=== design 1 ===
**Design 1: ports around the boundary**

The bar under the picture is 10 um long. Pins as bars across the die edge, other pins in grey.
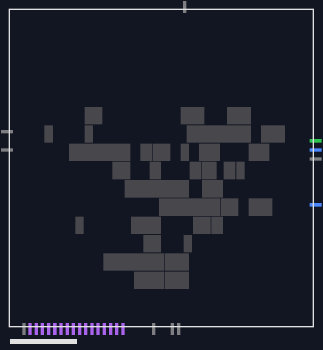
**src/rtl/noc_pwr_idle_initiator.sv**
```systemverilog
// Four-phase idle/fence initiator toward the NoC power-disconnect unit.
// Optional handshake-timeout watchdog enabled by NOC_PWR_IDLE_TIMEOUT_EN.
module noc_pwr_idle_initiator #(
    parameter int TIMEOUT_W = 16
) (
    input  logic                 i_clk,
    input  logic                 i_rst,
    input  logic                 i_fence_req,
    output logic                 o_fence_done,
    output logic                 o_pwr_idle_req,
    input  logic                 i_pwr_idle_ack,
    input  logic                 i_pwr_idle_val,
    input  logic [TIMEOUT_W-1:0] i_timeout_cycles,
    input  logic                 i_err_clr,
    output logic                 o_timeout_err,
    output logic [1:0]           o_state
);

    typedef enum logic [1:0] {
        RUN    = 2'd0,
        REQ    = 2'd1,
        FENCED = 2'd2,
        REL    = 2'd3
    } state_t;

    state_t state, state_nxt;
    logic   req_q, done_q;

    always_comb begin
        state_nxt = state;
        unique case (state)
            RUN:    if (i_fence_req) state_nxt = REQ;
            // req is never withdrawn before ack, even when the fence is dropped
            REQ: begin
                if (i_fence_req && i_pwr_idle_ack && i_pwr_idle_val) state_nxt = FENCED;
                else if (!i_fence_req && i_pwr_idle_ack)             state_nxt = REL;
            end
            FENCED: if (!i_fence_req) state_nxt = REL;
            REL:    if (!i_pwr_idle_ack && !i_pwr_idle_val) state_nxt = RUN;
            default: state_nxt = RUN;
        endcase
    end

    // Outputs are flopped from the next state so they change on the same edge as o_state
    always_ff @(posedge i_clk or posedge i_rst) begin
        if (i_rst) begin
            state  <= RUN;
            req_q  <= 1'b0;
            done_q <= 1'b0;
        end else begin
            state  <= state_nxt;
            req_q  <= (state_nxt == REQ) || (state_nxt == FENCED);
            done_q <= (state_nxt == FENCED);
        end
    end

    assign o_pwr_idle_req = req_q;
    assign o_fence_done   = done_q;
    assign o_state        = state;

`ifdef NOC_PWR_IDLE_TIMEOUT_EN
    logic [TIMEOUT_W-1:0] tmo_cnt;
    logic                 err_q;
    logic                 in_hs, entering_hs, tmo_hit;

    assign in_hs       = (state == REQ) || (state == REL);
    assign entering_hs = (state_nxt != state) && ((state_nxt == REQ) || (state_nxt == REL));
    assign tmo_hit     = in_hs && (i_timeout_cycles != '0) && (tmo_cnt == i_timeout_cycles);

    always_ff @(posedge i_clk or posedge i_rst) begin
        if (i_rst) begin
            tmo_cnt <= '0;
            err_q   <= 1'b0;
        end else begin
            if (entering_hs)                  tmo_cnt <= '0;
            else if (in_hs && (~tmo_cnt != '0)) tmo_cnt <= tmo_cnt + 1'b1;
            // set has priority over clear
            if (tmo_hit)        err_q <= 1'b1;
            else if (i_err_clr) err_q <= 1'b0;
        end
    end

    assign o_timeout_err = err_q;
`else
    logic unused_tmo_cfg;
    assign unused_tmo_cfg = ^{i_timeout_cycles, i_err_clr};
    assign o_timeout_err  = 1'b0;
`endif

endmodule

```
**config.mk**
```make
export PLATFORM = sky130hd
export DESIGN_NAME = noc_pwr_idle_initiator
export DESIGN_NICKNAME = d
export VERILOG_FILES = /design/src/rtl/noc_pwr_idle_initiator.sv
export SDC_FILE = /design/constraint.sdc
export NUM_CORES = 1
export LEC_CHECK = 0
export CAP_MARGIN = 20
export CORE_AREA = 4 4 41 43
export CTS_CLUSTER_DIAMETER = 100
export DETAILED_ROUTE_END_ITERATION = 16
export DIE_AREA = 0 0 45 47
export SYNTH_ARGS = -nofsm -noshare
export SYNTH_HDL_FRONTEND = slang
export SYNTH_SLANG_ARGS = --single-unit
```
**constraint.sdc**
```tcl
create_clock -name i_clk -period 1.3 [get_ports i_clk]
set_clock_uncertainty 0.05 [all_clocks]
set_input_delay 0.13 -clock i_clk [delete_from_list [all_inputs] [get_ports i_clk]]
set_output_delay 0.13 -clock i_clk [all_outputs]
set_load 0.01 [all_outputs]
```
==> results.txt <==
Total setup violations reported at the end of the flow = 1
Final GP Congestion = 0.7043
Synth Flop Type = dfrtp_1
Final worst slack = -0.004123 ns
Final core occ = 27.40%
Core Util at FP = 16.25%
Count of endpoints failing hold in the final timing report = 0
Dominant non-sequential cell family after synthesis = AND-OR/OR-AND gates
Number of port buffers = 8
Fraction of registers with async set or reset after synthesis = 100.0%
IO Pins = 27
Crit path required time = 1.43 ns
Biggest area consumer among synthesized cells = dfrtp_1
Yosys Chip Area = 211.5 um2
Cell with the most instances after synthesis = dfrtp_1
Lkg Pwr = 0.1663 nW
Run status = finished, violations left
Clock buffers created by TritonCTS = 3
Failing checks = setup timing
Largest stage delay, worst path = 0.43 ns
Setup TNS = -0.004123 ns
Total via count in the routed design = 182
Net count of the finished layout = 58
Top achievable clock speed = 0.7668 GHz
Residual overflow from global routing = 0
Gate Area = 98.84 um2
Crit-path cells = nand4b_1, o311ai_4, o21a_1, ha_1, inv_1
Area fraction in and, or, nand and nor cells after synthesis = 7.101%
Via count of the first global-routing pass = 189
Minimum clock period = 1.304 ns
Notes on 'ports around the boundary' of design 1 above:
Key: `o_state` = blue [pins 2, direction output, edge right]; `i_timeout_cycles` = purple [pins 16, direction input, edge bottom]; `i_pwr_idle_val` = green [pins 1, direction input, edge right]

==> area by class of cell <==
cell class	instances	share of cell area, %
Sequential cell	4	28.42
Inverter	4	4.211
Tap cell	15	5.263
Multi-Input combinational cell	12	27.72
Clock buffer	4	7.368
Timing Repair Buffer	10	27.02
==> report_power, final <==
group          switching, mW  internal [mW]  total, mW  leakage [nW]
combinational          0.181          0.230      0.411         0.105
clock                 0.0544          0.115      0.170        0.0150
sequential            0.0369          0.189      0.226        0.0467
total                  0.273          0.535      0.807         0.166
==> path summary, 6_finish.rpt <==
kind	from	to	slack, ns	cells past startpoint
max	o_state[1]	o_pwr_idle_req	-0.004	5
min	i_rst	o_pwr_idle_req	0.03	2
max reg2reg	o_state[1]	o_pwr_idle_req	-0.004	5
min reg2reg	o_state[0]	o_state[0]	0.56	2
max in group asynchronous	i_rst	o_state[1]	1.01	2
min in group i_clk	o_state[0]	o_state[0]	0.56	2
==> layer usage <==
layer | wire, um | track usage [%]
met1 | 202 | 4.817
met2 | 225 | 7.910
met3 | 40 | 3.448
met4 | 0 | 5.263
met5 | 0 | 0
==> flip-flops by register name, indices dropped and copies added, names as in the netlist <==
register        cells
o_fence_done        1
o_pwr_idle_req      1
o_state             2

=== design 2 ===
<file path="config.mk">
export PLATFORM = sky130hd
export DESIGN_NAME = udp_loop_tx_sched
export DESIGN_NICKNAME = d
export VERILOG_FILES = /design/src/rtl/udp_loop_tx_sched.sv
export SDC_FILE = /design/constraint.sdc
export NUM_CORES = 1
export LEC_CHECK = 0
export CAP_MARGIN = 20
export CORE_UTILIZATION = 23
export DETAILED_ROUTE_END_ITERATION = 16
export GPL_TIMING_DRIVEN = 0
export PLACE_DENSITY = 0.36
export SLEW_MARGIN = 15
export SYNTH_ARGS = -nofsm -noshare
export SYNTH_HDL_FRONTEND = slang
export SYNTH_SLANG_ARGS = --single-unit
</file>
<file path="constraint.sdc">
create_clock -name clk -period 3.4 [get_ports clk]
set_input_delay 0.34 -clock clk [delete_from_list [all_inputs] [get_ports clk]]
set_output_delay 0.34 -clock clk [all_outputs]
set_load 0.02 [all_outputs]
</file>
<file path="src/rtl/udp_loop_tx_sched.sv">
// Read-side scheduler for the UDP echo payload FIFO: queues RX payload lengths,
// launches one TX frame per length, paces FIFO reads and enforces an inter-packet gap.
module udp_loop_tx_sched #(
    parameter int LEN_W      = 16,
    parameter int LQ_AW      = 2,
    parameter int IPG_CYCLES = 12
) (
    input  logic             clk,
    input  logic             rst_n,
    input  logic             rx_pkt_done,
    input  logic [LEN_W-1:0] rx_byte_num,
    output logic             fifo_rd_en,
    input  logic             fifo_rd_empty,
    output logic             tx_start_en,
    output logic [LEN_W-1:0] tx_byte_num,
    input  logic             tx_req,
    input  logic             tx_done,
    output logic             busy,
    output logic             q_ovf,
    output logic             underrun,
    output logic             early_done,
    output logic [15:0]      pkt_cnt
);

    localparam int LQ_DEPTH = 1 << LQ_AW;
    localparam int GAP_W    = $clog2(IPG_CYCLES + 1);
    localparam logic [GAP_W-1:0] GAP_LAST = GAP_W'(IPG_CYCLES - 1);

    typedef enum logic [2:0] {IDLE, START, SEND, WAIT_DONE, GAP} state_t;

    state_t             state, state_nxt;
    logic [LEN_W-1:0]   lq_mem [LQ_DEPTH];
    logic [LQ_AW-1:0]   lq_wr_ptr, lq_rd_ptr;
    logic [LQ_AW:0]     lq_count;
    logic [LEN_W-1:0]   rem;
    logic [GAP_W-1:0]   gap_cnt;

    logic lq_empty, lq_full, push_req, push, pop, drop, rem_zero, rem_last;
    logic under_evt, early_evt, done_evt;

    assign lq_empty = (lq_count == '0);
    assign lq_full  = (lq_count == (LQ_AW+1)'(LQ_DEPTH));
    assign push_req = rx_pkt_done & (rx_byte_num != '0);
    assign pop      = (state == IDLE) & ~lq_empty;
    // A full queue still accepts a push when the head leaves in the same cycle.
    assign push     = push_req & (~lq_full | pop);
    assign drop     = push_req & lq_full & ~pop;
    assign rem_zero = (rem == '0);
    assign rem_last = (rem == LEN_W'(1));
    assign busy     = (state != IDLE);

    // NOTE: every output of this block gets a default first so no path infers a latch.
    always_comb begin
        state_nxt   = state;
        fifo_rd_en  = 1'b0;
        tx_start_en = 1'b0;
        under_evt   = 1'b0;
        early_evt   = 1'b0;
        done_evt    = 1'b0;
        case (state)
            IDLE:  if (pop) state_nxt = START;
            START: begin
                tx_start_en = 1'b1;
                state_nxt   = SEND;
            end
            SEND: begin
                fifo_rd_en = tx_req & ~rem_zero & ~fifo_rd_empty;
                under_evt  = tx_req & ~rem_zero & fifo_rd_empty;
                if (tx_done && !rem_zero) begin
                    early_evt = 1'b1;
                    state_nxt = GAP;
                end else if (rem_zero || (fifo_rd_en && rem_last)) begin
                    state_nxt = WAIT_DONE;
                end
            end
            WAIT_DONE: if (tx_done) begin
                done_evt  = 1'b1;
                state_nxt = GAP;
            end
            GAP:     if (gap_cnt == GAP_LAST) state_nxt = IDLE;
            default: state_nxt = IDLE;
        endcase
    end

    // NOTE: sequential state uses non-blocking assignments so all registers update together.
    always_ff @(posedge clk or negedge rst_n) begin
        if (!rst_n) state <= IDLE;
        else        state <= state_nxt;
    end

    // NOTE: queue storage is not reset; the pointers and count define which words are valid.
    always_ff @(posedge clk) begin
        if (push) lq_mem[lq_wr_ptr] <= rx_byte_num;
    end

    always_ff @(posedge clk or negedge rst_n) begin
        if (!rst_n) begin
            lq_wr_ptr <= '0;
            lq_rd_ptr <= '0;
            lq_count  <= '0;
        end else begin
            if (push) lq_wr_ptr <= lq_wr_ptr + 1'b1;
            if (pop)  lq_rd_ptr <= lq_rd_ptr + 1'b1;
            case ({push, pop})
                2'b10:   lq_count <= lq_count + 1'b1;
                2'b01:   lq_count <= lq_count - 1'b1;
                default: lq_count <= lq_count;
            endcase
        end
    end

    always_ff @(posedge clk or negedge rst_n) begin
        if (!rst_n) begin
            tx_byte_num <= '0;
            rem         <= '0;
            gap_cnt     <= '0;
            pkt_cnt     <= '0;
            q_ovf       <= 1'b0;
            underrun    <= 1'b0;
            early_done  <= 1'b0;
        end else begin
            if (pop) begin
                tx_byte_num <= lq_mem[lq_rd_ptr];
                rem         <= lq_mem[lq_rd_ptr];
            end else if (fifo_rd_en) begin
                rem <= rem - 1'b1;
            end
            gap_cnt <= (state == GAP) ? gap_cnt + 1'b1 : '0;
            if (done_evt)  pkt_cnt    <= pkt_cnt + 1'b1;
            if (drop)      q_ovf      <= 1'b1;
            if (under_evt) underrun   <= 1'b1;
            if (early_evt) early_done <= 1'b1;
        end
    end

endmodule

</file>
**Design 2: met3 routing**

The bar under the picture is 50 um long. Cells faint in the background.
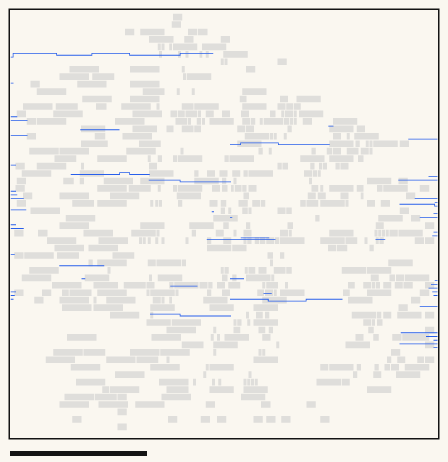
44 nets have wire on it. The longest straight run is 24.8 um. The layer carries 484 um of wire. The wires run mostly horizontal. The layer holds 3.7% of the routed length.

**Design 2: logic cells by family**

The bar under the picture is 50 um long.
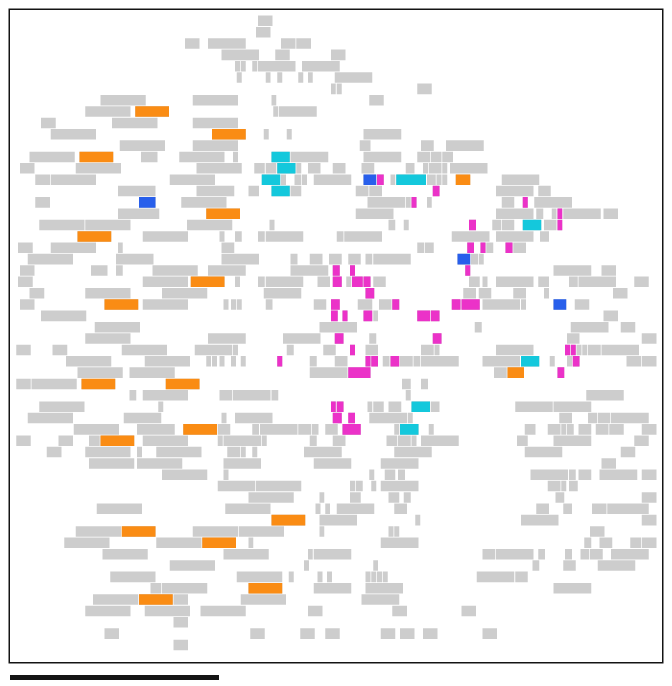
Key: AND-OR and OR-AND gates = blue [cells 4]; adder and majority cells = cyan [cells 9, most used ha_1]; multiplexers = orange [cells 18, most used mux4_2]; NOR gates = magenta [cells 43]

==> results.txt <==
Run status = finished, final reports clean
Period Utilization, post-route = 92.34%
Number of buffers between clock root and the deepest sink = 2
Setup TNS = 0 ns
Kind of launch point of the worst setup path = flop
Leading cell types by count after synthesis = 65 x dfrtp_1, 65 x nand2_1, 64 x edfxtp_1, 29 x xnor2_1, 16 x mux4_2
Area fraction in and, or, nand and nor cells after synthesis = 14.10%
Cells in synth_stat.txt = 402
Detailed-router iteration count before antenna repair = 4
Final hold slack = 0.3120 ns
Count of maximum capacitance violations = 0
Total via count in the routed design = 3383
Via count of the first global-routing pass = 3507
Category of the worst setup path capture point = primary output
Most used routing layer = met2
Biggest area consumer among synthesized cells = edfxtp_1
Post-synth mux share = 6.971%
Global-route wire length before repair = 20.63 mm
Yosys Chip Area = 0.005474 mm2
Number of pins with negative max-slew slack in the final report = 0
Instance count after placement with tap cells included = 781
Number of diodes = 0
Sink Count = 129
Post-synth net total = 433
CTS tree = done
## where the power goes
| group | leakage [nW] | switching [mW] | internal [mW] | total [mW] |
|---|---|---|---|---|
| Sequential | 1.40 | 0.293 | 2.11 | 2.40 |
| Clock | 0.268 | 0.738 | 1.01 | 1.75 |
| Combinational | 1.00 | 1.20 | 0.905 | 2.10 |
| Total | 2.67 | 2.23 | 4.03 | 6.26 |
## final cells by class
class | count | area share [%]
Buffer | 14 | 0.8679
Tap cell | 319 | 5.650
Clock inverter | 14 | 1.807
Multi-Input combinational cell | 245 | 25.82
Sequential cell | 129 | 50.23
Inverter | 13 | 0.6908
Clock buffer | 18 | 6.075
Timing Repair Buffer | 61 | 8.856
## worst paths after layout
path                                to        from  slack [ns]  cells past startpoint
max                         fifo_rd_en      rem[0]        0.26                      8
min                        pkt_cnt[13]       rst_n        0.31                      2
max reg2reg                lq_count[1]    state[0]        0.45                     10
min reg2reg                 gap_cnt[0]  gap_cnt[0]        0.46                      1
max in group asynchronous       rem[8]       rst_n        2.56                      3
min in group clk            gap_cnt[0]  gap_cnt[0]        0.46                      1

=== design 3 ===
### src/rtl/prog_loader.sv
// Boot-time program loader: assembles little-endian words from a byte stream and
// writes them to instruction memory, holding the CPU in reset. Option: PROG_LOADER_CSUM_EN.
module prog_loader #(
  parameter int ADDR_W = 8
) (
  input  logic              clk,
  input  logic              rst,
  input  logic [7:0]        in_data,
  input  logic              in_valid,
  output logic              in_ready,
  output logic              imem_we,
  output logic [ADDR_W-1:0] imem_addr,
  output logic [31:0]       imem_wdata,
  output logic              cpu_rst,
  output logic              done,
  output logic              error
);

  // state  | meaning
  // LEN_LO | waiting for word count low byte
  // LEN_HI | waiting for word count high byte, range check
  // DATA   | collecting payload bytes, one write per 4 bytes
  // CSUM   | waiting for trailing XOR byte (optional)
  // WAIT   | final write drains
  // RUN    | image loaded, CPU released
  // ERR    | malformed image, CPU held in reset
  typedef enum logic [2:0] {
    S_LEN_LO, S_LEN_HI, S_DATA, S_CSUM, S_WAIT, S_RUN, S_ERR
  } state_t;

  localparam int MAX_WORDS = 1 << ADDR_W;
  localparam int CW        = ADDR_W + 1;

  state_t              r_state, w_next;
  logic [15:0]         r_len;
  logic [1:0]          r_byte_idx;
  logic [CW-1:0]       r_word_cnt;
  logic [23:0]         r_asm;
  logic                r_we;
  logic [ADDR_W-1:0]   r_addr;
  logic [31:0]         r_wdata;
  logic                r_in_ready, r_cpu_rst, r_done, r_error;
`ifdef PROG_LOADER_CSUM_EN
  logic [7:0]          r_csum;
`endif

  logic        w_xfer, w_len_bad, w_last_word, w_ready_nxt;
  logic [15:0] w_len_full;

  assign w_xfer      = in_valid & r_in_ready;
  assign w_len_full  = {in_data, r_len[7:0]};
  assign w_len_bad   = (w_len_full == 16'd0) || (32'(w_len_full) > MAX_WORDS);
  assign w_last_word = (r_byte_idx == 2'd3) && ((32'(r_word_cnt) + 32'd1) == 32'(r_len));

  always_ff @(posedge clk or posedge rst) begin
    if (rst) r_state <= S_LEN_LO;
    else     r_state <= w_next;
  end

  always_comb begin
    w_next = r_state;
    case (r_state)
      S_LEN_LO: if (w_xfer) w_next = S_LEN_HI;
      S_LEN_HI: if (w_xfer) w_next = w_len_bad ? S_ERR : S_DATA;
      S_DATA: begin
        if (w_xfer && w_last_word) begin
`ifdef PROG_LOADER_CSUM_EN
          w_next = S_CSUM;
`else
          w_next = S_WAIT;
`endif
        end
      end
`ifdef PROG_LOADER_CSUM_EN
      S_CSUM:   if (w_xfer) w_next = (in_data == r_csum) ? S_WAIT : S_ERR;
`endif
      S_WAIT:   w_next = S_RUN;
      S_RUN:    w_next = S_RUN;
      S_ERR:    w_next = S_ERR;
      default:  w_next = S_ERR;
    endcase
  end

  // in_ready tracks the upcoming state so it is low during reset and high one cycle after
  always_comb begin
    w_ready_nxt = 1'b0;
    case (w_next)
      S_LEN_LO, S_LEN_HI, S_DATA, S_CSUM: w_ready_nxt = 1'b1;
      default:                            w_ready_nxt = 1'b0;
    endcase
  end

  // Status lags RUN by one cycle so release lands two edges after the last byte
  always_ff @(posedge clk or posedge rst) begin
    if (rst) begin
      r_in_ready <= 1'b0;
      r_cpu_rst  <= 1'b1;
      r_done     <= 1'b0;
      r_error    <= 1'b0;
    end else begin
      r_in_ready <= w_ready_nxt;
      r_cpu_rst  <= (r_state != S_RUN);
      r_done     <= (r_state == S_RUN);
      r_error    <= (r_state == S_ERR);
    end
  end

  always_ff @(posedge clk or posedge rst) begin
    if (rst) begin
      r_len      <= '0;
      r_byte_idx <= '0;
      r_word_cnt <= '0;
      r_asm      <= '0;
      r_we       <= 1'b0;
      r_addr     <= '0;
      r_wdata    <= '0;
`ifdef PROG_LOADER_CSUM_EN
      r_csum     <= '0;
`endif
    end else begin
      r_we <= 1'b0;
      if (w_xfer) begin
        case (r_state)
          S_LEN_LO: r_len[7:0]  <= in_data;
          S_LEN_HI: r_len[15:8] <= in_data;
          S_DATA: begin
            r_byte_idx <= r_byte_idx + 2'd1;
`ifdef PROG_LOADER_CSUM_EN
            r_csum     <= r_csum ^ in_data;
`endif
            if (r_byte_idx == 2'd3) begin
              r_we       <= 1'b1;
              r_addr     <= r_word_cnt[ADDR_W-1:0];
              r_wdata    <= {in_data, r_asm};
              r_word_cnt <= r_word_cnt + 1'b1;
            end else begin
              r_asm[8*r_byte_idx +: 8] <= in_data;
            end
          end
          default: ;
        endcase
      end
    end
  end

  assign in_ready   = r_in_ready;
  assign imem_we    = r_we;
  assign imem_addr  = r_addr;
  assign imem_wdata = r_wdata;
  assign cpu_rst    = r_cpu_rst;
  assign done       = r_done;
  assign error      = r_error;

endmodule
### config.mk
export PLATFORM = sky130hd
export DESIGN_NAME = prog_loader
export DESIGN_NICKNAME = d
export VERILOG_FILES = /design/src/rtl/prog_loader.sv
export SDC_FILE = /design/constraint.sdc
export NUM_CORES = 1
export LEC_CHECK = 0
export ABC_AREA = 0
export CORE_ASPECT_RATIO = 0.6
export CORE_MARGIN = 2
export CORE_UTILIZATION = 45
export CTS_BUF_LIST = sky130_fd_sc_hd__clkbuf_4 sky130_fd_sc_hd__clkbuf_8 sky130_fd_sc_hd__clkbuf_16
export CTS_CLUSTER_SIZE = 25
export DETAILED_ROUTE_END_ITERATION = 10
export PLACE_DENSITY = 0.77
export SETUP_SLACK_MARGIN = 0.4
export SYNTH_ARGS = -nofsm -noshare
export SYNTH_HDL_FRONTEND = slang
export SYNTH_SLANG_ARGS = --single-unit
### constraint.sdc
create_clock -name clk -period 4.75 [get_ports clk]
set_input_delay 1.1875 -clock clk [delete_from_list [all_inputs] [get_ports clk]]
set_output_delay 1.1875 -clock clk [all_outputs]
set_load 0.01 [all_outputs]
**Design 3: met3 routing**

The bar under the picture is 50 um long. Cells faint in the background.
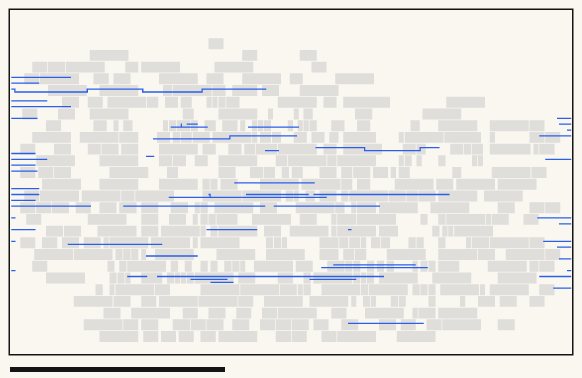
The layer holds 7.4% of the routed length. 47 nets have wire on it.

**Design 3: congestion heat map**

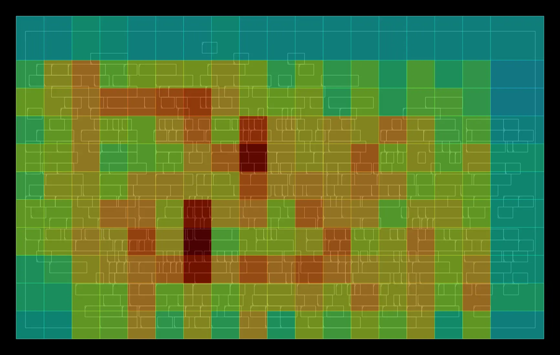
met3 Use GR: 6.434%
most used routing layer: met1

==> results.txt <==
Number of diodes = 0
Overall power after layout = 1.635 mW
Number of cells upsized or downsized after cts = 0
Part of the total power dissipated in sequential elements = 51.5%
Run status = finished, final reports clean
Non-clock buffer count = 59
Sink Count = 99
Detailed-routed wire length on met2 = 3.699 mm
Overall routed net length = 8.979 mm
Instance count after placement with tap cells included = 521
Synthesized area divided by synthesized cell count = 12.31 um2
Comb pwr share = 2.2%
Leading cell types by count after synthesis = 98 x dfrtp_1, 52 x mux2_2, 31 x inv_1, 26 x nand3_1, 25 x o21ai_0
Number of DRC violations after detailed-routing iteration 0 = 206
Worst-path fanout max = 26
Cells in synth_stat.txt = 351
Largest stage delay, worst path = 0.45 ns
Total net switching power = 0.3337 mW
Minimum clock period = 2.936 ns
**Design 3: zoomed window**

The bar under the picture is 10 um long. Window x 78 to 118, y 0 to 40 um. Cells in grey, sequential cells in the stronger grey; small squares are vias.
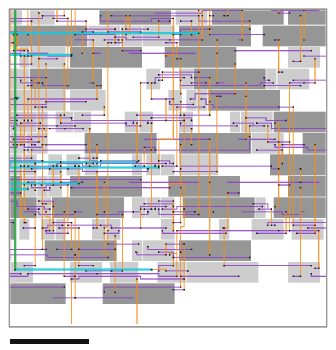
Key: met1 = purple; met4 = green; met2 = orange; met3 = cyan
Most frequent: dfrtp_1 (25), mux2_2 (13), inv_1 (12). Sequential cells in the window: 25. 90 logic cells have their middle in the window. Netlist names of flops here include `r_asm` (10), `imem_wdata` (9), `r_len` (4).

path summary, 6_finish.rpt:
path	start	depth (start not counted)	slack, ns	end
worst max-delay path	in_valid	7	1.81	r_word_cnt[7]
worst min-delay path	imem_wdata[16]	1	0.50	imem_wdata[16]
worst max register to register	r_word_cnt[0]	6	2.49	in_ready
worst min register to register	imem_wdata[16]	1	0.50	imem_wdata[16]
max in group asynchronous	rst	3	2.63	imem_wdata[3]
min in group asynchronous	rst	2	1.35	imem_wdata[11]
cells by family (layout without fill, tap and decap cells):
family	after synthesis	in the layout
AND-OR/OR-AND	37	37
XOR/XNOR	22	22
adder cells (fa/ha/maj)	6	6
buffers and inverters	50	106
flip-flops	99	99
multiplexers	57	57
AND/OR/NAND/NOR	80	80
per-stage QoR:
stage                     hold slack [ns]  util, %  worst slack (ns)
after floorplan                    0.4716        -            0.9737
after global placement             0.4868    53.43             1.535
after detailed placement           0.4879    53.43             1.488
after CTS                          0.5068    56.83             1.826
after global routing               0.5213    56.83             1.685
final                              0.5048    56.83             1.814
per-layer routing:
layer  up-vias  GRT usage, %
met2        81         26.88
met3         8         6.434
met4         0         4.787
met1      1367         29.45
li1       1308             -
met5         -             0

=== design 4 ===
**Design 4: congestion heat map**

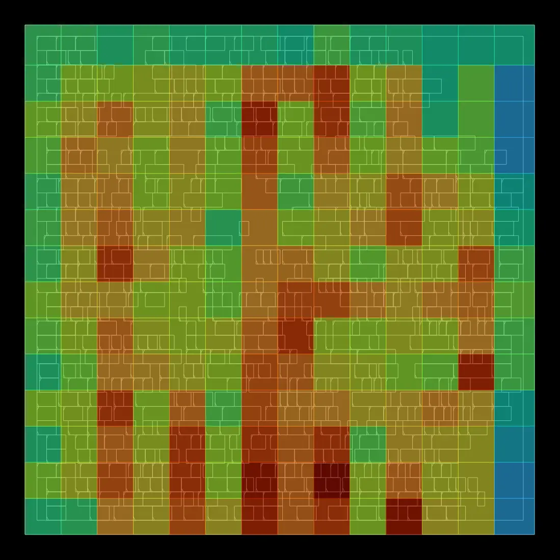
==> src/rtl/cdb_arbiter_pkg.sv <==
// Shared definitions for the complete stage: destination select, CDB packet and
// the `XLEN / `PREG_NUMBER defaults used when the core has not supplied them.
`ifndef XLEN
`define XLEN 32
`endif
`ifndef PREG_NUMBER
`define PREG_NUMBER 64
`endif

package cdb_arbiter_pkg;

  localparam int XLEN_DEF       = `XLEN;
  localparam int PREG_IDX_W_DEF = $clog2(`PREG_NUMBER);

  typedef enum logic [1:0] {
    DEST_RD   = 2'h0,
    DEST_NONE = 2'h1
  } DEST_REG_SEL;

  localparam int DEST_SEL_W = $bits(DEST_REG_SEL);

  typedef struct packed {
    logic                      valid;
    logic [PREG_IDX_W_DEF-1:0] tag;
    logic [XLEN_DEF-1:0]       value;
    logic                      wr_en;
  } CDB_PACKET;

endpackage

==> src/rtl/cdb_arbiter_rr.sv <==
// Combinational round-robin picker: first requester at or after ptr_i, wrapping
// at N-1 back to 0. Works for any N >= 2, not only powers of two.
module rr_arbiter #(
  parameter int N     = 4,
  parameter int IDX_W = $clog2(N)
) (
  input  logic [N-1:0]     req_i,
  input  logic [IDX_W-1:0] ptr_i,
  output logic [N-1:0]     gnt_o,
  output logic [IDX_W-1:0] gnt_idx_o,
  output logic             any_gnt_o
);

  always_comb begin
    int idx;
    logic [IDX_W-1:0] sel;
    gnt_o     = '0;
    gnt_idx_o = '0;
    any_gnt_o = 1'b0;
    idx       = 0;
    sel       = '0;
    for (int k = 0; k < N; k++) begin
      idx = int'(ptr_i) + k;
      if (idx >= N) idx = idx - N;
      sel = IDX_W'(idx);
      if (!any_gnt_o && req_i[sel]) begin
        gnt_o[sel] = 1'b1;
        gnt_idx_o  = sel;
        any_gnt_o  = 1'b1;
      end
    end
  end

endmodule

==> src/rtl/cdb_arbiter.sv <==
// Complete-stage arbiter: grants one done FU per cycle round-robin and registers
// its result onto the CDB. Optional statistics counters under CDB_STATS_EN.
module cdb_arbiter
  import cdb_arbiter_pkg::*;
#(
  parameter int FU_NUM     = 4,
  parameter int XLEN       = XLEN_DEF,
  parameter int PREG_IDX_W = PREG_IDX_W_DEF
`ifdef CDB_STATS_EN
  , parameter int STAT_W   = 32
`endif
) (
  input  logic                           clk,
  input  logic                           reset,
  input  logic [FU_NUM-1:0]              fu_done_i,
  input  logic [FU_NUM*PREG_IDX_W-1:0]   fu_dest_reg_i,
  input  logic [FU_NUM*DEST_SEL_W-1:0]   fu_dest_reg_sel_i,
  input  logic [FU_NUM*XLEN-1:0]         fu_result_i,
  input  logic                           cdb_stall_i,
  input  logic [1:0]                     branch_recover_i,
  output logic [FU_NUM-1:0]              fu_complete_en_o,
  output logic                           cdb_valid_o,
  output logic [PREG_IDX_W-1:0]          cdb_tag_o,
  output logic [XLEN-1:0]                cdb_value_o,
  output logic                           cdb_wr_en_o
`ifdef CDB_STATS_EN
  , output logic [FU_NUM*STAT_W-1:0]     grant_cnt_o,
  output logic [STAT_W-1:0]              conflict_cnt_o
`endif
);

  localparam int IDX_W = $clog2(FU_NUM);

  logic [FU_NUM-1:0] req;
  logic [FU_NUM-1:0] gnt;
  logic [IDX_W-1:0]  gnt_idx;
  logic              any_gnt;
  logic [IDX_W-1:0]  rr_ptr_q, rr_ptr_d;
  CDB_PACKET         cdb_q, cdb_d;
  logic              unused_recover;

  assign unused_recover = branch_recover_i[1];

  // Reset, stall and recovery all block arbitration in the same cycle.
  assign req = fu_done_i & {FU_NUM{~cdb_stall_i & ~branch_recover_i[0] & ~reset}};

  rr_arbiter #(.N(FU_NUM), .IDX_W(IDX_W)) u_rr (
    .req_i     (req),
    .ptr_i     (rr_ptr_q),
    .gnt_o     (gnt),
    .gnt_idx_o (gnt_idx),
    .any_gnt_o (any_gnt)
  );

  assign fu_complete_en_o = gnt;

  always_comb begin
    rr_ptr_d = rr_ptr_q;
    if (any_gnt)
      rr_ptr_d = (gnt_idx == IDX_W'(FU_NUM - 1)) ? '0 : gnt_idx + 1'b1;
  end

  // Tag and value hold when idle so the bus only toggles on real broadcasts.
  always_comb begin
    cdb_d       = cdb_q;
    cdb_d.valid = 1'b0;
    cdb_d.wr_en = 1'b0;
    for (int i = 0; i < FU_NUM; i++) begin
      if (any_gnt && gnt_idx == IDX_W'(i)) begin
        cdb_d.valid = 1'b1;
        cdb_d.tag   = fu_dest_reg_i[i*PREG_IDX_W +: PREG_IDX_W];
        cdb_d.value = fu_result_i[i*XLEN +: XLEN];
        cdb_d.wr_en = (fu_dest_reg_sel_i[i*DEST_SEL_W +: DEST_SEL_W] == DEST_RD);
      end
    end
  end

  always_ff @(posedge clk) begin
    if (reset) begin
      rr_ptr_q <= '0;
      cdb_q    <= '0;
    end else begin
      rr_ptr_q <= rr_ptr_d;
      cdb_q    <= cdb_d;
    end
  end

  assign cdb_valid_o = cdb_q.valid;
  assign cdb_tag_o   = cdb_q.tag;
  assign cdb_value_o = cdb_q.value;
  assign cdb_wr_en_o = cdb_q.wr_en;

`ifdef CDB_STATS_EN
  logic [STAT_W-1:0] grant_cnt_q [FU_NUM];
  logic [STAT_W-1:0] conflict_cnt_q;

  // Counters survive branch recovery; only reset clears them.
  always_ff @(posedge clk) begin
    if (reset) begin
      for (int i = 0; i < FU_NUM; i++) grant_cnt_q[i] <= '0;
      conflict_cnt_q <= '0;
    end else begin
      for (int i = 0; i < FU_NUM; i++)
        if (gnt[i]) grant_cnt_q[i] <= grant_cnt_q[i] + 1'b1;
      if ($countones(req) >= 2) conflict_cnt_q <= conflict_cnt_q + 1'b1;
    end
  end

  for (genvar g = 0; g < FU_NUM; g++) begin : g_cnt_out
    assign grant_cnt_o[g*STAT_W +: STAT_W] = grant_cnt_q[g];
  end
  assign conflict_cnt_o = conflict_cnt_q;
`endif

endmodule

==> config.mk <==
export PLATFORM = sky130hd
export DESIGN_NAME = cdb_arbiter
export DESIGN_NICKNAME = d
export VERILOG_FILES = /design/src/rtl/cdb_arbiter_pkg.sv /design/src/rtl/cdb_arbiter_rr.sv /design/src/rtl/cdb_arbiter.sv
export SDC_FILE = /design/constraint.sdc
export NUM_CORES = 1
export LEC_CHECK = 0
export CAP_MARGIN = 25
export CORE_MARGIN = 2
export CORE_UTILIZATION = 37
export DETAILED_ROUTE_END_ITERATION = 8
export GPL_TIMING_DRIVEN = 0
export PLACE_DENSITY = 0.82
export SETUP_SLACK_MARGIN = 0.1
export SLEW_MARGIN = 0
export SYNTH_ARGS = -nofsm -noshare
export SYNTH_HDL_FRONTEND = slang
export SYNTH_SLANG_ARGS = --single-unit
export TNS_END_PERCENT = 5
==> constraint.sdc <==
create_clock -name clk -period 4.4 [get_ports clk]
set_input_delay 1.32 -clock clk [delete_from_list [all_inputs] [get_ports clk]]
set_output_delay 1.32 -clock clk [all_outputs]
set_load 0.02 [all_outputs]
==> results.txt <==
Setup TNS = 0 ns
Lkg Pwr = 2.117 nW
Type of the worst setup path = in2out
IO Pins = 213
Overall routed net length = 12.60 mm
Yosys Chip Area = 0.003226 mm2
Switching part of the total = 26.72%
Via count of the first global-routing pass = 4247
Largest type area fraction = 26.07%
Power density over the cells = 197.7 mW/mm2
Clock buffers created by TritonCTS = 5
Adder-cell share of the synthesized area = 3.103%
Top achievable clock speed = 0.2341 GHz
Proportion of power drawn by the clock network = 27.6%
Fillers = 746
Synthesis-to-layout area growth = 76.88%
Max rail drop VDD = 0.1197 mV
Buffer type at the clock tree root = clkbuf_8
OpenROAD warnings = 34
Gate count after technology mapping = 436
Family of cells with the greatest summed delay on the critical path = buffers and inverters
Largest net degree at the start of global routing = 13
Power group with the highest consumption = registers
Internal Pwr Total = 0.8267 mW
Warning count from the yosys run = 0
Leading cell types by count after synthesis = 65 x a21oi_1, 54 x nor2b_1, 42 x dfxtp_1, 39 x nor3_1, 38 x nand3b_1
Run status = finished, final reports clean
About 'congestion heat map' of design 4:
GR met1 Demand/Resource: 31.11%
Routed wire per std cell: 16.50 um
met3 Use GR: 5.612%

-- sequential cells by signal, indices dropped and copies added (netlist names) --
register,cells
cdb_tag_o,6
cdb_valid_o,1
cdb_wr_en_o,1
rr_ptr_q,2
cdb_value_o,32
-- path summary, 6_finish.rpt --
path / cells after the start / slack (ns) / startpoint / end
worst min-delay path: 2 / 0.50 / cdb_value_o[29] / cdb_value_o[29]
worst min register to register: 2 / 0.50 / cdb_value_o[29] / cdb_value_o[29]
worst max-delay path: 8 / 0.13 / reset / fu_complete_en_o[3]
worst max register to register: 16 / 0.55 / rr_ptr_q[0] / cdb_value_o[27]
-- repair_timing --
item | in CTS | in global routing
setup endpoints to repair | 43 | 43
resized | 44 | 34
pin swaps | 2 | 4
buffers inserted | 1 | 1
-- metal layers --
layer	share of wire, %	up-vias
met5	0	-
met2	50	159
met1	41	1904
met4	2.4	0
li1	-	2026
met3	6.1	22
-- final cells by class --
cell class / count / area share, %
plain buffers: 45 / 3.860
clock buffers: 6 / 1.447
clock inverters: 1 / 0.5263
inverters: 5 / 0.3289
multi-input cells: 344 / 39.21
flip-flops and latches: 42 / 14.74
well taps: 108 / 2.368
repair buffers: 213 / 37.52

=== design 5 ===
[src/rtl/soc_bus_pkg.sv]
// Shared definitions for the SoC bus fabric: FSM encoding, default address map
// constants and a helper that sizes a slot index from the slot count.
package soc_bus_pkg;

  typedef enum logic [1:0] {
    IDLE    = 2'd0,
    RD_WAIT = 2'd1,
    WR_WAIT = 2'd2
  } bus_state_t;

  localparam logic [31:0] DEFAULT_BASE_ADDR  = 32'h0040_0000;
  localparam int          DEFAULT_SLOT_SHIFT = 16;
  localparam logic [31:0] DEFAULT_ERR_DATA   = 32'hDEAD_BEEF;

  // Width of a binary index able to address num_slots slots (at least 1 bit).
  function automatic int sel_width(input int num_slots);
    return (num_slots <= 2) ? 1 : $clog2(num_slots);
  endfunction

endpackage

[src/rtl/soc_bus_decode.sv]
// Address decoder: maps a CPU address to a one-hot slot vector. Slots
// 0..NUM_SLAVES-2 are fixed-size windows starting at BASE_ADDR; every address
// outside those windows falls through to the default slot (NUM_SLAVES-1).
module soc_bus_decode
  import soc_bus_pkg::*;
#(
  parameter int          NUM_SLAVES = 7,
  parameter logic [31:0] BASE_ADDR  = DEFAULT_BASE_ADDR,
  parameter int          SLOT_SHIFT = DEFAULT_SLOT_SHIFT
) (
  input  logic [31:0]           addr,
  output logic [NUM_SLAVES-1:0] sel
);

  localparam logic [31:0] BASE_PAGE = BASE_ADDR >> SLOT_SHIFT;

  logic [31:0] page;
  logic        hit;

  // Compare the address page against each peripheral window, default on miss.
  always_comb begin
    page = addr >> SLOT_SHIFT;
    sel  = '0;
    hit  = 1'b0;
    for (int i = 0; i < NUM_SLAVES - 1; i++) begin
      if (page == BASE_PAGE + 32'(i)) begin
        sel[i] = 1'b1;
        hit    = 1'b1;
      end
    end
    if (!hit) begin
      sel[NUM_SLAVES-1] = 1'b1;
    end
  end

endmodule

[src/rtl/soc_bus_fabric.sv]
// SoC bus fabric: decodes CPU accesses onto NUM_SLAVES slots, holds the slave
// select and qualifiers for the whole transaction, waits on per-slot ready,
// returns registered read data and forces completion with an error response
// when a slave never answers. A sticky record keeps the first faulting address.
module soc_bus_fabric
  import soc_bus_pkg::*;
#(
  parameter int                    NUM_SLAVES = 7,
  parameter logic [31:0]           BASE_ADDR  = DEFAULT_BASE_ADDR,
  parameter int                    SLOT_SHIFT = DEFAULT_SLOT_SHIFT,
  parameter logic [NUM_SLAVES-1:0] READY_MASK = '1,
  parameter logic [7:0]            TIMEOUT    = 8'd255,
  parameter logic [31:0]           ERR_DATA   = DEFAULT_ERR_DATA
) (
  input  logic                       clk,
  input  logic                       reset,
  input  logic [31:0]                mem_addr,
  input  logic [31:0]                mem_wdata,
  input  logic [3:0]                 mem_wmask,
  input  logic                       mem_rstrb,
  output logic [31:0]                mem_rdata,
  output logic                       mem_rbusy,
  output logic                       mem_wbusy,
  output logic [NUM_SLAVES-1:0]      s_cs,
  output logic                       s_rd,
  output logic                       s_wr,
  output logic [31:0]                s_addr,
  output logic [31:0]                s_wdata,
  output logic [3:0]                 s_wmask,
  input  logic [32*NUM_SLAVES-1:0]   s_dout,
  input  logic [NUM_SLAVES-1:0]      s_ready,
  input  logic                       err_clr,
  output logic                       bus_err,
  output logic [31:0]                bus_err_addr
);

  localparam int IDX_W = sel_width(NUM_SLAVES);

  bus_state_t            state;
  bus_state_t            state_next;

  logic [NUM_SLAVES-1:0] dec_sel;
  logic [NUM_SLAVES-1:0] sel_reg;
  logic [31:0]           addr_reg;
  logic [31:0]           wdata_reg;
  logic [3:0]            wmask_reg;
  logic [7:0]            wait_cnt;

  logic                  req_wr;
  logic                  req_rd;
  logic                  in_wait;
  logic [NUM_SLAVES-1:0] eff_ready;
  logic                  sel_ready;
  logic                  timing_out;
  logic                  done;
  logic [IDX_W-1:0]      sel_idx;
  logic [31:0]           rdata_slice;

  soc_bus_decode #(
    .NUM_SLAVES (NUM_SLAVES),
    .BASE_ADDR  (BASE_ADDR),
    .SLOT_SHIFT (SLOT_SHIFT)
  ) u_decode (
    .addr (mem_addr),
    .sel  (dec_sel)
  );

  // Classify the incoming request; a write masks a simultaneous read strobe.
  always_comb begin
    req_wr = |mem_wmask;
    req_rd = mem_rstrb & ~req_wr;
  end

  // Per-slot effective ready: real ready where wired, else ready on the first wait cycle.
  always_comb begin
    eff_ready = '0;
    for (int i = 0; i < NUM_SLAVES; i++) begin
      eff_ready[i] = READY_MASK[i] ? s_ready[i] : (wait_cnt == 8'd0);
    end
  end

  // Completion and watchdog: ready from the selected slot, or the wait budget is spent.
  always_comb begin
    in_wait    = (state != IDLE);
    sel_ready  = in_wait && (|(sel_reg & eff_ready));
    timing_out = in_wait && !sel_ready && (wait_cnt == TIMEOUT - 8'd1);
    done       = sel_ready || timing_out;
  end

  // Convert the latched one-hot select into an index and pick that slot's read data.
  always_comb begin
    sel_idx = '0;
    for (int i = 0; i < NUM_SLAVES; i++) begin
      if (sel_reg[i]) begin
        sel_idx = IDX_W'(i);
      end
    end
    rdata_slice = s_dout[32*sel_idx +: 32];
  end

  // Next-state logic: start a transaction from IDLE, return to IDLE on completion.
  always_comb begin
    state_next = state;
    case (state)
      IDLE: begin
        if (req_wr) begin
          state_next = WR_WAIT;
        end else if (req_rd) begin
          state_next = RD_WAIT;
        end
      end
      RD_WAIT, WR_WAIT: begin
        if (done) begin
          state_next = IDLE;
        end
      end
      default: state_next = IDLE;
    endcase
  end

  // State register.
  always_ff @(posedge clk) begin
    if (reset) begin
      state <= IDLE;
    end else begin
      state <= state_next;
    end
  end

  // Capture the request so the slave sees stable address/data/select while it works.
  always_ff @(posedge clk) begin
    if (reset) begin
      sel_reg   <= '0;
      addr_reg  <= '0;
      wdata_reg <= '0;
      wmask_reg <= '0;
    end else if (state == IDLE && (req_wr || req_rd)) begin
      sel_reg   <= dec_sel;
      addr_reg  <= mem_addr;
      wdata_reg <= mem_wdata;
      wmask_reg <= mem_wmask;
    end
  end

  // Wait-cycle counter: runs while a transaction is pending, clears when it ends.
  always_ff @(posedge clk) begin
    if (reset) begin
      wait_cnt <= '0;
    end else if (in_wait && !done) begin
      wait_cnt <= wait_cnt + 8'd1;
    end else begin
      wait_cnt <= '0;
    end
  end

  // Read data register: slave data on a normal finish, error pattern on timeout.
  always_ff @(posedge clk) begin
    if (reset) begin
      mem_rdata <= '0;
    end else if (state == RD_WAIT) begin
      if (sel_ready) begin
        mem_rdata <= rdata_slice;
      end else if (timing_out) begin
        mem_rdata <= ERR_DATA;
      end
    end
  end

  // Sticky error record; a timeout beats a same-cycle clear and then takes the new address.
  always_ff @(posedge clk) begin
    if (reset) begin
      bus_err      <= 1'b0;
      bus_err_addr <= '0;
    end else if (timing_out) begin
      bus_err <= 1'b1;
      if (!bus_err || err_clr) begin
        bus_err_addr <= addr_reg;
      end
    end else if (err_clr) begin
      bus_err      <= 1'b0;
      bus_err_addr <= '0;
    end
  end

  // Slave-side outputs and CPU busy flags come straight from state and the latches.
  always_comb begin
    mem_rbusy = (state == RD_WAIT);
    mem_wbusy = (state == WR_WAIT);
    s_cs      = in_wait ? sel_reg : '0;
    s_rd      = (state == RD_WAIT);
    s_wr      = (state == WR_WAIT);
    s_addr    = addr_reg;
    s_wdata   = wdata_reg;
    s_wmask   = (state == WR_WAIT) ? wmask_reg : 4'h0;
  end

endmodule

[config.mk]
export PLATFORM = sky130hd
export DESIGN_NAME = soc_bus_fabric
export DESIGN_NICKNAME = d
export VERILOG_FILES = /design/src/rtl/soc_bus_pkg.sv /design/src/rtl/soc_bus_decode.sv /design/src/rtl/soc_bus_fabric.sv
export SDC_FILE = /design/constraint.sdc
export NUM_CORES = 1
export LEC_CHECK = 0
export CORE_AREA = 2 2 173 175
export DETAILED_ROUTE_END_ITERATION = 10
export DIE_AREA = 0 0 175 177
export REMOVE_ABC_BUFFERS = 1
export SETUP_SLACK_MARGIN = 0.3
export SYNTH_ARGS = -nofsm -noshare
export SYNTH_HDL_FRONTEND = slang
export SYNTH_HIERARCHICAL = 1
export SYNTH_SLANG_ARGS = --single-unit
export TNS_END_PERCENT = 1
[constraint.sdc]
create_clock -name clk -period 3.4 [get_ports clk]
set_clock_uncertainty 0.2 [all_clocks]
set_input_delay 1.02 -clock clk [delete_from_list [all_inputs] [get_ports clk]]
set_output_delay 1.02 -clock clk [all_outputs]
set_load 0.02 [all_outputs]
**Design 5: congestion heat map**

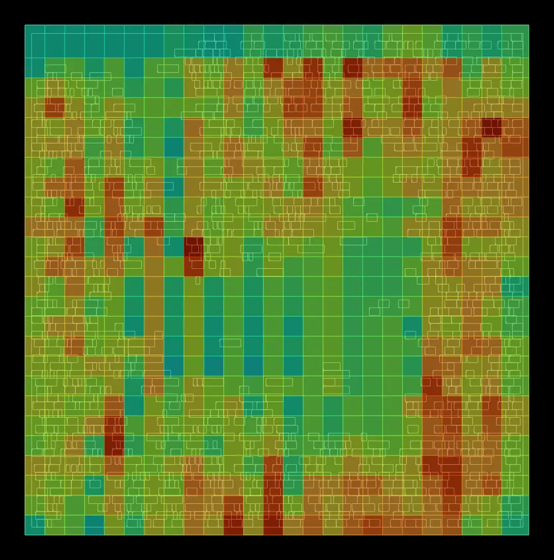
most used routing layer: met2
final core occ: 44.30%

==> results.txt <==
Cell with the most instances after synthesis = nand2_1
OpenROAD warnings = 30
Count of library flops with an enable pin = 0
RSZ-0062 raised after global routing = yes
Summed instance area of the synthesized netlist = 0.007347 mm2
Type of the worst setup path = reg2out
Hold endpoint = s_wdata[0]
Final worst slack = 0.3098 ns
Clk power = 1.90 mW
Via count of the first global-routing pass = 8312
CTS clk-pin slew, worst paths = 0.07 ns
Number of pins with negative max-slew slack in the final report = 0
Power density over the cells = 492.9 mW/mm2
Run status = finished, final reports clean
Number of DRC violations after detailed-routing iteration 0 = 414
Routed wire per std cell = 19.32 um
Final GP Congestion = 0.7995
Core Util at FP = 25.12%
## worst max-delay path, stage by stage (launching register included)
cell and delay, ns:
dfxtp_1 0.31, inv_1 0.10, ha_1 0.33, clkdlybuf4s50_1 0.70
## cell type report
type	instances	area [um2]
Multi-Input combinational cell	653	4024
Clock inverter	14	160.2
Antenna cell	4	10.01
Timing Repair Buffer	477	4808
Tap cell	390	488.0
Fill cell	2937	16290
Sequential cell	150	3003
Inverter	9	33.78
Clock buffer	18	429.2
## cell usage in the layout (no fill, tap or decap), types with 3 or more instances in the layout
master and count:
inv_6 3, or4b_2 3, dfxtp_1 150, clkinv_8 4, buf_4 23, and3_1 10, a2bb2oi_1 24, o311ai_0 7
a211oi_1 25, inv_1 9, nor2_1 45, diode_2 4, or4_1 4, nand2_1 187, o22ai_1 8, inv_8 4
o2bb2ai_1 7, and2_1 14, nand3_1 4, clkdlybuf4s50_1 443, nor4_1 30, a21oi_1 102, nand4_1 3, o21ai_0 10
a22oi_1 34, xor2_1 5, buf_12 9, nor2b_1 16, clkbuf_16 17, a221oi_1 30, mux2_2 47, ha_1 4

=== design 6 ===
### src/rtl/mem_responder.sv
// Single-port word memory behind a fixed-latency request/response handshake
// for a multicycle core: one request in flight, everything else dropped.
module mem_responder #(
  parameter int unsigned DEPTH   = 64,
  parameter int unsigned LATENCY = 2
) (
  input  logic        clk,
  input  logic        reset,
  input  logic        req,
  input  logic        we,
  input  logic [31:0] addr,
  input  logic [31:0] wdata,
  output logic        busy,
  output logic        ready,
  output logic [31:0] rdata,
  output logic        err
);

  localparam int unsigned IdxW = $clog2(DEPTH);
  localparam int unsigned AddrW = IdxW + 2;

  localparam logic [1:0] StIdle = 2'd0;
  localparam logic [1:0] StWait = 2'd1;
  localparam logic [1:0] StResp = 2'd2;

  localparam logic [3:0] CntInit = 4'(LATENCY - 1);

  logic [1:0]       state_q, state_d;
  logic [3:0]       cnt_q, cnt_d;
  logic             we_q, we_d;
  logic [AddrW-1:0] addr_q, addr_d;
  logic [31:0]      wdata_q, wdata_d;
  logic [31:0]      rdata_q, rdata_d;
  logic             err_q, err_d;
  logic [31:0]      mem_q [DEPTH];

  logic [IdxW-1:0]  idx;
  logic             misaligned;
  logic             commit;

  // Bits above the word index only alias and are intentionally dropped.
  logic unused_addr_hi;
  assign unused_addr_hi = ^addr[31:AddrW];

  assign idx        = addr_q[AddrW-1:2];
  assign misaligned = (addr_q[1:0] != 2'b00);
  assign commit     = (state_q == StWait) && (cnt_q == 4'd0);

  always_comb begin
    state_d = state_q;
    cnt_d   = cnt_q;
    we_d    = we_q;
    addr_d  = addr_q;
    wdata_d = wdata_q;
    case (state_q)
      StIdle: begin
        if (req) begin
          state_d = StWait;
          cnt_d   = CntInit;
          we_d    = we;
          addr_d  = addr[AddrW-1:0];
          wdata_d = wdata;
        end
      end
      StWait: begin
        if (cnt_q == 4'd0) begin
          state_d = StResp;
        end else begin
          cnt_d = cnt_q - 4'd1;
        end
      end
      StResp: begin
        state_d = StIdle;
      end
      default: begin
        state_d = StIdle;
      end
    endcase
  end

  // Response payload is latched on the WAIT->RESP edge and only survives one cycle.
  always_comb begin
    rdata_d = 32'd0;
    err_d   = 1'b0;
    if (commit) begin
      err_d = misaligned;
      if (!we_q && !misaligned) begin
        rdata_d = mem_q[idx];
      end
    end
  end

  always_ff @(posedge clk) begin
    if (reset) begin
      state_q <= StIdle;
      cnt_q   <= 4'd0;
      we_q    <= 1'b0;
      addr_q  <= '0;
      wdata_q <= 32'd0;
      rdata_q <= 32'd0;
      err_q   <= 1'b0;
    end else begin
      state_q <= state_d;
      cnt_q   <= cnt_d;
      we_q    <= we_d;
      addr_q  <= addr_d;
      wdata_q <= wdata_d;
      rdata_q <= rdata_d;
      err_q   <= err_d;
    end
  end

  always_ff @(posedge clk) begin
    if (reset) begin
      for (int i = 0; i < int'(DEPTH); i++) begin
        mem_q[i] <= 32'd0;
      end
    end else if (commit && we_q && !misaligned) begin
      mem_q[idx] <= wdata_q;
    end
  end

  assign busy  = (state_q != StIdle);
  assign ready = (state_q == StResp);
  assign rdata = rdata_q;
  assign err   = err_q;

endmodule
### config.mk
export PLATFORM = sky130hd
export DESIGN_NAME = mem_responder
export DESIGN_NICKNAME = d
export VERILOG_FILES = /design/src/rtl/mem_responder.sv
export SDC_FILE = /design/constraint.sdc
export NUM_CORES = 2
export LEC_CHECK = 0
export ABC_AREA = 1
export CORE_UTILIZATION = 35
export CTS_CLUSTER_DIAMETER = 100
export DETAILED_ROUTE_END_ITERATION = 10
export DONT_BUFFER_PORTS = 1
export PLACE_DENSITY = 0.59
export SKIP_LAST_GASP = 1
export SLEW_MARGIN = 20
export SYNTH_ARGS = -nofsm -noshare
export SYNTH_HDL_FRONTEND = slang
export SYNTH_SLANG_ARGS = --single-unit
### constraint.sdc
create_clock -name clk -period 3.7 [get_ports clk]
set_input_delay 0.74 -clock clk [delete_from_list [all_inputs] [get_ports clk]]
set_output_delay 0.74 -clock clk [all_outputs]
set_load 0.01 [all_outputs]
**Design 6: zoomed window**

The bar under the picture is 10 um long. Window x 380 to 420, y 113 to 153 um. Cells in grey, sequential cells in the stronger grey; small squares are vias.
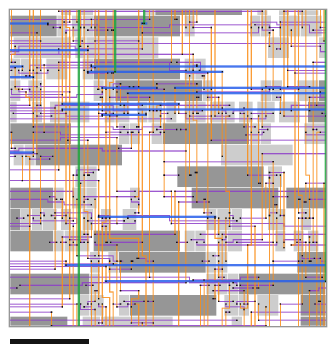
Key: met4 = green; met2 = orange; met3 = blue; met1 = purple
Most frequent: nand2_1 (33), inv_1 (18), nor2_1 (16). Netlist names of flops here include `mem_q` (14). Sequential cells in the window: 14. 109 logic cells have their middle in the window.

==> results.txt <==
WP data arrival = 3.91 ns
Kind of launch point of the worst setup path = flop
Run status = finished, final reports clean
Final worst slack = 0.5268 ns
Number of port buffers = 0
Met3 WL = 22.42 mm
Hold Crit Start = addr[0]
Via count of the first global-routing pass = 64.80k
Largest stage delay, worst path = 0.60 ns
Chip area = 0.2845 mm2
Type of the worst setup path = reg2reg
Antenna violations before repair = 7
Final GP Congestion = 0.8484
Hold_buf cts = 2
Clock skew after layout = 0.04673 ns
## state kept, by name, summed over array words and instances, names as in the netlist
register / flops
err: 1
we_q: 1
cnt_q: 4
state_q: 2
mem_q: 2048
addr_q: 8
rdata: 32
wdata_q: 32
## power groups by stage
stage               logic, mW  registers [mW]  clock network (mW)
global placement         6.70            27.9                   0
global route             7.29            27.5                22.4
floorplan                3.78            27.8                   0
CTS                      6.76            27.4                21.5
detailed placement       6.73            27.9                   0
finish                   6.78            27.4                21.3
## how the worst max path moves through the flow
| stage | end | slack (ns) | cells after the start |
|---|---|---|---|
| 2_1_floorplan | mem_q[15][0] | 0.83 | 8 |
| 3_3_place_gp | rdata[1] | 0.67 | 11 |
| 3_5_place_dp | rdata[1] | 0.66 | 11 |
| 4_1_cts | rdata[14] | 0.64 | 10 |
| 5_1_grt | rdata[14] | 0.52 | 10 |
| 6_report | rdata[14] | 0.53 | 10 |
## cell type report
type	instances	area, um2	share of cell area (%)
flip-flops and latches	2128	63100	56.76
multi-input cells	6353	26430	23.77
inverters	1652	6256	5.627
clock buffers	305	6057	5.448
well taps	3724	4659	4.191
repair buffers	411	3929	3.534
clock inverters	98	739.5	0.6651
diodes	3	7.507	0.006752

=== design 7 ===
**Design 7: metal 1**

The bar under the picture is 20 um long. Supply wires on this layer in grey.
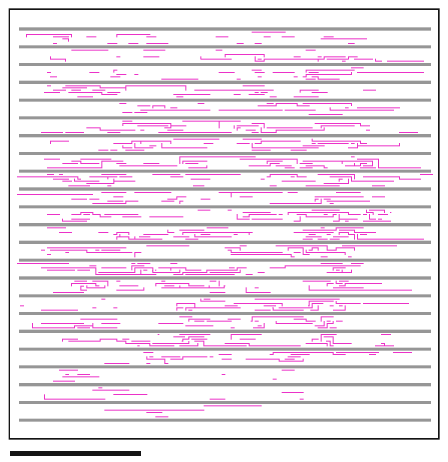
**Design 7: met3 routing**

The bar under the picture is 20 um long. Cells faint in the background.
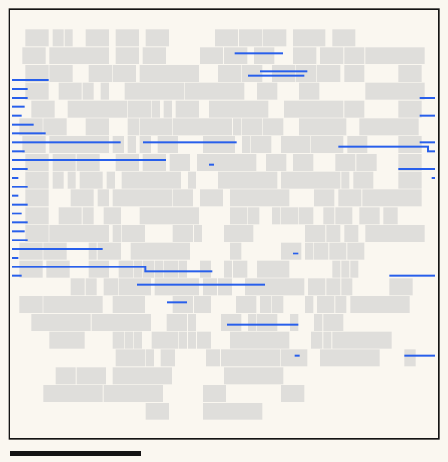
===== config.mk =====
export PLATFORM = sky130hd
export DESIGN_NAME = usb_bridge_arbiter
export DESIGN_NICKNAME = d
export VERILOG_FILES = /design/src/rtl/usb_bridge_pkg.sv /design/src/rtl/rr_arbiter.sv /design/src/rtl/usb_bridge_arbiter.sv
export SDC_FILE = /design/constraint.sdc
export NUM_CORES = 1
export LEC_CHECK = 0
export ABC_CLOCK_PERIOD_IN_PS = 2300
export CORE_UTILIZATION = 47
export DETAILED_ROUTE_END_ITERATION = 8
export GPL_TIMING_DRIVEN = 1
export PLACE_DENSITY = 0.83
export SLEW_MARGIN = 20
export SYNTH_ARGS = -nofsm -noshare
export SYNTH_HDL_FRONTEND = slang
export SYNTH_SLANG_ARGS = --single-unit

===== constraint.sdc =====
create_clock -name clk -period 2.3 [get_ports clk]
set_input_delay 0.345 -clock clk [delete_from_list [all_inputs] [get_ports clk]]
set_output_delay 0.345 -clock clk [all_outputs]
set_load 0.05 [all_outputs]

===== src/rtl/usb_bridge_pkg.sv =====
// usb_bridge_pkg
//   Shared types and constants for the USB bridge arbiter.
//   state_t            : arbiter FSM states
//   BRIDGE_NOMINAL_LAT : cycles from strobe rise until the bridge reports finished
//   BYTE_W             : bridge data width
//   idx_w()            : index width for an N-way selector (at least 1 bit)
package usb_bridge_pkg;

    typedef enum logic [2:0] {
        ST_FLUSH = 3'd0,
        ST_IDLE  = 3'd1,
        ST_BUSY  = 3'd2,
        ST_DONE  = 3'd3,
        ST_GAP   = 3'd4
    } state_t;

    localparam int BRIDGE_NOMINAL_LAT = 4;
    localparam int BYTE_W             = 8;

    function automatic int idx_w(input int n);
        return (n > 1) ? $clog2(n) : 1;
    endfunction

endpackage


===== src/rtl/rr_arbiter.sv =====
// rr_arbiter
//   Combinational NUM_REQ-way round-robin picker.
//   req        : pending request vector
//   ptr        : highest-priority index for this pick
//   gnt_onehot : one-hot winner (all zero when nothing pending)
//   gnt_idx    : binary winner index
//   any        : at least one request pending
module rr_arbiter
    import usb_bridge_pkg::*;
#(
    parameter int NUM_REQ = 2,
    parameter int IDX_W   = idx_w(NUM_REQ)
) (
    input  logic [NUM_REQ-1:0] req,
    input  logic [IDX_W-1:0]   ptr,
    output logic [NUM_REQ-1:0] gnt_onehot,
    output logic [IDX_W-1:0]   gnt_idx,
    output logic               any
);

    // Walk the requesters starting at ptr, wrapping once; first set bit wins.
    always_comb begin
        int k;
        gnt_onehot = '0;
        gnt_idx    = '0;
        any        = 1'b0;
        k          = 0;
        for (int i = 0; i < NUM_REQ; i++) begin
            k = int'(ptr) + i;
            if (k >= NUM_REQ) k = k - NUM_REQ;
            if (!any && req[k]) begin
                any           = 1'b1;
                gnt_idx       = IDX_W'(k);
                gnt_onehot[k] = 1'b1;
            end
        end
    end

endmodule


===== src/rtl/usb_bridge_arbiter.sv =====
// usb_bridge_arbiter
//   Shares one FT parallel-port USB bridge between NUM_REQ requesters.
//   Round-robin grant, one strobe per transaction, timeout on a hung bridge,
//   and a post-reset flush window that ignores stale br_finished pulses.
//   req/req_wr/req_wdata : requester side, req held until its done pulse
//   done/rdata/err       : completion pulse, read byte, timeout flag
//   busy                 : FSM not idle
//   br_*                 : bridge strobe/data interface
module usb_bridge_arbiter
    import usb_bridge_pkg::*;
#(
    parameter int NUM_REQ      = 2,
    parameter int TIMEOUT      = 64,
    parameter int DRAIN_CYCLES = 4
) (
    input  logic                      clk,
    input  logic                      rst_n,
    input  logic [NUM_REQ-1:0]        req,
    input  logic [NUM_REQ-1:0]        req_wr,
    input  logic [BYTE_W*NUM_REQ-1:0] req_wdata,
    output logic [NUM_REQ-1:0]        done,
    output logic [BYTE_W-1:0]         rdata,
    output logic                      err,
    output logic                      busy,
    output logic                      br_write_sig,
    output logic                      br_read_sig,
    output logic [BYTE_W-1:0]         br_write_data,
    input  logic [BYTE_W-1:0]         br_read_data,
    input  logic                      br_finished
);

    localparam int IDX_W = idx_w(NUM_REQ);
    localparam int TO_W  = $clog2(TIMEOUT);
    localparam int DR_W  = $clog2(DRAIN_CYCLES + 1);

    state_t             state;
    logic [DR_W-1:0]    drain_cnt;
    logic [TO_W-1:0]    to_cnt;
    logic [IDX_W-1:0]   rr_ptr;
    logic [NUM_REQ-1:0] grant_oh;

    logic [NUM_REQ-1:0] pick_oh;
    logic [IDX_W-1:0]   pick_idx;
    logic               pick_any;

    rr_arbiter #(.NUM_REQ(NUM_REQ), .IDX_W(IDX_W)) u_rr (
        .req        (req),
        .ptr        (rr_ptr),
        .gnt_onehot (pick_oh),
        .gnt_idx    (pick_idx),
        .any        (pick_any)
    );

    always_ff @(posedge clk or negedge rst_n) begin
        if (!rst_n) begin
            state         <= ST_FLUSH;
            drain_cnt     <= '0;
            to_cnt        <= '0;
            rr_ptr        <= '0;
            grant_oh      <= '0;
            done          <= '0;
            rdata         <= '0;
            err           <= 1'b0;
            busy          <= 1'b0;
            br_write_sig  <= 1'b0;
            br_read_sig   <= 1'b0;
            br_write_data <= '0;
        end else begin
            case (state)
                // The bridge itself is not reset and may still complete a
                // transfer started before reset; sit out that window.
                ST_FLUSH: begin
                    if (drain_cnt == DR_W'(DRAIN_CYCLES - 1)) begin
                        state <= ST_IDLE;
                        busy  <= 1'b0;
                    end else begin
                        drain_cnt <= drain_cnt + 1'b1;
                        busy      <= 1'b1;
                    end
                end
                ST_IDLE: begin
                    if (pick_any) begin
                        grant_oh      <= pick_oh;
                        br_write_data <= req_wdata[int'(pick_idx)*BYTE_W +: BYTE_W];
                        br_write_sig  <= req_wr[pick_idx];
                        br_read_sig   <= !req_wr[pick_idx];
                        to_cnt        <= '0;
                        err           <= 1'b0;
                        busy          <= 1'b1;
                        rr_ptr        <= (int'(pick_idx) == NUM_REQ - 1) ? '0 : pick_idx + 1'b1;
                        state         <= ST_BUSY;
                    end
                end
                // finished is tested first so it wins over a same-edge timeout.
                ST_BUSY: begin
                    if (br_finished) begin
                        br_write_sig <= 1'b0;
                        br_read_sig  <= 1'b0;
                        if (br_read_sig) rdata <= br_read_data;
                        err          <= 1'b0;
                        done         <= grant_oh;
                        state        <= ST_DONE;
                    end else if (to_cnt == TO_W'(TIMEOUT - 1)) begin
                        br_write_sig <= 1'b0;
                        br_read_sig  <= 1'b0;
                        rdata        <= '0;
                        err          <= 1'b1;
                        done         <= grant_oh;
                        state        <= ST_DONE;
                    end else begin
                        to_cnt <= to_cnt + 1'b1;
                    end
                end
                ST_DONE: begin
                    done  <= '0;
                    state <= ST_GAP;
                end
                // One strobe-free cycle lets the bridge return to idle.
                ST_GAP: begin
                    busy  <= 1'b0;
                    state <= ST_IDLE;
                end
                default: state <= ST_FLUSH;
            endcase
        end
    end

endmodule


==> results.txt <==
Number of levels in the clock H-tree = 2
Summed instance area of the synthesized netlist = 0.001893 mm2
Count of cells along the worst register-to-register path = 4
Total number of multi-input combinational cells = 120
HPWL after DPL = 2.900 mm
Cell with the largest stage delay on the worst path = clkdlybuf4s50_1
Core Area = 0.003771 mm2
Startpoint of the worst register-to-register path = state[0]
Height of the die = 65.47 um
Gate Area = 860.8 um2
Total net switching power = 1.682 mW
Power density over the cells = 1476 mW/mm2
Number of standard cells in the layout, taps in and fillers out = 275
Run status = finished, final reports clean
Residual overflow from global routing = 0
Average vias per placed instance = 5.549
Final core occ = 66.52%
Crit-path cells = clkdlybuf4s50_1
Number of DRC violations after detailed-routing iteration 0 = 128
Endpoint of the worst register-to-register path = to_cnt[1]
Top metal layer carrying routed signals = met4
CTS clk-pin slew, worst paths = 0.07 ns
Final instance area = 0.002509 mm2
All-Layer GR Usage = 21.64%
Dominant logic cell types in the final layout = 51 x clkdlybuf4s50_1, 37 x dfrtp_1, 19 x nand2_1, 17 x a22o_1
Net count of the finished layout = 260
## Picture notes: 'metal 1' of design 7
The longest straight run is 15.6 um. The wires run mostly horizontal. 218 nets have wire on it. The layer holds 43% of the routed length. The layer carries 1730 um of wire.

## Picture notes: 'met3 routing' of design 7
37 nets have wire on it. The layer holds 5.7% of the routed length.

[synthesized netlist by cell type (2+ instances only)]
master	number	share of area [%]
a22o_1	17	7.9
o21ai_1	9	2.4
a21oi_1	6	1.6
inv_1	7	1.4
nand4b_1	4	1.9
mux2i_1	9	4.8
a21o_1	4	1.6
a31oi_1	5	1.7
buf_4	2	0.79
and2_1	3	0.99
o311ai_0	3	1.4
ha_1	3	2.0
dfrtp_1	37	49
o2bb2ai_1	2	0.93
nor2b_1	2	0.66
nor2_1	7	1.4
clkbuf_1	3	0.59
nand2_1	19	3.8
nand3_1	2	0.53
buf_6	4	2.4
nand2b_1	4	1.3
[registers in the layout, summed over array words and instances, names as in the netlist]
name           cells
state              3
to_cnt             6
grant_oh           2
err                1
drain_cnt          3
rdata              8
br_write_sig       1
rr_ptr             1
busy               1
done               2
br_read_sig        1
br_write_data      8
[cells by family after synthesis]
group,after synthesis,share of synthesized area [%]
buffers and inverters,18,5.617
multiplexers,10,5.552
AND/OR/NAND/NOR,50,15.66
AND-OR/OR-AND,56,21.81
adder cells (fa/ha/maj),3,1.983
flip-flops,37,48.91
XOR/XNOR,1,0.4627

=== design 8 ===
**Design 8: metal 1**

The bar under the picture is 20 um long. Supply wires on this layer in grey.
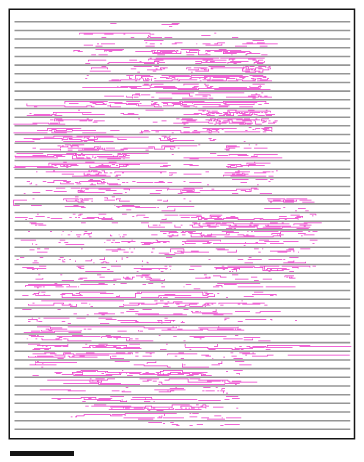
**Design 8: congestion heat map**

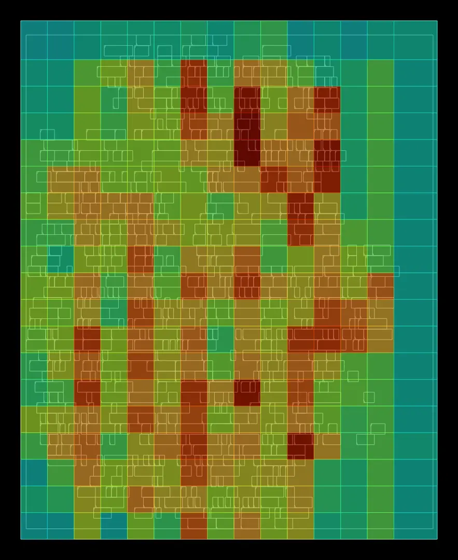
File: src/rtl/adsr_envelope.sv
// adsr_envelope: gate-keyed ADSR amplitude envelope on a valid/ready sample stream, one output register.
// Define ADSR_ENVELOPE_ROUND_EN to round the scaled sample half up instead of flooring it.
module adsr_envelope #(
  parameter int width_p         = 12,
  parameter int env_width_p     = 8,
  parameter int attack_step_p   = 16,
  parameter int decay_step_p    = 4,
  parameter int sustain_level_p = 192,
  parameter int release_step_p  = 2
) (
  input  logic                      clk_i,
  input  logic                      reset_i,
  input  logic                      gate_i,
  input  logic                      valid_i,
  input  logic signed [width_p-1:0] data_i,
  output logic                      ready_o,
  output logic                      valid_o,
  output logic signed [width_p-1:0] data_o,
  input  logic                      ready_i,
  output logic                      busy_o
);
  localparam int lw = env_width_p + 1;
  localparam int pw = width_p + env_width_p + 1;
  localparam logic [lw-1:0] max_l = lw'((1 << env_width_p) - 1);
  localparam logic [lw-1:0] atk_l = lw'(attack_step_p);
  localparam logic [lw-1:0] dec_l = lw'(decay_step_p);
  localparam logic [lw-1:0] sus_l = lw'(sustain_level_p);
  localparam logic [lw-1:0] rel_l = lw'(release_step_p);
  localparam logic [env_width_p-1:0] max_n = env_width_p'((1 << env_width_p) - 1);
  localparam logic [env_width_p-1:0] sus_n = env_width_p'(sustain_level_p);
`ifdef ADSR_ENVELOPE_ROUND_EN
  localparam logic signed [pw-1:0] rnd = pw'(1 << (env_width_p - 1));
`else
  localparam logic signed [pw-1:0] rnd = '0;
`endif
  typedef enum logic [2:0] {idle_s, attack_s, decay_s, sustain_s, release_s} state_t;
  state_t state, state_n;
  logic [env_width_p-1:0] level, level_n;
  logic [lw-1:0] lvl_x, up;
  logic gate_q, acc, rise, fall;
  logic signed [pw-1:0] prod;
  assign ready_o = ~valid_o | ready_i;
  assign acc     = valid_i & ready_o;
  assign rise    = gate_i & ~gate_q;
  assign fall    = ~gate_i & gate_q;
  assign busy_o  = state != idle_s;
  assign lvl_x   = {1'b0, level};
  assign up      = lvl_x + atk_l;
  assign prod    = pw'(data_i) * pw'($signed({1'b0, level})) + rnd;
  // Gate edges take the cycle: the level only moves on an accepted sample with no edge.
  always_comb begin
    state_n = state;
    level_n = level;
    if (rise)
      state_n = attack_s;
    else if (fall)
      state_n = (state == idle_s || state == release_s) ? state : release_s;
    else if (acc)
      case (state)
        attack_s: begin
          level_n = up >= max_l ? max_n : env_width_p'(up);
          state_n = up >= max_l ? decay_s : attack_s;
        end
        decay_s: begin
          level_n = lvl_x <= sus_l ? level : lvl_x <= sus_l + dec_l ? sus_n : env_width_p'(lvl_x - dec_l);
          state_n = lvl_x <= sus_l + dec_l ? sustain_s : decay_s;
        end
        sustain_s: level_n = sus_n;
        release_s: begin
          level_n = lvl_x <= rel_l ? '0 : env_width_p'(lvl_x - rel_l);
          state_n = lvl_x <= rel_l ? idle_s : release_s;
        end
        default: level_n = '0;
      endcase
  end
  always_ff @(posedge clk_i) begin
    if (reset_i) begin
      state   <= idle_s;
      level   <= '0;
      gate_q  <= 1'b0;
      valid_o <= 1'b0;
      data_o  <= '0;
    end else begin
      state  <= state_n;
      level  <= level_n;
      gate_q <= gate_i;
      if (acc) begin
        valid_o <= 1'b1;
        data_o  <= width_p'(prod >>> env_width_p);
      end else if (ready_i)
        valid_o <= 1'b0;
    end
  end
endmodule
File: config.mk
export PLATFORM = sky130hd
export DESIGN_NAME = adsr_envelope
export DESIGN_NICKNAME = d
export VERILOG_FILES = /design/src/rtl/adsr_envelope.sv
export SDC_FILE = /design/constraint.sdc
export NUM_CORES = 1
export LEC_CHECK = 0
export CORE_ASPECT_RATIO = 1.25
export CORE_UTILIZATION = 35
export DETAILED_ROUTE_END_ITERATION = 6
export MAX_ROUTING_LAYER = met4
export PLACE_DENSITY = 0.56
export SKIP_CTS_REPAIR_TIMING = 1
export SYNTH_ARGS = -nofsm -noshare
export SYNTH_HDL_FRONTEND = slang
export SYNTH_SLANG_ARGS = --single-unit
export TNS_END_PERCENT = 50
File: constraint.sdc
create_clock -name clk_i -period 4.9 [get_ports clk_i]
set_clock_uncertainty 0.05 [all_clocks]
set_input_delay 0.49 -clock clk_i [delete_from_list [all_inputs] [get_ports clk_i]]
set_output_delay 0.49 -clock clk_i [all_outputs]
set_load 0.01 [all_outputs]
==> results.txt <==
Run status = finished, final reports clean
CTS clk-pin slew, worst paths = 0.07 ns
CTS tree = done
Std cell rows = 47
Number of standard cells in the layout, taps in and fillers out = 840
Residual overflow from global routing = 0
Final instance area = 0.005987 mm2
Placed Instance Area = 0.005818 mm2
Internal Pwr Total = 0.3774 mW
All-Layer GR Usage = 19.08%
Largest net degree at the start of global routing = 23
Period Utilization, post-route = 95.93%
Crit path required time = 5.01 ns
Chip area = 0.01447 mm2
Antenna violations before repair = 0
Synthesized area divided by synthesized cell count = 8.300 um2
Sink Count = 25
Number of diodes = 0
Warning count from the yosys run = 0
Count of library flops with an enable pin = 0
OpenROAD warnings = 35
About 'metal 1' of design 8:
The layer holds 42% of the routed length. The longest straight run is 37.3 um. The wires run mostly horizontal. The layer carries 5100 um of wire. 748 nets have wire on it.

About 'congestion heat map' of design 8:
most used routing layer: met2
met3 Use GR: 1.361%
Routed wire per std cell: 14.55 um
routing usage on met2: 35.22%

## kinds of logic after synthesis
family	Yosys count	share of synthesized area (%)
AND/OR/NAND/NOR	194	20.36
buffers and inverters	141	10.99
adder cells (fa/ha/maj)	123	42.92
AND-OR/OR-AND	89	12.14
flip-flops	25	10.22
XOR/XNOR	18	3.373
## layer usage
| metal | wire length, um | vias up |
|---|---|---|
| met2 | 6550 | 88 |
| met4 | 338 | 0 |
| met3 | 237 | 23 |
| met5 | 0 | - |
| li1 | - | 2030 |
| met1 | 5098 | 2037 |
## cell type report
cell class	instances	area [um2]
fillers	1335	7480
well taps	171	214.0
clock inverters	1	5.005
clock buffers	3	75.07
repair buffers	97	837.1
inverters	119	446.7
flip-flops and latches	25	501.7
multi-input cells	424	3908
## worst paths after layout
path	start	end	slack (ns)	depth (start not counted)
worst max-delay path	level[1]	data_o[9]	0.20	16
worst min-delay path	data_o[5]	data_o[5]	0.41	2
worst min register to register	data_o[5]	data_o[5]	0.41	2
worst max register to register	level[1]	data_o[9]	0.20	16
## sequential cells by signal, indices dropped and copies added, names as in the netlist
name     count
state        3
level        8
valid_o      1
data_o      12
gate_q       1

=== design 9 ===
**config.mk**
```make
export PLATFORM = sky130hd
export DESIGN_NAME = nvme_doorbell_arbiter
export DESIGN_NICKNAME = d
export VERILOG_FILES = /design/src/rtl/nvme_doorbell_arbiter.sv
export SDC_FILE = /design/constraint.sdc
export NUM_CORES = 1
export LEC_CHECK = 0
export CAP_MARGIN = 20
export CORE_MARGIN = 1
export CORE_UTILIZATION = 46
export DETAILED_ROUTE_END_ITERATION = 8
export GPL_ROUTABILITY_DRIVEN = 0
export PLACE_DENSITY = 0.81
export SYNTH_ARGS = -nofsm -noshare
export SYNTH_HDL_FRONTEND = slang
export SYNTH_SLANG_ARGS = --single-unit
```
**constraint.sdc**
```tcl
create_clock -name user_clk -period 2.4 [get_ports user_clk]
set_input_delay 0.72 -clock user_clk [delete_from_list [all_inputs] [get_ports user_clk]]
set_output_delay 0.72 -clock user_clk [all_outputs]
set_load 0.05 [all_outputs]
```
**src/rtl/nvme_doorbell_arbiter.sv**
```systemverilog
// Round-robin arbiter sharing one NVMe doorbell-write engine across SQ-tail/CQ-head slots.
// Define DBL_TIMEOUT_EN to add the completion watchdog and sticky dbl_err flag.
module nvme_doorbell_arbiter #(
  parameter int unsigned NUM_Q          = 2,
  parameter logic [63:0] DBL_BASE       = 64'h0000_0000_8000_0000,
  parameter int unsigned DSTRD          = 0,
  parameter int unsigned TIMEOUT_CYCLES = 65535,
  localparam int unsigned NREQ          = 2 * NUM_Q
) (
  input  logic                 user_clk,
  input  logic                 user_reset_n,
  input  logic                 user_lnk_up,
  input  logic                 cfg_done,
  input  logic [NREQ-1:0]      dbl_req,
  input  logic [NREQ*16-1:0]   dbl_val,
  output logic [NREQ-1:0]      dbl_ack,
  output logic                 dbl_wr,
  output logic [63:0]          dbl_addr,
  output logic [31:0]          dbl_data,
  input  logic                 dbl_wr_done,
  output logic                 dbl_busy,
  output logic                 dbl_err,
  output logic [1:0]           arb_state
);

  localparam int unsigned GW = (NREQ > 1) ? $clog2(NREQ) : 1;

  typedef enum logic [1:0] {
    ST_IDLE  = 2'd0,
    ST_ISSUE = 2'd1,
    ST_WAIT  = 2'd2
  } state_e;

  state_e                 state_q;
  logic [NREQ-1:0]        pend_q, pend_d;
  logic [NREQ-1:0][15:0]  val_q, val_d;
  logic [GW-1:0]          grant_q, last_q;
  logic [NREQ-1:0]        ack_q;
  logic                   wr_q;
  logic [63:0]            addr_q;
  logic [31:0]            data_q;

  logic [GW-1:0]          pick;
  logic                   pick_vld;
  logic                   grant_now;
  logic [63:0]            pick_addr;

  // Rotating priority: first pending slot after the last one served.
  always_comb begin
    int idx;
    pick_vld = 1'b0;
    pick     = '0;
    idx      = 0;
    for (int k = 1; k <= int'(NREQ); k++) begin
      idx = int'(last_q) + k;
      if (idx >= int'(NREQ)) idx = idx - int'(NREQ);
      if (!pick_vld && pend_q[idx]) begin
        pick_vld = 1'b1;
        pick     = GW'(idx);
      end
    end
  end

  assign grant_now = (state_q == ST_IDLE) && cfg_done && pick_vld;
  assign pick_addr = DBL_BASE + 64'h1000 + ({{(64-GW){1'b0}}, pick} << (2 + DSTRD));

  // A new request on the slot being granted wins over the grant's clear.
  always_comb begin
    pend_d = pend_q;
    val_d  = val_q;
    if (grant_now) pend_d[pick] = 1'b0;
    for (int i = 0; i < int'(NREQ); i++) begin
      if (dbl_req[i]) begin
        pend_d[i] = 1'b1;
        val_d[i]  = dbl_val[16*i +: 16];
      end
    end
  end

  always_ff @(posedge user_clk or negedge user_reset_n) begin
    if (!user_reset_n) begin
      pend_q <= '0;
      val_q  <= '0;
    end else if (!user_lnk_up) begin
      pend_q <= '0;
      val_q  <= '0;
    end else begin
      pend_q <= pend_d;
      val_q  <= val_d;
    end
  end

`ifdef DBL_TIMEOUT_EN
  logic        err_q;
  logic [31:0] cnt_q;
  logic [31:0] cnt_nxt;
  assign cnt_nxt = cnt_q + 32'd1;
`endif

  always_ff @(posedge user_clk or negedge user_reset_n) begin
    if (!user_reset_n) begin
      state_q <= ST_IDLE;
      grant_q <= '0;
      last_q  <= GW'(NREQ - 1);
      ack_q   <= '0;
      wr_q    <= 1'b0;
      addr_q  <= '0;
      data_q  <= '0;
`ifdef DBL_TIMEOUT_EN
      err_q   <= 1'b0;
      cnt_q   <= '0;
`endif
    end else if (!user_lnk_up) begin
      state_q <= ST_IDLE;
      grant_q <= '0;
      last_q  <= GW'(NREQ - 1);
      ack_q   <= '0;
      wr_q    <= 1'b0;
      addr_q  <= '0;
      data_q  <= '0;
`ifdef DBL_TIMEOUT_EN
      cnt_q   <= '0;
`endif
    end else begin
      ack_q <= dbl_req;
      wr_q  <= 1'b0;
      case (state_q)
        ST_IDLE: begin
          if (grant_now) begin
            grant_q <= pick;
            addr_q  <= pick_addr;
            data_q  <= {16'h0, val_q[pick]};
            state_q <= ST_ISSUE;
          end
        end
        ST_ISSUE: begin
          wr_q    <= 1'b1;
          state_q <= ST_WAIT;
`ifdef DBL_TIMEOUT_EN
          cnt_q   <= '0;
`endif
        end
        ST_WAIT: begin
          if (dbl_wr_done) begin
            last_q  <= grant_q;
            state_q <= ST_IDLE;
`ifdef DBL_TIMEOUT_EN
          end else if (cnt_nxt == TIMEOUT_CYCLES) begin
            // Writer never answered: drop this value and move on.
            err_q   <= 1'b1;
            last_q  <= grant_q;
            state_q <= ST_IDLE;
          end else begin
            cnt_q   <= cnt_nxt;
`endif
          end
        end
        default: state_q <= ST_IDLE;
      endcase
    end
  end

  assign dbl_ack   = ack_q;
  assign dbl_wr    = wr_q;
  assign dbl_addr  = addr_q;
  assign dbl_data  = data_q;
  assign dbl_busy  = (state_q != ST_IDLE);
  assign arb_state = state_q;

`ifdef DBL_TIMEOUT_EN
  assign dbl_err = err_q;
`else
  logic unused_tmo;
  assign unused_tmo = ^TIMEOUT_CYCLES;
  assign dbl_err    = 1'b0;
`endif

endmodule

```
**Design 9: met3 routing**

The bar under the picture is 20 um long. Cells faint in the background.
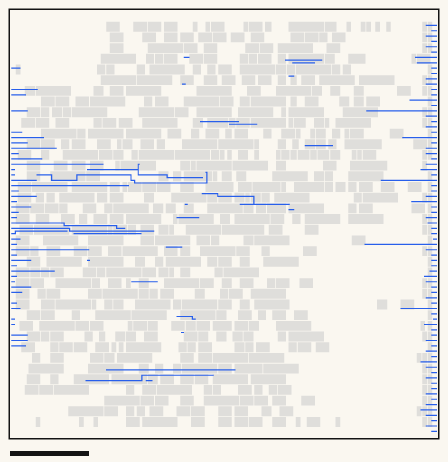
The layer holds 6.6% of the routed length. The longest straight run is 32.7 um. The wires run mostly horizontal. 132 nets have wire on it. The layer carries 751 um of wire.

==> results.txt <==
Run status = finished, final reports clean
Number of nets still failing antenna checks after routing = 0
Clock buffers created by TritonCTS = 9
Most flops, register = val_q
Core Area = 0.01098 mm2
Sequential element share of the synthesized area = 45.67%
Total setup violations reported at the end of the flow = 0
Number of levels in the clock H-tree = 3
Setup TNS = 0 ns
Worst setup slack after placement = -0.06501 ns
Clock insertion delay at the later pin of the skew report = 0.35 ns
Height of the die = 109.0 um
Routed wire per std cell = 15.72 um
Post-synth mux share = 18.92%
Number of buffers and inverters on the critical path = 1
Summed instance area of the synthesized netlist = 0.005265 mm2
Biggest area consumer among synthesized cells = dfrtp_1
Fraction of final layout cells with drive strength greater than 1 = 7.057%
Worst hold-check path type = in2async
Buffers inserted during post-CTS setup optimization = 0
Count of cells along the worst register-to-register path = 6
Count of endpoints failing hold in the final timing report = 0
All-Layer GR Usage = 20.13%
Kind of launch point of the worst setup path = flop
Worst-path fanout max = 6
Gate count after technology mapping = 482
Number of port buffers = 100
**Design 9: metal 1**

The bar under the picture is 20 um long. Supply wires on this layer in grey.
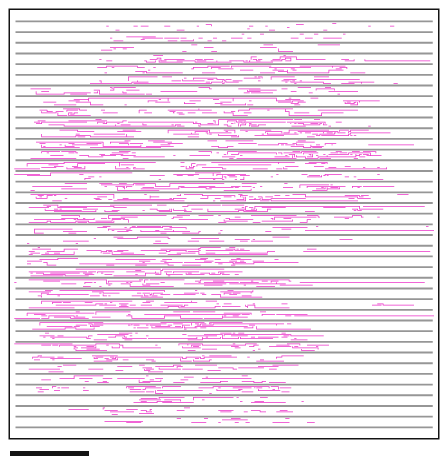
The layer carries 4900 um of wire. The wires run mostly horizontal. The longest straight run is 47.8 um. 512 nets have wire on it.

cells in the mapped netlist:
cell type,count
mux2i_1,98
dfrtp_1,94
buf_4,80
nor2b_1,67
nor3b_1,31
nand2_1,21
o211ai_1,15
clkbuf_1,13
buf_2,11
and2_1,6
nand2b_1,4
o21a_1,4
o21ai_0,4
buf_1,3
nor2_1,3
a21boi_0,2
a31oi_1,2
buf_6,2
dfstp_2,2
inv_1,2
nand3_1,2
nand3b_1,2
a21boi_1,1
a21o_1,1
a21oi_1,1
a221o_1,1
a22oi_1,1
a41oi_1,1
conb_1,1
inv_2,1
mux2_4,1
nand3_2,1
nor3b_2,1
o22a_1,1
or2_2,1
or4_1,1
worst register-to-register path, stage by stage, from the launching register on:
cell and delay [ns]:
dfstp_2 0.59, mux2i_1 0.20, o22a_1 0.16, o21a_2 0.28, buf_12 0.24, mux2i_1 0.35
o211ai_1 0.15
per-layer routing:
metal,track usage (%),up-vias,share of wire [%]
li1,-,1657,-
met3,5.260,13,6.6
met2,32.12,156,48
met5,0,-,0
met4,7.432,0,1.8
met1,26.26,1726,43
power breakdown:
part	internal [mW]	leakage, nW	switching [mW]
sequential	1.71	1.27	0.0657
combinational	0.346	1.65	0.649
clock	0.862	0.150	0.595

=== design 10 ===
**Design 10: logic cells by family**

The bar under the picture is 20 um long.
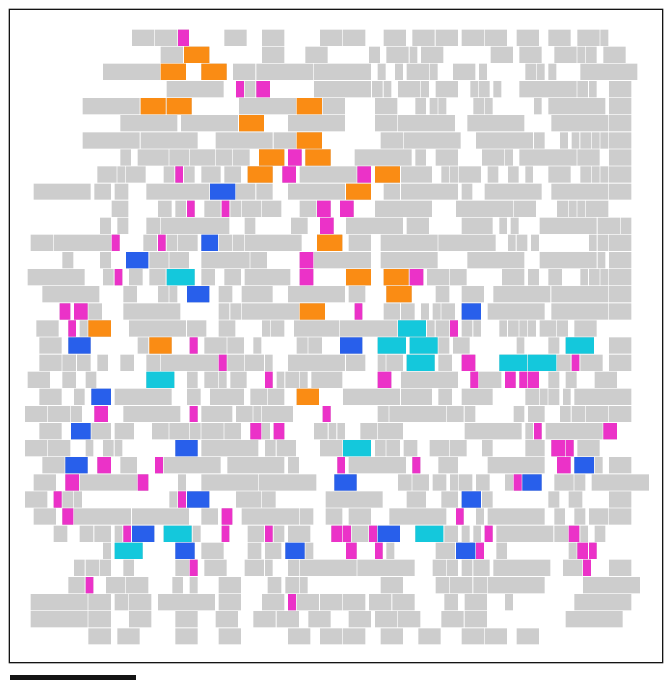
**Design 10: congestion heat map**

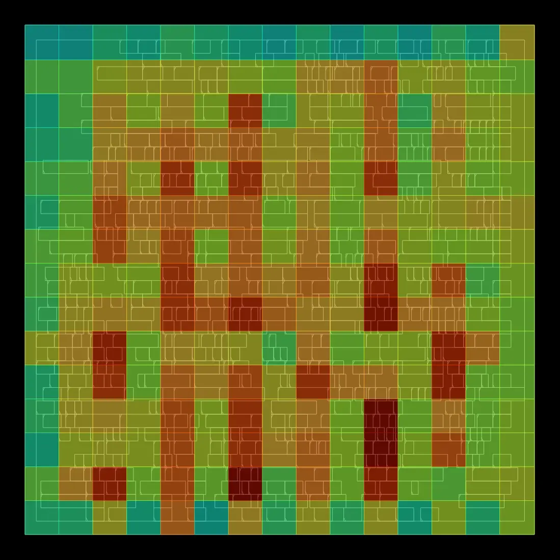
**Design 10: met3 routing**

The bar under the picture is 20 um long. Cells faint in the background.
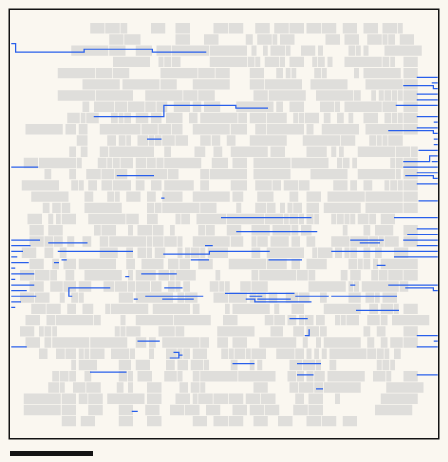
### src/rtl/mmm_job_sequencer.sv
// Job-level sequencer for the matrix-multiply core.
// It accepts one job descriptor at a time, runs its tiles back-to-back with a
// one-cycle start pulse per tile, and generates per-tile SRAM base addresses.
// A job ends in DONE with status OK, TIMEOUT or ABORT, and the result is held
// there until it is consumed.
//
// Handshakes: a transfer happens on a rising clock edge where both valid and
// ready are high. in_ready and out_valid come straight from the state register,
// so they never depend combinationally on the partner's valid/ready.
module mmm_job_sequencer #(
   parameter int NUM_RD_CH = 4,
   parameter int ADDR_W    = 10,
   parameter int TILE_W    = 8,
   parameter int RD_STRIDE = 16,
   parameter int WR_STRIDE = 8,
   parameter int TIMEOUT   = 1023
) (
   input  logic                          clock,
   input  logic                          reset,
   input  logic                          in_valid,
   output logic                          in_ready,
   input  logic [TILE_W-1:0]             in_num_tiles,
   input  logic [NUM_RD_CH*ADDR_W-1:0]   in_rd_base,
   input  logic [ADDR_W-1:0]             in_wr_base,
   output logic                          core_start,
   input  logic                          core_done,
   output logic [NUM_RD_CH*ADDR_W-1:0]   core_rd_base,
   output logic [ADDR_W-1:0]             core_wr_base,
   input  logic                          abort,
   output logic                          busy,
   output logic                          out_valid,
   input  logic                          out_ready,
   output logic [1:0]                    out_status,
   output logic [TILE_W-1:0]             out_tiles_done,
   output logic [1:0]                    dbg_state
);

   // Watchdog is wide enough to count up to TIMEOUT; a 1-bit stub when disabled.
   localparam int WD_W = (TIMEOUT > 0) ? $clog2(TIMEOUT + 1) : 1;
   localparam logic [WD_W-1:0]   WD_LAST = (TIMEOUT > 0) ? WD_W'(TIMEOUT - 1) : '0;
   localparam logic [ADDR_W-1:0] RD_INC  = ADDR_W'(RD_STRIDE);
   localparam logic [ADDR_W-1:0] WR_INC  = ADDR_W'(WR_STRIDE);

   localparam logic [1:0] ST_OK      = 2'b00;
   localparam logic [1:0] ST_TIMEOUT = 2'b01;
   localparam logic [1:0] ST_ABORT   = 2'b10;

   typedef enum logic [1:0] {
      S_IDLE  = 2'd0,
      S_START = 2'd1,
      S_WAIT  = 2'd2,
      S_DONE  = 2'd3
   } state_t;

   state_t                        state_q, state_d;
   logic [TILE_W-1:0]             num_q, num_d;
   logic [TILE_W-1:0]             idx_q, idx_d;
   logic [TILE_W-1:0]             tiles_done_q, tiles_done_d;
   logic [1:0]                    status_q, status_d;
   logic [WD_W-1:0]               wdog_q, wdog_d;
   logic [NUM_RD_CH*ADDR_W-1:0]   rd_q, rd_d;
   logic [ADDR_W-1:0]             wr_q, wr_d;
   logic [TILE_W-1:0]             idx_inc;

   // State and datapath registers; everything returns to zero/IDLE on reset.
   always_ff @(posedge clock or posedge reset) begin
      if (reset) begin
         state_q      <= S_IDLE;
         num_q        <= '0;
         idx_q        <= '0;
         tiles_done_q <= '0;
         status_q     <= ST_OK;
         wdog_q       <= '0;
         rd_q         <= '0;
         wr_q         <= '0;
      end else begin
         state_q      <= state_d;
         num_q        <= num_d;
         idx_q        <= idx_d;
         tiles_done_q <= tiles_done_d;
         status_q     <= status_d;
         wdog_q       <= wdog_d;
         rd_q         <= rd_d;
         wr_q         <= wr_d;
      end
   end

   // Next-state logic: accept, per-tile start/wait loop, and result hold.
   always_comb begin
      state_d      = state_q;
      num_d        = num_q;
      idx_d        = idx_q;
      tiles_done_d = tiles_done_q;
      status_d     = status_q;
      wdog_d       = wdog_q;
      rd_d         = rd_q;
      wr_d         = wr_q;
      idx_inc      = idx_q + TILE_W'(1);

      unique case (state_q)
         S_IDLE: begin
            if (in_valid) begin
               // Bases for tile 0 are the descriptor bases themselves.
               num_d        = in_num_tiles;
               idx_d        = '0;
               rd_d         = in_rd_base;
               wr_d         = in_wr_base;
               wdog_d       = '0;
               status_d     = ST_OK;
               tiles_done_d = '0;
               if (in_num_tiles == '0) begin
                  state_d = S_DONE;
               end else begin
                  state_d = S_START;
               end
            end
         end

         S_START: begin
            wdog_d = '0;
            if (abort) begin
               state_d      = S_DONE;
               status_d     = ST_ABORT;
               tiles_done_d = idx_q;
            end else begin
               state_d = S_WAIT;
            end
         end

         S_WAIT: begin
            if (abort) begin
               state_d      = S_DONE;
               status_d     = ST_ABORT;
               tiles_done_d = idx_q;
            end else if (core_done) begin
               idx_d = idx_inc;
               if (idx_inc == num_q) begin
                  state_d      = S_DONE;
                  status_d     = ST_OK;
                  tiles_done_d = num_q;
               end else begin
                  // Stepping the bases by the stride each tile equals
                  // base + idx*stride modulo 2^ADDR_W.
                  state_d = S_START;
                  for (int k = 0; k < NUM_RD_CH; k++) begin
                     rd_d[k*ADDR_W +: ADDR_W] = rd_q[k*ADDR_W +: ADDR_W] + RD_INC;
                  end
                  wr_d = wr_q + WR_INC;
               end
            end else if ((TIMEOUT != 0) && (wdog_q == WD_LAST)) begin
               // This WAIT cycle is the TIMEOUT-th without a done.
               state_d      = S_DONE;
               status_d     = ST_TIMEOUT;
               tiles_done_d = idx_q;
            end else begin
               wdog_d = wdog_q + WD_W'(1);
            end
         end

         S_DONE: begin
            if (out_ready) begin
               state_d = S_IDLE;
            end
         end

         default: begin
            state_d = S_IDLE;
         end
      endcase
   end

   // Outputs are decoded from state or driven directly from registers.
   always_comb begin
      in_ready       = (state_q == S_IDLE);
      busy           = (state_q != S_IDLE);
      core_start     = (state_q == S_START);
      out_valid      = (state_q == S_DONE);
      out_status     = status_q;
      out_tiles_done = tiles_done_q;
      core_rd_base   = rd_q;
      core_wr_base   = wr_q;
      dbg_state      = state_q;
   end

endmodule

### config.mk
export PLATFORM = sky130hd
export DESIGN_NAME = mmm_job_sequencer
export DESIGN_NICKNAME = d
export VERILOG_FILES = /design/src/rtl/mmm_job_sequencer.sv
export SDC_FILE = /design/constraint.sdc
export NUM_CORES = 1
export LEC_CHECK = 0
export ABC_CLOCK_PERIOD_IN_PS = 4200
export CORE_MARGIN = 2
export CORE_UTILIZATION = 49
export DETAILED_ROUTE_END_ITERATION = 8
export PLACE_DENSITY_LB_ADDON = 0.08
export SYNTH_ARGS = -nofsm -noshare
export SYNTH_HDL_FRONTEND = slang
export SYNTH_SLANG_ARGS = --single-unit
### constraint.sdc
create_clock -name clock -period 4.2 [get_ports clock]
set_input_delay 1.05 -clock clock [delete_from_list [all_inputs] [get_ports clock]]
set_output_delay 1.05 -clock clock [all_outputs]
set_load 0.01 [all_outputs]
==> results.txt <==
Run status = finished, final reports clean
Max rail drop VDD = 0.3902 mV
Net count of the finished layout = 724
Post-synth net total = 605
Antenna violations before repair = 0
Hold endpoint = core_rd_base[32]
Power density over the cells = 652.9 mW/mm2
Number of cells upsized or downsized after cts = 0
Area-dominant class = combinational gates
Number of nets still failing antenna checks after routing = 0
Main area contributors = dfrtp_1 45%, nand2_1 5.7%, o21ai_0 4.2%
Core Util at FP = 50.05%
All-Layer GR Usage = 25.27%
Total via count in the routed design = 4549
Gate Area = 0.002492 mm2
Detailed-router iteration count before antenna repair = 4
Worst setup slack after placement = 0.8894 ns
Sequential cell area in the final layout = 0.002202 mm2
Startpoint of the worst register-to-register path = idx_q[0]
Minimum clock period = 3.218 ns
Notes on 'logic cells by family' of design 10 above:
Key: AND-OR and OR-AND gates = blue [cells 21]; multiplexers = orange [cells 21, most used mux2_2]; NOR gates = magenta [cells 72, most used nor2_1]; adder and majority cells = cyan [cells 13, most used ha_1]

Notes on 'congestion heat map' of design 10 above:
Routed wire per std cell: 17.29 um
GR met1 Demand/Resource: 33.36%
routing usage on met2: 42.81%
final core occ: 66.91%
met3 Use GR: 4.783%

Notes on 'met3 routing' of design 10 above:
The layer carries 662 um of wire. The layer holds 4.9% of the routed length. 79 nets have wire on it. The wires run mostly horizontal. The longest straight run is 25.5 um.

critical path: stages, from the launching register on:
cell and delay [ns]:
dfrtp_1 0.54, ha_1 0.33, and3_1 0.26, nand4_1 0.12, a221oi_1 0.66, and3_1 0.59
nor2_1 0.27, a221o_1 0.34
sequential cells by signal (all words and copies together), names as in the netlist:
name / cells
num_q: 8
out_status: 2
dbg_state: 2
wdog_q: 10
core_wr_base: 10
core_rd_base: 40
out_tiles_done: 8
idx_q: 8
worst max path at each step:
| stage | to | slack, ns | depth (start not counted) |
|---|---|---|---|
| floorplan | core_rd_base[0] | 0.87 | 1 |
| global placement | core_rd_base[24] | 0.98 | 6 |
| detailed placement | core_wr_base[6] | 0.89 | 7 |
| CTS | busy | 1.04 | 4 |
| global route | core_rd_base[15] | 0.78 | 7 |
| finish | core_rd_base[35] | 0.98 | 7 |
per-layer routing:
metal,share of wire (%),up-vias,GRT usage (%)
met5,0,-,0
met4,0.99,0,6.853
met3,4.9,11,4.783
met2,50,129,42.81
met1,44,2234,33.36
li1,-,2175,-
power by group:
part	switching, mW	leakage (nW)	total [mW]	internal, mW
clock	0.332	0.100	0.620	0.287
combinational	1.09	1.47	2.14	1.05
sequential	0.343	1.12	1.49	1.15

=== design 11 ===
**Design 11: zoomed window**

The bar under the picture is 10 um long. Window x 80 to 120, y 10 to 50 um. Cells in grey, sequential cells in the stronger grey; small squares are vias.
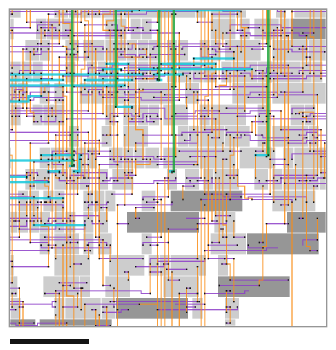
**Design 11: congestion heat map**

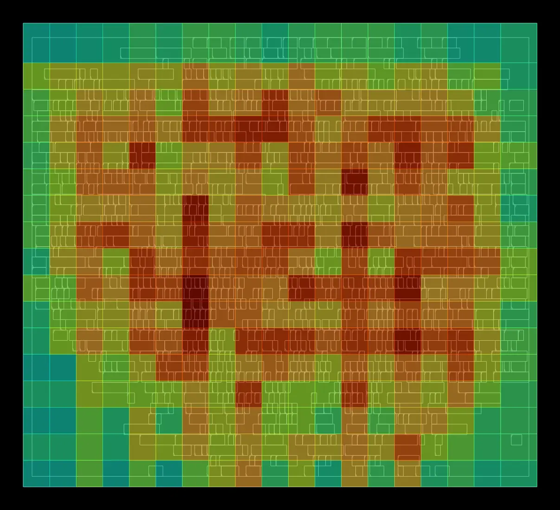
**Design 11: met3 routing**

The bar under the picture is 50 um long. Cells faint in the background.
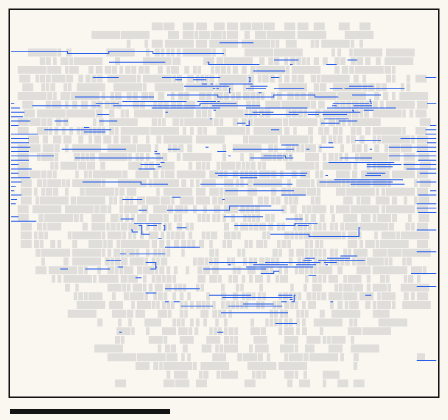
==> config.mk <==
export PLATFORM = sky130hd
export DESIGN_NAME = alu_seq
export DESIGN_NICKNAME = d
export VERILOG_FILES = /design/src/rtl/alu_seq.sv
export SDC_FILE = /design/constraint.sdc
export NUM_CORES = 1
export LEC_CHECK = 0
export ABC_AREA = 1
export CAP_MARGIN = 10
export CORE_ASPECT_RATIO = 0.9
export CORE_MARGIN = 2
export CORE_UTILIZATION = 55
export DETAILED_ROUTE_END_ITERATION = 10
export GPL_ROUTABILITY_DRIVEN = 1
export PLACE_DENSITY = 0.85
export SLEW_MARGIN = 20
export SYNTH_ARGS = -nofsm -noshare
export SYNTH_HDL_FRONTEND = slang
export SYNTH_SLANG_ARGS = --single-unit
==> constraint.sdc <==
create_clock -name Clock -period 3.65 [get_ports Clock]
set_input_delay 0.365 -clock Clock [delete_from_list [all_inputs] [get_ports Clock]]
set_output_delay 0.365 -clock Clock [all_outputs]
set_load 0.03 [all_outputs]
==> src/rtl/alu_seq.sv <==
// Multi-cycle ALU: single-cycle logic/arith ops, bit-serial shifts, optional shift-add multiply.
// Define ALU_SEQ_MUL_EN to build the multiplier (Op 1000); otherwise Op 1000 is an unused code.
module alu_seq #(
    parameter int WIDTH = 24,
    parameter int SHW   = 5
) (
    input  logic             Clock,
    input  logic             ResetN,
    input  logic             Start,
    input  logic [3:0]       Op,
    input  logic [WIDTH-1:0] A,
    input  logic [WIDTH-1:0] B,
    output logic [WIDTH-1:0] Result,
    output logic             Busy,
    output logic             Done,
    output logic             Zero,
    output logic             CarryOut,
    output logic             Overflow
);
    localparam int CW = $clog2(WIDTH + 1);

    localparam logic [3:0] OP_AND = 4'b0000;
    localparam logic [3:0] OP_OR  = 4'b0001;
    localparam logic [3:0] OP_ADD = 4'b0010;
    localparam logic [3:0] OP_SLL = 4'b0011;
    localparam logic [3:0] OP_SRL = 4'b0100;
    localparam logic [3:0] OP_XOR = 4'b0101;
    localparam logic [3:0] OP_SUB = 4'b0110;
    localparam logic [3:0] OP_SLT = 4'b0111;
`ifdef ALU_SEQ_MUL_EN
    localparam logic [3:0] OP_MUL = 4'b1000;
`endif

    typedef enum logic [2:0] {
        IDLE,
        EXEC,
        SHIFT,
`ifdef ALU_SEQ_MUL_EN
        MUL,
`endif
        DONE
    } state_t;

    typedef struct packed {
        logic [3:0]       op;
        logic [WIDTH-1:0] a;
        logic [WIDTH-1:0] b;
    } req_t;

    state_t           state, state_nx;
    req_t             req;
    logic [WIDTH-1:0] work;
    logic [CW-1:0]    cnt;
    logic [31:0]      shamt;
    logic [CW-1:0]    cnt_ld;

    logic             is_sub;
    logic [WIDTH-1:0] bx;
    logic [WIDTH:0]   sum;
    logic             ovf;
    logic [WIDTH-1:0] exec_res;
    logic             exec_c, exec_v;

    // Shift counts at or beyond WIDTH saturate: WIDTH steps already clear the register.
    assign shamt  = 32'(B[SHW-1:0]);
    assign cnt_ld = (shamt >= WIDTH) ? CW'(WIDTH) : CW'(shamt);

    assign Busy = (state != IDLE);
    assign Done = (state == DONE);

    always_ff @(posedge Clock or negedge ResetN) begin
        if (!ResetN) state <= IDLE;
        else         state <= state_nx;
    end

    always_comb begin
        state_nx = state;
        case (state)
            IDLE: begin
                if (Start) begin
                    if (Op == OP_SLL || Op == OP_SRL) state_nx = SHIFT;
`ifdef ALU_SEQ_MUL_EN
                    else if (Op == OP_MUL)            state_nx = MUL;
`endif
                    else                              state_nx = EXEC;
                end
            end
            EXEC:    state_nx = DONE;
            SHIFT:   if (cnt == '0) state_nx = DONE;
`ifdef ALU_SEQ_MUL_EN
            MUL:     if (cnt == '0) state_nx = DONE;
`endif
            DONE:    state_nx = IDLE;
            default: state_nx = IDLE;
        endcase
    end

    // Shared add/sub datapath; SLT reuses the subtract and corrects the sign for overflow.
    assign is_sub = (req.op == OP_SUB) || (req.op == OP_SLT);
    assign bx     = is_sub ? ~req.b : req.b;
    assign sum    = {1'b0, req.a} + {1'b0, bx} + {{WIDTH{1'b0}}, is_sub};
    assign ovf    = (req.a[WIDTH-1] == bx[WIDTH-1]) && (sum[WIDTH-1] != req.a[WIDTH-1]);

    always_comb begin
        exec_res = '0;
        exec_c   = 1'b0;
        exec_v   = 1'b0;
        case (req.op)
            OP_AND: exec_res = req.a & req.b;
            OP_OR:  exec_res = req.a | req.b;
            OP_XOR: exec_res = req.a ^ req.b;
            OP_ADD, OP_SUB: begin
                exec_res = sum[WIDTH-1:0];
                exec_c   = sum[WIDTH];
                exec_v   = ovf;
            end
            OP_SLT: exec_res = {{(WIDTH-1){1'b0}}, sum[WIDTH-1] ^ ovf};
            default: ;
        endcase
    end

`ifdef ALU_SEQ_MUL_EN
    // {hi, work} is the product register; work starts as the multiplier and shifts out LSB-first.
    logic [WIDTH-1:0] hi;
    logic [WIDTH:0]   msum;
    assign msum = {1'b0, hi} + {1'b0, (work[0] ? req.a : {WIDTH{1'b0}})};
`endif

    always_ff @(posedge Clock or negedge ResetN) begin
        if (!ResetN) begin
            req      <= '0;
            work     <= '0;
            cnt      <= '0;
            Result   <= '0;
            Zero     <= 1'b0;
            CarryOut <= 1'b0;
            Overflow <= 1'b0;
`ifdef ALU_SEQ_MUL_EN
            hi       <= '0;
`endif
        end else begin
            case (state)
                IDLE: if (Start) begin
                    req  <= '{op: Op, a: A, b: B};
                    work <= A;
                    cnt  <= cnt_ld;
`ifdef ALU_SEQ_MUL_EN
                    if (Op == OP_MUL) begin
                        work <= B;
                        hi   <= '0;
                        cnt  <= CW'(WIDTH);
                    end
`endif
                end
                EXEC: begin
                    Result   <= exec_res;
                    Zero     <= (exec_res == '0);
                    CarryOut <= exec_c;
                    Overflow <= exec_v;
                end
                SHIFT: begin
                    if (cnt == '0) begin
                        Result   <= work;
                        Zero     <= (work == '0);
                        CarryOut <= 1'b0;
                        Overflow <= 1'b0;
                    end else begin
                        work <= (req.op == OP_SLL) ? (work << 1) : (work >> 1);
                        cnt  <= cnt - CW'(1);
                    end
                end
`ifdef ALU_SEQ_MUL_EN
                MUL: begin
                    if (cnt == '0) begin
                        Result   <= work;
                        Zero     <= (work == '0);
                        CarryOut <= |hi;
                        Overflow <= 1'b0;
                    end else begin
                        hi   <= msum[WIDTH:1];
                        work <= {msum[0], work[WIDTH-1:1]};
                        cnt  <= cnt - CW'(1);
                    end
                end
`endif
                default: ;
            endcase
        end
    end
endmodule

==> results.txt <==
Run status = finished, final reports clean
Biggest area consumer among synthesized cells = dfrtp_1
Total of clock buffers placed in the layout = 11
Warning count from the yosys run = 0
Top achievable clock speed = 0.3063 GHz
HPWL after DPL = 17.17 mm
Final instance area = 0.009588 mm2
Met3 WL = 1.759 mm
Type of the worst setup path = reg2reg
Total setup violations reported at the end of the flow = 0
Well-tap cell count = 198
Synth cell types = 43
Top metal layer carrying routed signals = met4
Instance count after placement with tap cells included = 1424
Flop Count = 110
Adder-cell share of the synthesized area = 11.67%
Fraction of final layout cells with drive strength greater than 1 = 4.351%
Switching part of the total = 53.67%
Non-clock buffers, area share = 9.396%
Clk power = 1.03 mW
Residual overflow from global routing = 0
Proportion of power drawn by the clock network = 10.0%
Post-synth mux share = 0%
Max rail drop VDD = 0.8534 mV
Area-dominant class = combinational gates
Notes on 'zoomed window' of design 11 above:
Key: met2 = orange; met1 = purple; met4 = green; met3 = cyan
156 logic cells have their middle in the window. Sequential cells in the window: 6. Most frequent: nand2_1 (53), inv_1 (27), ha_1 (18). Netlist names of flops here include `req` (6).

Notes on 'congestion heat map' of design 11 above:
Routed wire per std cell: 15.97 um
most used routing layer: met2
routing usage on met2: 48.45%
GR met1 Demand/Resource: 40.04%
final core occ: 64.93%

Notes on 'met3 routing' of design 11 above:
165 nets have wire on it. The layer holds 7.7% of the routed length. The layer carries 1760 um of wire. The wires run mostly horizontal.

-- state kept, by name, indices dropped and copies added (netlist names) --
signal / count
req: 52
Overflow: 1
work: 24
Result: 24
state: 2
Zero: 1
CarryOut: 1
cnt: 5
-- Yosys cell counts, drive strengths merged --
cell type / number
o41ai: 1
nand4: 8
inv: 193
a41oi: 1
a22o: 1
nor4: 3
clkinv: 3
o211ai: 1
o22ai: 27
nor3: 7
nand2: 260
xor2: 25
ha: 76
buf: 13
o2111ai: 1
a21boi: 2
clkbuf: 33
fa: 1
o21bai: 4
a221oi: 16
o21ai: 111
xnor2: 1
nand3b: 8
dfrtp: 110
a21oi: 103
nor2: 107
o31ai: 1
nand3: 60
a2111oi: 1
a31oi: 3
-- critical path, cell delays in order (launching register included) --
cell	delay, ns
dfrtp_1	0.42
inv_2	0.11
nand3_4	0.19
buf_4	0.30
xor2_1	0.17
ha_1	0.37
nand2_1	0.12
inv_1	0.06
a21oi_1	0.21
nand2_2	0.13
nand2_1	0.11
nand3_1	0.07
nand3_1	0.08
nand2_1	0.13
nor2_1	0.18
nand2_1	0.07
nor2_1	0.09
nand3_1	0.08
nor2_1	0.14
nor2_1	0.05
nor2_1	0.10

=== design 12 ===
===== src/rtl/nexys_btn_stepper.sv =====
// Button-driven single-step clock source: synchronizes and debounces BTND, then issues
// one-cycle step strobes (with optional auto-repeat), a stretched step clock and a step count.
module nexys_btn_stepper #(
  parameter int unsigned DEBOUNCE_CYCLES = 1000000,
  parameter int unsigned PULSE_CYCLES    = 4,
  parameter int unsigned REPEAT_DELAY    = 50000000,
  parameter int unsigned REPEAT_PERIOD   = 10000000
) (
  input  logic        CLK100,
  input  logic        resetn,
  input  logic        BTND,
  input  logic        repeat_en_i,
  output logic        btn_level_o,
  output logic        step_o,
  output logic        step_clk_o,
  output logic [15:0] step_count_o
);

  localparam int unsigned DcntW   = $clog2(DEBOUNCE_CYCLES + 1);
  localparam int unsigned HoldMax = (REPEAT_DELAY > REPEAT_PERIOD) ? REPEAT_DELAY : REPEAT_PERIOD;
  localparam int unsigned HcntW   = $clog2(HoldMax + 1);
  localparam int unsigned PcntW   = $clog2(PULSE_CYCLES + 1);

  localparam logic [DcntW-1:0] DcntLast   = DcntW'(DEBOUNCE_CYCLES - 1);
  localparam logic [HcntW-1:0] DelayLast  = HcntW'(REPEAT_DELAY - 1);
  localparam logic [HcntW-1:0] PeriodLast = HcntW'(REPEAT_PERIOD - 1);
  localparam logic [PcntW-1:0] PulseLoad  = PcntW'(PULSE_CYCLES);

  typedef enum logic [1:0] {
    StIdle,
    StHold,
    StRepeat
  } state_e;

  logic             sync1_q;
  logic             btn_sync_q;
  logic [DcntW-1:0] dcnt_q, dcnt_d;
  logic             level_q, level_d;
  logic             level_prev_q;
  logic             level_rise;
  logic             level_fall;

  state_e           state_q;
  logic [HcntW-1:0] hcnt_q;
  logic [PcntW-1:0] pcnt_q;
  logic             step_q;
  logic [15:0]      count_q;

  // Two-flop synchronizer; BTND is asynchronous to CLK100.
  always_ff @(posedge CLK100 or negedge resetn) begin
    if (!resetn) begin
      sync1_q    <= 1'b0;
      btn_sync_q <= 1'b0;
    end else begin
      sync1_q    <= BTND;
      btn_sync_q <= sync1_q;
    end
  end

  always_comb begin
    dcnt_d  = dcnt_q;
    level_d = level_q;
    if (btn_sync_q == level_q) begin
      dcnt_d = '0;
    end else if (dcnt_q == DcntLast) begin
      dcnt_d  = '0;
      level_d = ~level_q;
    end else begin
      dcnt_d = dcnt_q + DcntW'(1);
    end
  end

  always_ff @(posedge CLK100 or negedge resetn) begin
    if (!resetn) begin
      dcnt_q       <= '0;
      level_q      <= 1'b0;
      level_prev_q <= 1'b0;
    end else begin
      dcnt_q       <= dcnt_d;
      level_q      <= level_d;
      level_prev_q <= level_q;
    end
  end

  assign level_rise = level_q & ~level_prev_q;
  // A fall on this edge must already block a step that would otherwise be due now.
  assign level_fall = level_q & ~level_d;

  always_ff @(posedge CLK100 or negedge resetn) begin
    if (!resetn) begin
      state_q <= StIdle;
      hcnt_q  <= '0;
      pcnt_q  <= '0;
      step_q  <= 1'b0;
    end else begin
      step_q <= 1'b0;
      if (pcnt_q != '0) begin
        pcnt_q <= pcnt_q - PcntW'(1);
      end
      unique case (state_q)
        StIdle: begin
          if (level_rise && !level_fall) begin
            step_q  <= 1'b1;
            pcnt_q  <= PulseLoad;
            hcnt_q  <= '0;
            state_q <= StHold;
          end
        end
        StHold: begin
          if (!level_q || level_fall) begin
            state_q <= StIdle;
          end else if (hcnt_q == DelayLast) begin
            // Without repeat enabled the count parks here until enabled or released.
            if (repeat_en_i) begin
              step_q  <= 1'b1;
              pcnt_q  <= PulseLoad;
              hcnt_q  <= '0;
              state_q <= StRepeat;
            end
          end else begin
            hcnt_q <= hcnt_q + HcntW'(1);
          end
        end
        StRepeat: begin
          if (!level_q || level_fall) begin
            state_q <= StIdle;
          end else if (hcnt_q == PeriodLast) begin
            if (repeat_en_i) begin
              step_q <= 1'b1;
              pcnt_q <= PulseLoad;
              hcnt_q <= '0;
            end
          end else begin
            hcnt_q <= hcnt_q + HcntW'(1);
          end
        end
        default: state_q <= StIdle;
      endcase
    end
  end

  always_ff @(posedge CLK100 or negedge resetn) begin
    if (!resetn) begin
      count_q <= '0;
    end else if (step_q) begin
      count_q <= count_q + 16'd1;
    end
  end

  assign btn_level_o  = level_q;
  assign step_o       = step_q;
  assign step_clk_o   = (pcnt_q != '0);
  assign step_count_o = count_q;

endmodule


===== config.mk =====
export PLATFORM = sky130hd
export DESIGN_NAME = nexys_btn_stepper
export DESIGN_NICKNAME = d
export VERILOG_FILES = /design/src/rtl/nexys_btn_stepper.sv
export SDC_FILE = /design/constraint.sdc
export NUM_CORES = 1
export LEC_CHECK = 0
export CORE_MARGIN = 2
export CORE_UTILIZATION = 55
export CTS_CLUSTER_DIAMETER = 30
export DETAILED_ROUTE_END_ITERATION = 12
export DONT_BUFFER_PORTS = 1
export MAX_ROUTING_LAYER = met4
export PLACE_DENSITY = 0.81
export SLEW_MARGIN = 40
export SYNTH_ARGS = -nofsm -noshare
export SYNTH_HDL_FRONTEND = slang
export SYNTH_SLANG_ARGS = --single-unit

===== constraint.sdc =====
create_clock -name CLK100 -period 2.2 [get_ports CLK100]
set_input_delay 0.44 -clock CLK100 [delete_from_list [all_inputs] [get_ports CLK100]]
set_output_delay 0.44 -clock CLK100 [all_outputs]
set_load 0.01 [all_outputs]

**Design 12: logic cells by family**

The bar under the picture is 20 um long.
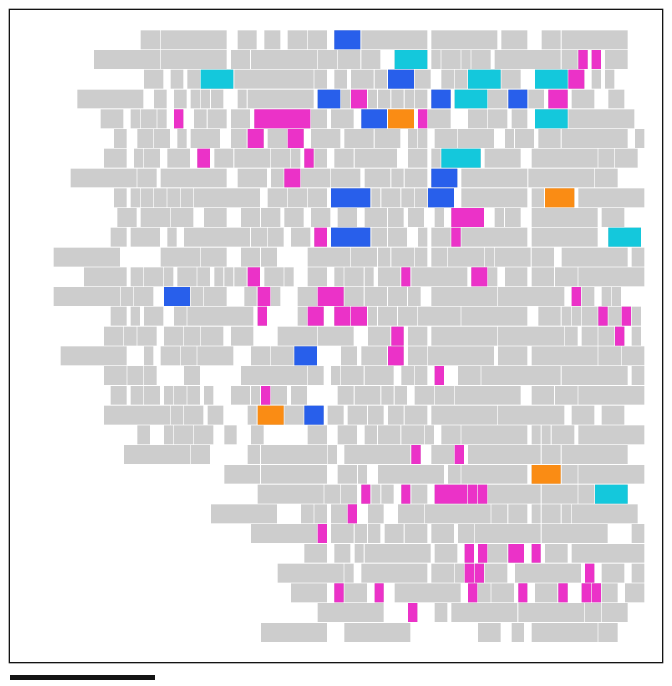
Key: adder and majority cells = cyan [cells 9, most used ha_1]; multiplexers = orange [cells 4]; NOR gates = magenta [cells 57, most used nor2_1]; AND-OR and OR-AND gates = blue [cells 13, most used a32o_1]

logic make-up after synthesis:
| family | count (synthesis) |
|---|---|
| and+or+nand+nor | 195 |
| AOI/OAI and AO/OA | 89 |
| DFF | 72 |
| xor gates and xnor gates | 35 |
| buffers and inverters | 33 |
| adders and majority gates | 9 |
| muxes | 4 |
metrics by stage:
stage / hold slack [ns] / std cells
5_1_grt: 0.09462 / 612
3_5_place_dp: 0.1460 / 582
2_1_floorplan: 0.1444 / 437
6_report: 0.1137 / 612
3_3_place_gp: 0.1458 / 582
4_1_cts: 0.1121 / 599
sequential cells by signal, summed over array words and instances (netlist names), 2 cells and up:
| signal | flops |
|---|---|
| hcnt_q | 26 |
| dcnt_q | 20 |
| step_count_o | 16 |
| pcnt_q | 3 |
| state_q | 2 |
final cells by class:
class	instances	area [um2]	area share (%)
sequential	72	1802	35.44
clock inverter	5	81.33	1.600
timing repair buffer	75	625.6	12.31
inverter	19	71.32	1.403
tap	99	123.9	2.437
clock buffer	10	137.6	2.707
multi-input combinational	332	2242	44.11
==> results.txt <==
Run status = finished, violations left
Failing checks = setup timing
Sink Count = 72
Global-route wire length before repair = 17.53 mm
Hold Crit Start = BTND
Total setup violations reported at the end of the flow = 21
Cell with the most instances after synthesis = dfrtp_1
Startpoint of the worst register-to-register path = hcnt_q[9]
Number of buffers and inverters on the critical path = 1
Met3 Use GR = 6.119%
Routed wire per std cell = 19.99 um
Post-synth net total = 450
Std cell rows = 31
Gate count after technology mapping = 437
Number of buffers between clock root and the deepest sink = 2
Period Utilization, post-route = 114.7%
CTS tree = done
Final worst slack = -0.3227 ns
Start point of the critical path = hcnt_q[9]
Number of pins with negative max-slew slack in the final report = 0
Warning count from the yosys run = 0
Via count of the first global-routing pass = 3679
Critical path endpoint = hcnt_q[9]
Clock insertion delay at the later pin of the skew report = 0.36 ns
IO Pins = 23
Family of cells with the greatest summed delay on the critical path = simple AND/OR/NAND/NOR gates
Compound-Gate Fraction of Synth Area = 15.18%
Category of the worst setup path capture point = flop
Internal Pwr Total = 2.007 mW

=== design 13 ===
$ cat config.mk
export PLATFORM = sky130hd
export DESIGN_NAME = step_dir_gen
export DESIGN_NICKNAME = d
export VERILOG_FILES = /design/src/rtl/step_dir_gen.sv
export SDC_FILE = /design/constraint.sdc
export NUM_CORES = 1
export LEC_CHECK = 0
export CAP_MARGIN = 20
export CORE_ASPECT_RATIO = 1.5
export CORE_MARGIN = 5
export CORE_UTILIZATION = 50
export DETAILED_ROUTE_END_ITERATION = 10
export GPL_ROUTABILITY_DRIVEN = 0
export PLACE_DENSITY = 0.76
export SYNTH_ARGS = -nofsm -noshare
export SYNTH_HDL_FRONTEND = slang
export SYNTH_SLANG_ARGS = --single-unit
$ cat constraint.sdc
create_clock -name i_clk -period 2.9 [get_ports i_clk]
set_input_delay 0.435 -clock i_clk [delete_from_list [all_inputs] [get_ports i_clk]]
set_output_delay 0.435 -clock i_clk [all_outputs]
set_load 0.01 [all_outputs]
$ cat src/rtl/step_dir_gen.sv
// -----------------------------------------------------------------------------
// step_dir_gen
// Step/direction generator. It accepts a target position over a valid/ready
// handshake and walks a downstream up/down counter to that target. It does
// this by emitting one-cycle step pulses (o_en) with a held direction
// (o_mode). The block keeps a shadow copy of the counter value (o_pos) and
// pulses o_done when the target is reached.
//
// Ports
//   i_clk        system clock, all state changes on the rising edge
//   i_rst_n      asynchronous active-low reset
//   i_tgt_valid  target offered
//   o_tgt_ready  target can be accepted (high exactly while idle)
//   i_tgt        target position, unsigned, N bits
//   i_interval   idle cycles between steps, sampled at acceptance
//   i_abort      synchronous cancel of the current move
//   o_en         step pulse, one cycle per step
//   o_mode       step direction, 1 = increment, 0 = decrement
//   o_pos        shadow position, tracks the downstream counter
//   o_busy       move in progress
//   o_done       one-cycle pulse when the target is reached
// -----------------------------------------------------------------------------
module step_dir_gen #(
   parameter int unsigned N  = 10,
   parameter int unsigned DW = 16
) (
   input  logic          i_clk,
   input  logic          i_rst_n,
   input  logic          i_tgt_valid,
   output logic          o_tgt_ready,
   input  logic [N-1:0]  i_tgt,
   input  logic [DW-1:0] i_interval,
   input  logic          i_abort,
   output logic          o_en,
   output logic          o_mode,
   output logic [N-1:0]  o_pos,
   output logic          o_busy,
   output logic          o_done
);

   localparam logic [1:0] ST_IDLE = 2'd0;
   localparam logic [1:0] ST_STEP = 2'd1;
   localparam logic [1:0] ST_WAIT = 2'd2;

   localparam logic [N-1:0]  LP_POS_ONE = {{(N-1){1'b0}}, 1'b1};
   localparam logic [DW-1:0] LP_TMR_ONE = {{(DW-1){1'b0}}, 1'b1};

   logic [1:0]    r_state, w_state_nx;
   logic [N-1:0]  r_pos,   w_pos_nx;
   logic          r_mode,  w_mode_nx;
   logic          r_en,    w_en_nx;
   logic          r_done,  w_done_nx;
   logic [N-1:0]  r_tgt,   w_tgt_nx;
   logic [DW-1:0] r_interval, w_interval_nx;
   logic [DW-1:0] r_timer, w_timer_nx;
   logic [N-1:0]  w_pos_step;

   // Position after the step that is in flight this cycle.
   assign w_pos_step = r_mode ? (r_pos + LP_POS_ONE) : (r_pos - LP_POS_ONE);

   always_comb begin
      w_state_nx    = r_state;
      w_pos_nx      = r_pos;
      w_mode_nx     = r_mode;
      w_done_nx     = 1'b0;
      w_tgt_nx      = r_tgt;
      w_interval_nx = r_interval;
      w_timer_nx    = r_timer;
      case (r_state)
         ST_IDLE: begin
            if (i_tgt_valid) begin
               w_tgt_nx      = i_tgt;
               w_interval_nx = i_interval;
               if (i_tgt == r_pos) begin
                  w_done_nx = 1'b1;
               end else begin
                  // Direction by magnitude only, so a move never wraps.
                  w_mode_nx  = (i_tgt > r_pos);
                  w_state_nx = ST_STEP;
               end
            end
         end
         ST_STEP: begin
            // The pulse high this cycle always completes, even on abort.
            w_pos_nx = w_pos_step;
            if (i_abort) begin
               w_state_nx = ST_IDLE;
            end else if (w_pos_step == r_tgt) begin
               w_state_nx = ST_IDLE;
               w_done_nx  = 1'b1;
            end else if (r_interval == '0) begin
               w_state_nx = ST_STEP;
            end else begin
               w_state_nx = ST_WAIT;
               w_timer_nx = r_interval;
            end
         end
         ST_WAIT: begin
            w_timer_nx = r_timer - LP_TMR_ONE;
            if (i_abort) begin
               w_state_nx = ST_IDLE;
            end else if (r_timer == LP_TMR_ONE) begin
               w_state_nx = ST_STEP;
            end
         end
         default: begin
            w_state_nx = ST_IDLE;
         end
      endcase
      // en is a registered copy of "next state is STEP".
      w_en_nx = (w_state_nx == ST_STEP);
   end

   always_ff @(posedge i_clk or negedge i_rst_n) begin
      if (!i_rst_n) begin
         r_state    <= ST_IDLE;
         r_pos      <= '0;
         r_mode     <= 1'b1;
         r_en       <= 1'b0;
         r_done     <= 1'b0;
         r_tgt      <= '0;
         r_interval <= '0;
         r_timer    <= '0;
      end else begin
         r_state    <= w_state_nx;
         r_pos      <= w_pos_nx;
         r_mode     <= w_mode_nx;
         r_en       <= w_en_nx;
         r_done     <= w_done_nx;
         r_tgt      <= w_tgt_nx;
         r_interval <= w_interval_nx;
         r_timer    <= w_timer_nx;
      end
   end

   assign o_tgt_ready = (r_state == ST_IDLE);
   assign o_busy      = (r_state != ST_IDLE);
   assign o_en        = r_en;
   assign o_mode      = r_mode;
   assign o_pos       = r_pos;
   assign o_done      = r_done;

endmodule

**Design 13: zoomed window**

The bar under the picture is 10 um long. Window x 38 to 78, y 8 to 48 um. Cells in grey, sequential cells in the stronger grey; small squares are vias.
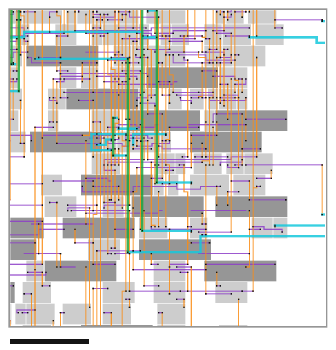
Key: met3 = cyan; met2 = orange; met1 = purple; met4 = green
Netlist names of flops here include `r_interval` (6), `r_timer` (6), `r_state` (2). Most frequent: dfrtp_1 (14), clkdlybuf4s50_1 (10), mux2_2 (7). Sequential cells in the window: 14. 90 logic cells have their middle in the window.

**Design 13: congestion heat map**

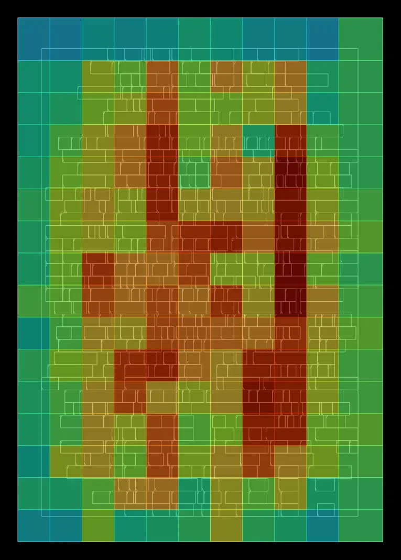
GR met1 Demand/Resource: 23.23%
Routed wire per std cell: 17.29 um
most used routing layer: met2
final core occ: 70.14%

==> results.txt <==
Number of buffers and inverters on the critical path = 2
Synth Flop Type = dfrtp_1
Routing usage on met2 = 41.36%
Total setup violations reported at the end of the flow = 21
Failing checks = setup timing
Final worst slack = -0.2948 ns
R2R setup slack = -0.29 ns
Core Util at FP = 51.30%
Run status = finished, violations left
Buffers inserted during post-CTS setup optimization = 3
Cells in synth_stat.txt = 348
CTS tree = done
Count of cells along the worst register-to-register path = 11
Detailed-routed wire length on met2 = 5.074 mm
Met3 WL = 337 um
Final instance area = 0.004806 mm2
**Design 13: met3 routing**

The bar under the picture is 20 um long. Cells faint in the background.
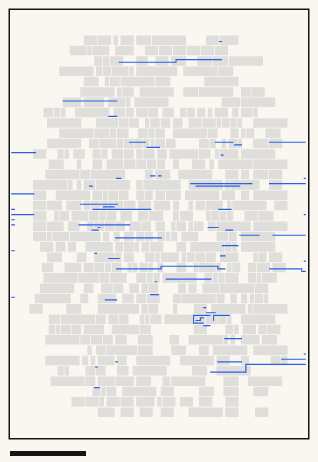
The layer carries 338 um of wire. 47 nets have wire on it. The layer holds 3.7% of the routed length.

area by class of cell:
cell class	count	area share, %
clock buffer	14	3.385
tap	78	2.031
clock inverter	2	1.250
inverter	19	1.562
sequential	57	29.71
timing repair buffer	102	18.88
multi-input combinational	260	43.19
worst max-delay path by stage:
| stage | startpoint | to | slack (ns) | cells past startpoint |
|---|---|---|---|---|
| CTS | o_mode | r_timer[3] | -0.29 | 11 |
| floorplan | o_mode | r_timer[11] | -0.25 | 11 |
| finish | o_mode | r_timer[15] | -0.29 | 11 |
| global route | o_mode | r_timer[3] | -0.40 | 11 |
| detailed placement | o_mode | r_timer[14] | -0.43 | 10 |
| global placement | o_mode | r_timer[13] | -0.32 | 12 |
power breakdown:
| group | switching (mW) | internal (mW) |
|---|---|---|
| sequential | 0.315 | 1.11 |
| clock | 0.316 | 0.532 |
| combinational | 1.92 | 2.30 |
kinds of logic (layout without fill, tap and decap cells):
kind of cell	after synthesis	in the layout	share of synthesized area [%]
and+or+nand+nor	112	112	16.84
AOI/OAI and AO/OA	76	77	16.16
DFF	57	57	40.62
buffers and inverters	32	137	3.774
muxes	30	30	9.541
adders and majority gates	21	21	7.690
xor gates and xnor gates	20	20	5.376

=== design 14 ===
### config.mk
export PLATFORM = sky130hd
export DESIGN_NAME = instr_fetch_unit
export DESIGN_NICKNAME = d
export VERILOG_FILES = /design/src/rtl/cpu_pkg.sv /design/src/rtl/next_pc_sel.sv /design/src/rtl/instr_fetch_unit.sv
export SDC_FILE = /design/constraint.sdc
export NUM_CORES = 1
export LEC_CHECK = 0
export CAP_MARGIN = 20
export CORE_MARGIN = 2
export CORE_UTILIZATION = 45
export CTS_BUF_LIST = sky130_fd_sc_hd__clkbuf_2 sky130_fd_sc_hd__clkbuf_4 sky130_fd_sc_hd__clkbuf_8
export DETAILED_ROUTE_END_ITERATION = 7
export GPL_TIMING_DRIVEN = 0
export MAX_ROUTING_LAYER = met4
export PLACE_DENSITY = 0.77
export SYNTH_ARGS = -nofsm -noshare
export SYNTH_HDL_FRONTEND = slang
export SYNTH_SLANG_ARGS = --single-unit
### constraint.sdc
create_clock -name Clock -period 2.6 [get_ports Clock]
set_input_delay 0.52 -clock Clock [delete_from_list [all_inputs] [get_ports Clock]]
set_output_delay 0.52 -clock Clock [all_outputs]
set_load 0.005 [all_outputs]
### src/rtl/cpu_pkg.sv
// Shared definitions for the 24-bit CPU: opcodes, instruction field positions
// and the fetch-stage state encoding.
package cpu_pkg;

  localparam int unsigned INSTR_W = 24;
  localparam int unsigned OPC_W   = 4;
  localparam int unsigned IMM_W   = 8;
  localparam int unsigned JTGT_W  = 20;

  localparam logic [OPC_W-1:0] OP_ADDI  = 4'b0001;
  localparam logic [OPC_W-1:0] OP_LW    = 4'b0010;
  localparam logic [OPC_W-1:0] OP_SW    = 4'b0011;
  localparam logic [OPC_W-1:0] OP_BEQ   = 4'b0100;
  localparam logic [OPC_W-1:0] OP_RTYPE = 4'b0110;
  localparam logic [OPC_W-1:0] OP_HALT  = 4'b1111;

  localparam int unsigned OPC_MSB  = 23;
  localparam int unsigned OPC_LSB  = 20;
  localparam int unsigned RS_MSB   = 19;
  localparam int unsigned RS_LSB   = 16;
  localparam int unsigned RT_MSB   = 15;
  localparam int unsigned RT_LSB   = 12;
  localparam int unsigned RD_MSB   = 11;
  localparam int unsigned RD_LSB   = 8;
  localparam int unsigned IMM_MSB  = 7;
  localparam int unsigned IMM_LSB  = 0;
  localparam int unsigned JTGT_MSB = 19;
  localparam int unsigned JTGT_LSB = 0;

  typedef enum logic [1:0] {
    StFetch,
    StIssue,
    StHalt
  } fetch_state_e;

endpackage

### src/rtl/next_pc_sel.sv
// Combinational next-PC selection: jump target, taken BEQ (PC+1+sext(imm8))
// or sequential PC+1, all wrapping modulo 2^PC_W.
module next_pc_sel
  import cpu_pkg::*;
#(
  parameter int unsigned PC_W = 16
) (
  input  logic [PC_W-1:0]   i_pc,
  input  logic [JTGT_W-1:0] i_jtgt,
  input  logic              i_jump,
  input  logic              i_branch,
  input  logic              i_zero,
  output logic [PC_W-1:0]   o_next_pc
);

  logic [PC_W-1:0] w_seq_pc;
  logic [PC_W-1:0] w_br_pc;
  logic [PC_W-1:0] w_jmp_pc;
  logic [PC_W-1:0] w_imm_ext;

  // imm8 lives in the low byte of the jump-target field
  assign w_imm_ext = PC_W'($signed(i_jtgt[IMM_MSB:IMM_LSB]));
  assign w_jmp_pc  = PC_W'(i_jtgt);
  assign w_seq_pc  = i_pc + PC_W'(1);
  assign w_br_pc   = w_seq_pc + w_imm_ext;

  always_comb begin
    o_next_pc = w_seq_pc;
    if (i_jump) begin
      o_next_pc = w_jmp_pc;
    end else if (i_branch && i_zero) begin
      o_next_pc = w_br_pc;
    end
  end

endmodule

### src/rtl/instr_fetch_unit.sv
// Fetch stage: owns the PC, fetches one instruction per FETCH/ISSUE round trip
// and holds it for the control unit until execute reports completion.
module instr_fetch_unit
  import cpu_pkg::*;
#(
  parameter int unsigned      PC_W     = 16,
  parameter logic [PC_W-1:0]  RESET_PC = '0,
  parameter logic [OPC_W-1:0] HALT_OP  = OP_HALT
) (
  input  logic               Clock,
  input  logic               ResetN,
  output logic [PC_W-1:0]    ImemAddr,
  output logic               ImemReq,
  input  logic               ImemReady,
  input  logic [INSTR_W-1:0] ImemData,
  input  logic               Jump,
  input  logic               Branch,
  input  logic               Zero,
  input  logic               ExecDone,
  output logic               InstrValid,
  output logic [INSTR_W-1:0] Instr,
  output logic [OPC_W-1:0]   Opcode,
  output logic [PC_W-1:0]    PcOut,
  output logic               Halted
);

  fetch_state_e       r_state;
  fetch_state_e       w_state_nxt;
  logic               r_req;
  logic               w_req_nxt;
  logic               w_latch;
  logic               w_pc_load;
  logic [PC_W-1:0]    r_pc;
  logic [PC_W-1:0]    r_pc_out;
  logic [PC_W-1:0]    w_next_pc;
  logic [INSTR_W-1:0] r_instr;

  next_pc_sel #(
    .PC_W (PC_W)
  ) u_next_pc_sel (
    .i_pc      (r_pc),
    .i_jtgt    (r_instr[JTGT_MSB:JTGT_LSB]),
    .i_jump    (Jump),
    .i_branch  (Branch),
    .i_zero    (Zero),
    .o_next_pc (w_next_pc)
  );

  always_comb begin
    w_state_nxt = r_state;
    w_req_nxt   = r_req;
    w_latch     = 1'b0;
    w_pc_load   = 1'b0;
    InstrValid  = 1'b0;
    Halted      = 1'b0;
    case (r_state)
      StFetch: begin
        // Ready only counts against a live request; stale responses are dropped
        if (!r_req) begin
          w_req_nxt = 1'b1;
        end else if (ImemReady) begin
          w_latch     = 1'b1;
          w_req_nxt   = 1'b0;
          w_state_nxt = (ImemData[OPC_MSB:OPC_LSB] == HALT_OP) ? StHalt : StIssue;
        end
      end
      StIssue: begin
        InstrValid = 1'b1;
        if (ExecDone) begin
          w_pc_load   = 1'b1;
          w_req_nxt   = 1'b1;
          w_state_nxt = StFetch;
        end
      end
      StHalt: begin
        InstrValid = 1'b1;
        Halted     = 1'b1;
        w_req_nxt  = 1'b0;
      end
      default: begin
        w_state_nxt = StFetch;
        w_req_nxt   = 1'b0;
      end
    endcase
  end

  always_ff @(posedge Clock or negedge ResetN) begin
    if (!ResetN) begin
      r_state  <= StFetch;
      r_req    <= 1'b0;
      r_pc     <= RESET_PC;
      r_pc_out <= RESET_PC;
      r_instr  <= '0;
    end else begin
      r_state <= w_state_nxt;
      r_req   <= w_req_nxt;
      if (w_latch) begin
        r_instr  <= ImemData;
        r_pc_out <= r_pc;
      end
      if (w_pc_load) begin
        r_pc <= w_next_pc;
      end
    end
  end

  assign ImemAddr = r_pc;
  assign ImemReq  = r_req;
  assign Instr    = r_instr;
  assign Opcode   = r_instr[OPC_MSB:OPC_LSB];
  assign PcOut    = r_pc_out;

endmodule

**Design 14: met3 routing**

The bar under the picture is 20 um long. Cells faint in the background.
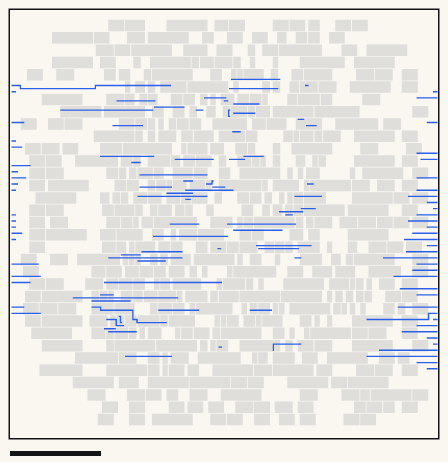
The layer holds 6.2% of the routed length. 100 nets have wire on it. The longest straight run is 25.8 um.

==> results.txt <==
Run status = finished, violations left
Failing checks = setup timing
Kind of launch point of the worst setup path = flop
Total net switching power = 3.317 mW
Category of the worst setup path capture point = flop
Post-synth mux share = 13.02%
Power drawn by the sequential cells = 1.94 mW
Residual overflow from global routing = 0
Total setup violations reported at the end of the flow = 6
Chip area = 0.008940 mm2
Final GP Congestion = 0.9592
Number of flip-flops in the largest register = 24
Proportion of power drawn by the clock network = 10.7%
Clk power = 0.879 mW
Final worst slack = -0.1572 ns
Headroom to the max-slew limit = 30.74%
Worst setup slack after placement = -0.5156 ns
Switching part of the total = 40.37%
Count of endpoints failing hold in the final timing report = 0
**Design 14: zoomed window**

The bar under the picture is 10 um long. Window x 51 to 91, y 4 to 44 um. Cells in grey, sequential cells in the stronger grey; small squares are vias.
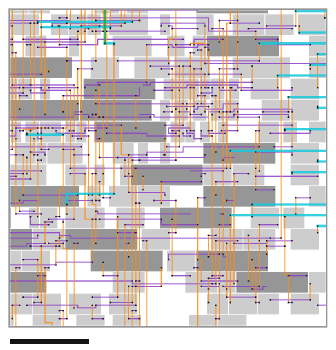
Key: met1 = purple; met4 = green; met3 = cyan; met2 = orange
Most frequent: clkdlybuf4s50_1 (31), dfrtp_1 (15), mux2_2 (10). Sequential cells in the window: 16. 112 logic cells have their middle in the window. Netlist names of flops here include `Instr` (9), `ImemAddr` (2), `PcOut` (2).

[critical path, stage by stage, from the launching register on]
cell and delay (ns):
dfrtp_1 0.37, clkbuf_8 0.15, nand3_2 0.09, nor3_4 0.23
buf_6 0.15, nand3_4 0.09, xnor2_4 0.25, ha_4 0.25
o21a_4 0.21, o31ai_4 0.21, nand2_1 0.10, a211oi_2 0.29
nor4_1 0.08, nand3b_1 0.17
[area by class of cell]
cell class	instances	area share, %
clock buffer	14	3.012
timing repair buffer	128	21.65
multi-input combinational	280	43.07
sequential	59	26.73
tap	105	2.360
inverter	9	0.6069
clock inverter	2	0.6294
buffer	19	1.955
[synthesized netlist by cell type, drive strengths merged (4+ instances only)]
library cell and number:
xor2 8, buf 8, dfrtp 59, o21ai 26, mux2 40, nand3 14, nand2 30, a21oi 29
nor3 8, o21a 5, xnor2 15, and3 5, nor2 18, a21o 4, o31ai 4, a211oi 4
clkbuf 12, nand3b 6, nand4 6, ha 23, o22ai 5, nor2b 4, inv 9
[layer usage]
layer	global-route usage, %	part of all wire, %	up-vias
li1	-	-	1612
met5	-	0	-
met2	40.83	49	163
met3	4.389	6.1	21
met4	8.696	1.7	0
met1	32.76	43	1719

=== design 15 ===
**Design 15: met3 routing**

The bar under the picture is 50 um long. Cells faint in the background.
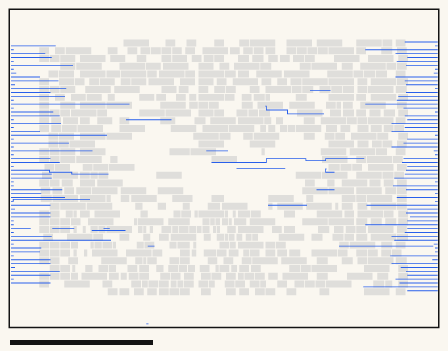
`config.mk`:
```
export PLATFORM = sky130hd
export DESIGN_NAME = mem_port_master_flat
export DESIGN_NICKNAME = d
export VERILOG_FILES = /design/src/rtl/mem_port_master_pkg.sv /design/src/rtl/mem_port_master_if.sv /design/src/rtl/mem_req_arb.sv /design/src/rtl/mem_port_master.sv /design/src/flat_wrapper.sv
export SDC_FILE = /design/constraint.sdc
export NUM_CORES = 1
export LEC_CHECK = 0
export CORE_ASPECT_RATIO = 0.7
export CORE_MARGIN = 10
export CORE_UTILIZATION = 40
export DETAILED_ROUTE_END_ITERATION = 10
export GPL_ROUTABILITY_DRIVEN = 0
export PLACE_DENSITY = 0.84
export SYNTH_ARGS = -nofsm -noshare
export SYNTH_HDL_FRONTEND = slang
export SYNTH_SLANG_ARGS = --single-unit
```
`constraint.sdc`:
```
create_clock -name clk -period 2.15 [get_ports clk]
set_input_delay 0.215 -clock clk [delete_from_list [all_inputs] [get_ports clk]]
set_output_delay 0.215 -clock clk [all_outputs]
set_load 0.005 [all_outputs]
```
`src/rtl/mem_port_master_pkg.sv`:
```
// mem_port_master_pkg: shared FSM states, port-select encoding and RAM geometry for the memory port master.
package mem_port_master_pkg;
  localparam int RAM_AW = 9;
  localparam int RAM_WORDS = 512;
  typedef enum logic [1:0] {IDLE, ISSUE, RD_WAIT, RESP} state_t;
  typedef enum logic {SEL_IF, SEL_D} sel_t;
  function automatic logic addr_ok(input logic [31:0] a, input int aw);
    return (a >> aw) == 32'd0;
  endfunction
endpackage

```
`src/rtl/mem_port_master_if.sv`:
```
// mem_port_master_if: CPU request/response ports plus RAM strobes, seen as master by the port and slave by the CPU/RAM side.
interface mem_port_master_if #(parameter int AW = 9, parameter int DW = 32);
  logic          if_req;
  logic [31:0]   if_addr;
  logic          if_ack;
  logic [DW-1:0] if_rdata;
  logic          d_req;
  logic          d_we;
  logic [31:0]   d_addr;
  logic [DW-1:0] d_wdata;
  logic          d_ack;
  logic [DW-1:0] d_rdata;
  logic          addr_err;
  logic [AW-1:0] mem_addr;
  logic [DW-1:0] mem_wdata;
  logic          mem_read;
  logic          mem_write;
  logic [DW-1:0] mem_rdata;
  modport master (
    input  if_req, if_addr, d_req, d_we, d_addr, d_wdata, mem_rdata,
    output if_ack, if_rdata, d_ack, d_rdata, addr_err, mem_addr, mem_wdata, mem_read, mem_write
  );
  modport slave (
    output if_req, if_addr, d_req, d_we, d_addr, d_wdata, mem_rdata,
    input  if_ack, if_rdata, d_ack, d_rdata, addr_err, mem_addr, mem_wdata, mem_read, mem_write
  );
endinterface

```
`src/rtl/mem_req_arb.sv`:
```
// mem_req_arb: combinational fixed-priority arbiter, data port beats fetch.
module mem_req_arb
  import mem_port_master_pkg::*;
#(
  parameter int DW = 32
) (
  input  logic          if_req,
  input  logic [31:0]   if_addr,
  input  logic          d_req,
  input  logic          d_we,
  input  logic [31:0]   d_addr,
  input  logic [DW-1:0] d_wdata,
  output logic          gnt,
  output sel_t          sel,
  output logic [31:0]   addr,
  output logic          we,
  output logic [DW-1:0] wdata
);
  always_comb begin
    gnt   = if_req | d_req;
    sel   = d_req ? SEL_D : SEL_IF;
    addr  = d_req ? d_addr : if_addr;
    we    = d_req & d_we;
    wdata = d_wdata;
  end
endmodule

```
`src/rtl/mem_port_master.sv`:
```
// mem_port_master: arbitrates fetch/data requests onto a registered-output synchronous RAM port.
module mem_port_master
  import mem_port_master_pkg::*;
#(
  parameter int AW = RAM_AW,
  parameter int DW = 32
) (
  input logic clk,
  input logic clr_n,
  mem_port_master_if.master bus
);
  state_t        state;
  sel_t          sel;
  logic          err;
  logic          we;
  logic          gnt;
  sel_t          a_sel;
  logic [31:0]   a_addr;
  logic          a_we;
  logic [DW-1:0] a_wdata;
  logic          ok;
  mem_req_arb #(.DW(DW)) u_arb (
    .if_req (bus.if_req),
    .if_addr(bus.if_addr),
    .d_req  (bus.d_req),
    .d_we   (bus.d_we),
    .d_addr (bus.d_addr),
    .d_wdata(bus.d_wdata),
    .gnt    (gnt),
    .sel    (a_sel),
    .addr   (a_addr),
    .we     (a_we),
    .wdata  (a_wdata)
  );
  assign ok = addr_ok(a_addr, AW);
  // Async clear also kills an in-flight mem_write so no partial store survives reset.
  always_ff @(posedge clk or negedge clr_n) begin
    if (!clr_n) begin
      state         <= IDLE;
      sel           <= SEL_IF;
      err           <= 1'b0;
      we            <= 1'b0;
      bus.mem_addr  <= '0;
      bus.mem_wdata <= '0;
      bus.mem_read  <= 1'b0;
      bus.mem_write <= 1'b0;
      bus.if_ack    <= 1'b0;
      bus.d_ack     <= 1'b0;
      bus.if_rdata  <= '0;
      bus.d_rdata   <= '0;
      bus.addr_err  <= 1'b0;
    end else begin
      bus.if_ack   <= 1'b0;
      bus.d_ack    <= 1'b0;
      bus.addr_err <= 1'b0;
      case (state)
        IDLE: if (gnt) begin
          sel   <= a_sel;
          we    <= a_we;
          err   <= !ok;
          state <= ok ? ISSUE : RESP;
          if (ok) begin
            bus.mem_addr  <= a_addr[AW-1:0];
            bus.mem_read  <= !a_we;
            bus.mem_write <= a_we;
            if (a_we) bus.mem_wdata <= a_wdata;
          end
        end
        ISSUE: begin
          bus.mem_read  <= 1'b0;
          bus.mem_write <= 1'b0;
          state         <= we ? RESP : RD_WAIT;
        end
        RD_WAIT: begin
          if (sel == SEL_D) bus.d_rdata <= bus.mem_rdata;
          else bus.if_rdata <= bus.mem_rdata;
          state <= RESP;
        end
        RESP: begin
          bus.d_ack    <= sel == SEL_D;
          bus.if_ack   <= sel == SEL_IF;
          bus.addr_err <= err;
          state        <= IDLE;
        end
        default: state <= IDLE;
      endcase
    end
  end
endmodule
```
`src/flat_wrapper.sv`:
```
// flat-port wrapper written by rule: the top's interface ports become plain ports
module mem_port_master_flat import mem_port_master_pkg::*;
#(
  parameter int AW = RAM_AW,
  parameter int DW = 32
)
  (clk, clr_n, bus_if_req, bus_if_addr, bus_d_req, bus_d_we, bus_d_addr, bus_d_wdata, bus_mem_rdata, bus_if_ack, bus_if_rdata, bus_d_ack, bus_d_rdata, bus_addr_err, bus_mem_addr, bus_mem_wdata, bus_mem_read, bus_mem_write);
  mem_port_master_if #(.AW(AW), .DW(DW)) bus_i ();
  input logic clk;
  input logic clr_n;
  input wire logic [$bits(bus_i.if_req)-1:0] bus_if_req;
  input wire logic [$bits(bus_i.if_addr)-1:0] bus_if_addr;
  input wire logic [$bits(bus_i.d_req)-1:0] bus_d_req;
  input wire logic [$bits(bus_i.d_we)-1:0] bus_d_we;
  input wire logic [$bits(bus_i.d_addr)-1:0] bus_d_addr;
  input wire logic [$bits(bus_i.d_wdata)-1:0] bus_d_wdata;
  input wire logic [$bits(bus_i.mem_rdata)-1:0] bus_mem_rdata;
  output wire logic [$bits(bus_i.if_ack)-1:0] bus_if_ack;
  output wire logic [$bits(bus_i.if_rdata)-1:0] bus_if_rdata;
  output wire logic [$bits(bus_i.d_ack)-1:0] bus_d_ack;
  output wire logic [$bits(bus_i.d_rdata)-1:0] bus_d_rdata;
  output wire logic [$bits(bus_i.addr_err)-1:0] bus_addr_err;
  output wire logic [$bits(bus_i.mem_addr)-1:0] bus_mem_addr;
  output wire logic [$bits(bus_i.mem_wdata)-1:0] bus_mem_wdata;
  output wire logic [$bits(bus_i.mem_read)-1:0] bus_mem_read;
  output wire logic [$bits(bus_i.mem_write)-1:0] bus_mem_write;
  assign bus_i.if_req = bus_if_req;
  assign bus_i.if_addr = bus_if_addr;
  assign bus_i.d_req = bus_d_req;
  assign bus_i.d_we = bus_d_we;
  assign bus_i.d_addr = bus_d_addr;
  assign bus_i.d_wdata = bus_d_wdata;
  assign bus_i.mem_rdata = bus_mem_rdata;
  assign bus_if_ack = bus_i.if_ack;
  assign bus_if_rdata = bus_i.if_rdata;
  assign bus_d_ack = bus_i.d_ack;
  assign bus_d_rdata = bus_i.d_rdata;
  assign bus_addr_err = bus_i.addr_err;
  assign bus_mem_addr = bus_i.mem_addr;
  assign bus_mem_wdata = bus_i.mem_wdata;
  assign bus_mem_read = bus_i.mem_read;
  assign bus_mem_write = bus_i.mem_write;
  mem_port_master #(.AW(AW), .DW(DW)) u_core (.clk(clk), .clr_n(clr_n), .bus(bus_i));
endmodule
```
==> results.txt <==
Run status = finished, final reports clean
Top achievable clock speed = 0.5170 GHz
Crit-path cells = clkdlybuf4s50_1, nor4b_1, nand4_1, o22ai_2, nand4_4, buf_12, mux2_4
Biggest area consumer among synthesized cells = dfrtp_1
Setup TNS = 0 ns
HPWL after DPL = 11.00 mm
Main area contributors = dfrtp_1 61%, mux2_2 16%, mux2_4 9.6%
Overall power after layout = 8.938 mW
Sequential cell area in the final layout = 0.002878 mm2
Count of library flops with an enable pin = 0
Worst-path fanout max = 28
Count of cells along the worst register-to-register path = 7
Sink Count = 115
Count of maximum capacitance violations = 0
Flop Count = 115
Cells in synth_stat.txt = 306
Antenna violations before repair = 0
Synthesized area divided by synthesized cell count = 15.40 um2
Total setup violations reported at the end of the flow = 0
Net count of the finished layout = 705
Count of endpoints failing hold in the final timing report = 0
Largest type area fraction = 61.07%
Final worst slack = 0.2158 ns
Post-synth mux share = 27.24%
Clock Network Area Fraction = 6.813%
Headroom to the max-slew limit = 61.06%
Summed instance area of the synthesized netlist = 0.004712 mm2
About 'met3 routing' of design 15:
The layer carries 1600 um of wire. The layer holds 11% of the routed length. The longest straight run is 41.2 um. The wires run mostly horizontal.

-- flip-flops by register name (all words and copies together), names as in the netlist, 2 cells and up --
name / cells
u_core.bus.d_rdata: 32
u_core.bus.if_rdata: 32
u_core.bus.mem_wdata: 32
u_core.bus.mem_addr: 9
u_core.state: 2
-- report_power, final --
group | internal [mW] | total, mW | switching, mW
clock | 1.53 | 2.51 | 0.983
combinational | 2.14 | 3.20 | 1.06
sequential | 2.87 | 3.23 | 0.362
total | 6.54 | 8.94 | 2.40
-- cell usage after synthesis, types with 3 or more instances --
cell type / count
a21o_1: 9
buf_1: 7
buf_6: 3
clkbuf_1: 4
dfrtp_1: 115
ha_1: 4
inv_1: 3
mux2_2: 66
mux2_4: 30
mux2i_1: 9
nand2_1: 8
nor2_1: 11
nor4_1: 10
o211ai_1: 3
o21a_1: 3
o21ai_0: 3
-- routing by layer --
metal	wire length [um]	part of all wire (%)	up-vias	GRT usage (%)
li1	-	-	1623	-
met1	5492	39	1705	18.96
met2	6788	49	153	27.00
met3	1597	11	6	8.646
met4	85	0.61	0	4.522
met5	0	0	-	0
-- timing repair --
item,CTS,global route
hold endpoints to repair,41,0
setup endpoints to repair,0,0
hold buffers,1,0

=== design 16 ===
==> src/rtl/systolic_feeder_if.sv <==
// Operand-feed bundle between the matrix source, the feeder and the MAC array.
// The master side supplies matrices and start; the feeder (slave) returns the skewed stream.
interface systolic_feeder_if #(
  parameter int OP_WIDTH = 8,
  parameter int DIM      = 2
);
  logic                          start;
  logic [DIM*DIM*OP_WIDTH-1:0]   a_matrix;
  logic [DIM*DIM*OP_WIDTH-1:0]   b_matrix;
  logic [DIM*OP_WIDTH-1:0]       new_a_column;
  logic [DIM*OP_WIDTH-1:0]       new_b_row;
  logic                          feed_valid;
  logic                          acc_clear;
  logic                          busy;
  logic                          done;

  modport master (
    output start, a_matrix, b_matrix,
    input  new_a_column, new_b_row, feed_valid, acc_clear, busy, done
  );

  modport slave (
    input  start, a_matrix, b_matrix,
    output new_a_column, new_b_row, feed_valid, acc_clear, busy, done
  );
endinterface

==> src/rtl/systolic_feeder.sv <==
// Operand sequencer for a DIM x DIM systolic MAC array: latches A and B on start,
// then streams skewed A columns / B rows, pads with zeros, drains and pulses done.
module systolic_feeder #(
  parameter int OP_WIDTH = 8,
  parameter int DIM      = 2
) (
  input logic             clk,
  input logic             reset,
  systolic_feeder_if.slave bus
);
  localparam int MAT_W = DIM*DIM*OP_WIDTH;
  localparam int VEC_W = DIM*OP_WIDTH;
  localparam int CNT_W = $clog2(2*DIM);
  localparam logic [CNT_W-1:0] LAST_FEED  = CNT_W'(2*DIM-2);
  localparam logic [CNT_W-1:0] LAST_DRAIN = CNT_W'(DIM-1);

  typedef enum logic [2:0] {IDLE, LOAD, FEED, DRAIN, DONE} state_t;

  state_t             state, next_state;
  logic [CNT_W-1:0]   cnt, next_cnt;
  logic [MAT_W-1:0]   a_lat, b_lat;
  logic [VEC_W-1:0]   a_col_d, b_row_d;
  logic               feed_d, clear_d, busy_d, done_d;
  int                 t;

  // State and step counter
  always_ff @(posedge clk or posedge reset) begin
    if (reset) begin
      state <= IDLE;
      cnt   <= '0;
    end else begin
      state <= next_state;
      cnt   <= next_cnt;
    end
  end

  always_ff @(posedge clk or posedge reset) begin
    if (reset) begin
      a_lat <= '0;
      b_lat <= '0;
    end else if (state == IDLE && bus.start) begin
      a_lat <= bus.a_matrix;
      b_lat <= bus.b_matrix;
    end
  end

  always_comb begin
    next_state = state;
    next_cnt   = cnt;
    case (state)
      IDLE: if (bus.start) next_state = LOAD;
      LOAD: begin
        next_state = FEED;
        next_cnt   = '0;
      end
      FEED: begin
        if (cnt == LAST_FEED) begin
          next_state = DRAIN;
          next_cnt   = '0;
        end else begin
          next_cnt = cnt + 1'b1;
        end
      end
      DRAIN: begin
        if (cnt == LAST_DRAIN) begin
          next_state = DONE;
          next_cnt   = '0;
        end else begin
          next_cnt = cnt + 1'b1;
        end
      end
      DONE: begin
        next_state = IDLE;
        next_cnt   = '0;
      end
      default: begin
        next_state = IDLE;
        next_cnt   = '0;
      end
    endcase
  end

  // Outputs are decoded from the upcoming state so the registered copy lines up with it.
  // Row i and column j share the skew index t-i, so one loop builds both vectors.
  always_comb begin
    a_col_d = '0;
    b_row_d = '0;
    t       = int'(next_cnt);
    feed_d  = (next_state == FEED);
    clear_d = (next_state == LOAD);
    busy_d  = (next_state != IDLE);
    done_d  = (next_state == DONE);
    if (feed_d) begin
      for (int i = 0; i < DIM; i++) begin
        if (t >= i && t - i < DIM) begin
          a_col_d[i*OP_WIDTH +: OP_WIDTH] = a_lat[(i*DIM + t - i)*OP_WIDTH +: OP_WIDTH];
          b_row_d[i*OP_WIDTH +: OP_WIDTH] = b_lat[((t - i)*DIM + i)*OP_WIDTH +: OP_WIDTH];
        end
      end
    end
  end

  // Output register
  always_ff @(posedge clk or posedge reset) begin
    if (reset) begin
      bus.new_a_column <= '0;
      bus.new_b_row    <= '0;
      bus.feed_valid   <= 1'b0;
      bus.acc_clear    <= 1'b0;
      bus.busy         <= 1'b0;
      bus.done         <= 1'b0;
    end else begin
      bus.new_a_column <= a_col_d;
      bus.new_b_row    <= b_row_d;
      bus.feed_valid   <= feed_d;
      bus.acc_clear    <= clear_d;
      bus.busy         <= busy_d;
      bus.done         <= done_d;
    end
  end
endmodule

==> src/flat_wrapper.sv <==
// flat-port wrapper written by rule: the top's interface ports become plain ports
module systolic_feeder_flat 
#(
  parameter int OP_WIDTH = 8,
  parameter int DIM      = 2
)
  (clk, reset, bus_start, bus_a_matrix, bus_b_matrix, bus_new_a_column, bus_new_b_row, bus_feed_valid, bus_acc_clear, bus_busy, bus_done);
  systolic_feeder_if #(.OP_WIDTH(OP_WIDTH), .DIM(DIM)) bus_i ();
  input logic clk;
  input logic reset;
  input wire logic [$bits(bus_i.start)-1:0] bus_start;
  input wire logic [$bits(bus_i.a_matrix)-1:0] bus_a_matrix;
  input wire logic [$bits(bus_i.b_matrix)-1:0] bus_b_matrix;
  output wire logic [$bits(bus_i.new_a_column)-1:0] bus_new_a_column;
  output wire logic [$bits(bus_i.new_b_row)-1:0] bus_new_b_row;
  output wire logic [$bits(bus_i.feed_valid)-1:0] bus_feed_valid;
  output wire logic [$bits(bus_i.acc_clear)-1:0] bus_acc_clear;
  output wire logic [$bits(bus_i.busy)-1:0] bus_busy;
  output wire logic [$bits(bus_i.done)-1:0] bus_done;
  assign bus_i.start = bus_start;
  assign bus_i.a_matrix = bus_a_matrix;
  assign bus_i.b_matrix = bus_b_matrix;
  assign bus_new_a_column = bus_i.new_a_column;
  assign bus_new_b_row = bus_i.new_b_row;
  assign bus_feed_valid = bus_i.feed_valid;
  assign bus_acc_clear = bus_i.acc_clear;
  assign bus_busy = bus_i.busy;
  assign bus_done = bus_i.done;
  systolic_feeder #(.OP_WIDTH(OP_WIDTH), .DIM(DIM)) u_core (.clk(clk), .reset(reset), .bus(bus_i));
endmodule
==> config.mk <==
export PLATFORM = sky130hd
export DESIGN_NAME = systolic_feeder_flat
export DESIGN_NICKNAME = d
export VERILOG_FILES = /design/src/rtl/systolic_feeder_if.sv /design/src/rtl/systolic_feeder.sv /design/src/flat_wrapper.sv
export SDC_FILE = /design/constraint.sdc
export NUM_CORES = 1
export LEC_CHECK = 0
export ABC_AREA = 1
export ABC_CLOCK_PERIOD_IN_PS = 5000
export CAP_MARGIN = 40
export CORE_MARGIN = 1
export CORE_UTILIZATION = 50
export DETAILED_ROUTE_END_ITERATION = 10
export PLACE_DENSITY = 0.8
export SYNTH_ARGS = -nofsm -noshare
export SYNTH_HDL_FRONTEND = slang
export SYNTH_SLANG_ARGS = --single-unit
==> constraint.sdc <==
create_clock -name clk -period 5 [get_ports clk]
set_input_delay 0.75 -clock clk [delete_from_list [all_inputs] [get_ports clk]]
set_output_delay 0.75 -clock clk [all_outputs]
set_load 0.05 [all_outputs]
==> results.txt <==
Core Area = 0.008678 mm2
Number of buffers between clock root and the deepest sink = 2
Total net switching power = 1.674 mW
Number of DRC violations after detailed-routing iteration 0 = 206
Run status = finished, final reports clean
Final instance area = 0.005667 mm2
Crit path required time = 5.27 ns
Routing usage on met2 = 37.50%
Total number of multi-input combinational cells = 282
Leading cell types by count after synthesis = 105 x dfrtp_1, 98 x nand2_1, 60 x inv_1, 55 x o21ai_0, 43 x nor2_1
Type of the worst setup path = reg2reg
Overall routed net length = 9.670 mm
Net count of the finished layout = 634
Warning count from the yosys run = 0
Count of endpoints failing hold in the final timing report = 0
Overall power after layout = 3.730 mW
Yosys Chip Area = 0.004463 mm2
Flop Count = 105
GR met1 Demand/Resource = 28.01%
Cell with the most instances after synthesis = dfrtp_1
Worst setup slack after placement = 1.779 ns
Met3 Use GR = 2.582%
Met3 WL = 495 um
Kind of launch point of the worst setup path = flop
Count of cells along the worst register-to-register path = 8
Sequential element share of the synthesized area = 58.87%
Inverters excl. clock = 62
Cell count of the worst hold path = 1
==> critical path, cell delays in order (launching register included) <==
cell and delay, ns:
dfrtp_1 0.44, inv_2 0.08, nor2_1 0.12, nand3_2 0.61
nand2_2 0.84, inv_1 0.10, ha_1 0.68, nand4_1 0.17
nor2_1 0.15
==> how the worst max path moves through the flow <==
stage / from / endpoint / slack, ns
floorplan: reset / u_core.a_lat[0] / 1.49
global placement: u_core.state[1] / u_core.bus.new_a_column[11] / 1.86
detailed placement: u_core.state[1] / u_core.bus.new_a_column[11] / 1.78
CTS: u_core.state[1] / u_core.bus.new_a_column[11] / 1.70
global route: u_core.state[2] / u_core.bus.new_a_column[11] / 1.44
finish: u_core.state[1] / u_core.bus.new_a_column[11] / 1.71
==> sequential cells by signal (all words and copies together) (netlist names) <==
register / count
u_core.a_lat: 32
u_core.b_lat: 32
u_core.bus.feed_valid: 1
u_core.bus.new_b_row: 16
u_core.bus.busy: 1
u_core.state: 3
u_core.cnt: 2
u_core.bus.new_a_column: 16
u_core.bus.acc_clear: 1
u_core.bus.done: 1
**Design 16: logic cells by family**

The bar under the picture is 20 um long.
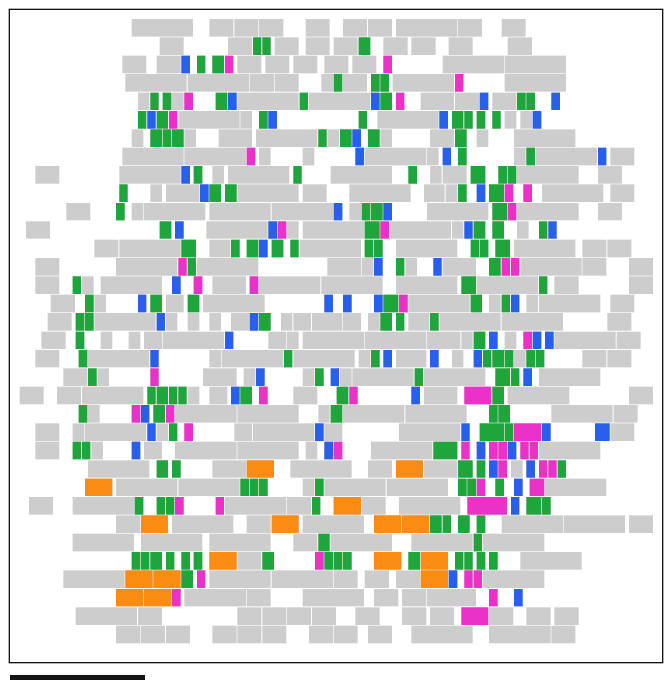
Key: NOR gates = magenta [cells 48, most used nor2_1]; NAND gates = green [cells 153, most used nand2_1]; multiplexers = orange [cells 16, most used mux2_2]; inverters = blue [cells 62, most used inv_1]

**Design 16: zoomed window**

The bar under the picture is 10 um long. Window x 52 to 92, y 4 to 44 um. Cells in grey, sequential cells in the stronger grey; small squares are vias.
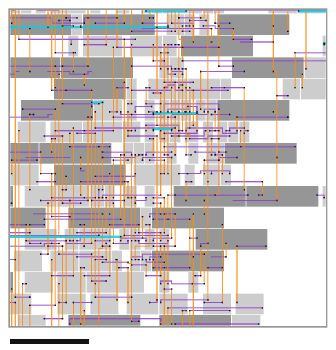
Key: met2 = orange; met1 = purple; met3 = cyan
104 logic cells have their middle in the window. Most frequent: dfrtp_1 (21), nand2_1 (17), clkdlybuf4s50_1 (16). Netlist names of flops here include `u_core.b_lat` (6), `u_core.bus.new_b_row` (4), `u_core.state` (3). Sequential cells in the window: 21.


=== design 17 ===
**Design 17: logic cells by family**

The bar under the picture is 20 um long.
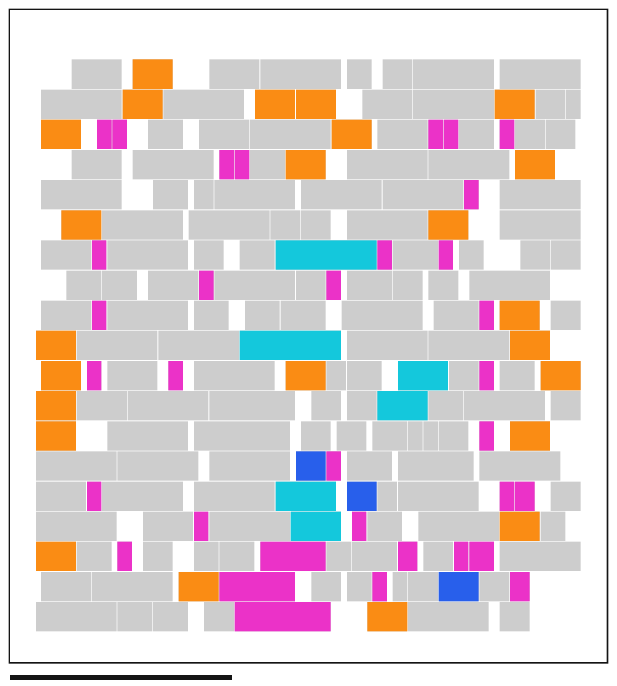
**src/rtl/alsu_req_arbiter.sv**
```systemverilog
// Round-robin front end sharing one ALSU between two requesters; one op in flight at a time.
// Optional build macro ALSU_ARB_ERRCHK_EN enables the illegal-op flag on rsp_err.
module alsu_req_arbiter #(
  parameter int         LATENCY = 2,
  parameter logic [2:0] PARK_A  = 3'b000
) (
  input  logic       clk,
  input  logic       rst,
  input  logic       req0_valid,
  output logic       req0_ready,
  input  logic [2:0] req0_a,
  input  logic [2:0] req0_b,
  input  logic [2:0] req0_opcode,
  input  logic [6:0] req0_ctrl,
  input  logic       req1_valid,
  output logic       req1_ready,
  input  logic [2:0] req1_a,
  input  logic [2:0] req1_b,
  input  logic [2:0] req1_opcode,
  input  logic [6:0] req1_ctrl,
  output logic [2:0] alsu_a,
  output logic [2:0] alsu_b,
  output logic [2:0] alsu_opcode,
  output logic [6:0] alsu_ctrl,
  input  logic [5:0] alsu_out,
  output logic       rsp_valid,
  input  logic       rsp_ready,
  output logic       rsp_id,
  output logic [5:0] rsp_data,
  output logic       rsp_err,
  output logic       busy
);

  localparam int         NUM_REQ   = 2;
  localparam logic [2:0] WAIT_LAST = 3'(LATENCY - 1);
  // ctrl packing: {cin,serial_in,red_op_A,red_op_B,bypass_A,bypass_B,direction}
  localparam logic [6:0] PARK_CTRL = 7'b0000100;

  typedef struct packed {
    logic [2:0] a;
    logic [2:0] b;
    logic [2:0] opcode;
    logic [6:0] ctrl;
  } alsu_req_t;

  typedef enum logic [1:0] {IDLE, ISSUE, WAIT, RESP} state_t;

  state_t                   state, state_nxt;
  alsu_req_t [NUM_REQ-1:0]  req_in;
  logic      [NUM_REQ-1:0]  req_valid;
  logic      [NUM_REQ-1:0]  req_ready;
  alsu_req_t                op_q;
  logic                     id_q;
  logic                     last_id;
  logic                     grant_id;
  logic                     accept;
  logic                     wait_last;
  logic      [2:0]          wait_cnt;

  assign req_in[0]  = {req0_a, req0_b, req0_opcode, req0_ctrl};
  assign req_in[1]  = {req1_a, req1_b, req1_opcode, req1_ctrl};
  assign req_valid  = {req1_valid, req0_valid};
  assign req0_ready = req_ready[0];
  assign req1_ready = req_ready[1];

  // On a tie the requester not served last wins; otherwise the lone requester.
  always_comb begin
    if (&req_valid) grant_id = ~last_id;
    else            grant_id = req_valid[1];
  end

  for (genvar g = 0; g < NUM_REQ; g++) begin : g_req
    assign req_ready[g] = (state == IDLE) && !rst && req_valid[g] && (grant_id == 1'(g));
  end

  assign accept    = |req_ready;
  assign wait_last = (state == WAIT) && (wait_cnt == WAIT_LAST);

  always_ff @(posedge clk) begin
    if (rst) state <= IDLE;
    else     state <= state_nxt;
  end

  always_comb begin
    state_nxt = state;
    case (state)
      IDLE:    if (accept)    state_nxt = ISSUE;
      ISSUE:                  state_nxt = WAIT;
      WAIT:    if (wait_last) state_nxt = RESP;
      RESP:    if (rsp_ready) state_nxt = IDLE;
      default:                state_nxt = IDLE;
    endcase
  end

  // Park drives a bypass of PARK_A so shift/rotate ops start from a known value.
  always_comb begin
    rsp_valid   = (state == RESP);
    busy        = (state != IDLE);
    alsu_a      = PARK_A;
    alsu_b      = 3'b000;
    alsu_opcode = 3'b000;
    alsu_ctrl   = PARK_CTRL;
    if (state == ISSUE) begin
      alsu_a      = op_q.a;
      alsu_b      = op_q.b;
      alsu_opcode = op_q.opcode;
      alsu_ctrl   = op_q.ctrl;
    end
  end

  always_ff @(posedge clk) begin
    if (rst) begin
      op_q     <= '0;
      id_q     <= 1'b0;
      wait_cnt <= 3'd0;
      rsp_id   <= 1'b0;
      rsp_data <= 6'd0;
      last_id  <= 1'b1;
    end else begin
      if (accept) begin
        op_q <= req_in[grant_id];
        id_q <= grant_id;
      end
      if (state == ISSUE)     wait_cnt <= 3'd0;
      else if (state == WAIT) wait_cnt <= wait_cnt + 3'd1;
      if (wait_last) begin
        rsp_data <= alsu_out;
        rsp_id   <= id_q;
      end
      if (rsp_valid && rsp_ready) last_id <= rsp_id;
    end
  end

`ifdef ALSU_ARB_ERRCHK_EN
  logic op_illegal;

  // Reduction is only meaningful for AND/XOR; 110/111 are undefined unless bypassed.
  always_comb begin
    op_illegal = !(op_q.ctrl[2] | op_q.ctrl[1]) &&
                 ((op_q.opcode[2:1] == 2'b11) ||
                  ((op_q.opcode >= 3'd2) && (op_q.ctrl[4] | op_q.ctrl[3])));
  end

  always_ff @(posedge clk) begin
    if (rst)            rsp_err <= 1'b0;
    else if (wait_last) rsp_err <= op_illegal;
  end
`else
  assign rsp_err = 1'b0;
`endif

endmodule
```
**config.mk**
```make
export PLATFORM = sky130hd
export DESIGN_NAME = alsu_req_arbiter
export DESIGN_NICKNAME = d
export VERILOG_FILES = /design/src/rtl/alsu_req_arbiter.sv
export SDC_FILE = /design/constraint.sdc
export NUM_CORES = 1
export LEC_CHECK = 0
export CAP_MARGIN = 20
export CORE_ASPECT_RATIO = 1.1
export CORE_MARGIN = 2
export CORE_UTILIZATION = 58
export CTS_CLUSTER_SIZE = 16
export DETAILED_ROUTE_END_ITERATION = 6
export DONT_BUFFER_PORTS = 1
export GPL_ROUTABILITY_DRIVEN = 0
export GPL_TIMING_DRIVEN = 1
export PLACE_DENSITY_LB_ADDON = 0.05
export SLEW_MARGIN = 0
export SYNTH_ARGS = -nofsm -noshare
export SYNTH_HDL_FRONTEND = slang
export SYNTH_SLANG_ARGS = --single-unit
export TNS_END_PERCENT = 100
```
**constraint.sdc**
```tcl
create_clock -name clk -period 1.8 [get_ports clk]
set_clock_uncertainty 0.05 [all_clocks]
set_input_delay 0.36 -clock clk [delete_from_list [all_inputs] [get_ports clk]]
set_output_delay 0.36 -clock clk [all_outputs]
set_load 0.1 [all_outputs]
```
==> results.txt <==
Run status = finished, violations left
Failing checks = setup timing
Sequential element share of the synthesized area = 37.88%
Count of cells along the worst register-to-register path = 8
Hold_buf cts = 0
Minimum clock period = 1.925 ns
Number of buffers and inverters on the critical path = 4
Top achievable clock speed = 0.5196 GHz
Start point of the critical path = state[1]
Worst-path fanout max = 5
Comb pwr share = 60.5%
Number of standard cells in the layout, taps in and fillers out = 226
Final worst slack = -0.1247 ns
Clock insertion delay at the later pin of the skew report = 0.35 ns
CTS tree = done
Std cell rows = 19
Part of the total power dissipated in sequential elements = 27.6%
Endpoint of the worst register-to-register path = op_q[1]
Switching part of the total = 47.00%
Power density over the cells = 1415 mW/mm2
Proportion of power drawn by the clock network = 11.9%
Overall routed net length = 4.445 mm
Synthesis-to-layout area growth = 41.99%
Worst setup slack after placement = 0.01775 ns
Total setup violations reported at the end of the flow = 18
Most frequent cell on the critical path = buf_6
Notes on 'logic cells by family' of design 17 above:
Key: multiplexers = orange [cells 24, most used mux2i_1, where all over the die]; adder and majority cells = cyan [cells 6, most used ha_1]; AND-OR and OR-AND gates = blue [cells 3, most used o21a_1]; NOR gates = magenta [cells 34, most used nor2_1, where all over the die]

cell type report:
class / count / area [um2] / area share (%)
flip-flops and latches: 30 / 605.6 / 26.90
clock buffers: 5 / 37.54 / 1.668
repair buffers: 41 / 555.5 / 24.68
inverters: 4 / 25.02 / 1.112
clock inverters: 2 / 10.01 / 0.4447
well taps: 31 / 38.79 / 1.723
multi-input cells: 113 / 978.4 / 43.47
kinds of logic (layout without fill, tap and decap cells):
logic type / count (synthesis) / in the layout / share of synthesized area [%]
other: 1 / 1 / 0.2366
multiplexers: 24 / 24 / 15.15
XOR/XNOR: 2 / 2 / 1.105
buffers and inverters: 17 / 52 / 6.550
AND/OR/NAND/NOR: 56 / 56 / 18.23
AND-OR/OR-AND: 24 / 24 / 16.10
flip-flops: 30 / 30 / 37.89
adder cells (fa/ha/maj): 6 / 6 / 4.735
power by group through the flow:
stage | Combinational [mW] | Sequential (mW) | Clock [mW]
after CTS | 1.73 | 0.864 | 0.369
after floorplan | 1.17 | 0.870 | 0
after global placement | 1.48 | 0.861 | 0
after global routing | 2.01 | 0.890 | 0.414
final | 1.93 | 0.880 | 0.379
after detailed placement | 1.52 | 0.875 | 0

=== design 18 ===
### config.mk
export PLATFORM = sky130hd
export DESIGN_NAME = pipe_hazard_ctrl_flat
export DESIGN_NICKNAME = d
export VERILOG_FILES = /design/src/rtl/pipe_hazard_ctrl_pkg.sv /design/src/rtl/pipe_hazard_ctrl_if.sv /design/src/rtl/pipe_hazard_ctrl_scoreboard.sv /design/src/rtl/pipe_hazard_ctrl.sv /design/src/flat_wrapper.sv
export SDC_FILE = /design/constraint.sdc
export NUM_CORES = 1
export LEC_CHECK = 0
export CORE_MARGIN = 2
export CORE_UTILIZATION = 37
export CTS_BUF_LIST = sky130_fd_sc_hd__clkbuf_4 sky130_fd_sc_hd__clkbuf_8
export CTS_CLUSTER_DIAMETER = 60
export CTS_CLUSTER_SIZE = 25
export DETAILED_ROUTE_END_ITERATION = 10
export PLACE_DENSITY = 0.75
export SETUP_SLACK_MARGIN = 0.5
export SYNTH_ARGS = -nofsm -noshare
export SYNTH_HDL_FRONTEND = slang
export SYNTH_HIERARCHICAL = 1
export SYNTH_SLANG_ARGS = --single-unit
### constraint.sdc
create_clock -name clk -period 3.11 [get_ports clk]
set_clock_uncertainty 0.2 [all_clocks]
set_input_delay 0.622 -clock clk [delete_from_list [all_inputs] [get_ports clk]]
set_output_delay 0.622 -clock clk [all_outputs]
set_load 0.005 [all_outputs]
### src/rtl/pipe_hazard_ctrl_pkg.sv
// Shared definitions for the pipeline hazard/flush controller.
package pipe_hazard_ctrl_pkg;

  typedef enum logic {
    RUN   = 1'b0,
    FLUSH = 1'b1
  } hazard_state_e;

  typedef enum logic [1:0] {
    FWD_RF = 2'd0,
    FWD_EX = 2'd1,
    FWD_WB = 2'd2
  } fwd_sel_e;

  localparam int unsigned FLUSH_CNT_W = 4;
  localparam int unsigned X0          = 0;

endpackage

### src/rtl/pipe_hazard_ctrl_if.sv
// Decode/exec/writeback control bundle; master = pipeline side, slave = controller.
// Forwarding selects exist only when PIPE_HAZARD_FWD_EN is defined.
interface pipe_hazard_ctrl_if #(
  parameter int unsigned XLEN       = 32,
  parameter int unsigned REG_ADDR_W = 5
);
  import pipe_hazard_ctrl_pkg::*;

  logic                  id_valid;
  logic [REG_ADDR_W-1:0] id_rs1;
  logic [REG_ADDR_W-1:0] id_rs2;
  logic                  id_uses_rs1;
  logic                  id_uses_rs2;
  logic [REG_ADDR_W-1:0] id_rd;
  logic                  id_writes_rd;
  logic                  id_issue;
  logic                  if_stall;
  logic                  id_flush;
  logic                  ex_bubble;
  logic                  ex_valid;
  logic                  ex_redirect;
  logic [XLEN-1:0]       ex_target;
  logic                  wb_valid;
  logic [REG_ADDR_W-1:0] wb_rd;
  logic                  pc_redirect_valid;
  logic [XLEN-1:0]       pc_redirect_addr;
`ifdef PIPE_HAZARD_FWD_EN
  fwd_sel_e              fwd_rs1_sel;
  fwd_sel_e              fwd_rs2_sel;
`endif

  modport master (
    output id_valid, id_rs1, id_rs2, id_uses_rs1, id_uses_rs2, id_rd, id_writes_rd,
    output ex_valid, ex_redirect, ex_target, wb_valid, wb_rd,
    input  id_issue, if_stall, id_flush, ex_bubble, pc_redirect_valid, pc_redirect_addr
`ifdef PIPE_HAZARD_FWD_EN
    , input fwd_rs1_sel, fwd_rs2_sel
`endif
  );

  modport slave (
    input  id_valid, id_rs1, id_rs2, id_uses_rs1, id_uses_rs2, id_rd, id_writes_rd,
    input  ex_valid, ex_redirect, ex_target, wb_valid, wb_rd,
    output id_issue, if_stall, id_flush, ex_bubble, pc_redirect_valid, pc_redirect_addr
`ifdef PIPE_HAZARD_FWD_EN
    , output fwd_rs1_sel, fwd_rs2_sel
`endif
  );

endinterface

### src/rtl/pipe_hazard_ctrl_scoreboard.sv
// One busy bit per architectural register; x0 never marked busy.
module pipe_scoreboard
  import pipe_hazard_ctrl_pkg::*;
#(
  parameter int unsigned REG_ADDR_W = 5
) (
  input  logic                  clk,
  input  logic                  rst,
  input  logic                  set_en,
  input  logic [REG_ADDR_W-1:0] set_idx,
  input  logic                  clr_en,
  input  logic [REG_ADDR_W-1:0] clr_idx,
  input  logic [REG_ADDR_W-1:0] rd_a_idx,
  output logic                  rd_a_hit,
  input  logic [REG_ADDR_W-1:0] rd_b_idx,
  output logic                  rd_b_hit
);

  localparam int unsigned NREGS = 1 << REG_ADDR_W;

  logic [NREGS-1:0] sb;

  always_ff @(posedge clk) begin
    if (rst) begin
      sb <= '0;
    end else begin
      if (clr_en) sb[clr_idx] <= 1'b0;
      // Later assignment wins, so a same-index set overrides the clear.
      if (set_en && set_idx != REG_ADDR_W'(X0)) sb[set_idx] <= 1'b1;
    end
  end

  assign rd_a_hit = sb[rd_a_idx];
  assign rd_b_hit = sb[rd_b_idx];

endmodule

### src/rtl/pipe_hazard_ctrl.sv
// Stall/flush/bubble sequencing for the 4-stage core: RAW stalls and timed redirect flush.
// Define PIPE_HAZARD_FWD_EN to add exec/wb forwarding selects and suppress forwardable stalls.
module pipe_hazard_ctrl
  import pipe_hazard_ctrl_pkg::*;
#(
  parameter int unsigned XLEN         = 32,
  parameter int unsigned REG_ADDR_W   = 5,
  parameter int unsigned FLUSH_CYCLES = 2
) (
  input  logic              clk,
  input  logic              rst,
  pipe_hazard_ctrl_if.slave bus
);

  hazard_state_e          state_q, state_d;
  logic [FLUSH_CNT_W-1:0] cnt_q, cnt_d;
  logic                   redir_pulse_q;
  logic [XLEN-1:0]        redir_addr_q;

  logic rs1_busy, rs2_busy, rs1_block, rs2_block;
  logic hazard, redirect_now, issue, stall, flush, bubble;

  pipe_scoreboard #(.REG_ADDR_W(REG_ADDR_W)) u_sb (
    .clk      (clk),
    .rst      (rst),
    .set_en   (issue & bus.id_writes_rd),
    .set_idx  (bus.id_rd),
    .clr_en   (bus.wb_valid),
    .clr_idx  (bus.wb_rd),
    .rd_a_idx (bus.id_rs1),
    .rd_a_hit (rs1_busy),
    .rd_b_idx (bus.id_rs2),
    .rd_b_hit (rs2_busy)
  );

`ifdef PIPE_HAZARD_FWD_EN
  logic                  ex_rd_valid_q;
  logic [REG_ADDR_W-1:0] ex_rd_q;
  fwd_sel_e              sel1, sel2;

  function automatic fwd_sel_e fwd_pick(input logic [REG_ADDR_W-1:0] src,
                                        input logic ex_v, input logic [REG_ADDR_W-1:0] ex_rd,
                                        input logic wb_v, input logic [REG_ADDR_W-1:0] wb_rd);
    if (src == REG_ADDR_W'(X0))      return FWD_RF;
    else if (ex_v && ex_rd == src)   return FWD_EX;
    else if (wb_v && wb_rd == src)   return FWD_WB;
    else                             return FWD_RF;
  endfunction

  always_ff @(posedge clk) begin
    if (rst) begin
      ex_rd_valid_q <= 1'b0;
      ex_rd_q       <= '0;
    end else begin
      ex_rd_valid_q <= issue & bus.id_writes_rd & (bus.id_rd != REG_ADDR_W'(X0));
      ex_rd_q       <= bus.id_rd;
    end
  end

  always_comb begin
    sel1 = fwd_pick(bus.id_rs1, ex_rd_valid_q, ex_rd_q, bus.wb_valid, bus.wb_rd);
    sel2 = fwd_pick(bus.id_rs2, ex_rd_valid_q, ex_rd_q, bus.wb_valid, bus.wb_rd);
    rs1_block = bus.id_uses_rs1 & rs1_busy & (sel1 == FWD_RF);
    rs2_block = bus.id_uses_rs2 & rs2_busy & (sel2 == FWD_RF);
  end

  assign bus.fwd_rs1_sel = rst ? FWD_RF : sel1;
  assign bus.fwd_rs2_sel = rst ? FWD_RF : sel2;
`else
  assign rs1_block = bus.id_uses_rs1 & rs1_busy;
  assign rs2_block = bus.id_uses_rs2 & rs2_busy;
`endif

  // Redirect outranks a same-cycle hazard: the decode instruction is flushed, not stalled.
  always_comb begin
    state_d      = state_q;
    cnt_d        = cnt_q;
    hazard       = 1'b0;
    redirect_now = 1'b0;
    issue        = 1'b0;
    stall        = 1'b0;
    flush        = 1'b0;
    bubble       = 1'b0;
    case (state_q)
      RUN: begin
        redirect_now = bus.ex_valid & bus.ex_redirect;
        hazard       = bus.id_valid & (rs1_block | rs2_block);
        issue        = bus.id_valid & ~hazard & ~redirect_now;
        stall        = hazard & ~redirect_now;
        bubble       = hazard | redirect_now;
        flush        = redirect_now;
        if (redirect_now) begin
          state_d = FLUSH;
          cnt_d   = FLUSH_CNT_W'(FLUSH_CYCLES - 1);
        end
      end
      FLUSH: begin
        flush  = 1'b1;
        bubble = 1'b1;
        if (cnt_q == '0) state_d = RUN;
        else             cnt_d   = cnt_q - 1'b1;
      end
      default: state_d = RUN;
    endcase
    if (rst) begin
      redirect_now = 1'b0;
      issue        = 1'b0;
      stall        = 1'b0;
      flush        = 1'b0;
      bubble       = 1'b0;
    end
  end

  always_ff @(posedge clk) begin
    if (rst) begin
      state_q       <= RUN;
      cnt_q         <= '0;
      redir_pulse_q <= 1'b0;
      redir_addr_q  <= '0;
    end else begin
      state_q       <= state_d;
      cnt_q         <= cnt_d;
      redir_pulse_q <= redirect_now;
      if (redirect_now) redir_addr_q <= bus.ex_target;
    end
  end

  assign bus.id_issue          = issue;
  assign bus.if_stall          = stall;
  assign bus.id_flush          = flush;
  assign bus.ex_bubble         = bubble;
  assign bus.pc_redirect_valid = redir_pulse_q & ~rst;
  assign bus.pc_redirect_addr  = rst ? '0 : redir_addr_q;

endmodule

### src/flat_wrapper.sv
// flat-port wrapper written by rule: the top's interface ports become plain ports
module pipe_hazard_ctrl_flat import pipe_hazard_ctrl_pkg::*;
#(
  parameter int unsigned XLEN         = 32,
  parameter int unsigned REG_ADDR_W   = 5,
  parameter int unsigned FLUSH_CYCLES = 2
)
  (clk, rst, bus_id_valid, bus_id_rs1, bus_id_rs2, bus_id_uses_rs1, bus_id_uses_rs2, bus_id_rd, bus_id_writes_rd, bus_ex_valid, bus_ex_redirect, bus_ex_target, bus_wb_valid, bus_wb_rd, bus_id_issue, bus_if_stall, bus_id_flush, bus_ex_bubble, bus_pc_redirect_valid, bus_pc_redirect_addr);
  pipe_hazard_ctrl_if #(.XLEN(XLEN), .REG_ADDR_W(REG_ADDR_W)) bus_i ();
  input  logic clk;
  input  logic rst;
  input wire logic [$bits(bus_i.id_valid)-1:0] bus_id_valid;
  input wire logic [$bits(bus_i.id_rs1)-1:0] bus_id_rs1;
  input wire logic [$bits(bus_i.id_rs2)-1:0] bus_id_rs2;
  input wire logic [$bits(bus_i.id_uses_rs1)-1:0] bus_id_uses_rs1;
  input wire logic [$bits(bus_i.id_uses_rs2)-1:0] bus_id_uses_rs2;
  input wire logic [$bits(bus_i.id_rd)-1:0] bus_id_rd;
  input wire logic [$bits(bus_i.id_writes_rd)-1:0] bus_id_writes_rd;
  input wire logic [$bits(bus_i.ex_valid)-1:0] bus_ex_valid;
  input wire logic [$bits(bus_i.ex_redirect)-1:0] bus_ex_redirect;
  input wire logic [$bits(bus_i.ex_target)-1:0] bus_ex_target;
  input wire logic [$bits(bus_i.wb_valid)-1:0] bus_wb_valid;
  input wire logic [$bits(bus_i.wb_rd)-1:0] bus_wb_rd;
  output wire logic [$bits(bus_i.id_issue)-1:0] bus_id_issue;
  output wire logic [$bits(bus_i.if_stall)-1:0] bus_if_stall;
  output wire logic [$bits(bus_i.id_flush)-1:0] bus_id_flush;
  output wire logic [$bits(bus_i.ex_bubble)-1:0] bus_ex_bubble;
  output wire logic [$bits(bus_i.pc_redirect_valid)-1:0] bus_pc_redirect_valid;
  output wire logic [$bits(bus_i.pc_redirect_addr)-1:0] bus_pc_redirect_addr;
  assign bus_i.id_valid = bus_id_valid;
  assign bus_i.id_rs1 = bus_id_rs1;
  assign bus_i.id_rs2 = bus_id_rs2;
  assign bus_i.id_uses_rs1 = bus_id_uses_rs1;
  assign bus_i.id_uses_rs2 = bus_id_uses_rs2;
  assign bus_i.id_rd = bus_id_rd;
  assign bus_i.id_writes_rd = bus_id_writes_rd;
  assign bus_i.ex_valid = bus_ex_valid;
  assign bus_i.ex_redirect = bus_ex_redirect;
  assign bus_i.ex_target = bus_ex_target;
  assign bus_i.wb_valid = bus_wb_valid;
  assign bus_i.wb_rd = bus_wb_rd;
  assign bus_id_issue = bus_i.id_issue;
  assign bus_if_stall = bus_i.if_stall;
  assign bus_id_flush = bus_i.id_flush;
  assign bus_ex_bubble = bus_i.ex_bubble;
  assign bus_pc_redirect_valid = bus_i.pc_redirect_valid;
  assign bus_pc_redirect_addr = bus_i.pc_redirect_addr;
  pipe_hazard_ctrl #(.XLEN(XLEN), .REG_ADDR_W(REG_ADDR_W), .FLUSH_CYCLES(FLUSH_CYCLES)) u_core (.clk(clk), .rst(rst), .bus(bus_i));
endmodule
==> results.txt <==
HPWL after DPL = 7.344 mm
Synthesized area divided by synthesized cell count = 8.170 um2
Max rail drop VDD = 0.2444 mV
Final worst slack = -0.008792 ns
Count of cells along the worst register-to-register path = 13
Total of clock buffers placed in the layout = 9
Clock buffers created by TritonCTS = 9
Synth cell types = 41
Total setup violations reported at the end of the flow = 1
Via count of the first global-routing pass = 3488
Failing checks = setup timing
Gate count after technology mapping = 436
Die Width = 102.1 um
Endpoint of the worst register-to-register path = u_core/u_sb/sb[11]
Hold Crit Start = u_core/redir_addr_q[3]
Top cell excl fill/tap = clkdlybuf4s50_1
Instance count after placement with tap cells included = 661
Run status = finished, violations left
Warning count from the yosys run = 6
Met3 Use GR = 3.283%
Adder-cell share of the synthesized area = 0.3512%
Sequential cell area in the final layout = 0.001401 mm2
Category of the worst setup path capture point = primary output
## how the worst max path moves through the flow
stage | cells past startpoint | slack, ns | end | start
final | 10 | -0.009 | bus_id_issue | bus_id_rs1[1]
after detailed placement | 10 | -0.91 | bus_id_issue | bus_id_rs1[1]
after floorplan | 14 | 0.20 | u_core/u_sb/sb[9] | bus_id_rs1[1]
after global routing | 10 | -0.09 | bus_id_issue | bus_id_rs1[1]
after global placement | 10 | -0.87 | bus_id_issue | bus_id_rs1[1]
after CTS | 10 | -0.007 | bus_id_issue | bus_id_rs1[1]
## worst max-delay path: stages
cell,delay (ns)
buf_8,0.09
buf_12,0.12
mux2i_1,0.20
a22oi_1,0.11
nand4b_1,0.11
a21oi_1,0.05
a311o_1,0.34
a22o_4,0.28
a2111oi_4,0.20
buf_2,0.17
## through the flow
stage | area (um2) | setup WS [ns] | utilization (%) | hold slack, ns
floorplan | 3626 | 0.2048 | - | 0.2318
global placement | 4790 | -0.8680 | 51.59 | 0.2379
detailed placement | 4790 | -0.9134 | 51.59 | 0.2417
CTS | 5230 | -0.007349 | 56.33 | 0.2525
global route | 5396 | -0.08892 | 58.13 | 0.2774
finish | 5396 | -0.008792 | 58.13 | 0.2500
**Design 18: metal 1**

The bar under the picture is 20 um long. Supply wires on this layer in grey.
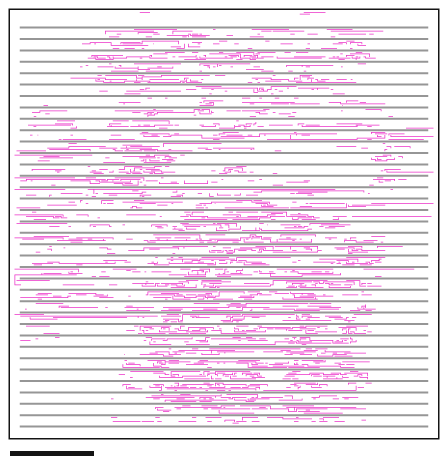
The layer holds 43% of the routed length. 566 nets have wire on it.

**Design 18: met3 routing**

The bar under the picture is 20 um long. Cells faint in the background.
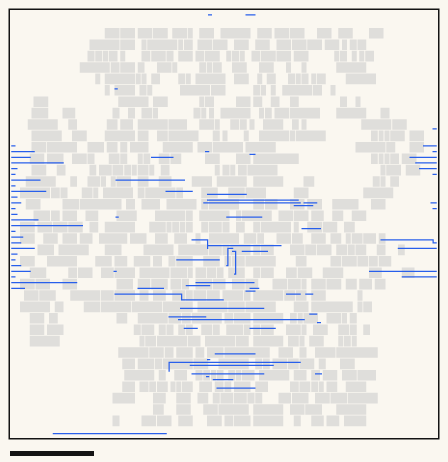
The layer carries 585 um of wire. 71 nets have wire on it. The longest straight run is 31.3 um. The wires run mostly horizontal.


=== design 19 ===
**Design 19: congestion heat map**

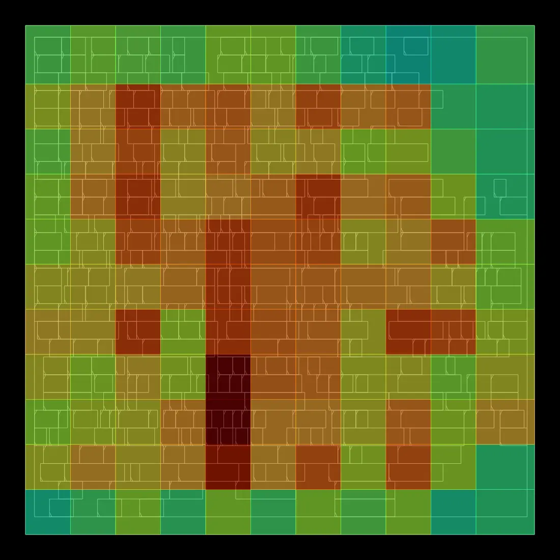
**Design 19: met3 routing**

The bar under the picture is 20 um long. Cells faint in the background.
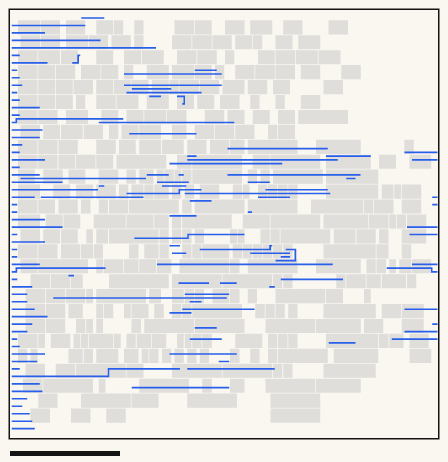
<file path="src/rtl/gpr_write_arbiter_pkg.sv">
// Shared widths, starvation limit and arbiter state encoding for the GPR
// write arbiter and its busy-register scoreboard.
package gpr_write_arbiter_pkg;

  localparam int unsigned REG_AW       = 5;
  localparam int unsigned REG_DW       = 32;
  localparam int unsigned NUM_REGS     = 32;
  localparam int unsigned STARVE_LIMIT = 3;
  localparam int unsigned STARVE_W     = $clog2(STARVE_LIMIT + 1);

  typedef enum logic [1:0] {
    IDLE  = 2'd0,
    WAIT  = 2'd1,
    FORCE = 2'd2
  } arb_state_e;

endpackage

</file>
<file path="src/rtl/gpr_scoreboard.sv">
// Busy-register scoreboard: set on long-op issue, cleared on long-unit
// writeback; register 0 is never busy.
module gpr_scoreboard
  import gpr_write_arbiter_pkg::*;
(
  input  logic              clk,
  input  logic              rst,
  input  logic              set_i,
  input  logic [REG_AW-1:0] set_addr_i,
  input  logic              clr_i,
  input  logic [REG_AW-1:0] clr_addr_i,
  input  logic [REG_AW-1:0] q1_addr_i,
  input  logic [REG_AW-1:0] q2_addr_i,
  output logic              busy1_o,
  output logic              busy2_o
);

  logic [NUM_REGS-1:0] busy_q;
  logic [NUM_REGS-1:0] busy_d;

  // Set is applied after clear so a same-cycle issue to the retiring register wins.
  always_comb begin
    busy_d = busy_q;
    if (clr_i) busy_d[clr_addr_i] = 1'b0;
    if (set_i) busy_d[set_addr_i] = 1'b1;
    busy_d[0] = 1'b0;
  end

  always_ff @(posedge clk or posedge rst) begin
    if (rst) busy_q <= '0;
    else     busy_q <= busy_d;
  end

  assign busy1_o = busy_q[q1_addr_i];
  assign busy2_o = busy_q[q2_addr_i];

endmodule

</file>
<file path="src/rtl/gpr_write_arbiter.sv">
// Arbitrates the single GPR write port between pipeline writeback and a
// long-latency unit, with starvation escape and a busy-register scoreboard.
module gpr_write_arbiter
  import gpr_write_arbiter_pkg::*;
(
  input  logic              clk,
  input  logic              rst,
  input  logic              wb_we_i,
  input  logic [REG_AW-1:0] wb_addr_i,
  input  logic [REG_DW-1:0] wb_data_i,
  input  logic              lu_valid_i,
  input  logic [REG_AW-1:0] lu_addr_i,
  input  logic [REG_DW-1:0] lu_data_i,
  output logic              lu_ready_o,
  input  logic              issue_i,
  input  logic [REG_AW-1:0] issue_addr_i,
  input  logic [REG_AW-1:0] rd1_addr_i,
  input  logic [REG_AW-1:0] rd2_addr_i,
  output logic              hazard_o,
  output logic              stall_req_o,
  output logic              rd_write_o,
  output logic [REG_AW-1:0] rd_addr_o,
  output logic [REG_DW-1:0] write_data_o
);

  arb_state_e          state_q;
  logic [STARVE_W-1:0] starve_cnt_q;
  logic                stall_req_q;
  logic                grant_lu;
  logic                grant_wb;
  logic                busy1;
  logic                busy2;

  // In FORCE the WB write is dropped; the frozen pipeline re-presents it.
  assign grant_lu = !rst && lu_valid_i && ((state_q == FORCE) || !wb_we_i);
  assign grant_wb = !rst && wb_we_i && (state_q != FORCE);

  always_comb begin
    rd_write_o   = 1'b0;
    rd_addr_o    = '0;
    write_data_o = '0;
    if (grant_lu) begin
      rd_write_o   = 1'b1;
      rd_addr_o    = lu_addr_i;
      write_data_o = lu_data_i;
    end else if (grant_wb) begin
      rd_write_o   = 1'b1;
      rd_addr_o    = wb_addr_i;
      write_data_o = wb_data_i;
    end
  end

  assign lu_ready_o  = grant_lu;
  assign stall_req_o = stall_req_q;

  always_ff @(posedge clk or posedge rst) begin
    if (rst) begin
      state_q      <= IDLE;
      starve_cnt_q <= '0;
      stall_req_q  <= 1'b0;
    end else begin
      case (state_q)
        IDLE: begin
          if (wb_we_i && lu_valid_i) begin
            state_q      <= WAIT;
            starve_cnt_q <= STARVE_W'(1);
          end
        end
        WAIT: begin
          if (!lu_valid_i || !wb_we_i) begin
            state_q      <= IDLE;
            starve_cnt_q <= '0;
            stall_req_q  <= 1'b0;
          end else begin
            starve_cnt_q <= starve_cnt_q + STARVE_W'(1);
            if (starve_cnt_q == STARVE_W'(STARVE_LIMIT - 1)) begin
              state_q     <= FORCE;
              stall_req_q <= 1'b1;
            end
          end
        end
        FORCE: begin
          state_q      <= IDLE;
          starve_cnt_q <= '0;
          stall_req_q  <= 1'b0;
        end
        default: begin
          state_q      <= IDLE;
          starve_cnt_q <= '0;
          stall_req_q  <= 1'b0;
        end
      endcase
    end
  end

  gpr_scoreboard u_scoreboard (
    .clk        (clk),
    .rst        (rst),
    .set_i      (issue_i),
    .set_addr_i (issue_addr_i),
    .clr_i      (grant_lu),
    .clr_addr_i (lu_addr_i),
    .q1_addr_i  (rd1_addr_i),
    .q2_addr_i  (rd2_addr_i),
    .busy1_o    (busy1),
    .busy2_o    (busy2)
  );

  assign hazard_o = !rst && (((rd1_addr_i != '0) && busy1) || ((rd2_addr_i != '0) && busy2));

endmodule

</file>
<file path="config.mk">
export PLATFORM = sky130hd
export DESIGN_NAME = gpr_write_arbiter
export DESIGN_NICKNAME = d
export VERILOG_FILES = /design/src/rtl/gpr_write_arbiter_pkg.sv /design/src/rtl/gpr_scoreboard.sv /design/src/rtl/gpr_write_arbiter.sv
export SDC_FILE = /design/constraint.sdc
export NUM_CORES = 1
export LEC_CHECK = 0
export CAP_MARGIN = 20
export CORE_UTILIZATION = 43
export CTS_CLUSTER_SIZE = 12
export DETAILED_ROUTE_END_ITERATION = 10
export GPL_TIMING_DRIVEN = 0
export PLACE_DENSITY = 0.94
export SLEW_MARGIN = 10
export SYNTH_ARGS = -nofsm -noshare
export SYNTH_HDL_FRONTEND = slang
export SYNTH_SLANG_ARGS = --single-unit
</file>
<file path="constraint.sdc">
create_clock -name clk -period 3.7 [get_ports clk]
set_clock_uncertainty 0.15 [all_clocks]
set_input_delay 0.74 -clock clk [delete_from_list [all_inputs] [get_ports clk]]
set_output_delay 0.74 -clock clk [all_outputs]
set_load 0.05 [all_outputs]
</file>
==> results.txt <==
Chip area = 0.006078 mm2
Number of diodes = 0
Type of the worst setup path = in2out
Fillers = 418
Final core occ = 70.69%
Dominant logic cell types in the final layout = 86 x clkdlybuf4s50_1, 59 x o21ai_0, 37 x a22o_1, 36 x dfrtp_1, 21 x clkdlybuf4s15_2
Largest stage delay, worst path = 0.56 ns
Leading cell types by count after synthesis = 59 x o21ai_0, 37 x a22o_1, 36 x dfrtp_1, 10 x nand2_1
Largest net degree at the start of global routing = 37
Hold_buf cts = 0
Number of buffers and inverters on the critical path = 3
Average vias per placed instance = 6.194
Cells in synth_stat.txt = 243
Run status = finished, final reports clean
Start point of the critical path = rst
Worst-path fanout max = 10
Notes on 'congestion heat map' of design 19 above:
All-Layer GR Usage: 31.23%
most used routing layer: met2
met3 Use GR: 6.706%

Notes on 'met3 routing' of design 19 above:
The longest straight run is 31.7 um. The layer carries 904 um of wire.

[where the power goes]
part / internal, mW / total [mW] / switching [mW] / leakage (nW)
sequential: 0.479 / 0.556 / 0.0766 / 0.427
combinational: 0.261 / 0.528 / 0.268 / 1.11
clock: 0.200 / 0.342 / 0.142 / 0.0552
[kinds of logic after synthesis]
kind of cell / count (synthesis) / share of synthesized area, %
buf+inv: 21 / 4.589
simple gates: 48 / 11.20
mux: 22 / 17.10
flops: 36 / 36.31
fa+ha+maj: 1 / 0.5042
compound gates: 115 / 30.31
[metal layers]
metal	vias up	routed length, um
met5	-	0
met4	0	139
met3	14	903
met2	182	4541
met1	1350	3747
li1	1229	-
[area by class of cell]
| cell class | count | area [um2] | area share, % |
|---|---|---|---|
| Buffer | 16 | 98.84 | 2.524 |
| Tap cell | 72 | 90.09 | 2.300 |
| Clock buffer | 6 | 72.57 | 1.853 |
| Sequential cell | 36 | 900.9 | 23.00 |
| Multi-Input combinational cell | 186 | 1474 | 37.64 |
| Timing Repair Buffer | 125 | 1226 | 31.31 |
| Inverter | 5 | 18.77 | 0.4792 |
| Clock inverter | 2 | 35.03 | 0.8946 |

=== design 20 ===
===== src/rtl/fpu_pkg.sv =====
// Shared single-precision types and helpers for the FPU pipelines.
// The float layout is the IEEE-754 binary32 bit order.
package fpu_pkg;

    localparam int EXP_BIAS = 127;
    localparam int EXP_MAX  = 255;

    typedef struct packed {
        logic        sign;
        logic [7:0]  exp;
        logic [22:0] man;
    } float_t;

    // Special-case flags computed once at the divider input
    typedef struct packed {
        logic z1;
        logic z2;
        logic inf2;
    } div_flags_t;

    typedef enum logic [1:0] {
        FC_NORM = 2'd0,
        FC_INF  = 2'd1,
        FC_ZERO = 2'd2
    } fclass_t;

    typedef struct packed {
        logic       sign;
        logic [7:0] exp;
        fclass_t    cls;
        logic       unity;
    } finv_meta_t;

    function automatic logic is_zero_exp(input float_t f);
        return f.exp == 8'd0;
    endfunction

endpackage


===== src/rtl/finv.sv =====
// Pipelined binary32 reciprocal, three register stages.
// Mantissa is a 24-bit restoring division of 2^47 by {1,man}, 8 quotient bits per stage.
module finv
    import fpu_pkg::*;
(
    input  logic        clk,
    input  logic        rstn,
    input  logic [31:0] x,
    output logic [31:0] y
);

    localparam int STEPS = 8;

    // Returns {remainder, quotient}; remainder stays below d except for the
    // unity mantissa, whose result is overridden downstream.
    function automatic logic [47:0] div_steps(input logic [23:0] rem_in,
                                              input logic [23:0] q_in,
                                              input logic [23:0] d);
        logic [24:0] r;
        logic [23:0] q;
        r = {1'b0, rem_in};
        q = q_in;
        for (int i = 0; i < STEPS; i++) begin
            r = {r[23:0], 1'b0};
            if (r >= {1'b0, d}) begin
                r = r - {1'b0, d};
                q = {q[22:0], 1'b1};
            end else begin
                q = {q[22:0], 1'b0};
            end
        end
        return {r[23:0], q};
    endfunction

    float_t     fx;
    logic [8:0] e_t;
    finv_meta_t meta0;
    logic [23:0] d0;
    logic [47:0] step1, step2, step3;
    logic [23:0] q_rnd;
    logic [31:0] y_d;

    logic [23:0] s1_d, s1_rem, s1_q;
    logic [23:0] s2_d, s2_rem, s2_q;
    finv_meta_t  s1_meta, s2_meta;

    assign fx = float_t'(x);
    assign d0 = {1'b1, fx.man};
    // 1/m lands in (0.5,1) unless m==1, hence the extra -1 on the exponent
    assign e_t = ((fx.man == 23'd0) ? 9'd254 : 9'd253) - {1'b0, fx.exp};

    always_comb begin
        meta0       = '0;
        meta0.sign  = fx.sign;
        meta0.exp   = e_t[7:0];
        meta0.unity = (fx.man == 23'd0);
        if (is_zero_exp(fx))
            meta0.cls = FC_INF;
        else if (fx.exp == 8'hFF || e_t[8])
            meta0.cls = FC_ZERO;
        else
            meta0.cls = FC_NORM;
    end

    assign step1 = div_steps(24'h800000, 24'd0, d0);
    assign step2 = div_steps(s1_rem, s1_q, s1_d);
    assign step3 = div_steps(s2_rem, s2_q, s2_d);

    // Final remainder decides round-to-nearest; cannot carry out for m>1
    assign q_rnd = step3[23:0] + {23'd0, ({step3[47:24], 1'b0} >= {1'b0, s2_d})};

    always_comb begin
        y_d = {s2_meta.sign, s2_meta.exp, q_rnd[22:0]};
        case (s2_meta.cls)
            FC_INF:  y_d = {s2_meta.sign, 8'hFF, 23'd0};
            FC_ZERO: y_d = {s2_meta.sign, 31'd0};
            default: if (s2_meta.unity) y_d = {s2_meta.sign, s2_meta.exp, 23'd0};
        endcase
    end

    always_ff @(posedge clk or negedge rstn) begin
        if (!rstn) begin
            s1_d    <= '0;
            s1_rem  <= '0;
            s1_q    <= '0;
            s1_meta <= '0;
            s2_d    <= '0;
            s2_rem  <= '0;
            s2_q    <= '0;
            s2_meta <= '0;
            y       <= '0;
        end else begin
            s1_d    <= d0;
            s1_rem  <= step1[47:24];
            s1_q    <= step1[23:0];
            s1_meta <= meta0;
            s2_d    <= s1_d;
            s2_rem  <= step2[47:24];
            s2_q    <= step2[23:0];
            s2_meta <= s1_meta;
            y       <= y_d;
        end
    end

endmodule


===== src/rtl/fmul_core.sv =====
// Two-stage binary32 multiply (A: mantissa product and exponent sum,
// B: normalise, round-nearest-even, specials). Result sign is a.sign ^ b.sign.
module fmul_core
    import fpu_pkg::*;
(
    input  logic        clk,
    input  logic        rstn,
    input  logic [31:0] a,
    input  logic [31:0] b,
    input  logic [2:0]  flags,
    output logic [31:0] y
);

    localparam logic signed [9:0] E_BIAS = 10'(EXP_BIAS);
    localparam logic signed [9:0] E_MAX  = 10'(EXP_MAX);

    float_t fa, fb;
    assign fa = float_t'(a);
    assign fb = float_t'(b);

    logic [47:0]       prod_q;
    logic signed [9:0] esum_q;
    logic              sign_q;
    div_flags_t        flg_q;

    always_ff @(posedge clk or negedge rstn) begin
        if (!rstn) begin
            prod_q <= '0;
            esum_q <= '0;
            sign_q <= 1'b0;
            flg_q  <= '0;
        end else begin
            prod_q <= {24'd0, 1'b1, fa.man} * {24'd0, 1'b1, fb.man};
            esum_q <= $signed({2'b00, fa.exp}) + $signed({2'b00, fb.exp}) - E_BIAS;
            sign_q <= fa.sign ^ fb.sign;
            flg_q  <= div_flags_t'(flags);
        end
    end

    logic [23:0]       keep;
    logic              guard, sticky;
    logic [24:0]       rnd;
    logic [22:0]       man;
    logic signed [9:0] e1, e2;
    logic [31:0]       y_d;

    always_comb begin
        keep   = prod_q[47] ? prod_q[47:24] : prod_q[46:23];
        guard  = prod_q[47] ? prod_q[23] : prod_q[22];
        sticky = prod_q[47] ? (|prod_q[22:0]) : (|prod_q[21:0]);
        e1     = esum_q + (prod_q[47] ? 10'sd1 : 10'sd0);
        rnd    = {1'b0, keep} + {24'd0, guard & (sticky | keep[0])};
        // Carry out only from all-ones, so the renormalised mantissa is zero
        man    = rnd[24] ? rnd[23:1] : rnd[22:0];
        e2     = e1 + (rnd[24] ? 10'sd1 : 10'sd0);

        y_d = {sign_q, e2[7:0], man};
        if (flg_q.z2)
            y_d = {sign_q, 8'hFF, 23'd0};
        else if (flg_q.z1 || flg_q.inf2)
            y_d = {sign_q, 31'd0};
        else if (e2 >= E_MAX)
            y_d = {sign_q, 8'hFF, 23'd0};
        else if (e2 <= 10'sd0)
            y_d = {sign_q, 31'd0};
    end

    always_ff @(posedge clk or negedge rstn) begin
        if (!rstn) y <= '0;
        else       y <= y_d;
    end

endmodule


===== src/rtl/fdiv_pipe.sv =====
// Pipelined binary32 divider y = x1 * finv(x2), one operand pair per cycle.
// x1 and the special flags ride a FINV_LAT-deep delay line to meet finv's result.
module fdiv_pipe
    import fpu_pkg::*;
#(
    parameter int FINV_LAT = 3,
    parameter int FMUL_LAT = 2
) (
    input  logic        clk,
    input  logic        rstn,
    input  logic        in_valid,
    input  logic [31:0] x1,
    input  logic [31:0] x2,
    output logic        out_valid,
    output logic [31:0] y
);

    localparam int LAT = FINV_LAT + FMUL_LAT;

    div_flags_t                flags_in;
    logic [FINV_LAT-1:0][31:0] x1_dly;
    div_flags_t [FINV_LAT-1:0] flg_dly;
    logic [LAT-1:0]            vld_pipe;
    logic [31:0]               r;

    assign flags_in = '{z1:   is_zero_exp(float_t'(x1)),
                        z2:   is_zero_exp(float_t'(x2)),
                        inf2: (x2[30:23] == 8'hFF)};

    finv u_finv (
        .clk  (clk),
        .rstn (rstn),
        .x    (x2),
        .y    (r)
    );

    always_ff @(posedge clk or negedge rstn) begin
        if (!rstn) begin
            x1_dly   <= '0;
            flg_dly  <= '0;
            vld_pipe <= '0;
        end else begin
            x1_dly[0]  <= x1;
            flg_dly[0] <= flags_in;
            for (int i = 1; i < FINV_LAT; i++) begin
                x1_dly[i]  <= x1_dly[i-1];
                flg_dly[i] <= flg_dly[i-1];
            end
            vld_pipe <= {vld_pipe[LAT-2:0], in_valid};
        end
    end

    fmul_core u_fmul (
        .clk   (clk),
        .rstn  (rstn),
        .a     (x1_dly[FINV_LAT-1]),
        .b     (r),
        .flags (flg_dly[FINV_LAT-1]),
        .y     (y)
    );

    assign out_valid = vld_pipe[LAT-1];

endmodule


===== config.mk =====
export PLATFORM = sky130hd
export DESIGN_NAME = fdiv_pipe
export DESIGN_NICKNAME = d
export VERILOG_FILES = /design/src/rtl/fpu_pkg.sv /design/src/rtl/finv.sv /design/src/rtl/fmul_core.sv /design/src/rtl/fdiv_pipe.sv
export SDC_FILE = /design/constraint.sdc
export NUM_CORES = 2
export LEC_CHECK = 0
export CAP_MARGIN = 40
export CORE_MARGIN = 5
export CORE_UTILIZATION = 28
export DETAILED_ROUTE_END_ITERATION = 10
export PLACE_DENSITY = 0.48
export RECOVER_POWER = 25
export SLEW_MARGIN = 10
export SYNTH_ARGS = -nofsm -noshare
export SYNTH_HDL_FRONTEND = slang
export SYNTH_SLANG_ARGS = --single-unit
export TNS_END_PERCENT = 20

===== constraint.sdc =====
create_clock -name clk -period 73.9 [get_ports clk]
set_input_delay 11.085 -clock clk [delete_from_list [all_inputs] [get_ports clk]]
set_output_delay 11.085 -clock clk [all_outputs]
set_load 0.005 [all_outputs]

**Design 20: metal 1**

The bar under the picture is 100 um long. Supply wires on this layer in grey.
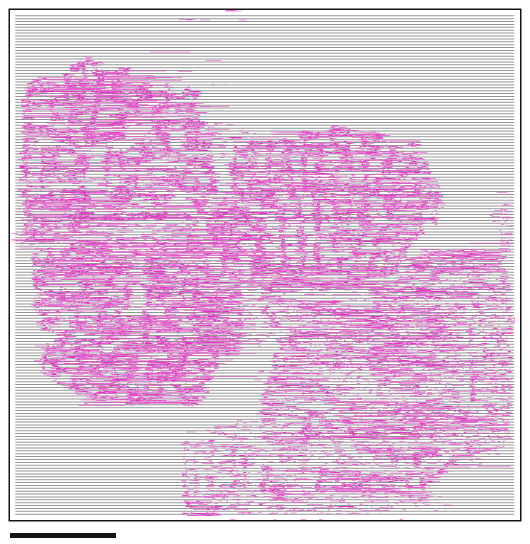
The layer holds 44% of the routed length. The wires run mostly horizontal. 8171 nets have wire on it. The longest straight run is 110 um.

==> results.txt <==
Run status = finished, violations left
Failing checks = capacitance limit, slew limit
Height of the die = 481.5 um
Worst hold-check path type = reg2reg
Sequential element share of the synthesized area = 15.12%
Minimum clock period = 37.29 ns
Count of cells along the worst register-to-register path = 129
Crit path required time = 74.43 ns
Worst-path fanout max = 31
Die Width = 481.5 um
Largest regs = x1_dly x96, u_fmul.prod_q x48
Core Util at FP = 28.08%
Summed instance area of the synthesized netlist = 0.06225 mm2
Type of the worst setup path = in2reg
Number of pins with negative max-slew slack in the final report = 104
Core Area = 0.2217 mm2
Top achievable clock speed = 0.02682 GHz
Area fraction in and, or, nand and nor cells after synthesis = 17.46%
Clock buffers created by TritonCTS = 47
Count of maximum capacitance violations = 3
Chip area = 0.2318 mm2
Most flops, register = x1_dly
Start point of the critical path = x2[0]
-- worst max-delay path by stage --
stage	end
global placement	u_finv.s1_rem[12]
detailed placement	u_finv.s1_rem[20]
global route	u_finv.s1_rem[12]
finish	u_finv.s1_rem[17]
floorplan	u_finv.s1_rem[10]
CTS	u_finv.s1_rem[20]
-- area by class of cell --
type / count / area (um2) / area share, %
multi-input combinational: 6051 / 49260 / 71.78
timing repair buffer: 200 / 1802 / 2.625
antenna: 5 / 12.51 / 0.01823
tap: 2975 / 3722 / 5.424
sequential: 376 / 9410 / 13.71
inverter: 727 / 2729 / 3.976
clock inverter: 33 / 464.2 / 0.6764
clock buffer: 55 / 1226 / 1.787
-- worst max-delay path: cells and delay by family --
| family | cells | cell delay (ns) |
|---|---|---|
| simple gates | 21 | 4.45 |
| compound gates | 52 | 13.12 |
| xor+xnor | 1 | 0.24 |
| fa+ha+maj | 8 | 3.23 |
| mux | 6 | 2.31 |
| buf+inv | 9 | 3.24 |
-- per-stage QoR --
stage,setup slack [ns],instance area (um2),util (%)
after floorplan,41.34,62250,-
after global placement,36.55,66810,30.14
after detailed placement,36.37,66970,30.21
after CTS,37.00,68660,30.98
after global routing,34.78,68620,30.96
final,36.61,68630,30.96

=== design 21 ===
**Design 21: metal 1**

The bar under the picture is 20 um long. Supply wires on this layer in grey.
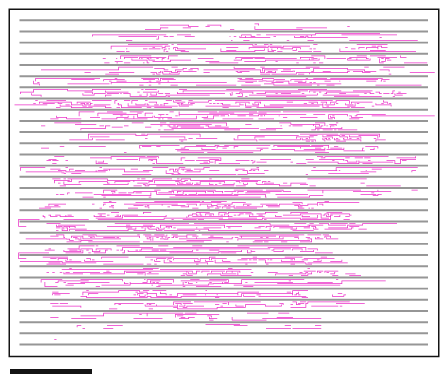
**Design 21: congestion heat map**

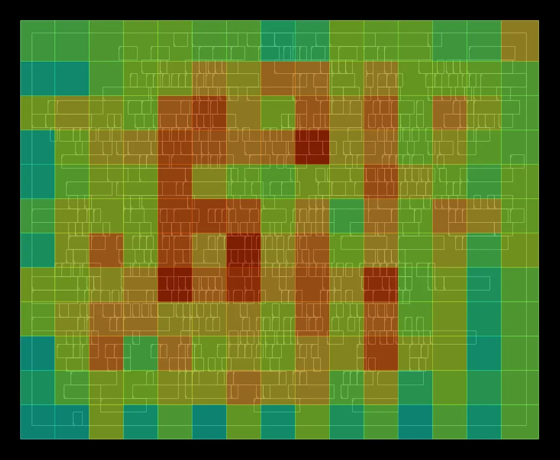
[src/rtl/oven_timer_if.sv]
// Keypad/control and display bundle for the oven countdown timer.
// The master drives requests and reads the display; the slave is the timer.
interface oven_timer_if;
  logic       digit_valid;
  logic [3:0] digit;
  logic       start;
  logic       stop;
  logic       clear;
  logic       door_open;
  logic [3:0] min_tens;
  logic [3:0] min_ones;
  logic [3:0] sec_tens;
  logic [3:0] sec_ones;
  logic       cooking;
  logic       done;

  modport master (
    output digit_valid, digit, start, stop, clear, door_open,
    input  min_tens, min_ones, sec_tens, sec_ones, cooking, done
  );

  modport slave (
    input  digit_valid, digit, start, stop, clear, door_open,
    output min_tens, min_ones, sec_tens, sec_ones, cooking, done
  );
endinterface

[src/rtl/oven_timer.sv]
// MM:SS BCD oven countdown timer with keypad entry, pause on stop/door and a DONE state.
// Every output comes straight from a flop; there is no input-to-output combinational path.
module oven_timer #(
  parameter int unsigned TICK_DIV = 50000000
) (
  input logic         clk,
  input logic         rst_n,
  oven_timer_if.slave ctl
);

  localparam int unsigned CntW = (TICK_DIV > 2) ? $clog2(TICK_DIV) : 1;
  localparam logic [CntW-1:0] CntLast = CntW'(TICK_DIV - 1);

  typedef enum logic [1:0] {StIdle, StCook, StPause, StDone} state_e;

  state_e          state_q, state_d;
  logic [15:0]     time_q, time_d;  // {min_tens, min_ones, sec_tens, sec_ones}
  logic [CntW-1:0] tick_q, tick_d;
  logic            cooking_q, cooking_d;
  logic            done_q, done_d;
  logic [15:0]     time_dec;
  logic            tick;

  // BCD borrow chain; seconds 60-99 count down as entered.
  always_comb begin
    time_dec = time_q;
    if (time_q[3:0] != 4'd0) begin
      time_dec[3:0] = time_q[3:0] - 4'd1;
    end else begin
      time_dec[3:0] = 4'd9;
      if (time_q[7:4] != 4'd0) begin
        time_dec[7:4] = time_q[7:4] - 4'd1;
      end else begin
        time_dec[7:4] = 4'd5;
        if (time_q[11:8] != 4'd0) begin
          time_dec[11:8] = time_q[11:8] - 4'd1;
        end else begin
          time_dec[11:8]  = 4'd9;
          time_dec[15:12] = time_q[15:12] - 4'd1;
        end
      end
    end
  end

  assign tick = (tick_q == CntLast);

  always_comb begin
    state_d = state_q;
    time_d  = time_q;
    tick_d  = tick_q;
    if (ctl.clear) begin
      state_d = StIdle;
      time_d  = 16'h0000;
      tick_d  = '0;
    end else begin
      unique case (state_q)
        StIdle: begin
          if (ctl.start && !ctl.door_open && (time_q != 16'h0000)) begin
            state_d = StCook;
            tick_d  = '0;
          end else if (ctl.digit_valid && (ctl.digit <= 4'd9)) begin
            time_d = {time_q[11:0], ctl.digit};
          end
        end
        StCook: begin
          // A tick coinciding with a pause request is dropped and the count held.
          if (ctl.door_open || ctl.stop) begin
            state_d = StPause;
          end else if (tick) begin
            tick_d = '0;
            time_d = time_dec;
            if (time_q == 16'h0001) begin
              state_d = StDone;
            end
          end else begin
            tick_d = tick_q + CntW'(1);
          end
        end
        StPause: begin
          if (ctl.start && !ctl.door_open) begin
            state_d = StCook;
          end
        end
        StDone: begin
          if (ctl.door_open) begin
            state_d = StIdle;
            time_d  = 16'h0000;
            tick_d  = '0;
          end
        end
        default: state_d = StIdle;
      endcase
    end
    cooking_d = (state_d == StCook);
    done_d    = (state_d == StDone);
  end

  always_ff @(posedge clk or negedge rst_n) begin
    if (!rst_n) begin
      state_q   <= StIdle;
      time_q    <= 16'h0000;
      tick_q    <= '0;
      cooking_q <= 1'b0;
      done_q    <= 1'b0;
    end else begin
      state_q   <= state_d;
      time_q    <= time_d;
      tick_q    <= tick_d;
      cooking_q <= cooking_d;
      done_q    <= done_d;
    end
  end

  assign ctl.min_tens = time_q[15:12];
  assign ctl.min_ones = time_q[11:8];
  assign ctl.sec_tens = time_q[7:4];
  assign ctl.sec_ones = time_q[3:0];
  assign ctl.cooking  = cooking_q;
  assign ctl.done     = done_q;

endmodule

[src/flat_wrapper.sv]
// flat-port wrapper written by rule: the top's interface ports become plain ports
module oven_timer_flat 
#(
  parameter int unsigned TICK_DIV = 50000000
)
  (clk, rst_n, ctl_digit_valid, ctl_digit, ctl_start, ctl_stop, ctl_clear, ctl_door_open, ctl_min_tens, ctl_min_ones, ctl_sec_tens, ctl_sec_ones, ctl_cooking, ctl_done);
  oven_timer_if ctl_i ();
  input logic clk;
  input logic rst_n;
  input wire logic [$bits(ctl_i.digit_valid)-1:0] ctl_digit_valid;
  input wire logic [$bits(ctl_i.digit)-1:0] ctl_digit;
  input wire logic [$bits(ctl_i.start)-1:0] ctl_start;
  input wire logic [$bits(ctl_i.stop)-1:0] ctl_stop;
  input wire logic [$bits(ctl_i.clear)-1:0] ctl_clear;
  input wire logic [$bits(ctl_i.door_open)-1:0] ctl_door_open;
  output wire logic [$bits(ctl_i.min_tens)-1:0] ctl_min_tens;
  output wire logic [$bits(ctl_i.min_ones)-1:0] ctl_min_ones;
  output wire logic [$bits(ctl_i.sec_tens)-1:0] ctl_sec_tens;
  output wire logic [$bits(ctl_i.sec_ones)-1:0] ctl_sec_ones;
  output wire logic [$bits(ctl_i.cooking)-1:0] ctl_cooking;
  output wire logic [$bits(ctl_i.done)-1:0] ctl_done;
  assign ctl_i.digit_valid = ctl_digit_valid;
  assign ctl_i.digit = ctl_digit;
  assign ctl_i.start = ctl_start;
  assign ctl_i.stop = ctl_stop;
  assign ctl_i.clear = ctl_clear;
  assign ctl_i.door_open = ctl_door_open;
  assign ctl_min_tens = ctl_i.min_tens;
  assign ctl_min_ones = ctl_i.min_ones;
  assign ctl_sec_tens = ctl_i.sec_tens;
  assign ctl_sec_ones = ctl_i.sec_ones;
  assign ctl_cooking = ctl_i.cooking;
  assign ctl_done = ctl_i.done;
  oven_timer #(.TICK_DIV(TICK_DIV)) u_core (.clk(clk), .rst_n(rst_n), .ctl(ctl_i));
endmodule
[config.mk]
export PLATFORM = sky130hd
export DESIGN_NAME = oven_timer_flat
export DESIGN_NICKNAME = d
export VERILOG_FILES = /design/src/rtl/oven_timer_if.sv /design/src/rtl/oven_timer.sv /design/src/flat_wrapper.sv
export SDC_FILE = /design/constraint.sdc
export NUM_CORES = 1
export LEC_CHECK = 0
export ABC_AREA = 1
export CAP_MARGIN = 20
export CORE_ASPECT_RATIO = 0.8
export CORE_MARGIN = 2
export CORE_UTILIZATION = 45
export CTS_BUF_LIST = sky130_fd_sc_hd__clkbuf_8 sky130_fd_sc_hd__clkbuf_16
export DETAILED_ROUTE_END_ITERATION = 8
export PLACE_DENSITY = 0.71
export SLEW_MARGIN = 40
export SYNTH_ARGS = -nofsm -noshare
export SYNTH_HDL_FRONTEND = slang
export SYNTH_SLANG_ARGS = --single-unit
[constraint.sdc]
create_clock -name clk -period 2.48 [get_ports clk]
set_clock_uncertainty 0.1 [all_clocks]
set_input_delay 0.62 -clock clk [delete_from_list [all_inputs] [get_ports clk]]
set_output_delay 0.62 -clock clk [all_outputs]
set_load 0.1 [all_outputs]
==> results.txt <==
Run status = finished, final reports clean
Compound-Gate Fraction of Synth Area = 7.802%
Internal Pwr Total = 1.720 mW
Synthesis-to-layout area growth = 13.56%
Area fraction in and, or, nand and nor cells after synthesis = 44.66%
Routed wire per std cell = 13.83 um
Detailed-route DRC error count = 0
Total via count in the routed design = 3673
Power group with the highest consumption = combinational cells
Total setup violations reported at the end of the flow = 0
IO Pins = 29
Number of standard cells in the layout, taps in and fillers out = 703
Comb pwr share = 62.2%
Number of diodes = 0
Power drawn by the sequential cells = 1.02 mW
Flip-flop and latch count after synthesis = 46
Largest net degree at the start of global routing = 25
Count of cells along the worst register-to-register path = 10
Via count of the first global-routing pass = 3364
Main area contributors = dfrtp_1 32%, nand2_1 18%, nor2_1 10%
OpenROAD warnings = 31
Warning count from the yosys run = 0
Largest type area fraction = 31.90%
Total net switching power = 2.251 mW
Instance count after placement with tap cells included = 695
Crit path required time = 2.61 ns
Lkg Pwr = 1.870 nW
Biggest area consumer among synthesized cells = dfrtp_1
CTS clk-pin slew, worst paths = 0.09 ns
Sink Count = 46
## Picture notes: 'metal 1' of design 21
The layer holds 51% of the routed length. The longest straight run is 31.3 um. 566 nets have wire on it. The layer carries 4940 um of wire. The wires run mostly horizontal.

## Picture notes: 'congestion heat map' of design 21
GR met1 Demand/Resource: 36.55%
routing usage on met2: 32.66%
All-Layer GR Usage: 22.96%
most used routing layer: met1

-- area by class of cell --
type                       instances  area [um2]  share of cell area, %
multi-input combinational        436        2127                  51.91
sequential                        46        1151                  28.09
timing repair buffer              42       347.8                  8.489
inverter                          63       246.5                  6.015
tap                              108       135.1                  3.298
clock buffer                       5       68.82                  1.679
clock inverter                     3       21.27                 0.5191
-- kinds of logic after synthesis --
group	count (synthesis)
XOR/XNOR	11
buffers and inverters	73
flip-flops	46
AND/OR/NAND/NOR	367
adder cells (fa/ha/maj)	11
AND-OR/OR-AND	47
-- sequential cells by signal (all words and copies together) (netlist names) --
name and flops:
u_core.time_q 16, u_core.state_q 2, u_core.ctl.cooking 1, u_core.ctl.done 1
u_core.tick_q 26
-- per-stage QoR --
step / worst slack (ns) / hold slack [ns]
floorplan: 0.008839 / 0.2244
global route: 0.02204 / 0.2349
detailed placement: 0.04403 / 0.4234
finish: 0.2079 / 0.1870
global placement: 0.09653 / 0.3900
CTS: 0.2130 / 0.2082
-- layer usage --
layer	vias to the layer above	global-route usage, %	share of wire [%]
met5	-	0	0
met4	0	4.545	0.65
met3	6	3.279	7.6
met2	143	32.66	41
met1	1690	36.55	51
li1	1834	-	-

=== design 22 ===
**Design 22: congestion heat map**

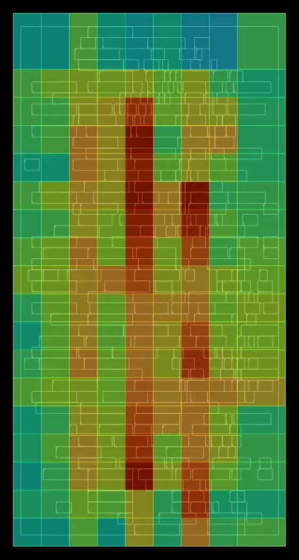
**Design 22: zoomed window**

The bar under the picture is 10 um long. Window x 27 to 67, y 13 to 53 um. Cells in grey, sequential cells in the stronger grey; small squares are vias.
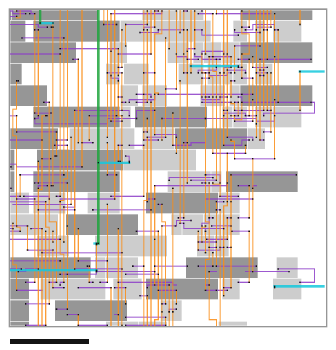
File: src/rtl/char_out_driver_if.sv
// CPU-to-display character channel: write port toward the FIFO plus the
// display-side strobe/clear/status signals produced by char_out_driver.
interface char_out_driver_if;
  logic       wr_en;
  logic [7:0] wr_data;
  logic       full;
  logic       empty;
  logic       addInput;
  logic [6:0] charCode;
  logic       clear;
  logic [4:0] col;
  logic       busy;

  // Producer side: writes bytes, observes status and display strobes.
  modport master (
    output wr_en, wr_data,
    input  full, empty, addInput, charCode, clear, col, busy
  );

  // Driver side: consumes bytes, generates display strobes.
  modport slave (
    input  wr_en, wr_data,
    output full, empty, addInput, charCode, clear, col, busy
  );
endinterface

File: src/rtl/char_out_driver.sv
// Character output driver: buffers CPU bytes in a FIFO and replays them to a
// character display as addInput strobes separated by gaps, issuing a display
// clear on form-feed/newline or (optionally) before the 17th character.
module char_out_driver #(
  parameter int DEPTH      = 8,
  parameter int HOLD       = 2,
  parameter int AUTO_CLEAR = 1
) (
  input logic              clk_50,
  input logic              reset_n,
  char_out_driver_if.slave bus
);

  localparam int              AW        = $clog2(DEPTH);
  localparam int              HW        = $clog2(HOLD + 1);
  localparam logic [AW:0]     FULL_CNT  = (AW + 1)'(DEPTH);
  localparam logic [HW-1:0]   HOLD_LAST = HW'(HOLD - 1);

  typedef enum logic [1:0] {IDLE, STROBE, GAP, CLEAR} state_t;

  logic [7:0]    mem_q [DEPTH];
  logic [AW-1:0] wr_ptr_q;
  logic [AW-1:0] rd_ptr_q;
  logic [AW:0]   count_q;

  state_t        state_q, state_d;
  logic [HW-1:0] hold_q, hold_d;
  logic          add_q, add_d;
  logic          clr_q, clr_d;
  logic          busy_q, busy_d;
  logic [6:0]    code_q, code_d;
  logic [4:0]    col_q, col_d;

  logic          push;
  logic          pop;
  logic          full_w;
  logic          empty_w;
  logic [7:0]    head;

  function automatic logic is_printable(input logic [7:0] b);
    return (b >= 8'h20) && (b <= 8'h7E);
  endfunction

  function automatic logic is_clear_code(input logic [7:0] b);
    return (b == 8'h0A) || (b == 8'h0C);
  endfunction

  // Column advance: saturate at 16 when auto-clear handles overflow,
  // otherwise follow the display's own 4-bit wrap.
  function automatic logic [4:0] col_inc(input logic [4:0] c);
    if (AUTO_CLEAR != 0) begin
      return (c >= 5'd16) ? 5'd16 : c + 5'd1;
    end
    return {1'b0, c[3:0] + 4'd1};
  endfunction

  assign full_w  = (count_q == FULL_CNT);
  assign empty_w = (count_q == '0);
  // A write while full is dropped outright, even if a pop frees a slot now.
  assign push    = bus.wr_en && !full_w;
  assign head    = mem_q[rd_ptr_q];

  // FIFO storage: payload only, never needs a reset value.
  always_ff @(posedge clk_50) begin
    if (push) mem_q[wr_ptr_q] <= bus.wr_data;
  end

  // FIFO pointers and occupancy; simultaneous push and pop cancel in count.
  always_ff @(posedge clk_50 or negedge reset_n) begin
    if (!reset_n) begin
      wr_ptr_q <= '0;
      rd_ptr_q <= '0;
      count_q  <= '0;
    end else begin
      if (push) wr_ptr_q <= wr_ptr_q + 1'b1;
      if (pop)  rd_ptr_q <= rd_ptr_q + 1'b1;
      case ({push, pop})
        2'b10:   count_q <= count_q + 1'b1;
        2'b01:   count_q <= count_q - 1'b1;
        default: count_q <= count_q;
      endcase
    end
  end

  // Next-state logic: classify the head byte in IDLE, time each phase by HOLD.
  always_comb begin
    state_d = state_q;
    hold_d  = hold_q;
    code_d  = code_q;
    col_d   = col_q;
    pop     = 1'b0;
    case (state_q)
      IDLE: begin
        if (!empty_w) begin
          if ((AUTO_CLEAR != 0) && (col_q == 5'd16) && is_printable(head)) begin
            // Line is full: clear first, keep the byte for the next pass.
            state_d = CLEAR;
            hold_d  = '0;
            col_d   = '0;
          end else begin
            pop = 1'b1;
            if (is_clear_code(head)) begin
              state_d = CLEAR;
              hold_d  = '0;
              col_d   = '0;
            end else if (is_printable(head)) begin
              state_d = STROBE;
              hold_d  = '0;
              code_d  = head[6:0];
            end
          end
        end
      end
      STROBE: begin
        if (hold_q == HOLD_LAST) begin
          state_d = GAP;
          hold_d  = '0;
          col_d   = col_inc(col_q);
        end else begin
          hold_d = hold_q + 1'b1;
        end
      end
      GAP, CLEAR: begin
        if (hold_q == HOLD_LAST) begin
          state_d = IDLE;
          hold_d  = '0;
        end else begin
          hold_d = hold_q + 1'b1;
        end
      end
      default: state_d = IDLE;
    endcase
    add_d  = (state_d == STROBE);
    clr_d  = (state_d == CLEAR);
    busy_d = (state_d != IDLE);
  end

  // State and registered display outputs.
  always_ff @(posedge clk_50 or negedge reset_n) begin
    if (!reset_n) begin
      state_q <= IDLE;
      hold_q  <= '0;
      add_q   <= 1'b0;
      clr_q   <= 1'b0;
      busy_q  <= 1'b0;
      code_q  <= '0;
      col_q   <= '0;
    end else begin
      state_q <= state_d;
      hold_q  <= hold_d;
      add_q   <= add_d;
      clr_q   <= clr_d;
      busy_q  <= busy_d;
      code_q  <= code_d;
      col_q   <= col_d;
    end
  end

  assign bus.full     = full_w;
  assign bus.empty    = empty_w;
  assign bus.addInput = add_q;
  assign bus.clear    = clr_q;
  assign bus.charCode = code_q;
  assign bus.col      = col_q;
  assign bus.busy     = busy_q;

endmodule

File: src/flat_wrapper.sv
// flat-port wrapper written by rule: the top's interface ports become plain ports
module char_out_driver_flat 
#(
  parameter int DEPTH      = 8,
  parameter int HOLD       = 2,
  parameter int AUTO_CLEAR = 1
)
  (clk_50, reset_n, bus_wr_en, bus_wr_data, bus_full, bus_empty, bus_addInput, bus_charCode, bus_clear, bus_col, bus_busy);
  char_out_driver_if bus_i ();
  input logic clk_50;
  input logic reset_n;
  input wire logic [$bits(bus_i.wr_en)-1:0] bus_wr_en;
  input wire logic [$bits(bus_i.wr_data)-1:0] bus_wr_data;
  output wire logic [$bits(bus_i.full)-1:0] bus_full;
  output wire logic [$bits(bus_i.empty)-1:0] bus_empty;
  output wire logic [$bits(bus_i.addInput)-1:0] bus_addInput;
  output wire logic [$bits(bus_i.charCode)-1:0] bus_charCode;
  output wire logic [$bits(bus_i.clear)-1:0] bus_clear;
  output wire logic [$bits(bus_i.col)-1:0] bus_col;
  output wire logic [$bits(bus_i.busy)-1:0] bus_busy;
  assign bus_i.wr_en = bus_wr_en;
  assign bus_i.wr_data = bus_wr_data;
  assign bus_full = bus_i.full;
  assign bus_empty = bus_i.empty;
  assign bus_addInput = bus_i.addInput;
  assign bus_charCode = bus_i.charCode;
  assign bus_clear = bus_i.clear;
  assign bus_col = bus_i.col;
  assign bus_busy = bus_i.busy;
  char_out_driver #(.DEPTH(DEPTH), .HOLD(HOLD), .AUTO_CLEAR(AUTO_CLEAR)) u_core (.clk_50(clk_50), .reset_n(reset_n), .bus(bus_i));
endmodule
File: config.mk
export PLATFORM = sky130hd
export DESIGN_NAME = char_out_driver_flat
export DESIGN_NICKNAME = d
export VERILOG_FILES = /design/src/rtl/char_out_driver_if.sv /design/src/rtl/char_out_driver.sv /design/src/flat_wrapper.sv
export SDC_FILE = /design/constraint.sdc
export NUM_CORES = 1
export LEC_CHECK = 0
export CORE_ASPECT_RATIO = 2
export CORE_MARGIN = 1.5
export CORE_UTILIZATION = 48
export DETAILED_ROUTE_END_ITERATION = 10
export PLACE_DENSITY = 0.71
export SLEW_MARGIN = 20
export SYNTH_ARGS = -nofsm -noshare
export SYNTH_HDL_FRONTEND = slang
export SYNTH_SLANG_ARGS = --single-unit
File: constraint.sdc
create_clock -name clk_50 -period 6.6 [get_ports clk_50]
set_input_delay 1.65 -clock clk_50 [delete_from_list [all_inputs] [get_ports clk_50]]
set_output_delay 1.65 -clock clk_50 [all_outputs]
set_load 0.005 [all_outputs]
==> results.txt <==
Biggest area consumer among synthesized cells = edfxtp_1
Count of cells along the worst register-to-register path = 10
Final instance area = 0.004577 mm2
Compound-Gate Fraction of Synth Area = 4.449%
Number of nets still failing antenna checks after routing = 0
Sink Count = 93
Yosys Chip Area = 0.003938 mm2
Minimum clock period = 3.597 ns
Cells in synth_stat.txt = 245
Final worst slack = 3.003 ns
Measured slew at the worst slew-check pin = 0.9071 ns
Fraction of final layout cells with drive strength greater than 1 = 15.73%
Post-synth mux share = 13.60%
Final GP Congestion = 0.8256
Run status = finished, final reports clean
Number of DRC violations after detailed-routing iteration 0 = 100
Sequential element share of the synthesized area = 67.24%
Overall routed net length = 7.087 mm
Lkg Pwr = 1.698 nW
## Picture notes: 'congestion heat map' of design 22
most used routing layer: met2
final core occ: 57.62%
routing usage on met2: 34.13%
Routed wire per std cell: 18.55 um

## Picture notes: 'zoomed window' of design 22
Key: met3 = cyan; met2 = orange; met4 = green; met1 = purple
Most frequent: dfrtp_1 (10), nor2_1 (8), edfxtp_1 (7). Netlist names of flops here include `u_core.mem_q` (7), `u_core.bus.charCode` (3), `u_core.bus.col` (2). Sequential cells in the window: 17. 70 logic cells have their middle in the window.

==> registers in the layout, summed over array words and instances (netlist names) <==
signal / flops
u_core.bus.addInput: 1
u_core.bus.busy: 1
u_core.bus.charCode: 7
u_core.bus.clear: 1
u_core.bus.col: 5
u_core.count_q: 4
u_core.hold_q: 2
u_core.mem_q: 64
u_core.rd_ptr_q: 3
u_core.state_q: 2
u_core.wr_ptr_q: 3
==> area by class of cell <==
| cell class | instances | area [um2] | area share (%) |
|---|---|---|---|
| clock buffer | 9 | 225.2 | 4.921 |
| timing repair buffer | 31 | 300.3 | 6.561 |
| inverter | 8 | 30.03 | 0.6561 |
| tap | 96 | 120.1 | 2.624 |
| multi-input combinational | 138 | 1211 | 26.46 |
| sequential | 93 | 2648 | 57.85 |
| clock inverter | 7 | 42.54 | 0.9295 |
==> power groups by stage <==
stage               Clock [mW]  Combinational [mW]  Sequential [mW]
finish                   0.458               0.786            0.885
floorplan                    0               0.597            0.849
global placement             0               0.777            0.892
CTS                      0.470               0.799            0.885
detailed placement           0               0.792            0.896
global route             0.487               0.867            0.904
==> critical path, cell delays in order, from the launching register on <==
cell,delay [ns]
dfrtp_1,0.45
nor4_1,0.55
clkdlybuf4s50_1,0.61

=== design 23 ===
**Design 23: logic cells by family**

The bar under the picture is 20 um long.
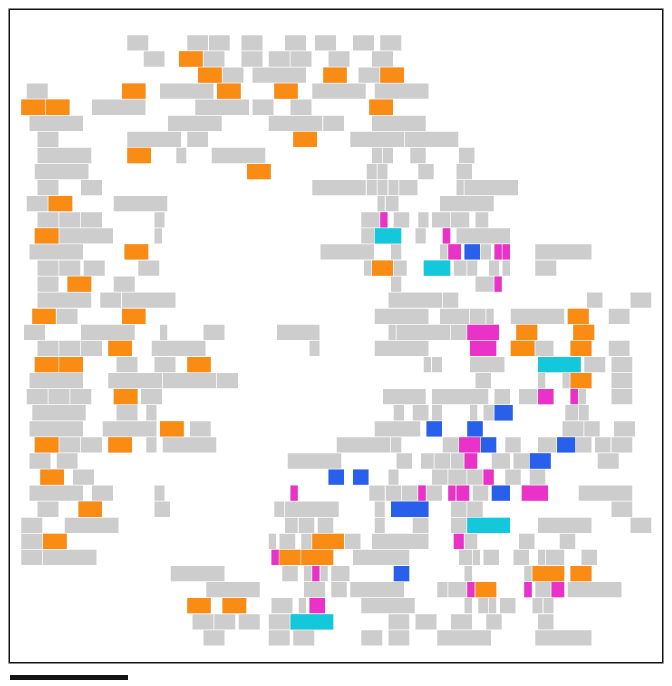
**Design 23: met3 routing**

The bar under the picture is 20 um long. Cells faint in the background.
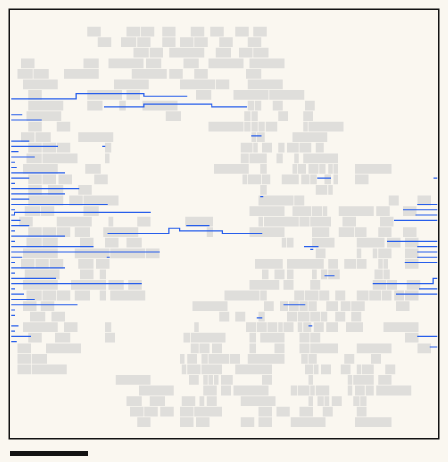
`src/rtl/sel3_dispatch_sched_pkg.sv`:
```
// rtl/sel3_dispatch_sched_pkg.sv - shared constants and types for the 3-lane dispatch scheduler
package sel3_sched_pkg;

  localparam int NLANE = 3;
  localparam int CW = 3;
  localparam logic [1:0] DEST_ANY = 2'd3;

  typedef enum logic [1:0] {
    IDLE     = 2'd0,
    DRIVE    = 2'd1,
    WAIT_ACK = 2'd2
  } state_t;

  function automatic logic [NLANE-1:0] lane_onehot(input logic [1:0] lane);
    return 3'b001 << lane;
  endfunction

endpackage

```
`src/rtl/sel3_dispatch_sched_if.sv`:
```
// rtl/sel3_dispatch_sched_if.sv - upstream word handshake, selector drive/ack and credit bundle
interface sel3_dispatch_sched_if #(
  parameter int DATA_WIDTH = 32
);
  logic                  valid;
  logic                  ready;
  logic [DATA_WIDTH-1:0] data;
  logic [1:0]            dest;
  logic [2:0]            lane_en;
  logic                  drive;
  logic [DATA_WIDTH+2:0] word;
  logic                  sel_free;
  logic [2:0]            free_next;
  logic [8:0]            credit;
  logic                  err;

  modport master (
    output valid, data, dest, lane_en, sel_free, free_next,
    input  ready, drive, word, credit, err
  );

  modport slave (
    input  valid, data, dest, lane_en, sel_free, free_next,
    output ready, drive, word, credit, err
  );
endinterface

```
`src/rtl/sel3_dispatch_sched_rr_pick3.sv`:
```
// rtl/sel3_dispatch_sched_rr_pick3.sv - combinational round-robin picker over three lanes
module rr_pick3 (
  input  logic [2:0] ok,
  input  logic [1:0] ptr,
  output logic [2:0] gnt,
  output logic       any
);

  function automatic logic [1:0] next_lane(input logic [1:0] p);
    return (p >= 2'd2) ? 2'd0 : p + 2'd1;
  endfunction

  logic [1:0] c1;
  logic [1:0] c2;

  // Search starts just after the last granted lane, so that lane comes last.
  always_comb begin
    gnt = '0;
    c1  = next_lane(ptr);
    c2  = next_lane(c1);
    if (ok[c1])       gnt[c1]  = 1'b1;
    else if (ok[c2])  gnt[c2]  = 1'b1;
    else if (ok[ptr]) gnt[ptr] = 1'b1;
    any = |ok;
  end

endmodule

```
`src/rtl/sel3_dispatch_sched.sv`:
```
// rtl/sel3_dispatch_sched.sv - dispatch scheduler: lane choice, drive/ack FSM, per-lane credits
module sel3_dispatch_sched
  import sel3_sched_pkg::*;
#(
  parameter int DATA_WIDTH = 32,
  parameter int CREDITS    = 2,
  parameter int TIMEOUT    = 255
) (
  input logic                  clk,
  input logic                  rst,
  sel3_dispatch_sched_if.slave bus
);

  localparam logic [1:0] S_IDLE  = IDLE;
  localparam logic [1:0] S_DRIVE = DRIVE;
  localparam logic [1:0] S_WAIT  = WAIT_ACK;

  logic [1:0]              state;
  logic [7:0]              cnt;
  logic [1:0]              ptr;
  logic [NLANE-1:0][CW-1:0] cred;
  logic [DATA_WIDTH+2:0]   word_q;
  logic                    drive_q;
  logic                    err_q;

  logic [2:0] ok;
  logic [2:0] rr_gnt;
  logic       rr_any;
  logic [2:0] sel;
  logic [1:0] sel_idx;
  logic       ready;
  logic       acc;
  logic [2:0] debit;
  logic [2:0] full;
  logic       ovf;
  logic       timeout_hit;

  always_comb begin
    ok   = '0;
    full = '0;
    for (int l = 0; l < NLANE; l++) begin
      ok[l]   = bus.lane_en[l] && (cred[l] != '0);
      full[l] = (cred[l] == CW'(CREDITS));
    end
  end

  rr_pick3 u_pick (
    .ok  (ok),
    .ptr (ptr),
    .gnt (rr_gnt),
    .any (rr_any)
  );

  // A fixed destination never reroutes: it either gets its own lane or stalls.
  always_comb begin
    sel = '0;
    if (bus.dest == DEST_ANY) sel = rr_any ? rr_gnt : 3'b000;
    else                      sel = lane_onehot(bus.dest) & ok;
    sel_idx = sel[2] ? 2'd2 : (sel[1] ? 2'd1 : 2'd0);
  end

  assign ready       = !rst && (state == S_IDLE) && (|sel);
  assign acc         = bus.valid && ready;
  assign debit       = {3{acc}} & sel;
  assign ovf         = |(bus.free_next & ~debit & full);
  assign timeout_hit = (state == S_WAIT) && !bus.sel_free && (cnt == 8'(TIMEOUT - 1));

  always_ff @(posedge clk or posedge rst) begin
    if (rst) begin
      state   <= S_IDLE;
      cnt     <= '0;
      ptr     <= 2'd2;
      word_q  <= '0;
      drive_q <= 1'b0;
    end else begin
      drive_q <= 1'b0;
      case (state)
        S_IDLE: begin
          if (acc) begin
            word_q  <= {sel, bus.data};
            ptr     <= sel_idx;
            drive_q <= 1'b1;
            state   <= S_DRIVE;
          end
        end
        S_DRIVE: begin
          cnt   <= '0;
          state <= S_WAIT;
        end
        S_WAIT: begin
          if (bus.sel_free || timeout_hit) state <= S_IDLE;
          else                             cnt   <= cnt + 8'd1;
        end
        default: state <= S_IDLE;
      endcase
    end
  end

  // A return and a debit in the same cycle cancel; a return into a full lane is dropped and flagged.
  always_ff @(posedge clk or posedge rst) begin
    if (rst) begin
      for (int l = 0; l < NLANE; l++) cred[l] <= CW'(CREDITS);
    end else begin
      for (int l = 0; l < NLANE; l++) begin
        if (bus.free_next[l] && !debit[l]) begin
          if (!full[l]) cred[l] <= cred[l] + CW'(1);
        end else if (debit[l] && !bus.free_next[l]) begin
          cred[l] <= cred[l] - CW'(1);
        end
      end
    end
  end

  always_ff @(posedge clk or posedge rst) begin
    if (rst)                     err_q <= 1'b0;
    else if (timeout_hit || ovf) err_q <= 1'b1;
  end

  assign bus.ready  = ready;
  assign bus.drive  = drive_q;
  assign bus.word   = word_q;
  assign bus.credit = cred;
  assign bus.err    = err_q;

endmodule

```
`src/flat_wrapper.sv`:
```
// flat-port wrapper written by rule: the top's interface ports become plain ports
module sel3_dispatch_sched_flat import sel3_sched_pkg::*;
#(
  parameter int DATA_WIDTH = 32,
  parameter int CREDITS    = 2,
  parameter int TIMEOUT    = 255
)
  (clk, rst, bus_valid, bus_data, bus_dest, bus_lane_en, bus_sel_free, bus_free_next, bus_ready, bus_drive, bus_word, bus_credit, bus_err);
  sel3_dispatch_sched_if #(.DATA_WIDTH(DATA_WIDTH)) bus_i ();
  input logic clk;
  input logic rst;
  input wire logic [$bits(bus_i.valid)-1:0] bus_valid;
  input wire logic [$bits(bus_i.data)-1:0] bus_data;
  input wire logic [$bits(bus_i.dest)-1:0] bus_dest;
  input wire logic [$bits(bus_i.lane_en)-1:0] bus_lane_en;
  input wire logic [$bits(bus_i.sel_free)-1:0] bus_sel_free;
  input wire logic [$bits(bus_i.free_next)-1:0] bus_free_next;
  output wire logic [$bits(bus_i.ready)-1:0] bus_ready;
  output wire logic [$bits(bus_i.drive)-1:0] bus_drive;
  output wire logic [$bits(bus_i.word)-1:0] bus_word;
  output wire logic [$bits(bus_i.credit)-1:0] bus_credit;
  output wire logic [$bits(bus_i.err)-1:0] bus_err;
  assign bus_i.valid = bus_valid;
  assign bus_i.data = bus_data;
  assign bus_i.dest = bus_dest;
  assign bus_i.lane_en = bus_lane_en;
  assign bus_i.sel_free = bus_sel_free;
  assign bus_i.free_next = bus_free_next;
  assign bus_ready = bus_i.ready;
  assign bus_drive = bus_i.drive;
  assign bus_word = bus_i.word;
  assign bus_credit = bus_i.credit;
  assign bus_err = bus_i.err;
  sel3_dispatch_sched #(.DATA_WIDTH(DATA_WIDTH), .CREDITS(CREDITS), .TIMEOUT(TIMEOUT)) u_core (.clk(clk), .rst(rst), .bus(bus_i));
endmodule
```
`config.mk`:
```
export PLATFORM = sky130hd
export DESIGN_NAME = sel3_dispatch_sched_flat
export DESIGN_NICKNAME = d
export VERILOG_FILES = /design/src/rtl/sel3_dispatch_sched_pkg.sv /design/src/rtl/sel3_dispatch_sched_if.sv /design/src/rtl/sel3_dispatch_sched_rr_pick3.sv /design/src/rtl/sel3_dispatch_sched.sv /design/src/flat_wrapper.sv
export SDC_FILE = /design/constraint.sdc
export NUM_CORES = 1
export LEC_CHECK = 0
export CAP_MARGIN = 10
export CORE_MARGIN = 1.5
export CORE_UTILIZATION = 25
export CTS_BUF_LIST = sky130_fd_sc_hd__clkbuf_2
export DETAILED_ROUTE_END_ITERATION = 10
export PLACE_DENSITY = 0.55
export REMOVE_ABC_BUFFERS = 1
export SETUP_SLACK_MARGIN = 0.02
export SLEW_MARGIN = 20
export SYNTH_ARGS = -nofsm -noshare
export SYNTH_HDL_FRONTEND = slang
export SYNTH_SLANG_ARGS = --single-unit
```
`constraint.sdc`:
```
create_clock -name clk -period 2.7 [get_ports clk]
set_input_delay 0.54 -clock clk [delete_from_list [all_inputs] [get_ports clk]]
set_output_delay 0.54 -clock clk [all_outputs]
set_load 0.02 [all_outputs]
```
==> results.txt <==
Run status = finished, final reports clean
Most used routing layer = met2
Worst hold-check path type = reg2reg
Std cell rows = 38
Flip-flop and latch count after synthesis = 58
Synth Flop Type = dfrtp_1
Yosys Chip Area = 0.002878 mm2
OpenROAD warnings = 28
Number of buffers between clock root and the deepest sink = 2
Main area contributors = dfrtp_1 47%, mux2_2 13%, dfstp_2 3.7%
Number of buffers and inverters on the critical path = 2
WP data arrival = 2.15 ns
Critical path endpoint = bus_ready
Internal Pwr Total = 2.649 mW
Comb pwr share = 54.4%
Total via count in the routed design = 2333
Count of cells along the worst register-to-register path = 9
Clock buffers created by TritonCTS = 9
Detailed-routed wire length on met2 = 3.250 mm
Warning count from the yosys run = 0
Crit path required time = 2.16 ns
Core Util at FP = 26.09%
Sink Count = 58
Final hold slack = 0.5035 ns
Total setup violations reported at the end of the flow = 0
Number of cells upsized or downsized after cts = 12
Largest stage delay, worst path = 0.61 ns
Fillers = 1129
Met3 WL = 585 um
Lkg Pwr = 1.841 nW
## Picture notes: 'logic cells by family' of design 23
Key: multiplexers = orange [cells 45, most used mux2_2, where all over the die]; AND-OR and OR-AND gates = blue [cells 12, most used a21o_1]; NOR gates = magenta [cells 25, most used nor2_1]; adder and majority cells = cyan [cells 5, most used fa_1]

## Picture notes: 'met3 routing' of design 23
The longest straight run is 37.9 um. The layer holds 8.2% of the routed length. 62 nets have wire on it.

## cell usage in the layout, fill, tap and decap left out, types with 3 or more instances in the layout
cell              n
clkdlybuf4s50_1  89
dfrtp_1          54
buf_4            35
mux2_2           32
nor2_1           13
nand2_1          13
clkbuf_2         10
inv_1             9
nand3_1           9
o21ai_0           9
mux2i_1           9
a21o_1            4
o211ai_1          4
xnor2_1           4
a21oi_1           4
dfstp_2           4
o21a_1            3
o31ai_1           3
or2_2             3
nand4_1           3
mux2_4            3
fa_1              3
clkinv_2          3
## cell families after synthesis
logic type      Yosys count  share of synthesized area [%]
compound gates           46                          12.57
xor+xnor                  6                          1.826
fa+ha+maj                 5                          2.956
buf+inv                  17                          3.522
flops                    58                          50.61
mux                      45                          17.61
simple gates             60                          10.91
## flip-flops by register name, summed over array words and instances (netlist names)
name	count
u_core.bus.word	35
u_core.bus.credit	9
u_core.cnt	8
u_core.ptr	2
u_core.state	2
u_core.bus.drive	1
u_core.bus.err	1
## final cells by class
type	count	area (um2)	area share (%)
timing repair buffer	126	1194	27.74
multi-input combinational	162	1356	31.52
clock buffer	10	50.05	1.163
inverter	10	37.54	0.8723
sequential	58	1456	33.85
clock inverter	6	33.78	0.7851
tap	140	175.2	4.071

=== design 24 ===
**Design 24: metal 1**

The bar under the picture is 100 um long. Supply wires on this layer in grey.
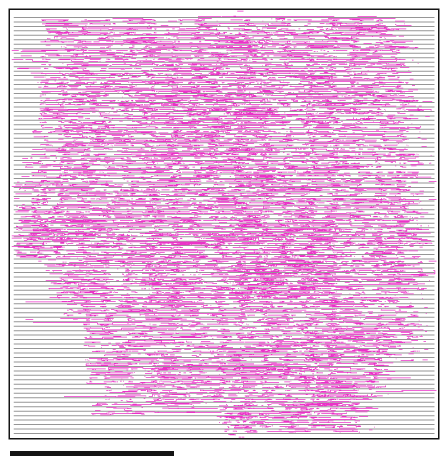
File: src/rtl/imem_prog.sv
// ---------------------------------------------------------------------------
// imem_prog
//
// Byte-programmable instruction memory with a combinational, big-endian
// word fetch port. A programming session is opened with prog_start and fed
// one byte per cycle through a valid/ready handshake. The last byte of a
// session is flagged with prog_last, and the session ends with a one-cycle
// prog_done pulse.
//
// Optional feature macro: IMEM_PROG_CLEAR_EN
//   defined   - each session first rewrites every word with NOP_WORD
//               (CLEAR state, MEM_DEPTH_BYTES/4 extra cycles).
//   undefined - sessions go straight to loading; bytes that are not
//               reloaded keep their previous contents.
//
// Ports
//   clk           clock
//   rst_n         asynchronous active-low reset (memory contents untouched)
//   a             fetch byte address
//   rd            fetched instruction {mem[a], mem[a+1], mem[a+2], mem[a+3]}
//   misaligned    a[1:0] != 0
//   out_of_range  a+3 >= MEM_DEPTH_BYTES
//   prog_start    open (or restart) a programming session
//   prog_valid    prog_byte is valid
//   prog_byte     byte to load
//   prog_last     final byte of the session (only meaningful with prog_valid)
//   prog_ready    loader accepts a byte this cycle
//   busy          session in progress (CLEAR, LOAD or DONE)
//   prog_done     one-cycle session-complete pulse
//   prog_overflow sticky: a byte was offered past capacity
//   prog_count    bytes written during the current session
// ---------------------------------------------------------------------------
module imem_prog #(
    parameter int                        ADDR_BUS_WIDTH  = 16,
    parameter int                        DATA_BUS_WIDTH  = 32,
    parameter int                        MEM_DEPTH_BYTES = 128,
    parameter logic [DATA_BUS_WIDTH-1:0] NOP_WORD        = 32'h00000013
) (
    input  logic                               clk,
    input  logic                               rst_n,
    input  logic [ADDR_BUS_WIDTH-1:0]          a,
    output logic [DATA_BUS_WIDTH-1:0]          rd,
    output logic                               misaligned,
    output logic                               out_of_range,
    input  logic                               prog_start,
    input  logic                               prog_valid,
    input  logic [7:0]                         prog_byte,
    input  logic                               prog_last,
    output logic                               prog_ready,
    output logic                               busy,
    output logic                               prog_done,
    output logic                               prog_overflow,
    output logic [$clog2(MEM_DEPTH_BYTES):0]   prog_count
);

    localparam int WORDS   = MEM_DEPTH_BYTES / 4;
    localparam int BYTE_AW = $clog2(MEM_DEPTH_BYTES);
    localparam int WORD_AW = BYTE_AW - 2;
    localparam int CNT_W   = BYTE_AW + 1;

    typedef enum logic [1:0] {
        IDLE  = 2'd0,
        CLEAR = 2'd1,
        LOAD  = 2'd2,
        DONE  = 2'd3
    } state_t;

`ifdef IMEM_PROG_CLEAR_EN
    localparam state_t START_STATE = CLEAR;
`else
    localparam state_t START_STATE = LOAD;
`endif

    state_t             state_q, state_d;
    logic [CNT_W-1:0]   ptr_q, ptr_d;
    logic               overflow_q, overflow_d;
    logic               byteWe;
`ifdef IMEM_PROG_CLEAR_EN
    logic [WORD_AW-1:0] clearIdx_q, clearIdx_d;
    logic               clearWe;
`endif

    // Word-organised storage; byte 0 of a word lives in bits [31:24] so an
    // aligned fetch is simply the stored word. The power-up image is all
    // NOP_WORD and is deliberately outside the reset domain.
    logic [DATA_BUS_WIDTH-1:0] mem_q [WORDS] = '{default: NOP_WORD};

    // Control state. The write pointer doubles as the session byte count,
    // since both are cleared together and advance on the same writes.
    always_ff @(posedge clk or negedge rst_n) begin
        if (!rst_n) begin
            state_q    <= IDLE;
            ptr_q      <= '0;
            overflow_q <= 1'b0;
`ifdef IMEM_PROG_CLEAR_EN
            clearIdx_q <= '0;
`endif
        end else begin
            state_q    <= state_d;
            ptr_q      <= ptr_d;
            overflow_q <= overflow_d;
`ifdef IMEM_PROG_CLEAR_EN
            clearIdx_q <= clearIdx_d;
`endif
        end
    end

    // Next-state logic. prog_start outside DONE (re)opens a session and
    // takes priority over any byte offered in the same cycle.
    always_comb begin
        state_d    = state_q;
        ptr_d      = ptr_q;
        overflow_d = overflow_q;
        byteWe     = 1'b0;
`ifdef IMEM_PROG_CLEAR_EN
        clearIdx_d = clearIdx_q;
        clearWe    = 1'b0;
`endif
        if (prog_start && (state_q != DONE)) begin
            state_d    = START_STATE;
            ptr_d      = '0;
            overflow_d = 1'b0;
`ifdef IMEM_PROG_CLEAR_EN
            clearIdx_d = '0;
`endif
        end else begin
            case (state_q)
                IDLE: begin
                    state_d = IDLE;
                end
`ifdef IMEM_PROG_CLEAR_EN
                CLEAR: begin
                    clearWe = 1'b1;
                    if (clearIdx_q == WORD_AW'(WORDS - 1)) begin
                        state_d = LOAD;
                    end else begin
                        clearIdx_d = clearIdx_q + WORD_AW'(1);
                    end
                end
`endif
                LOAD: begin
                    if (prog_valid) begin
                        // A full memory drops the byte instead of wrapping.
                        if (ptr_q == CNT_W'(MEM_DEPTH_BYTES)) begin
                            overflow_d = 1'b1;
                        end else begin
                            byteWe = 1'b1;
                            ptr_d  = ptr_q + CNT_W'(1);
                        end
                        if (prog_last) begin
                            state_d = DONE;
                        end
                    end
                end
                DONE: begin
                    state_d = IDLE;
                end
                default: begin
                    state_d = IDLE;
                end
            endcase
        end
    end

    // Memory writes: whole NOP words while clearing, single byte lanes
    // while loading.
    always_ff @(posedge clk) begin
`ifdef IMEM_PROG_CLEAR_EN
        if (clearWe) begin
            mem_q[clearIdx_q] <= NOP_WORD;
        end else
`endif
        if (byteWe) begin
            case (ptr_q[1:0])
                2'd0:    mem_q[ptr_q[BYTE_AW-1:2]][31:24] <= prog_byte;
                2'd1:    mem_q[ptr_q[BYTE_AW-1:2]][23:16] <= prog_byte;
                2'd2:    mem_q[ptr_q[BYTE_AW-1:2]][15:8]  <= prog_byte;
                default: mem_q[ptr_q[BYTE_AW-1:2]][7:0]   <= prog_byte;
            endcase
        end
    end

    // Status outputs decoded from the state register.
    assign prog_ready    = (state_q == LOAD);
    assign busy          = (state_q != IDLE);
    assign prog_done     = (state_q == DONE);
    assign prog_overflow = overflow_q;
    assign prog_count    = ptr_q;

    // Range check is done one bit wider so a+3 cannot wrap near the top of
    // the address space.
    assign misaligned   = |a[1:0];
    assign out_of_range = (({1'b0, a} + (ADDR_BUS_WIDTH+1)'(3)) >=
                           (ADDR_BUS_WIDTH+1)'(MEM_DEPTH_BYTES));

    // Fetch returns NOP_WORD whenever the addressed word is not safely
    // readable, including while a session is rewriting memory.
    always_comb begin
        rd = NOP_WORD;
        if (!busy && !misaligned && !out_of_range) begin
            rd = mem_q[a[BYTE_AW-1:2]];
        end
    end

endmodule

File: config.mk
export PLATFORM = sky130hd
export DESIGN_NAME = imem_prog
export DESIGN_NICKNAME = d
export VERILOG_FILES = /design/src/rtl/imem_prog.sv
export SDC_FILE = /design/constraint.sdc
export NUM_CORES = 1
export LEC_CHECK = 0
export CORE_MARGIN = 2
export CORE_UTILIZATION = 62
export DETAILED_ROUTE_END_ITERATION = 8
export PLACE_DENSITY = 0.81
export SYNTH_ARGS = -nofsm -noshare
export SYNTH_HDL_FRONTEND = slang
export SYNTH_SLANG_ARGS = --single-unit
File: constraint.sdc
create_clock -name clk -period 2.65 [get_ports clk]
set_input_delay 0.265 -clock clk [delete_from_list [all_inputs] [get_ports clk]]
set_output_delay 0.265 -clock clk [all_outputs]
set_load 0.05 [all_outputs]
==> results.txt <==
Run status = finished, violations left
Failing checks = setup timing
Antenna violations before repair = 1
Top cell excl fill/tap = edfxtp_1
Total setup violations reported at the end of the flow = 43
Number of nets still failing antenna checks after routing = 0
Most frequent cell on the critical path = buf_12
Worst setup slack after placement = -0.5982 ns
Number of pins with negative max-slew slack in the final report = 0
Startpoint of the worst register-to-register path = prog_count[4]
Category of the worst setup path capture point = primary output
Power group with the highest consumption = registers
Via count of the first global-routing pass = 23.28k
OpenROAD warnings = 34
Flip-flop and latch count after synthesis = 1035
Final worst slack = -0.1777 ns
## Picture notes: 'metal 1' of design 24
2299 nets have wire on it. The wires run mostly horizontal. The layer holds 33% of the routed length. The longest straight run is 82.8 um.

==> cell families (layout without fill, tap and decap cells) <==
family | Yosys count | count (layout) | synth area share, %
AND-OR/OR-AND | 161 | 161 | 2.715
AND/OR/NAND/NOR | 327 | 327 | 3.846
adder cells (fa/ha/maj) | 5 | 5 | 0.1537
XOR/XNOR | 8 | 8 | 0.1722
buffers and inverters | 120 | 533 | 1.838
flip-flops | 1035 | 1035 | 76.23
multiplexers | 349 | 349 | 15.05
==> area by class of cell <==
| type | instances | area [um2] | area share [%] |
|---|---|---|---|
| well taps | 855 | 1070 | 2.189 |
| clock buffers | 117 | 2565 | 5.248 |
| repair buffers | 353 | 3761 | 7.696 |
| clock inverters | 59 | 726.9 | 1.487 |
| multi-input cells | 850 | 9706 | 19.86 |
| flip-flops and latches | 1035 | 31030 | 63.49 |
| inverters | 4 | 15.01 | 0.03072 |
==> what timing repair did <==
| action | CTS | global route |
|---|---|---|
| gates cloned | 1 | 2 |
| hold buffers | 1 | 0 |
| resized | 104 | 53 |
| buffers inserted | 6 | 1 |
| endpoints found under the hold margin | 11 | 0 |
| pin swaps | 23 | 3 |
| setup endpoints to repair | 32 | 325 |


==> gallery <==
Metal 1.
image #1
The bar under the picture is 200 um long. Supply wires on this layer in grey.
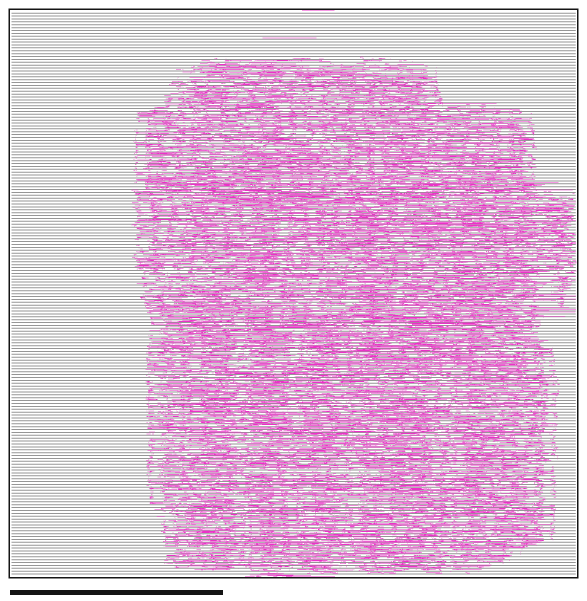
image #2
The bar under the picture is 20 um long. Supply wires on this layer in grey.
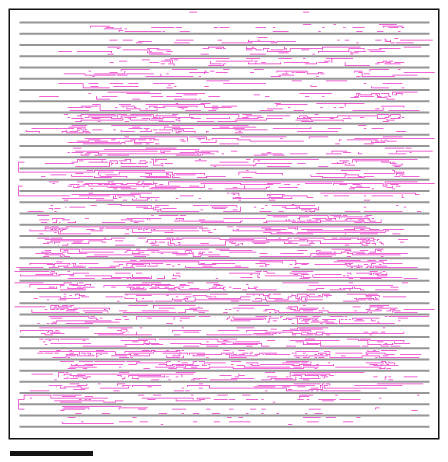
image #3
The bar under the picture is 20 um long. Supply wires on this layer in grey.
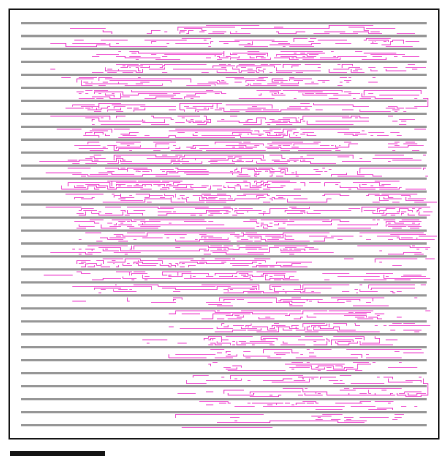
image #4
The bar under the picture is 20 um long. Supply wires on this layer in grey.
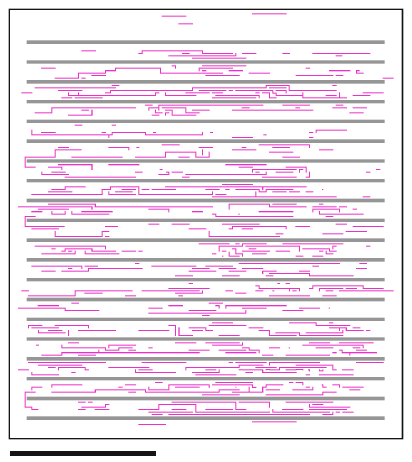
image #5
The bar under the picture is 20 um long. Supply wires on this layer in grey.
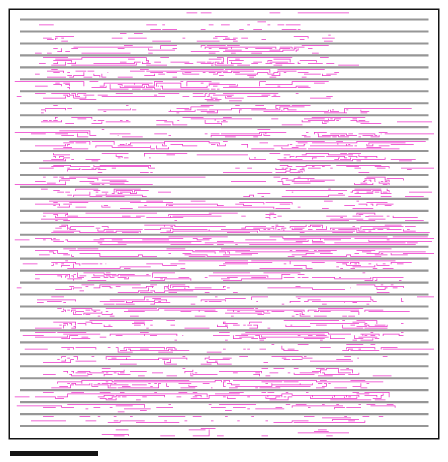
image #6
The bar under the picture is 50 um long. Supply wires on this layer in grey.
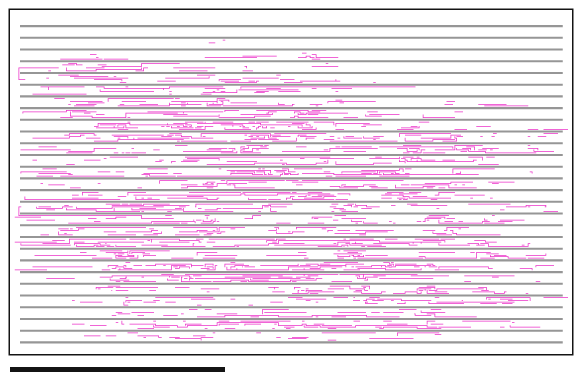
For design 17, see image #4.
For design 6, see image #1.
For design 4, see image #5.
For design 10, see image #2.
For design 3, see image #6.
For design 12, see image #3.
The one with the smallest die is image #4.
The one with the largest die is image #1.

Key to image #3:
The layer carries 4730 um of wire. The wires run mostly horizontal. The longest straight run is 18.9 um. 491 nets have wire on it. The layer holds 39% of the routed length.


==> layout pictures side by side <==
Congestion heat map.
(a)
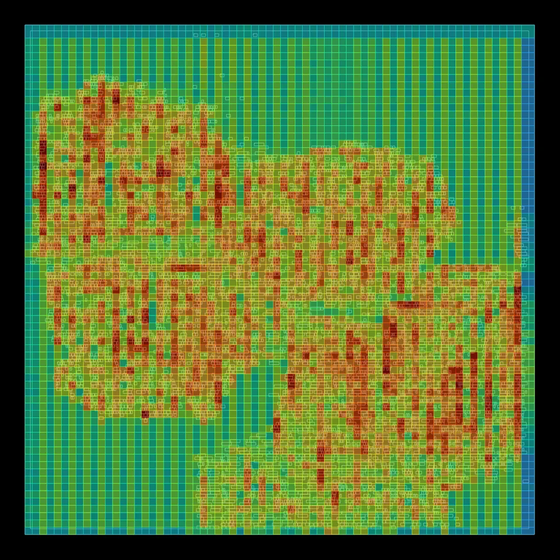
(b)
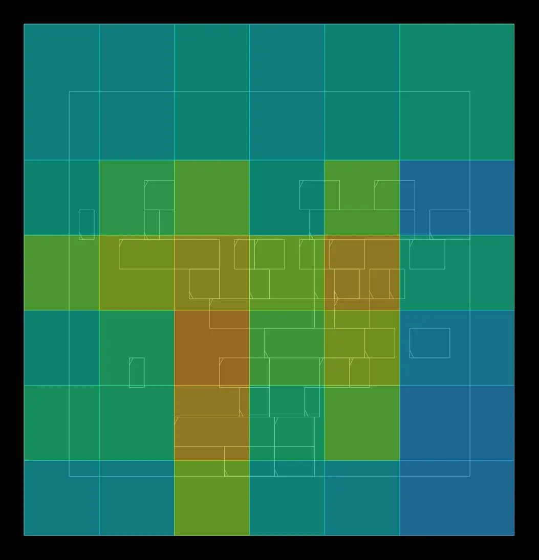
(c)
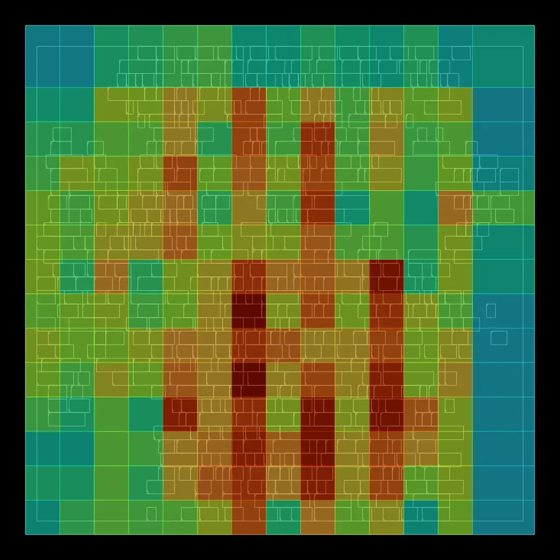
(d)
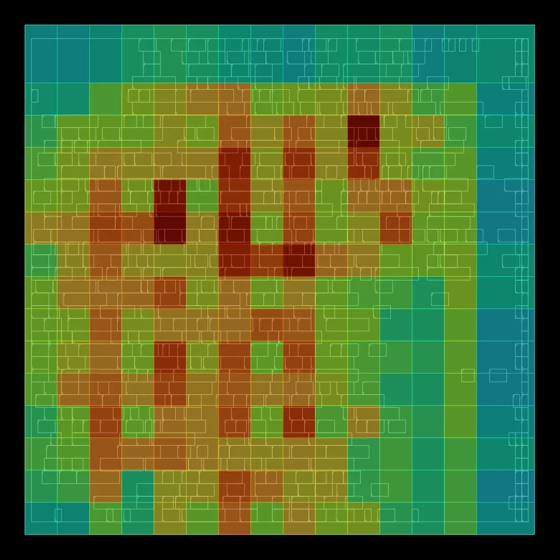
(e)
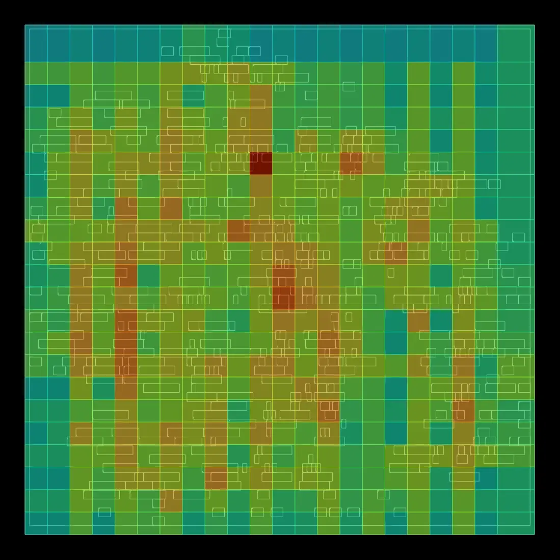
(f)
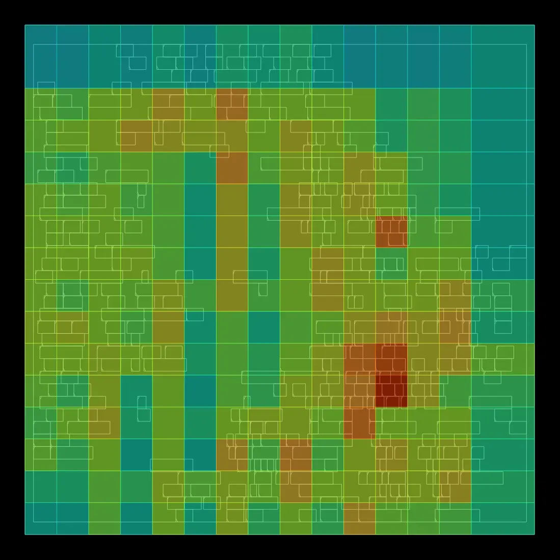
Design 9 is (d).
Design 18 is (c).
Design 1 is (b).
Design 2 is (e).
Design 20 is (a).
Design 23 is (f).

Power figures rest on the tool's default switching activity, not on a simulated workload.
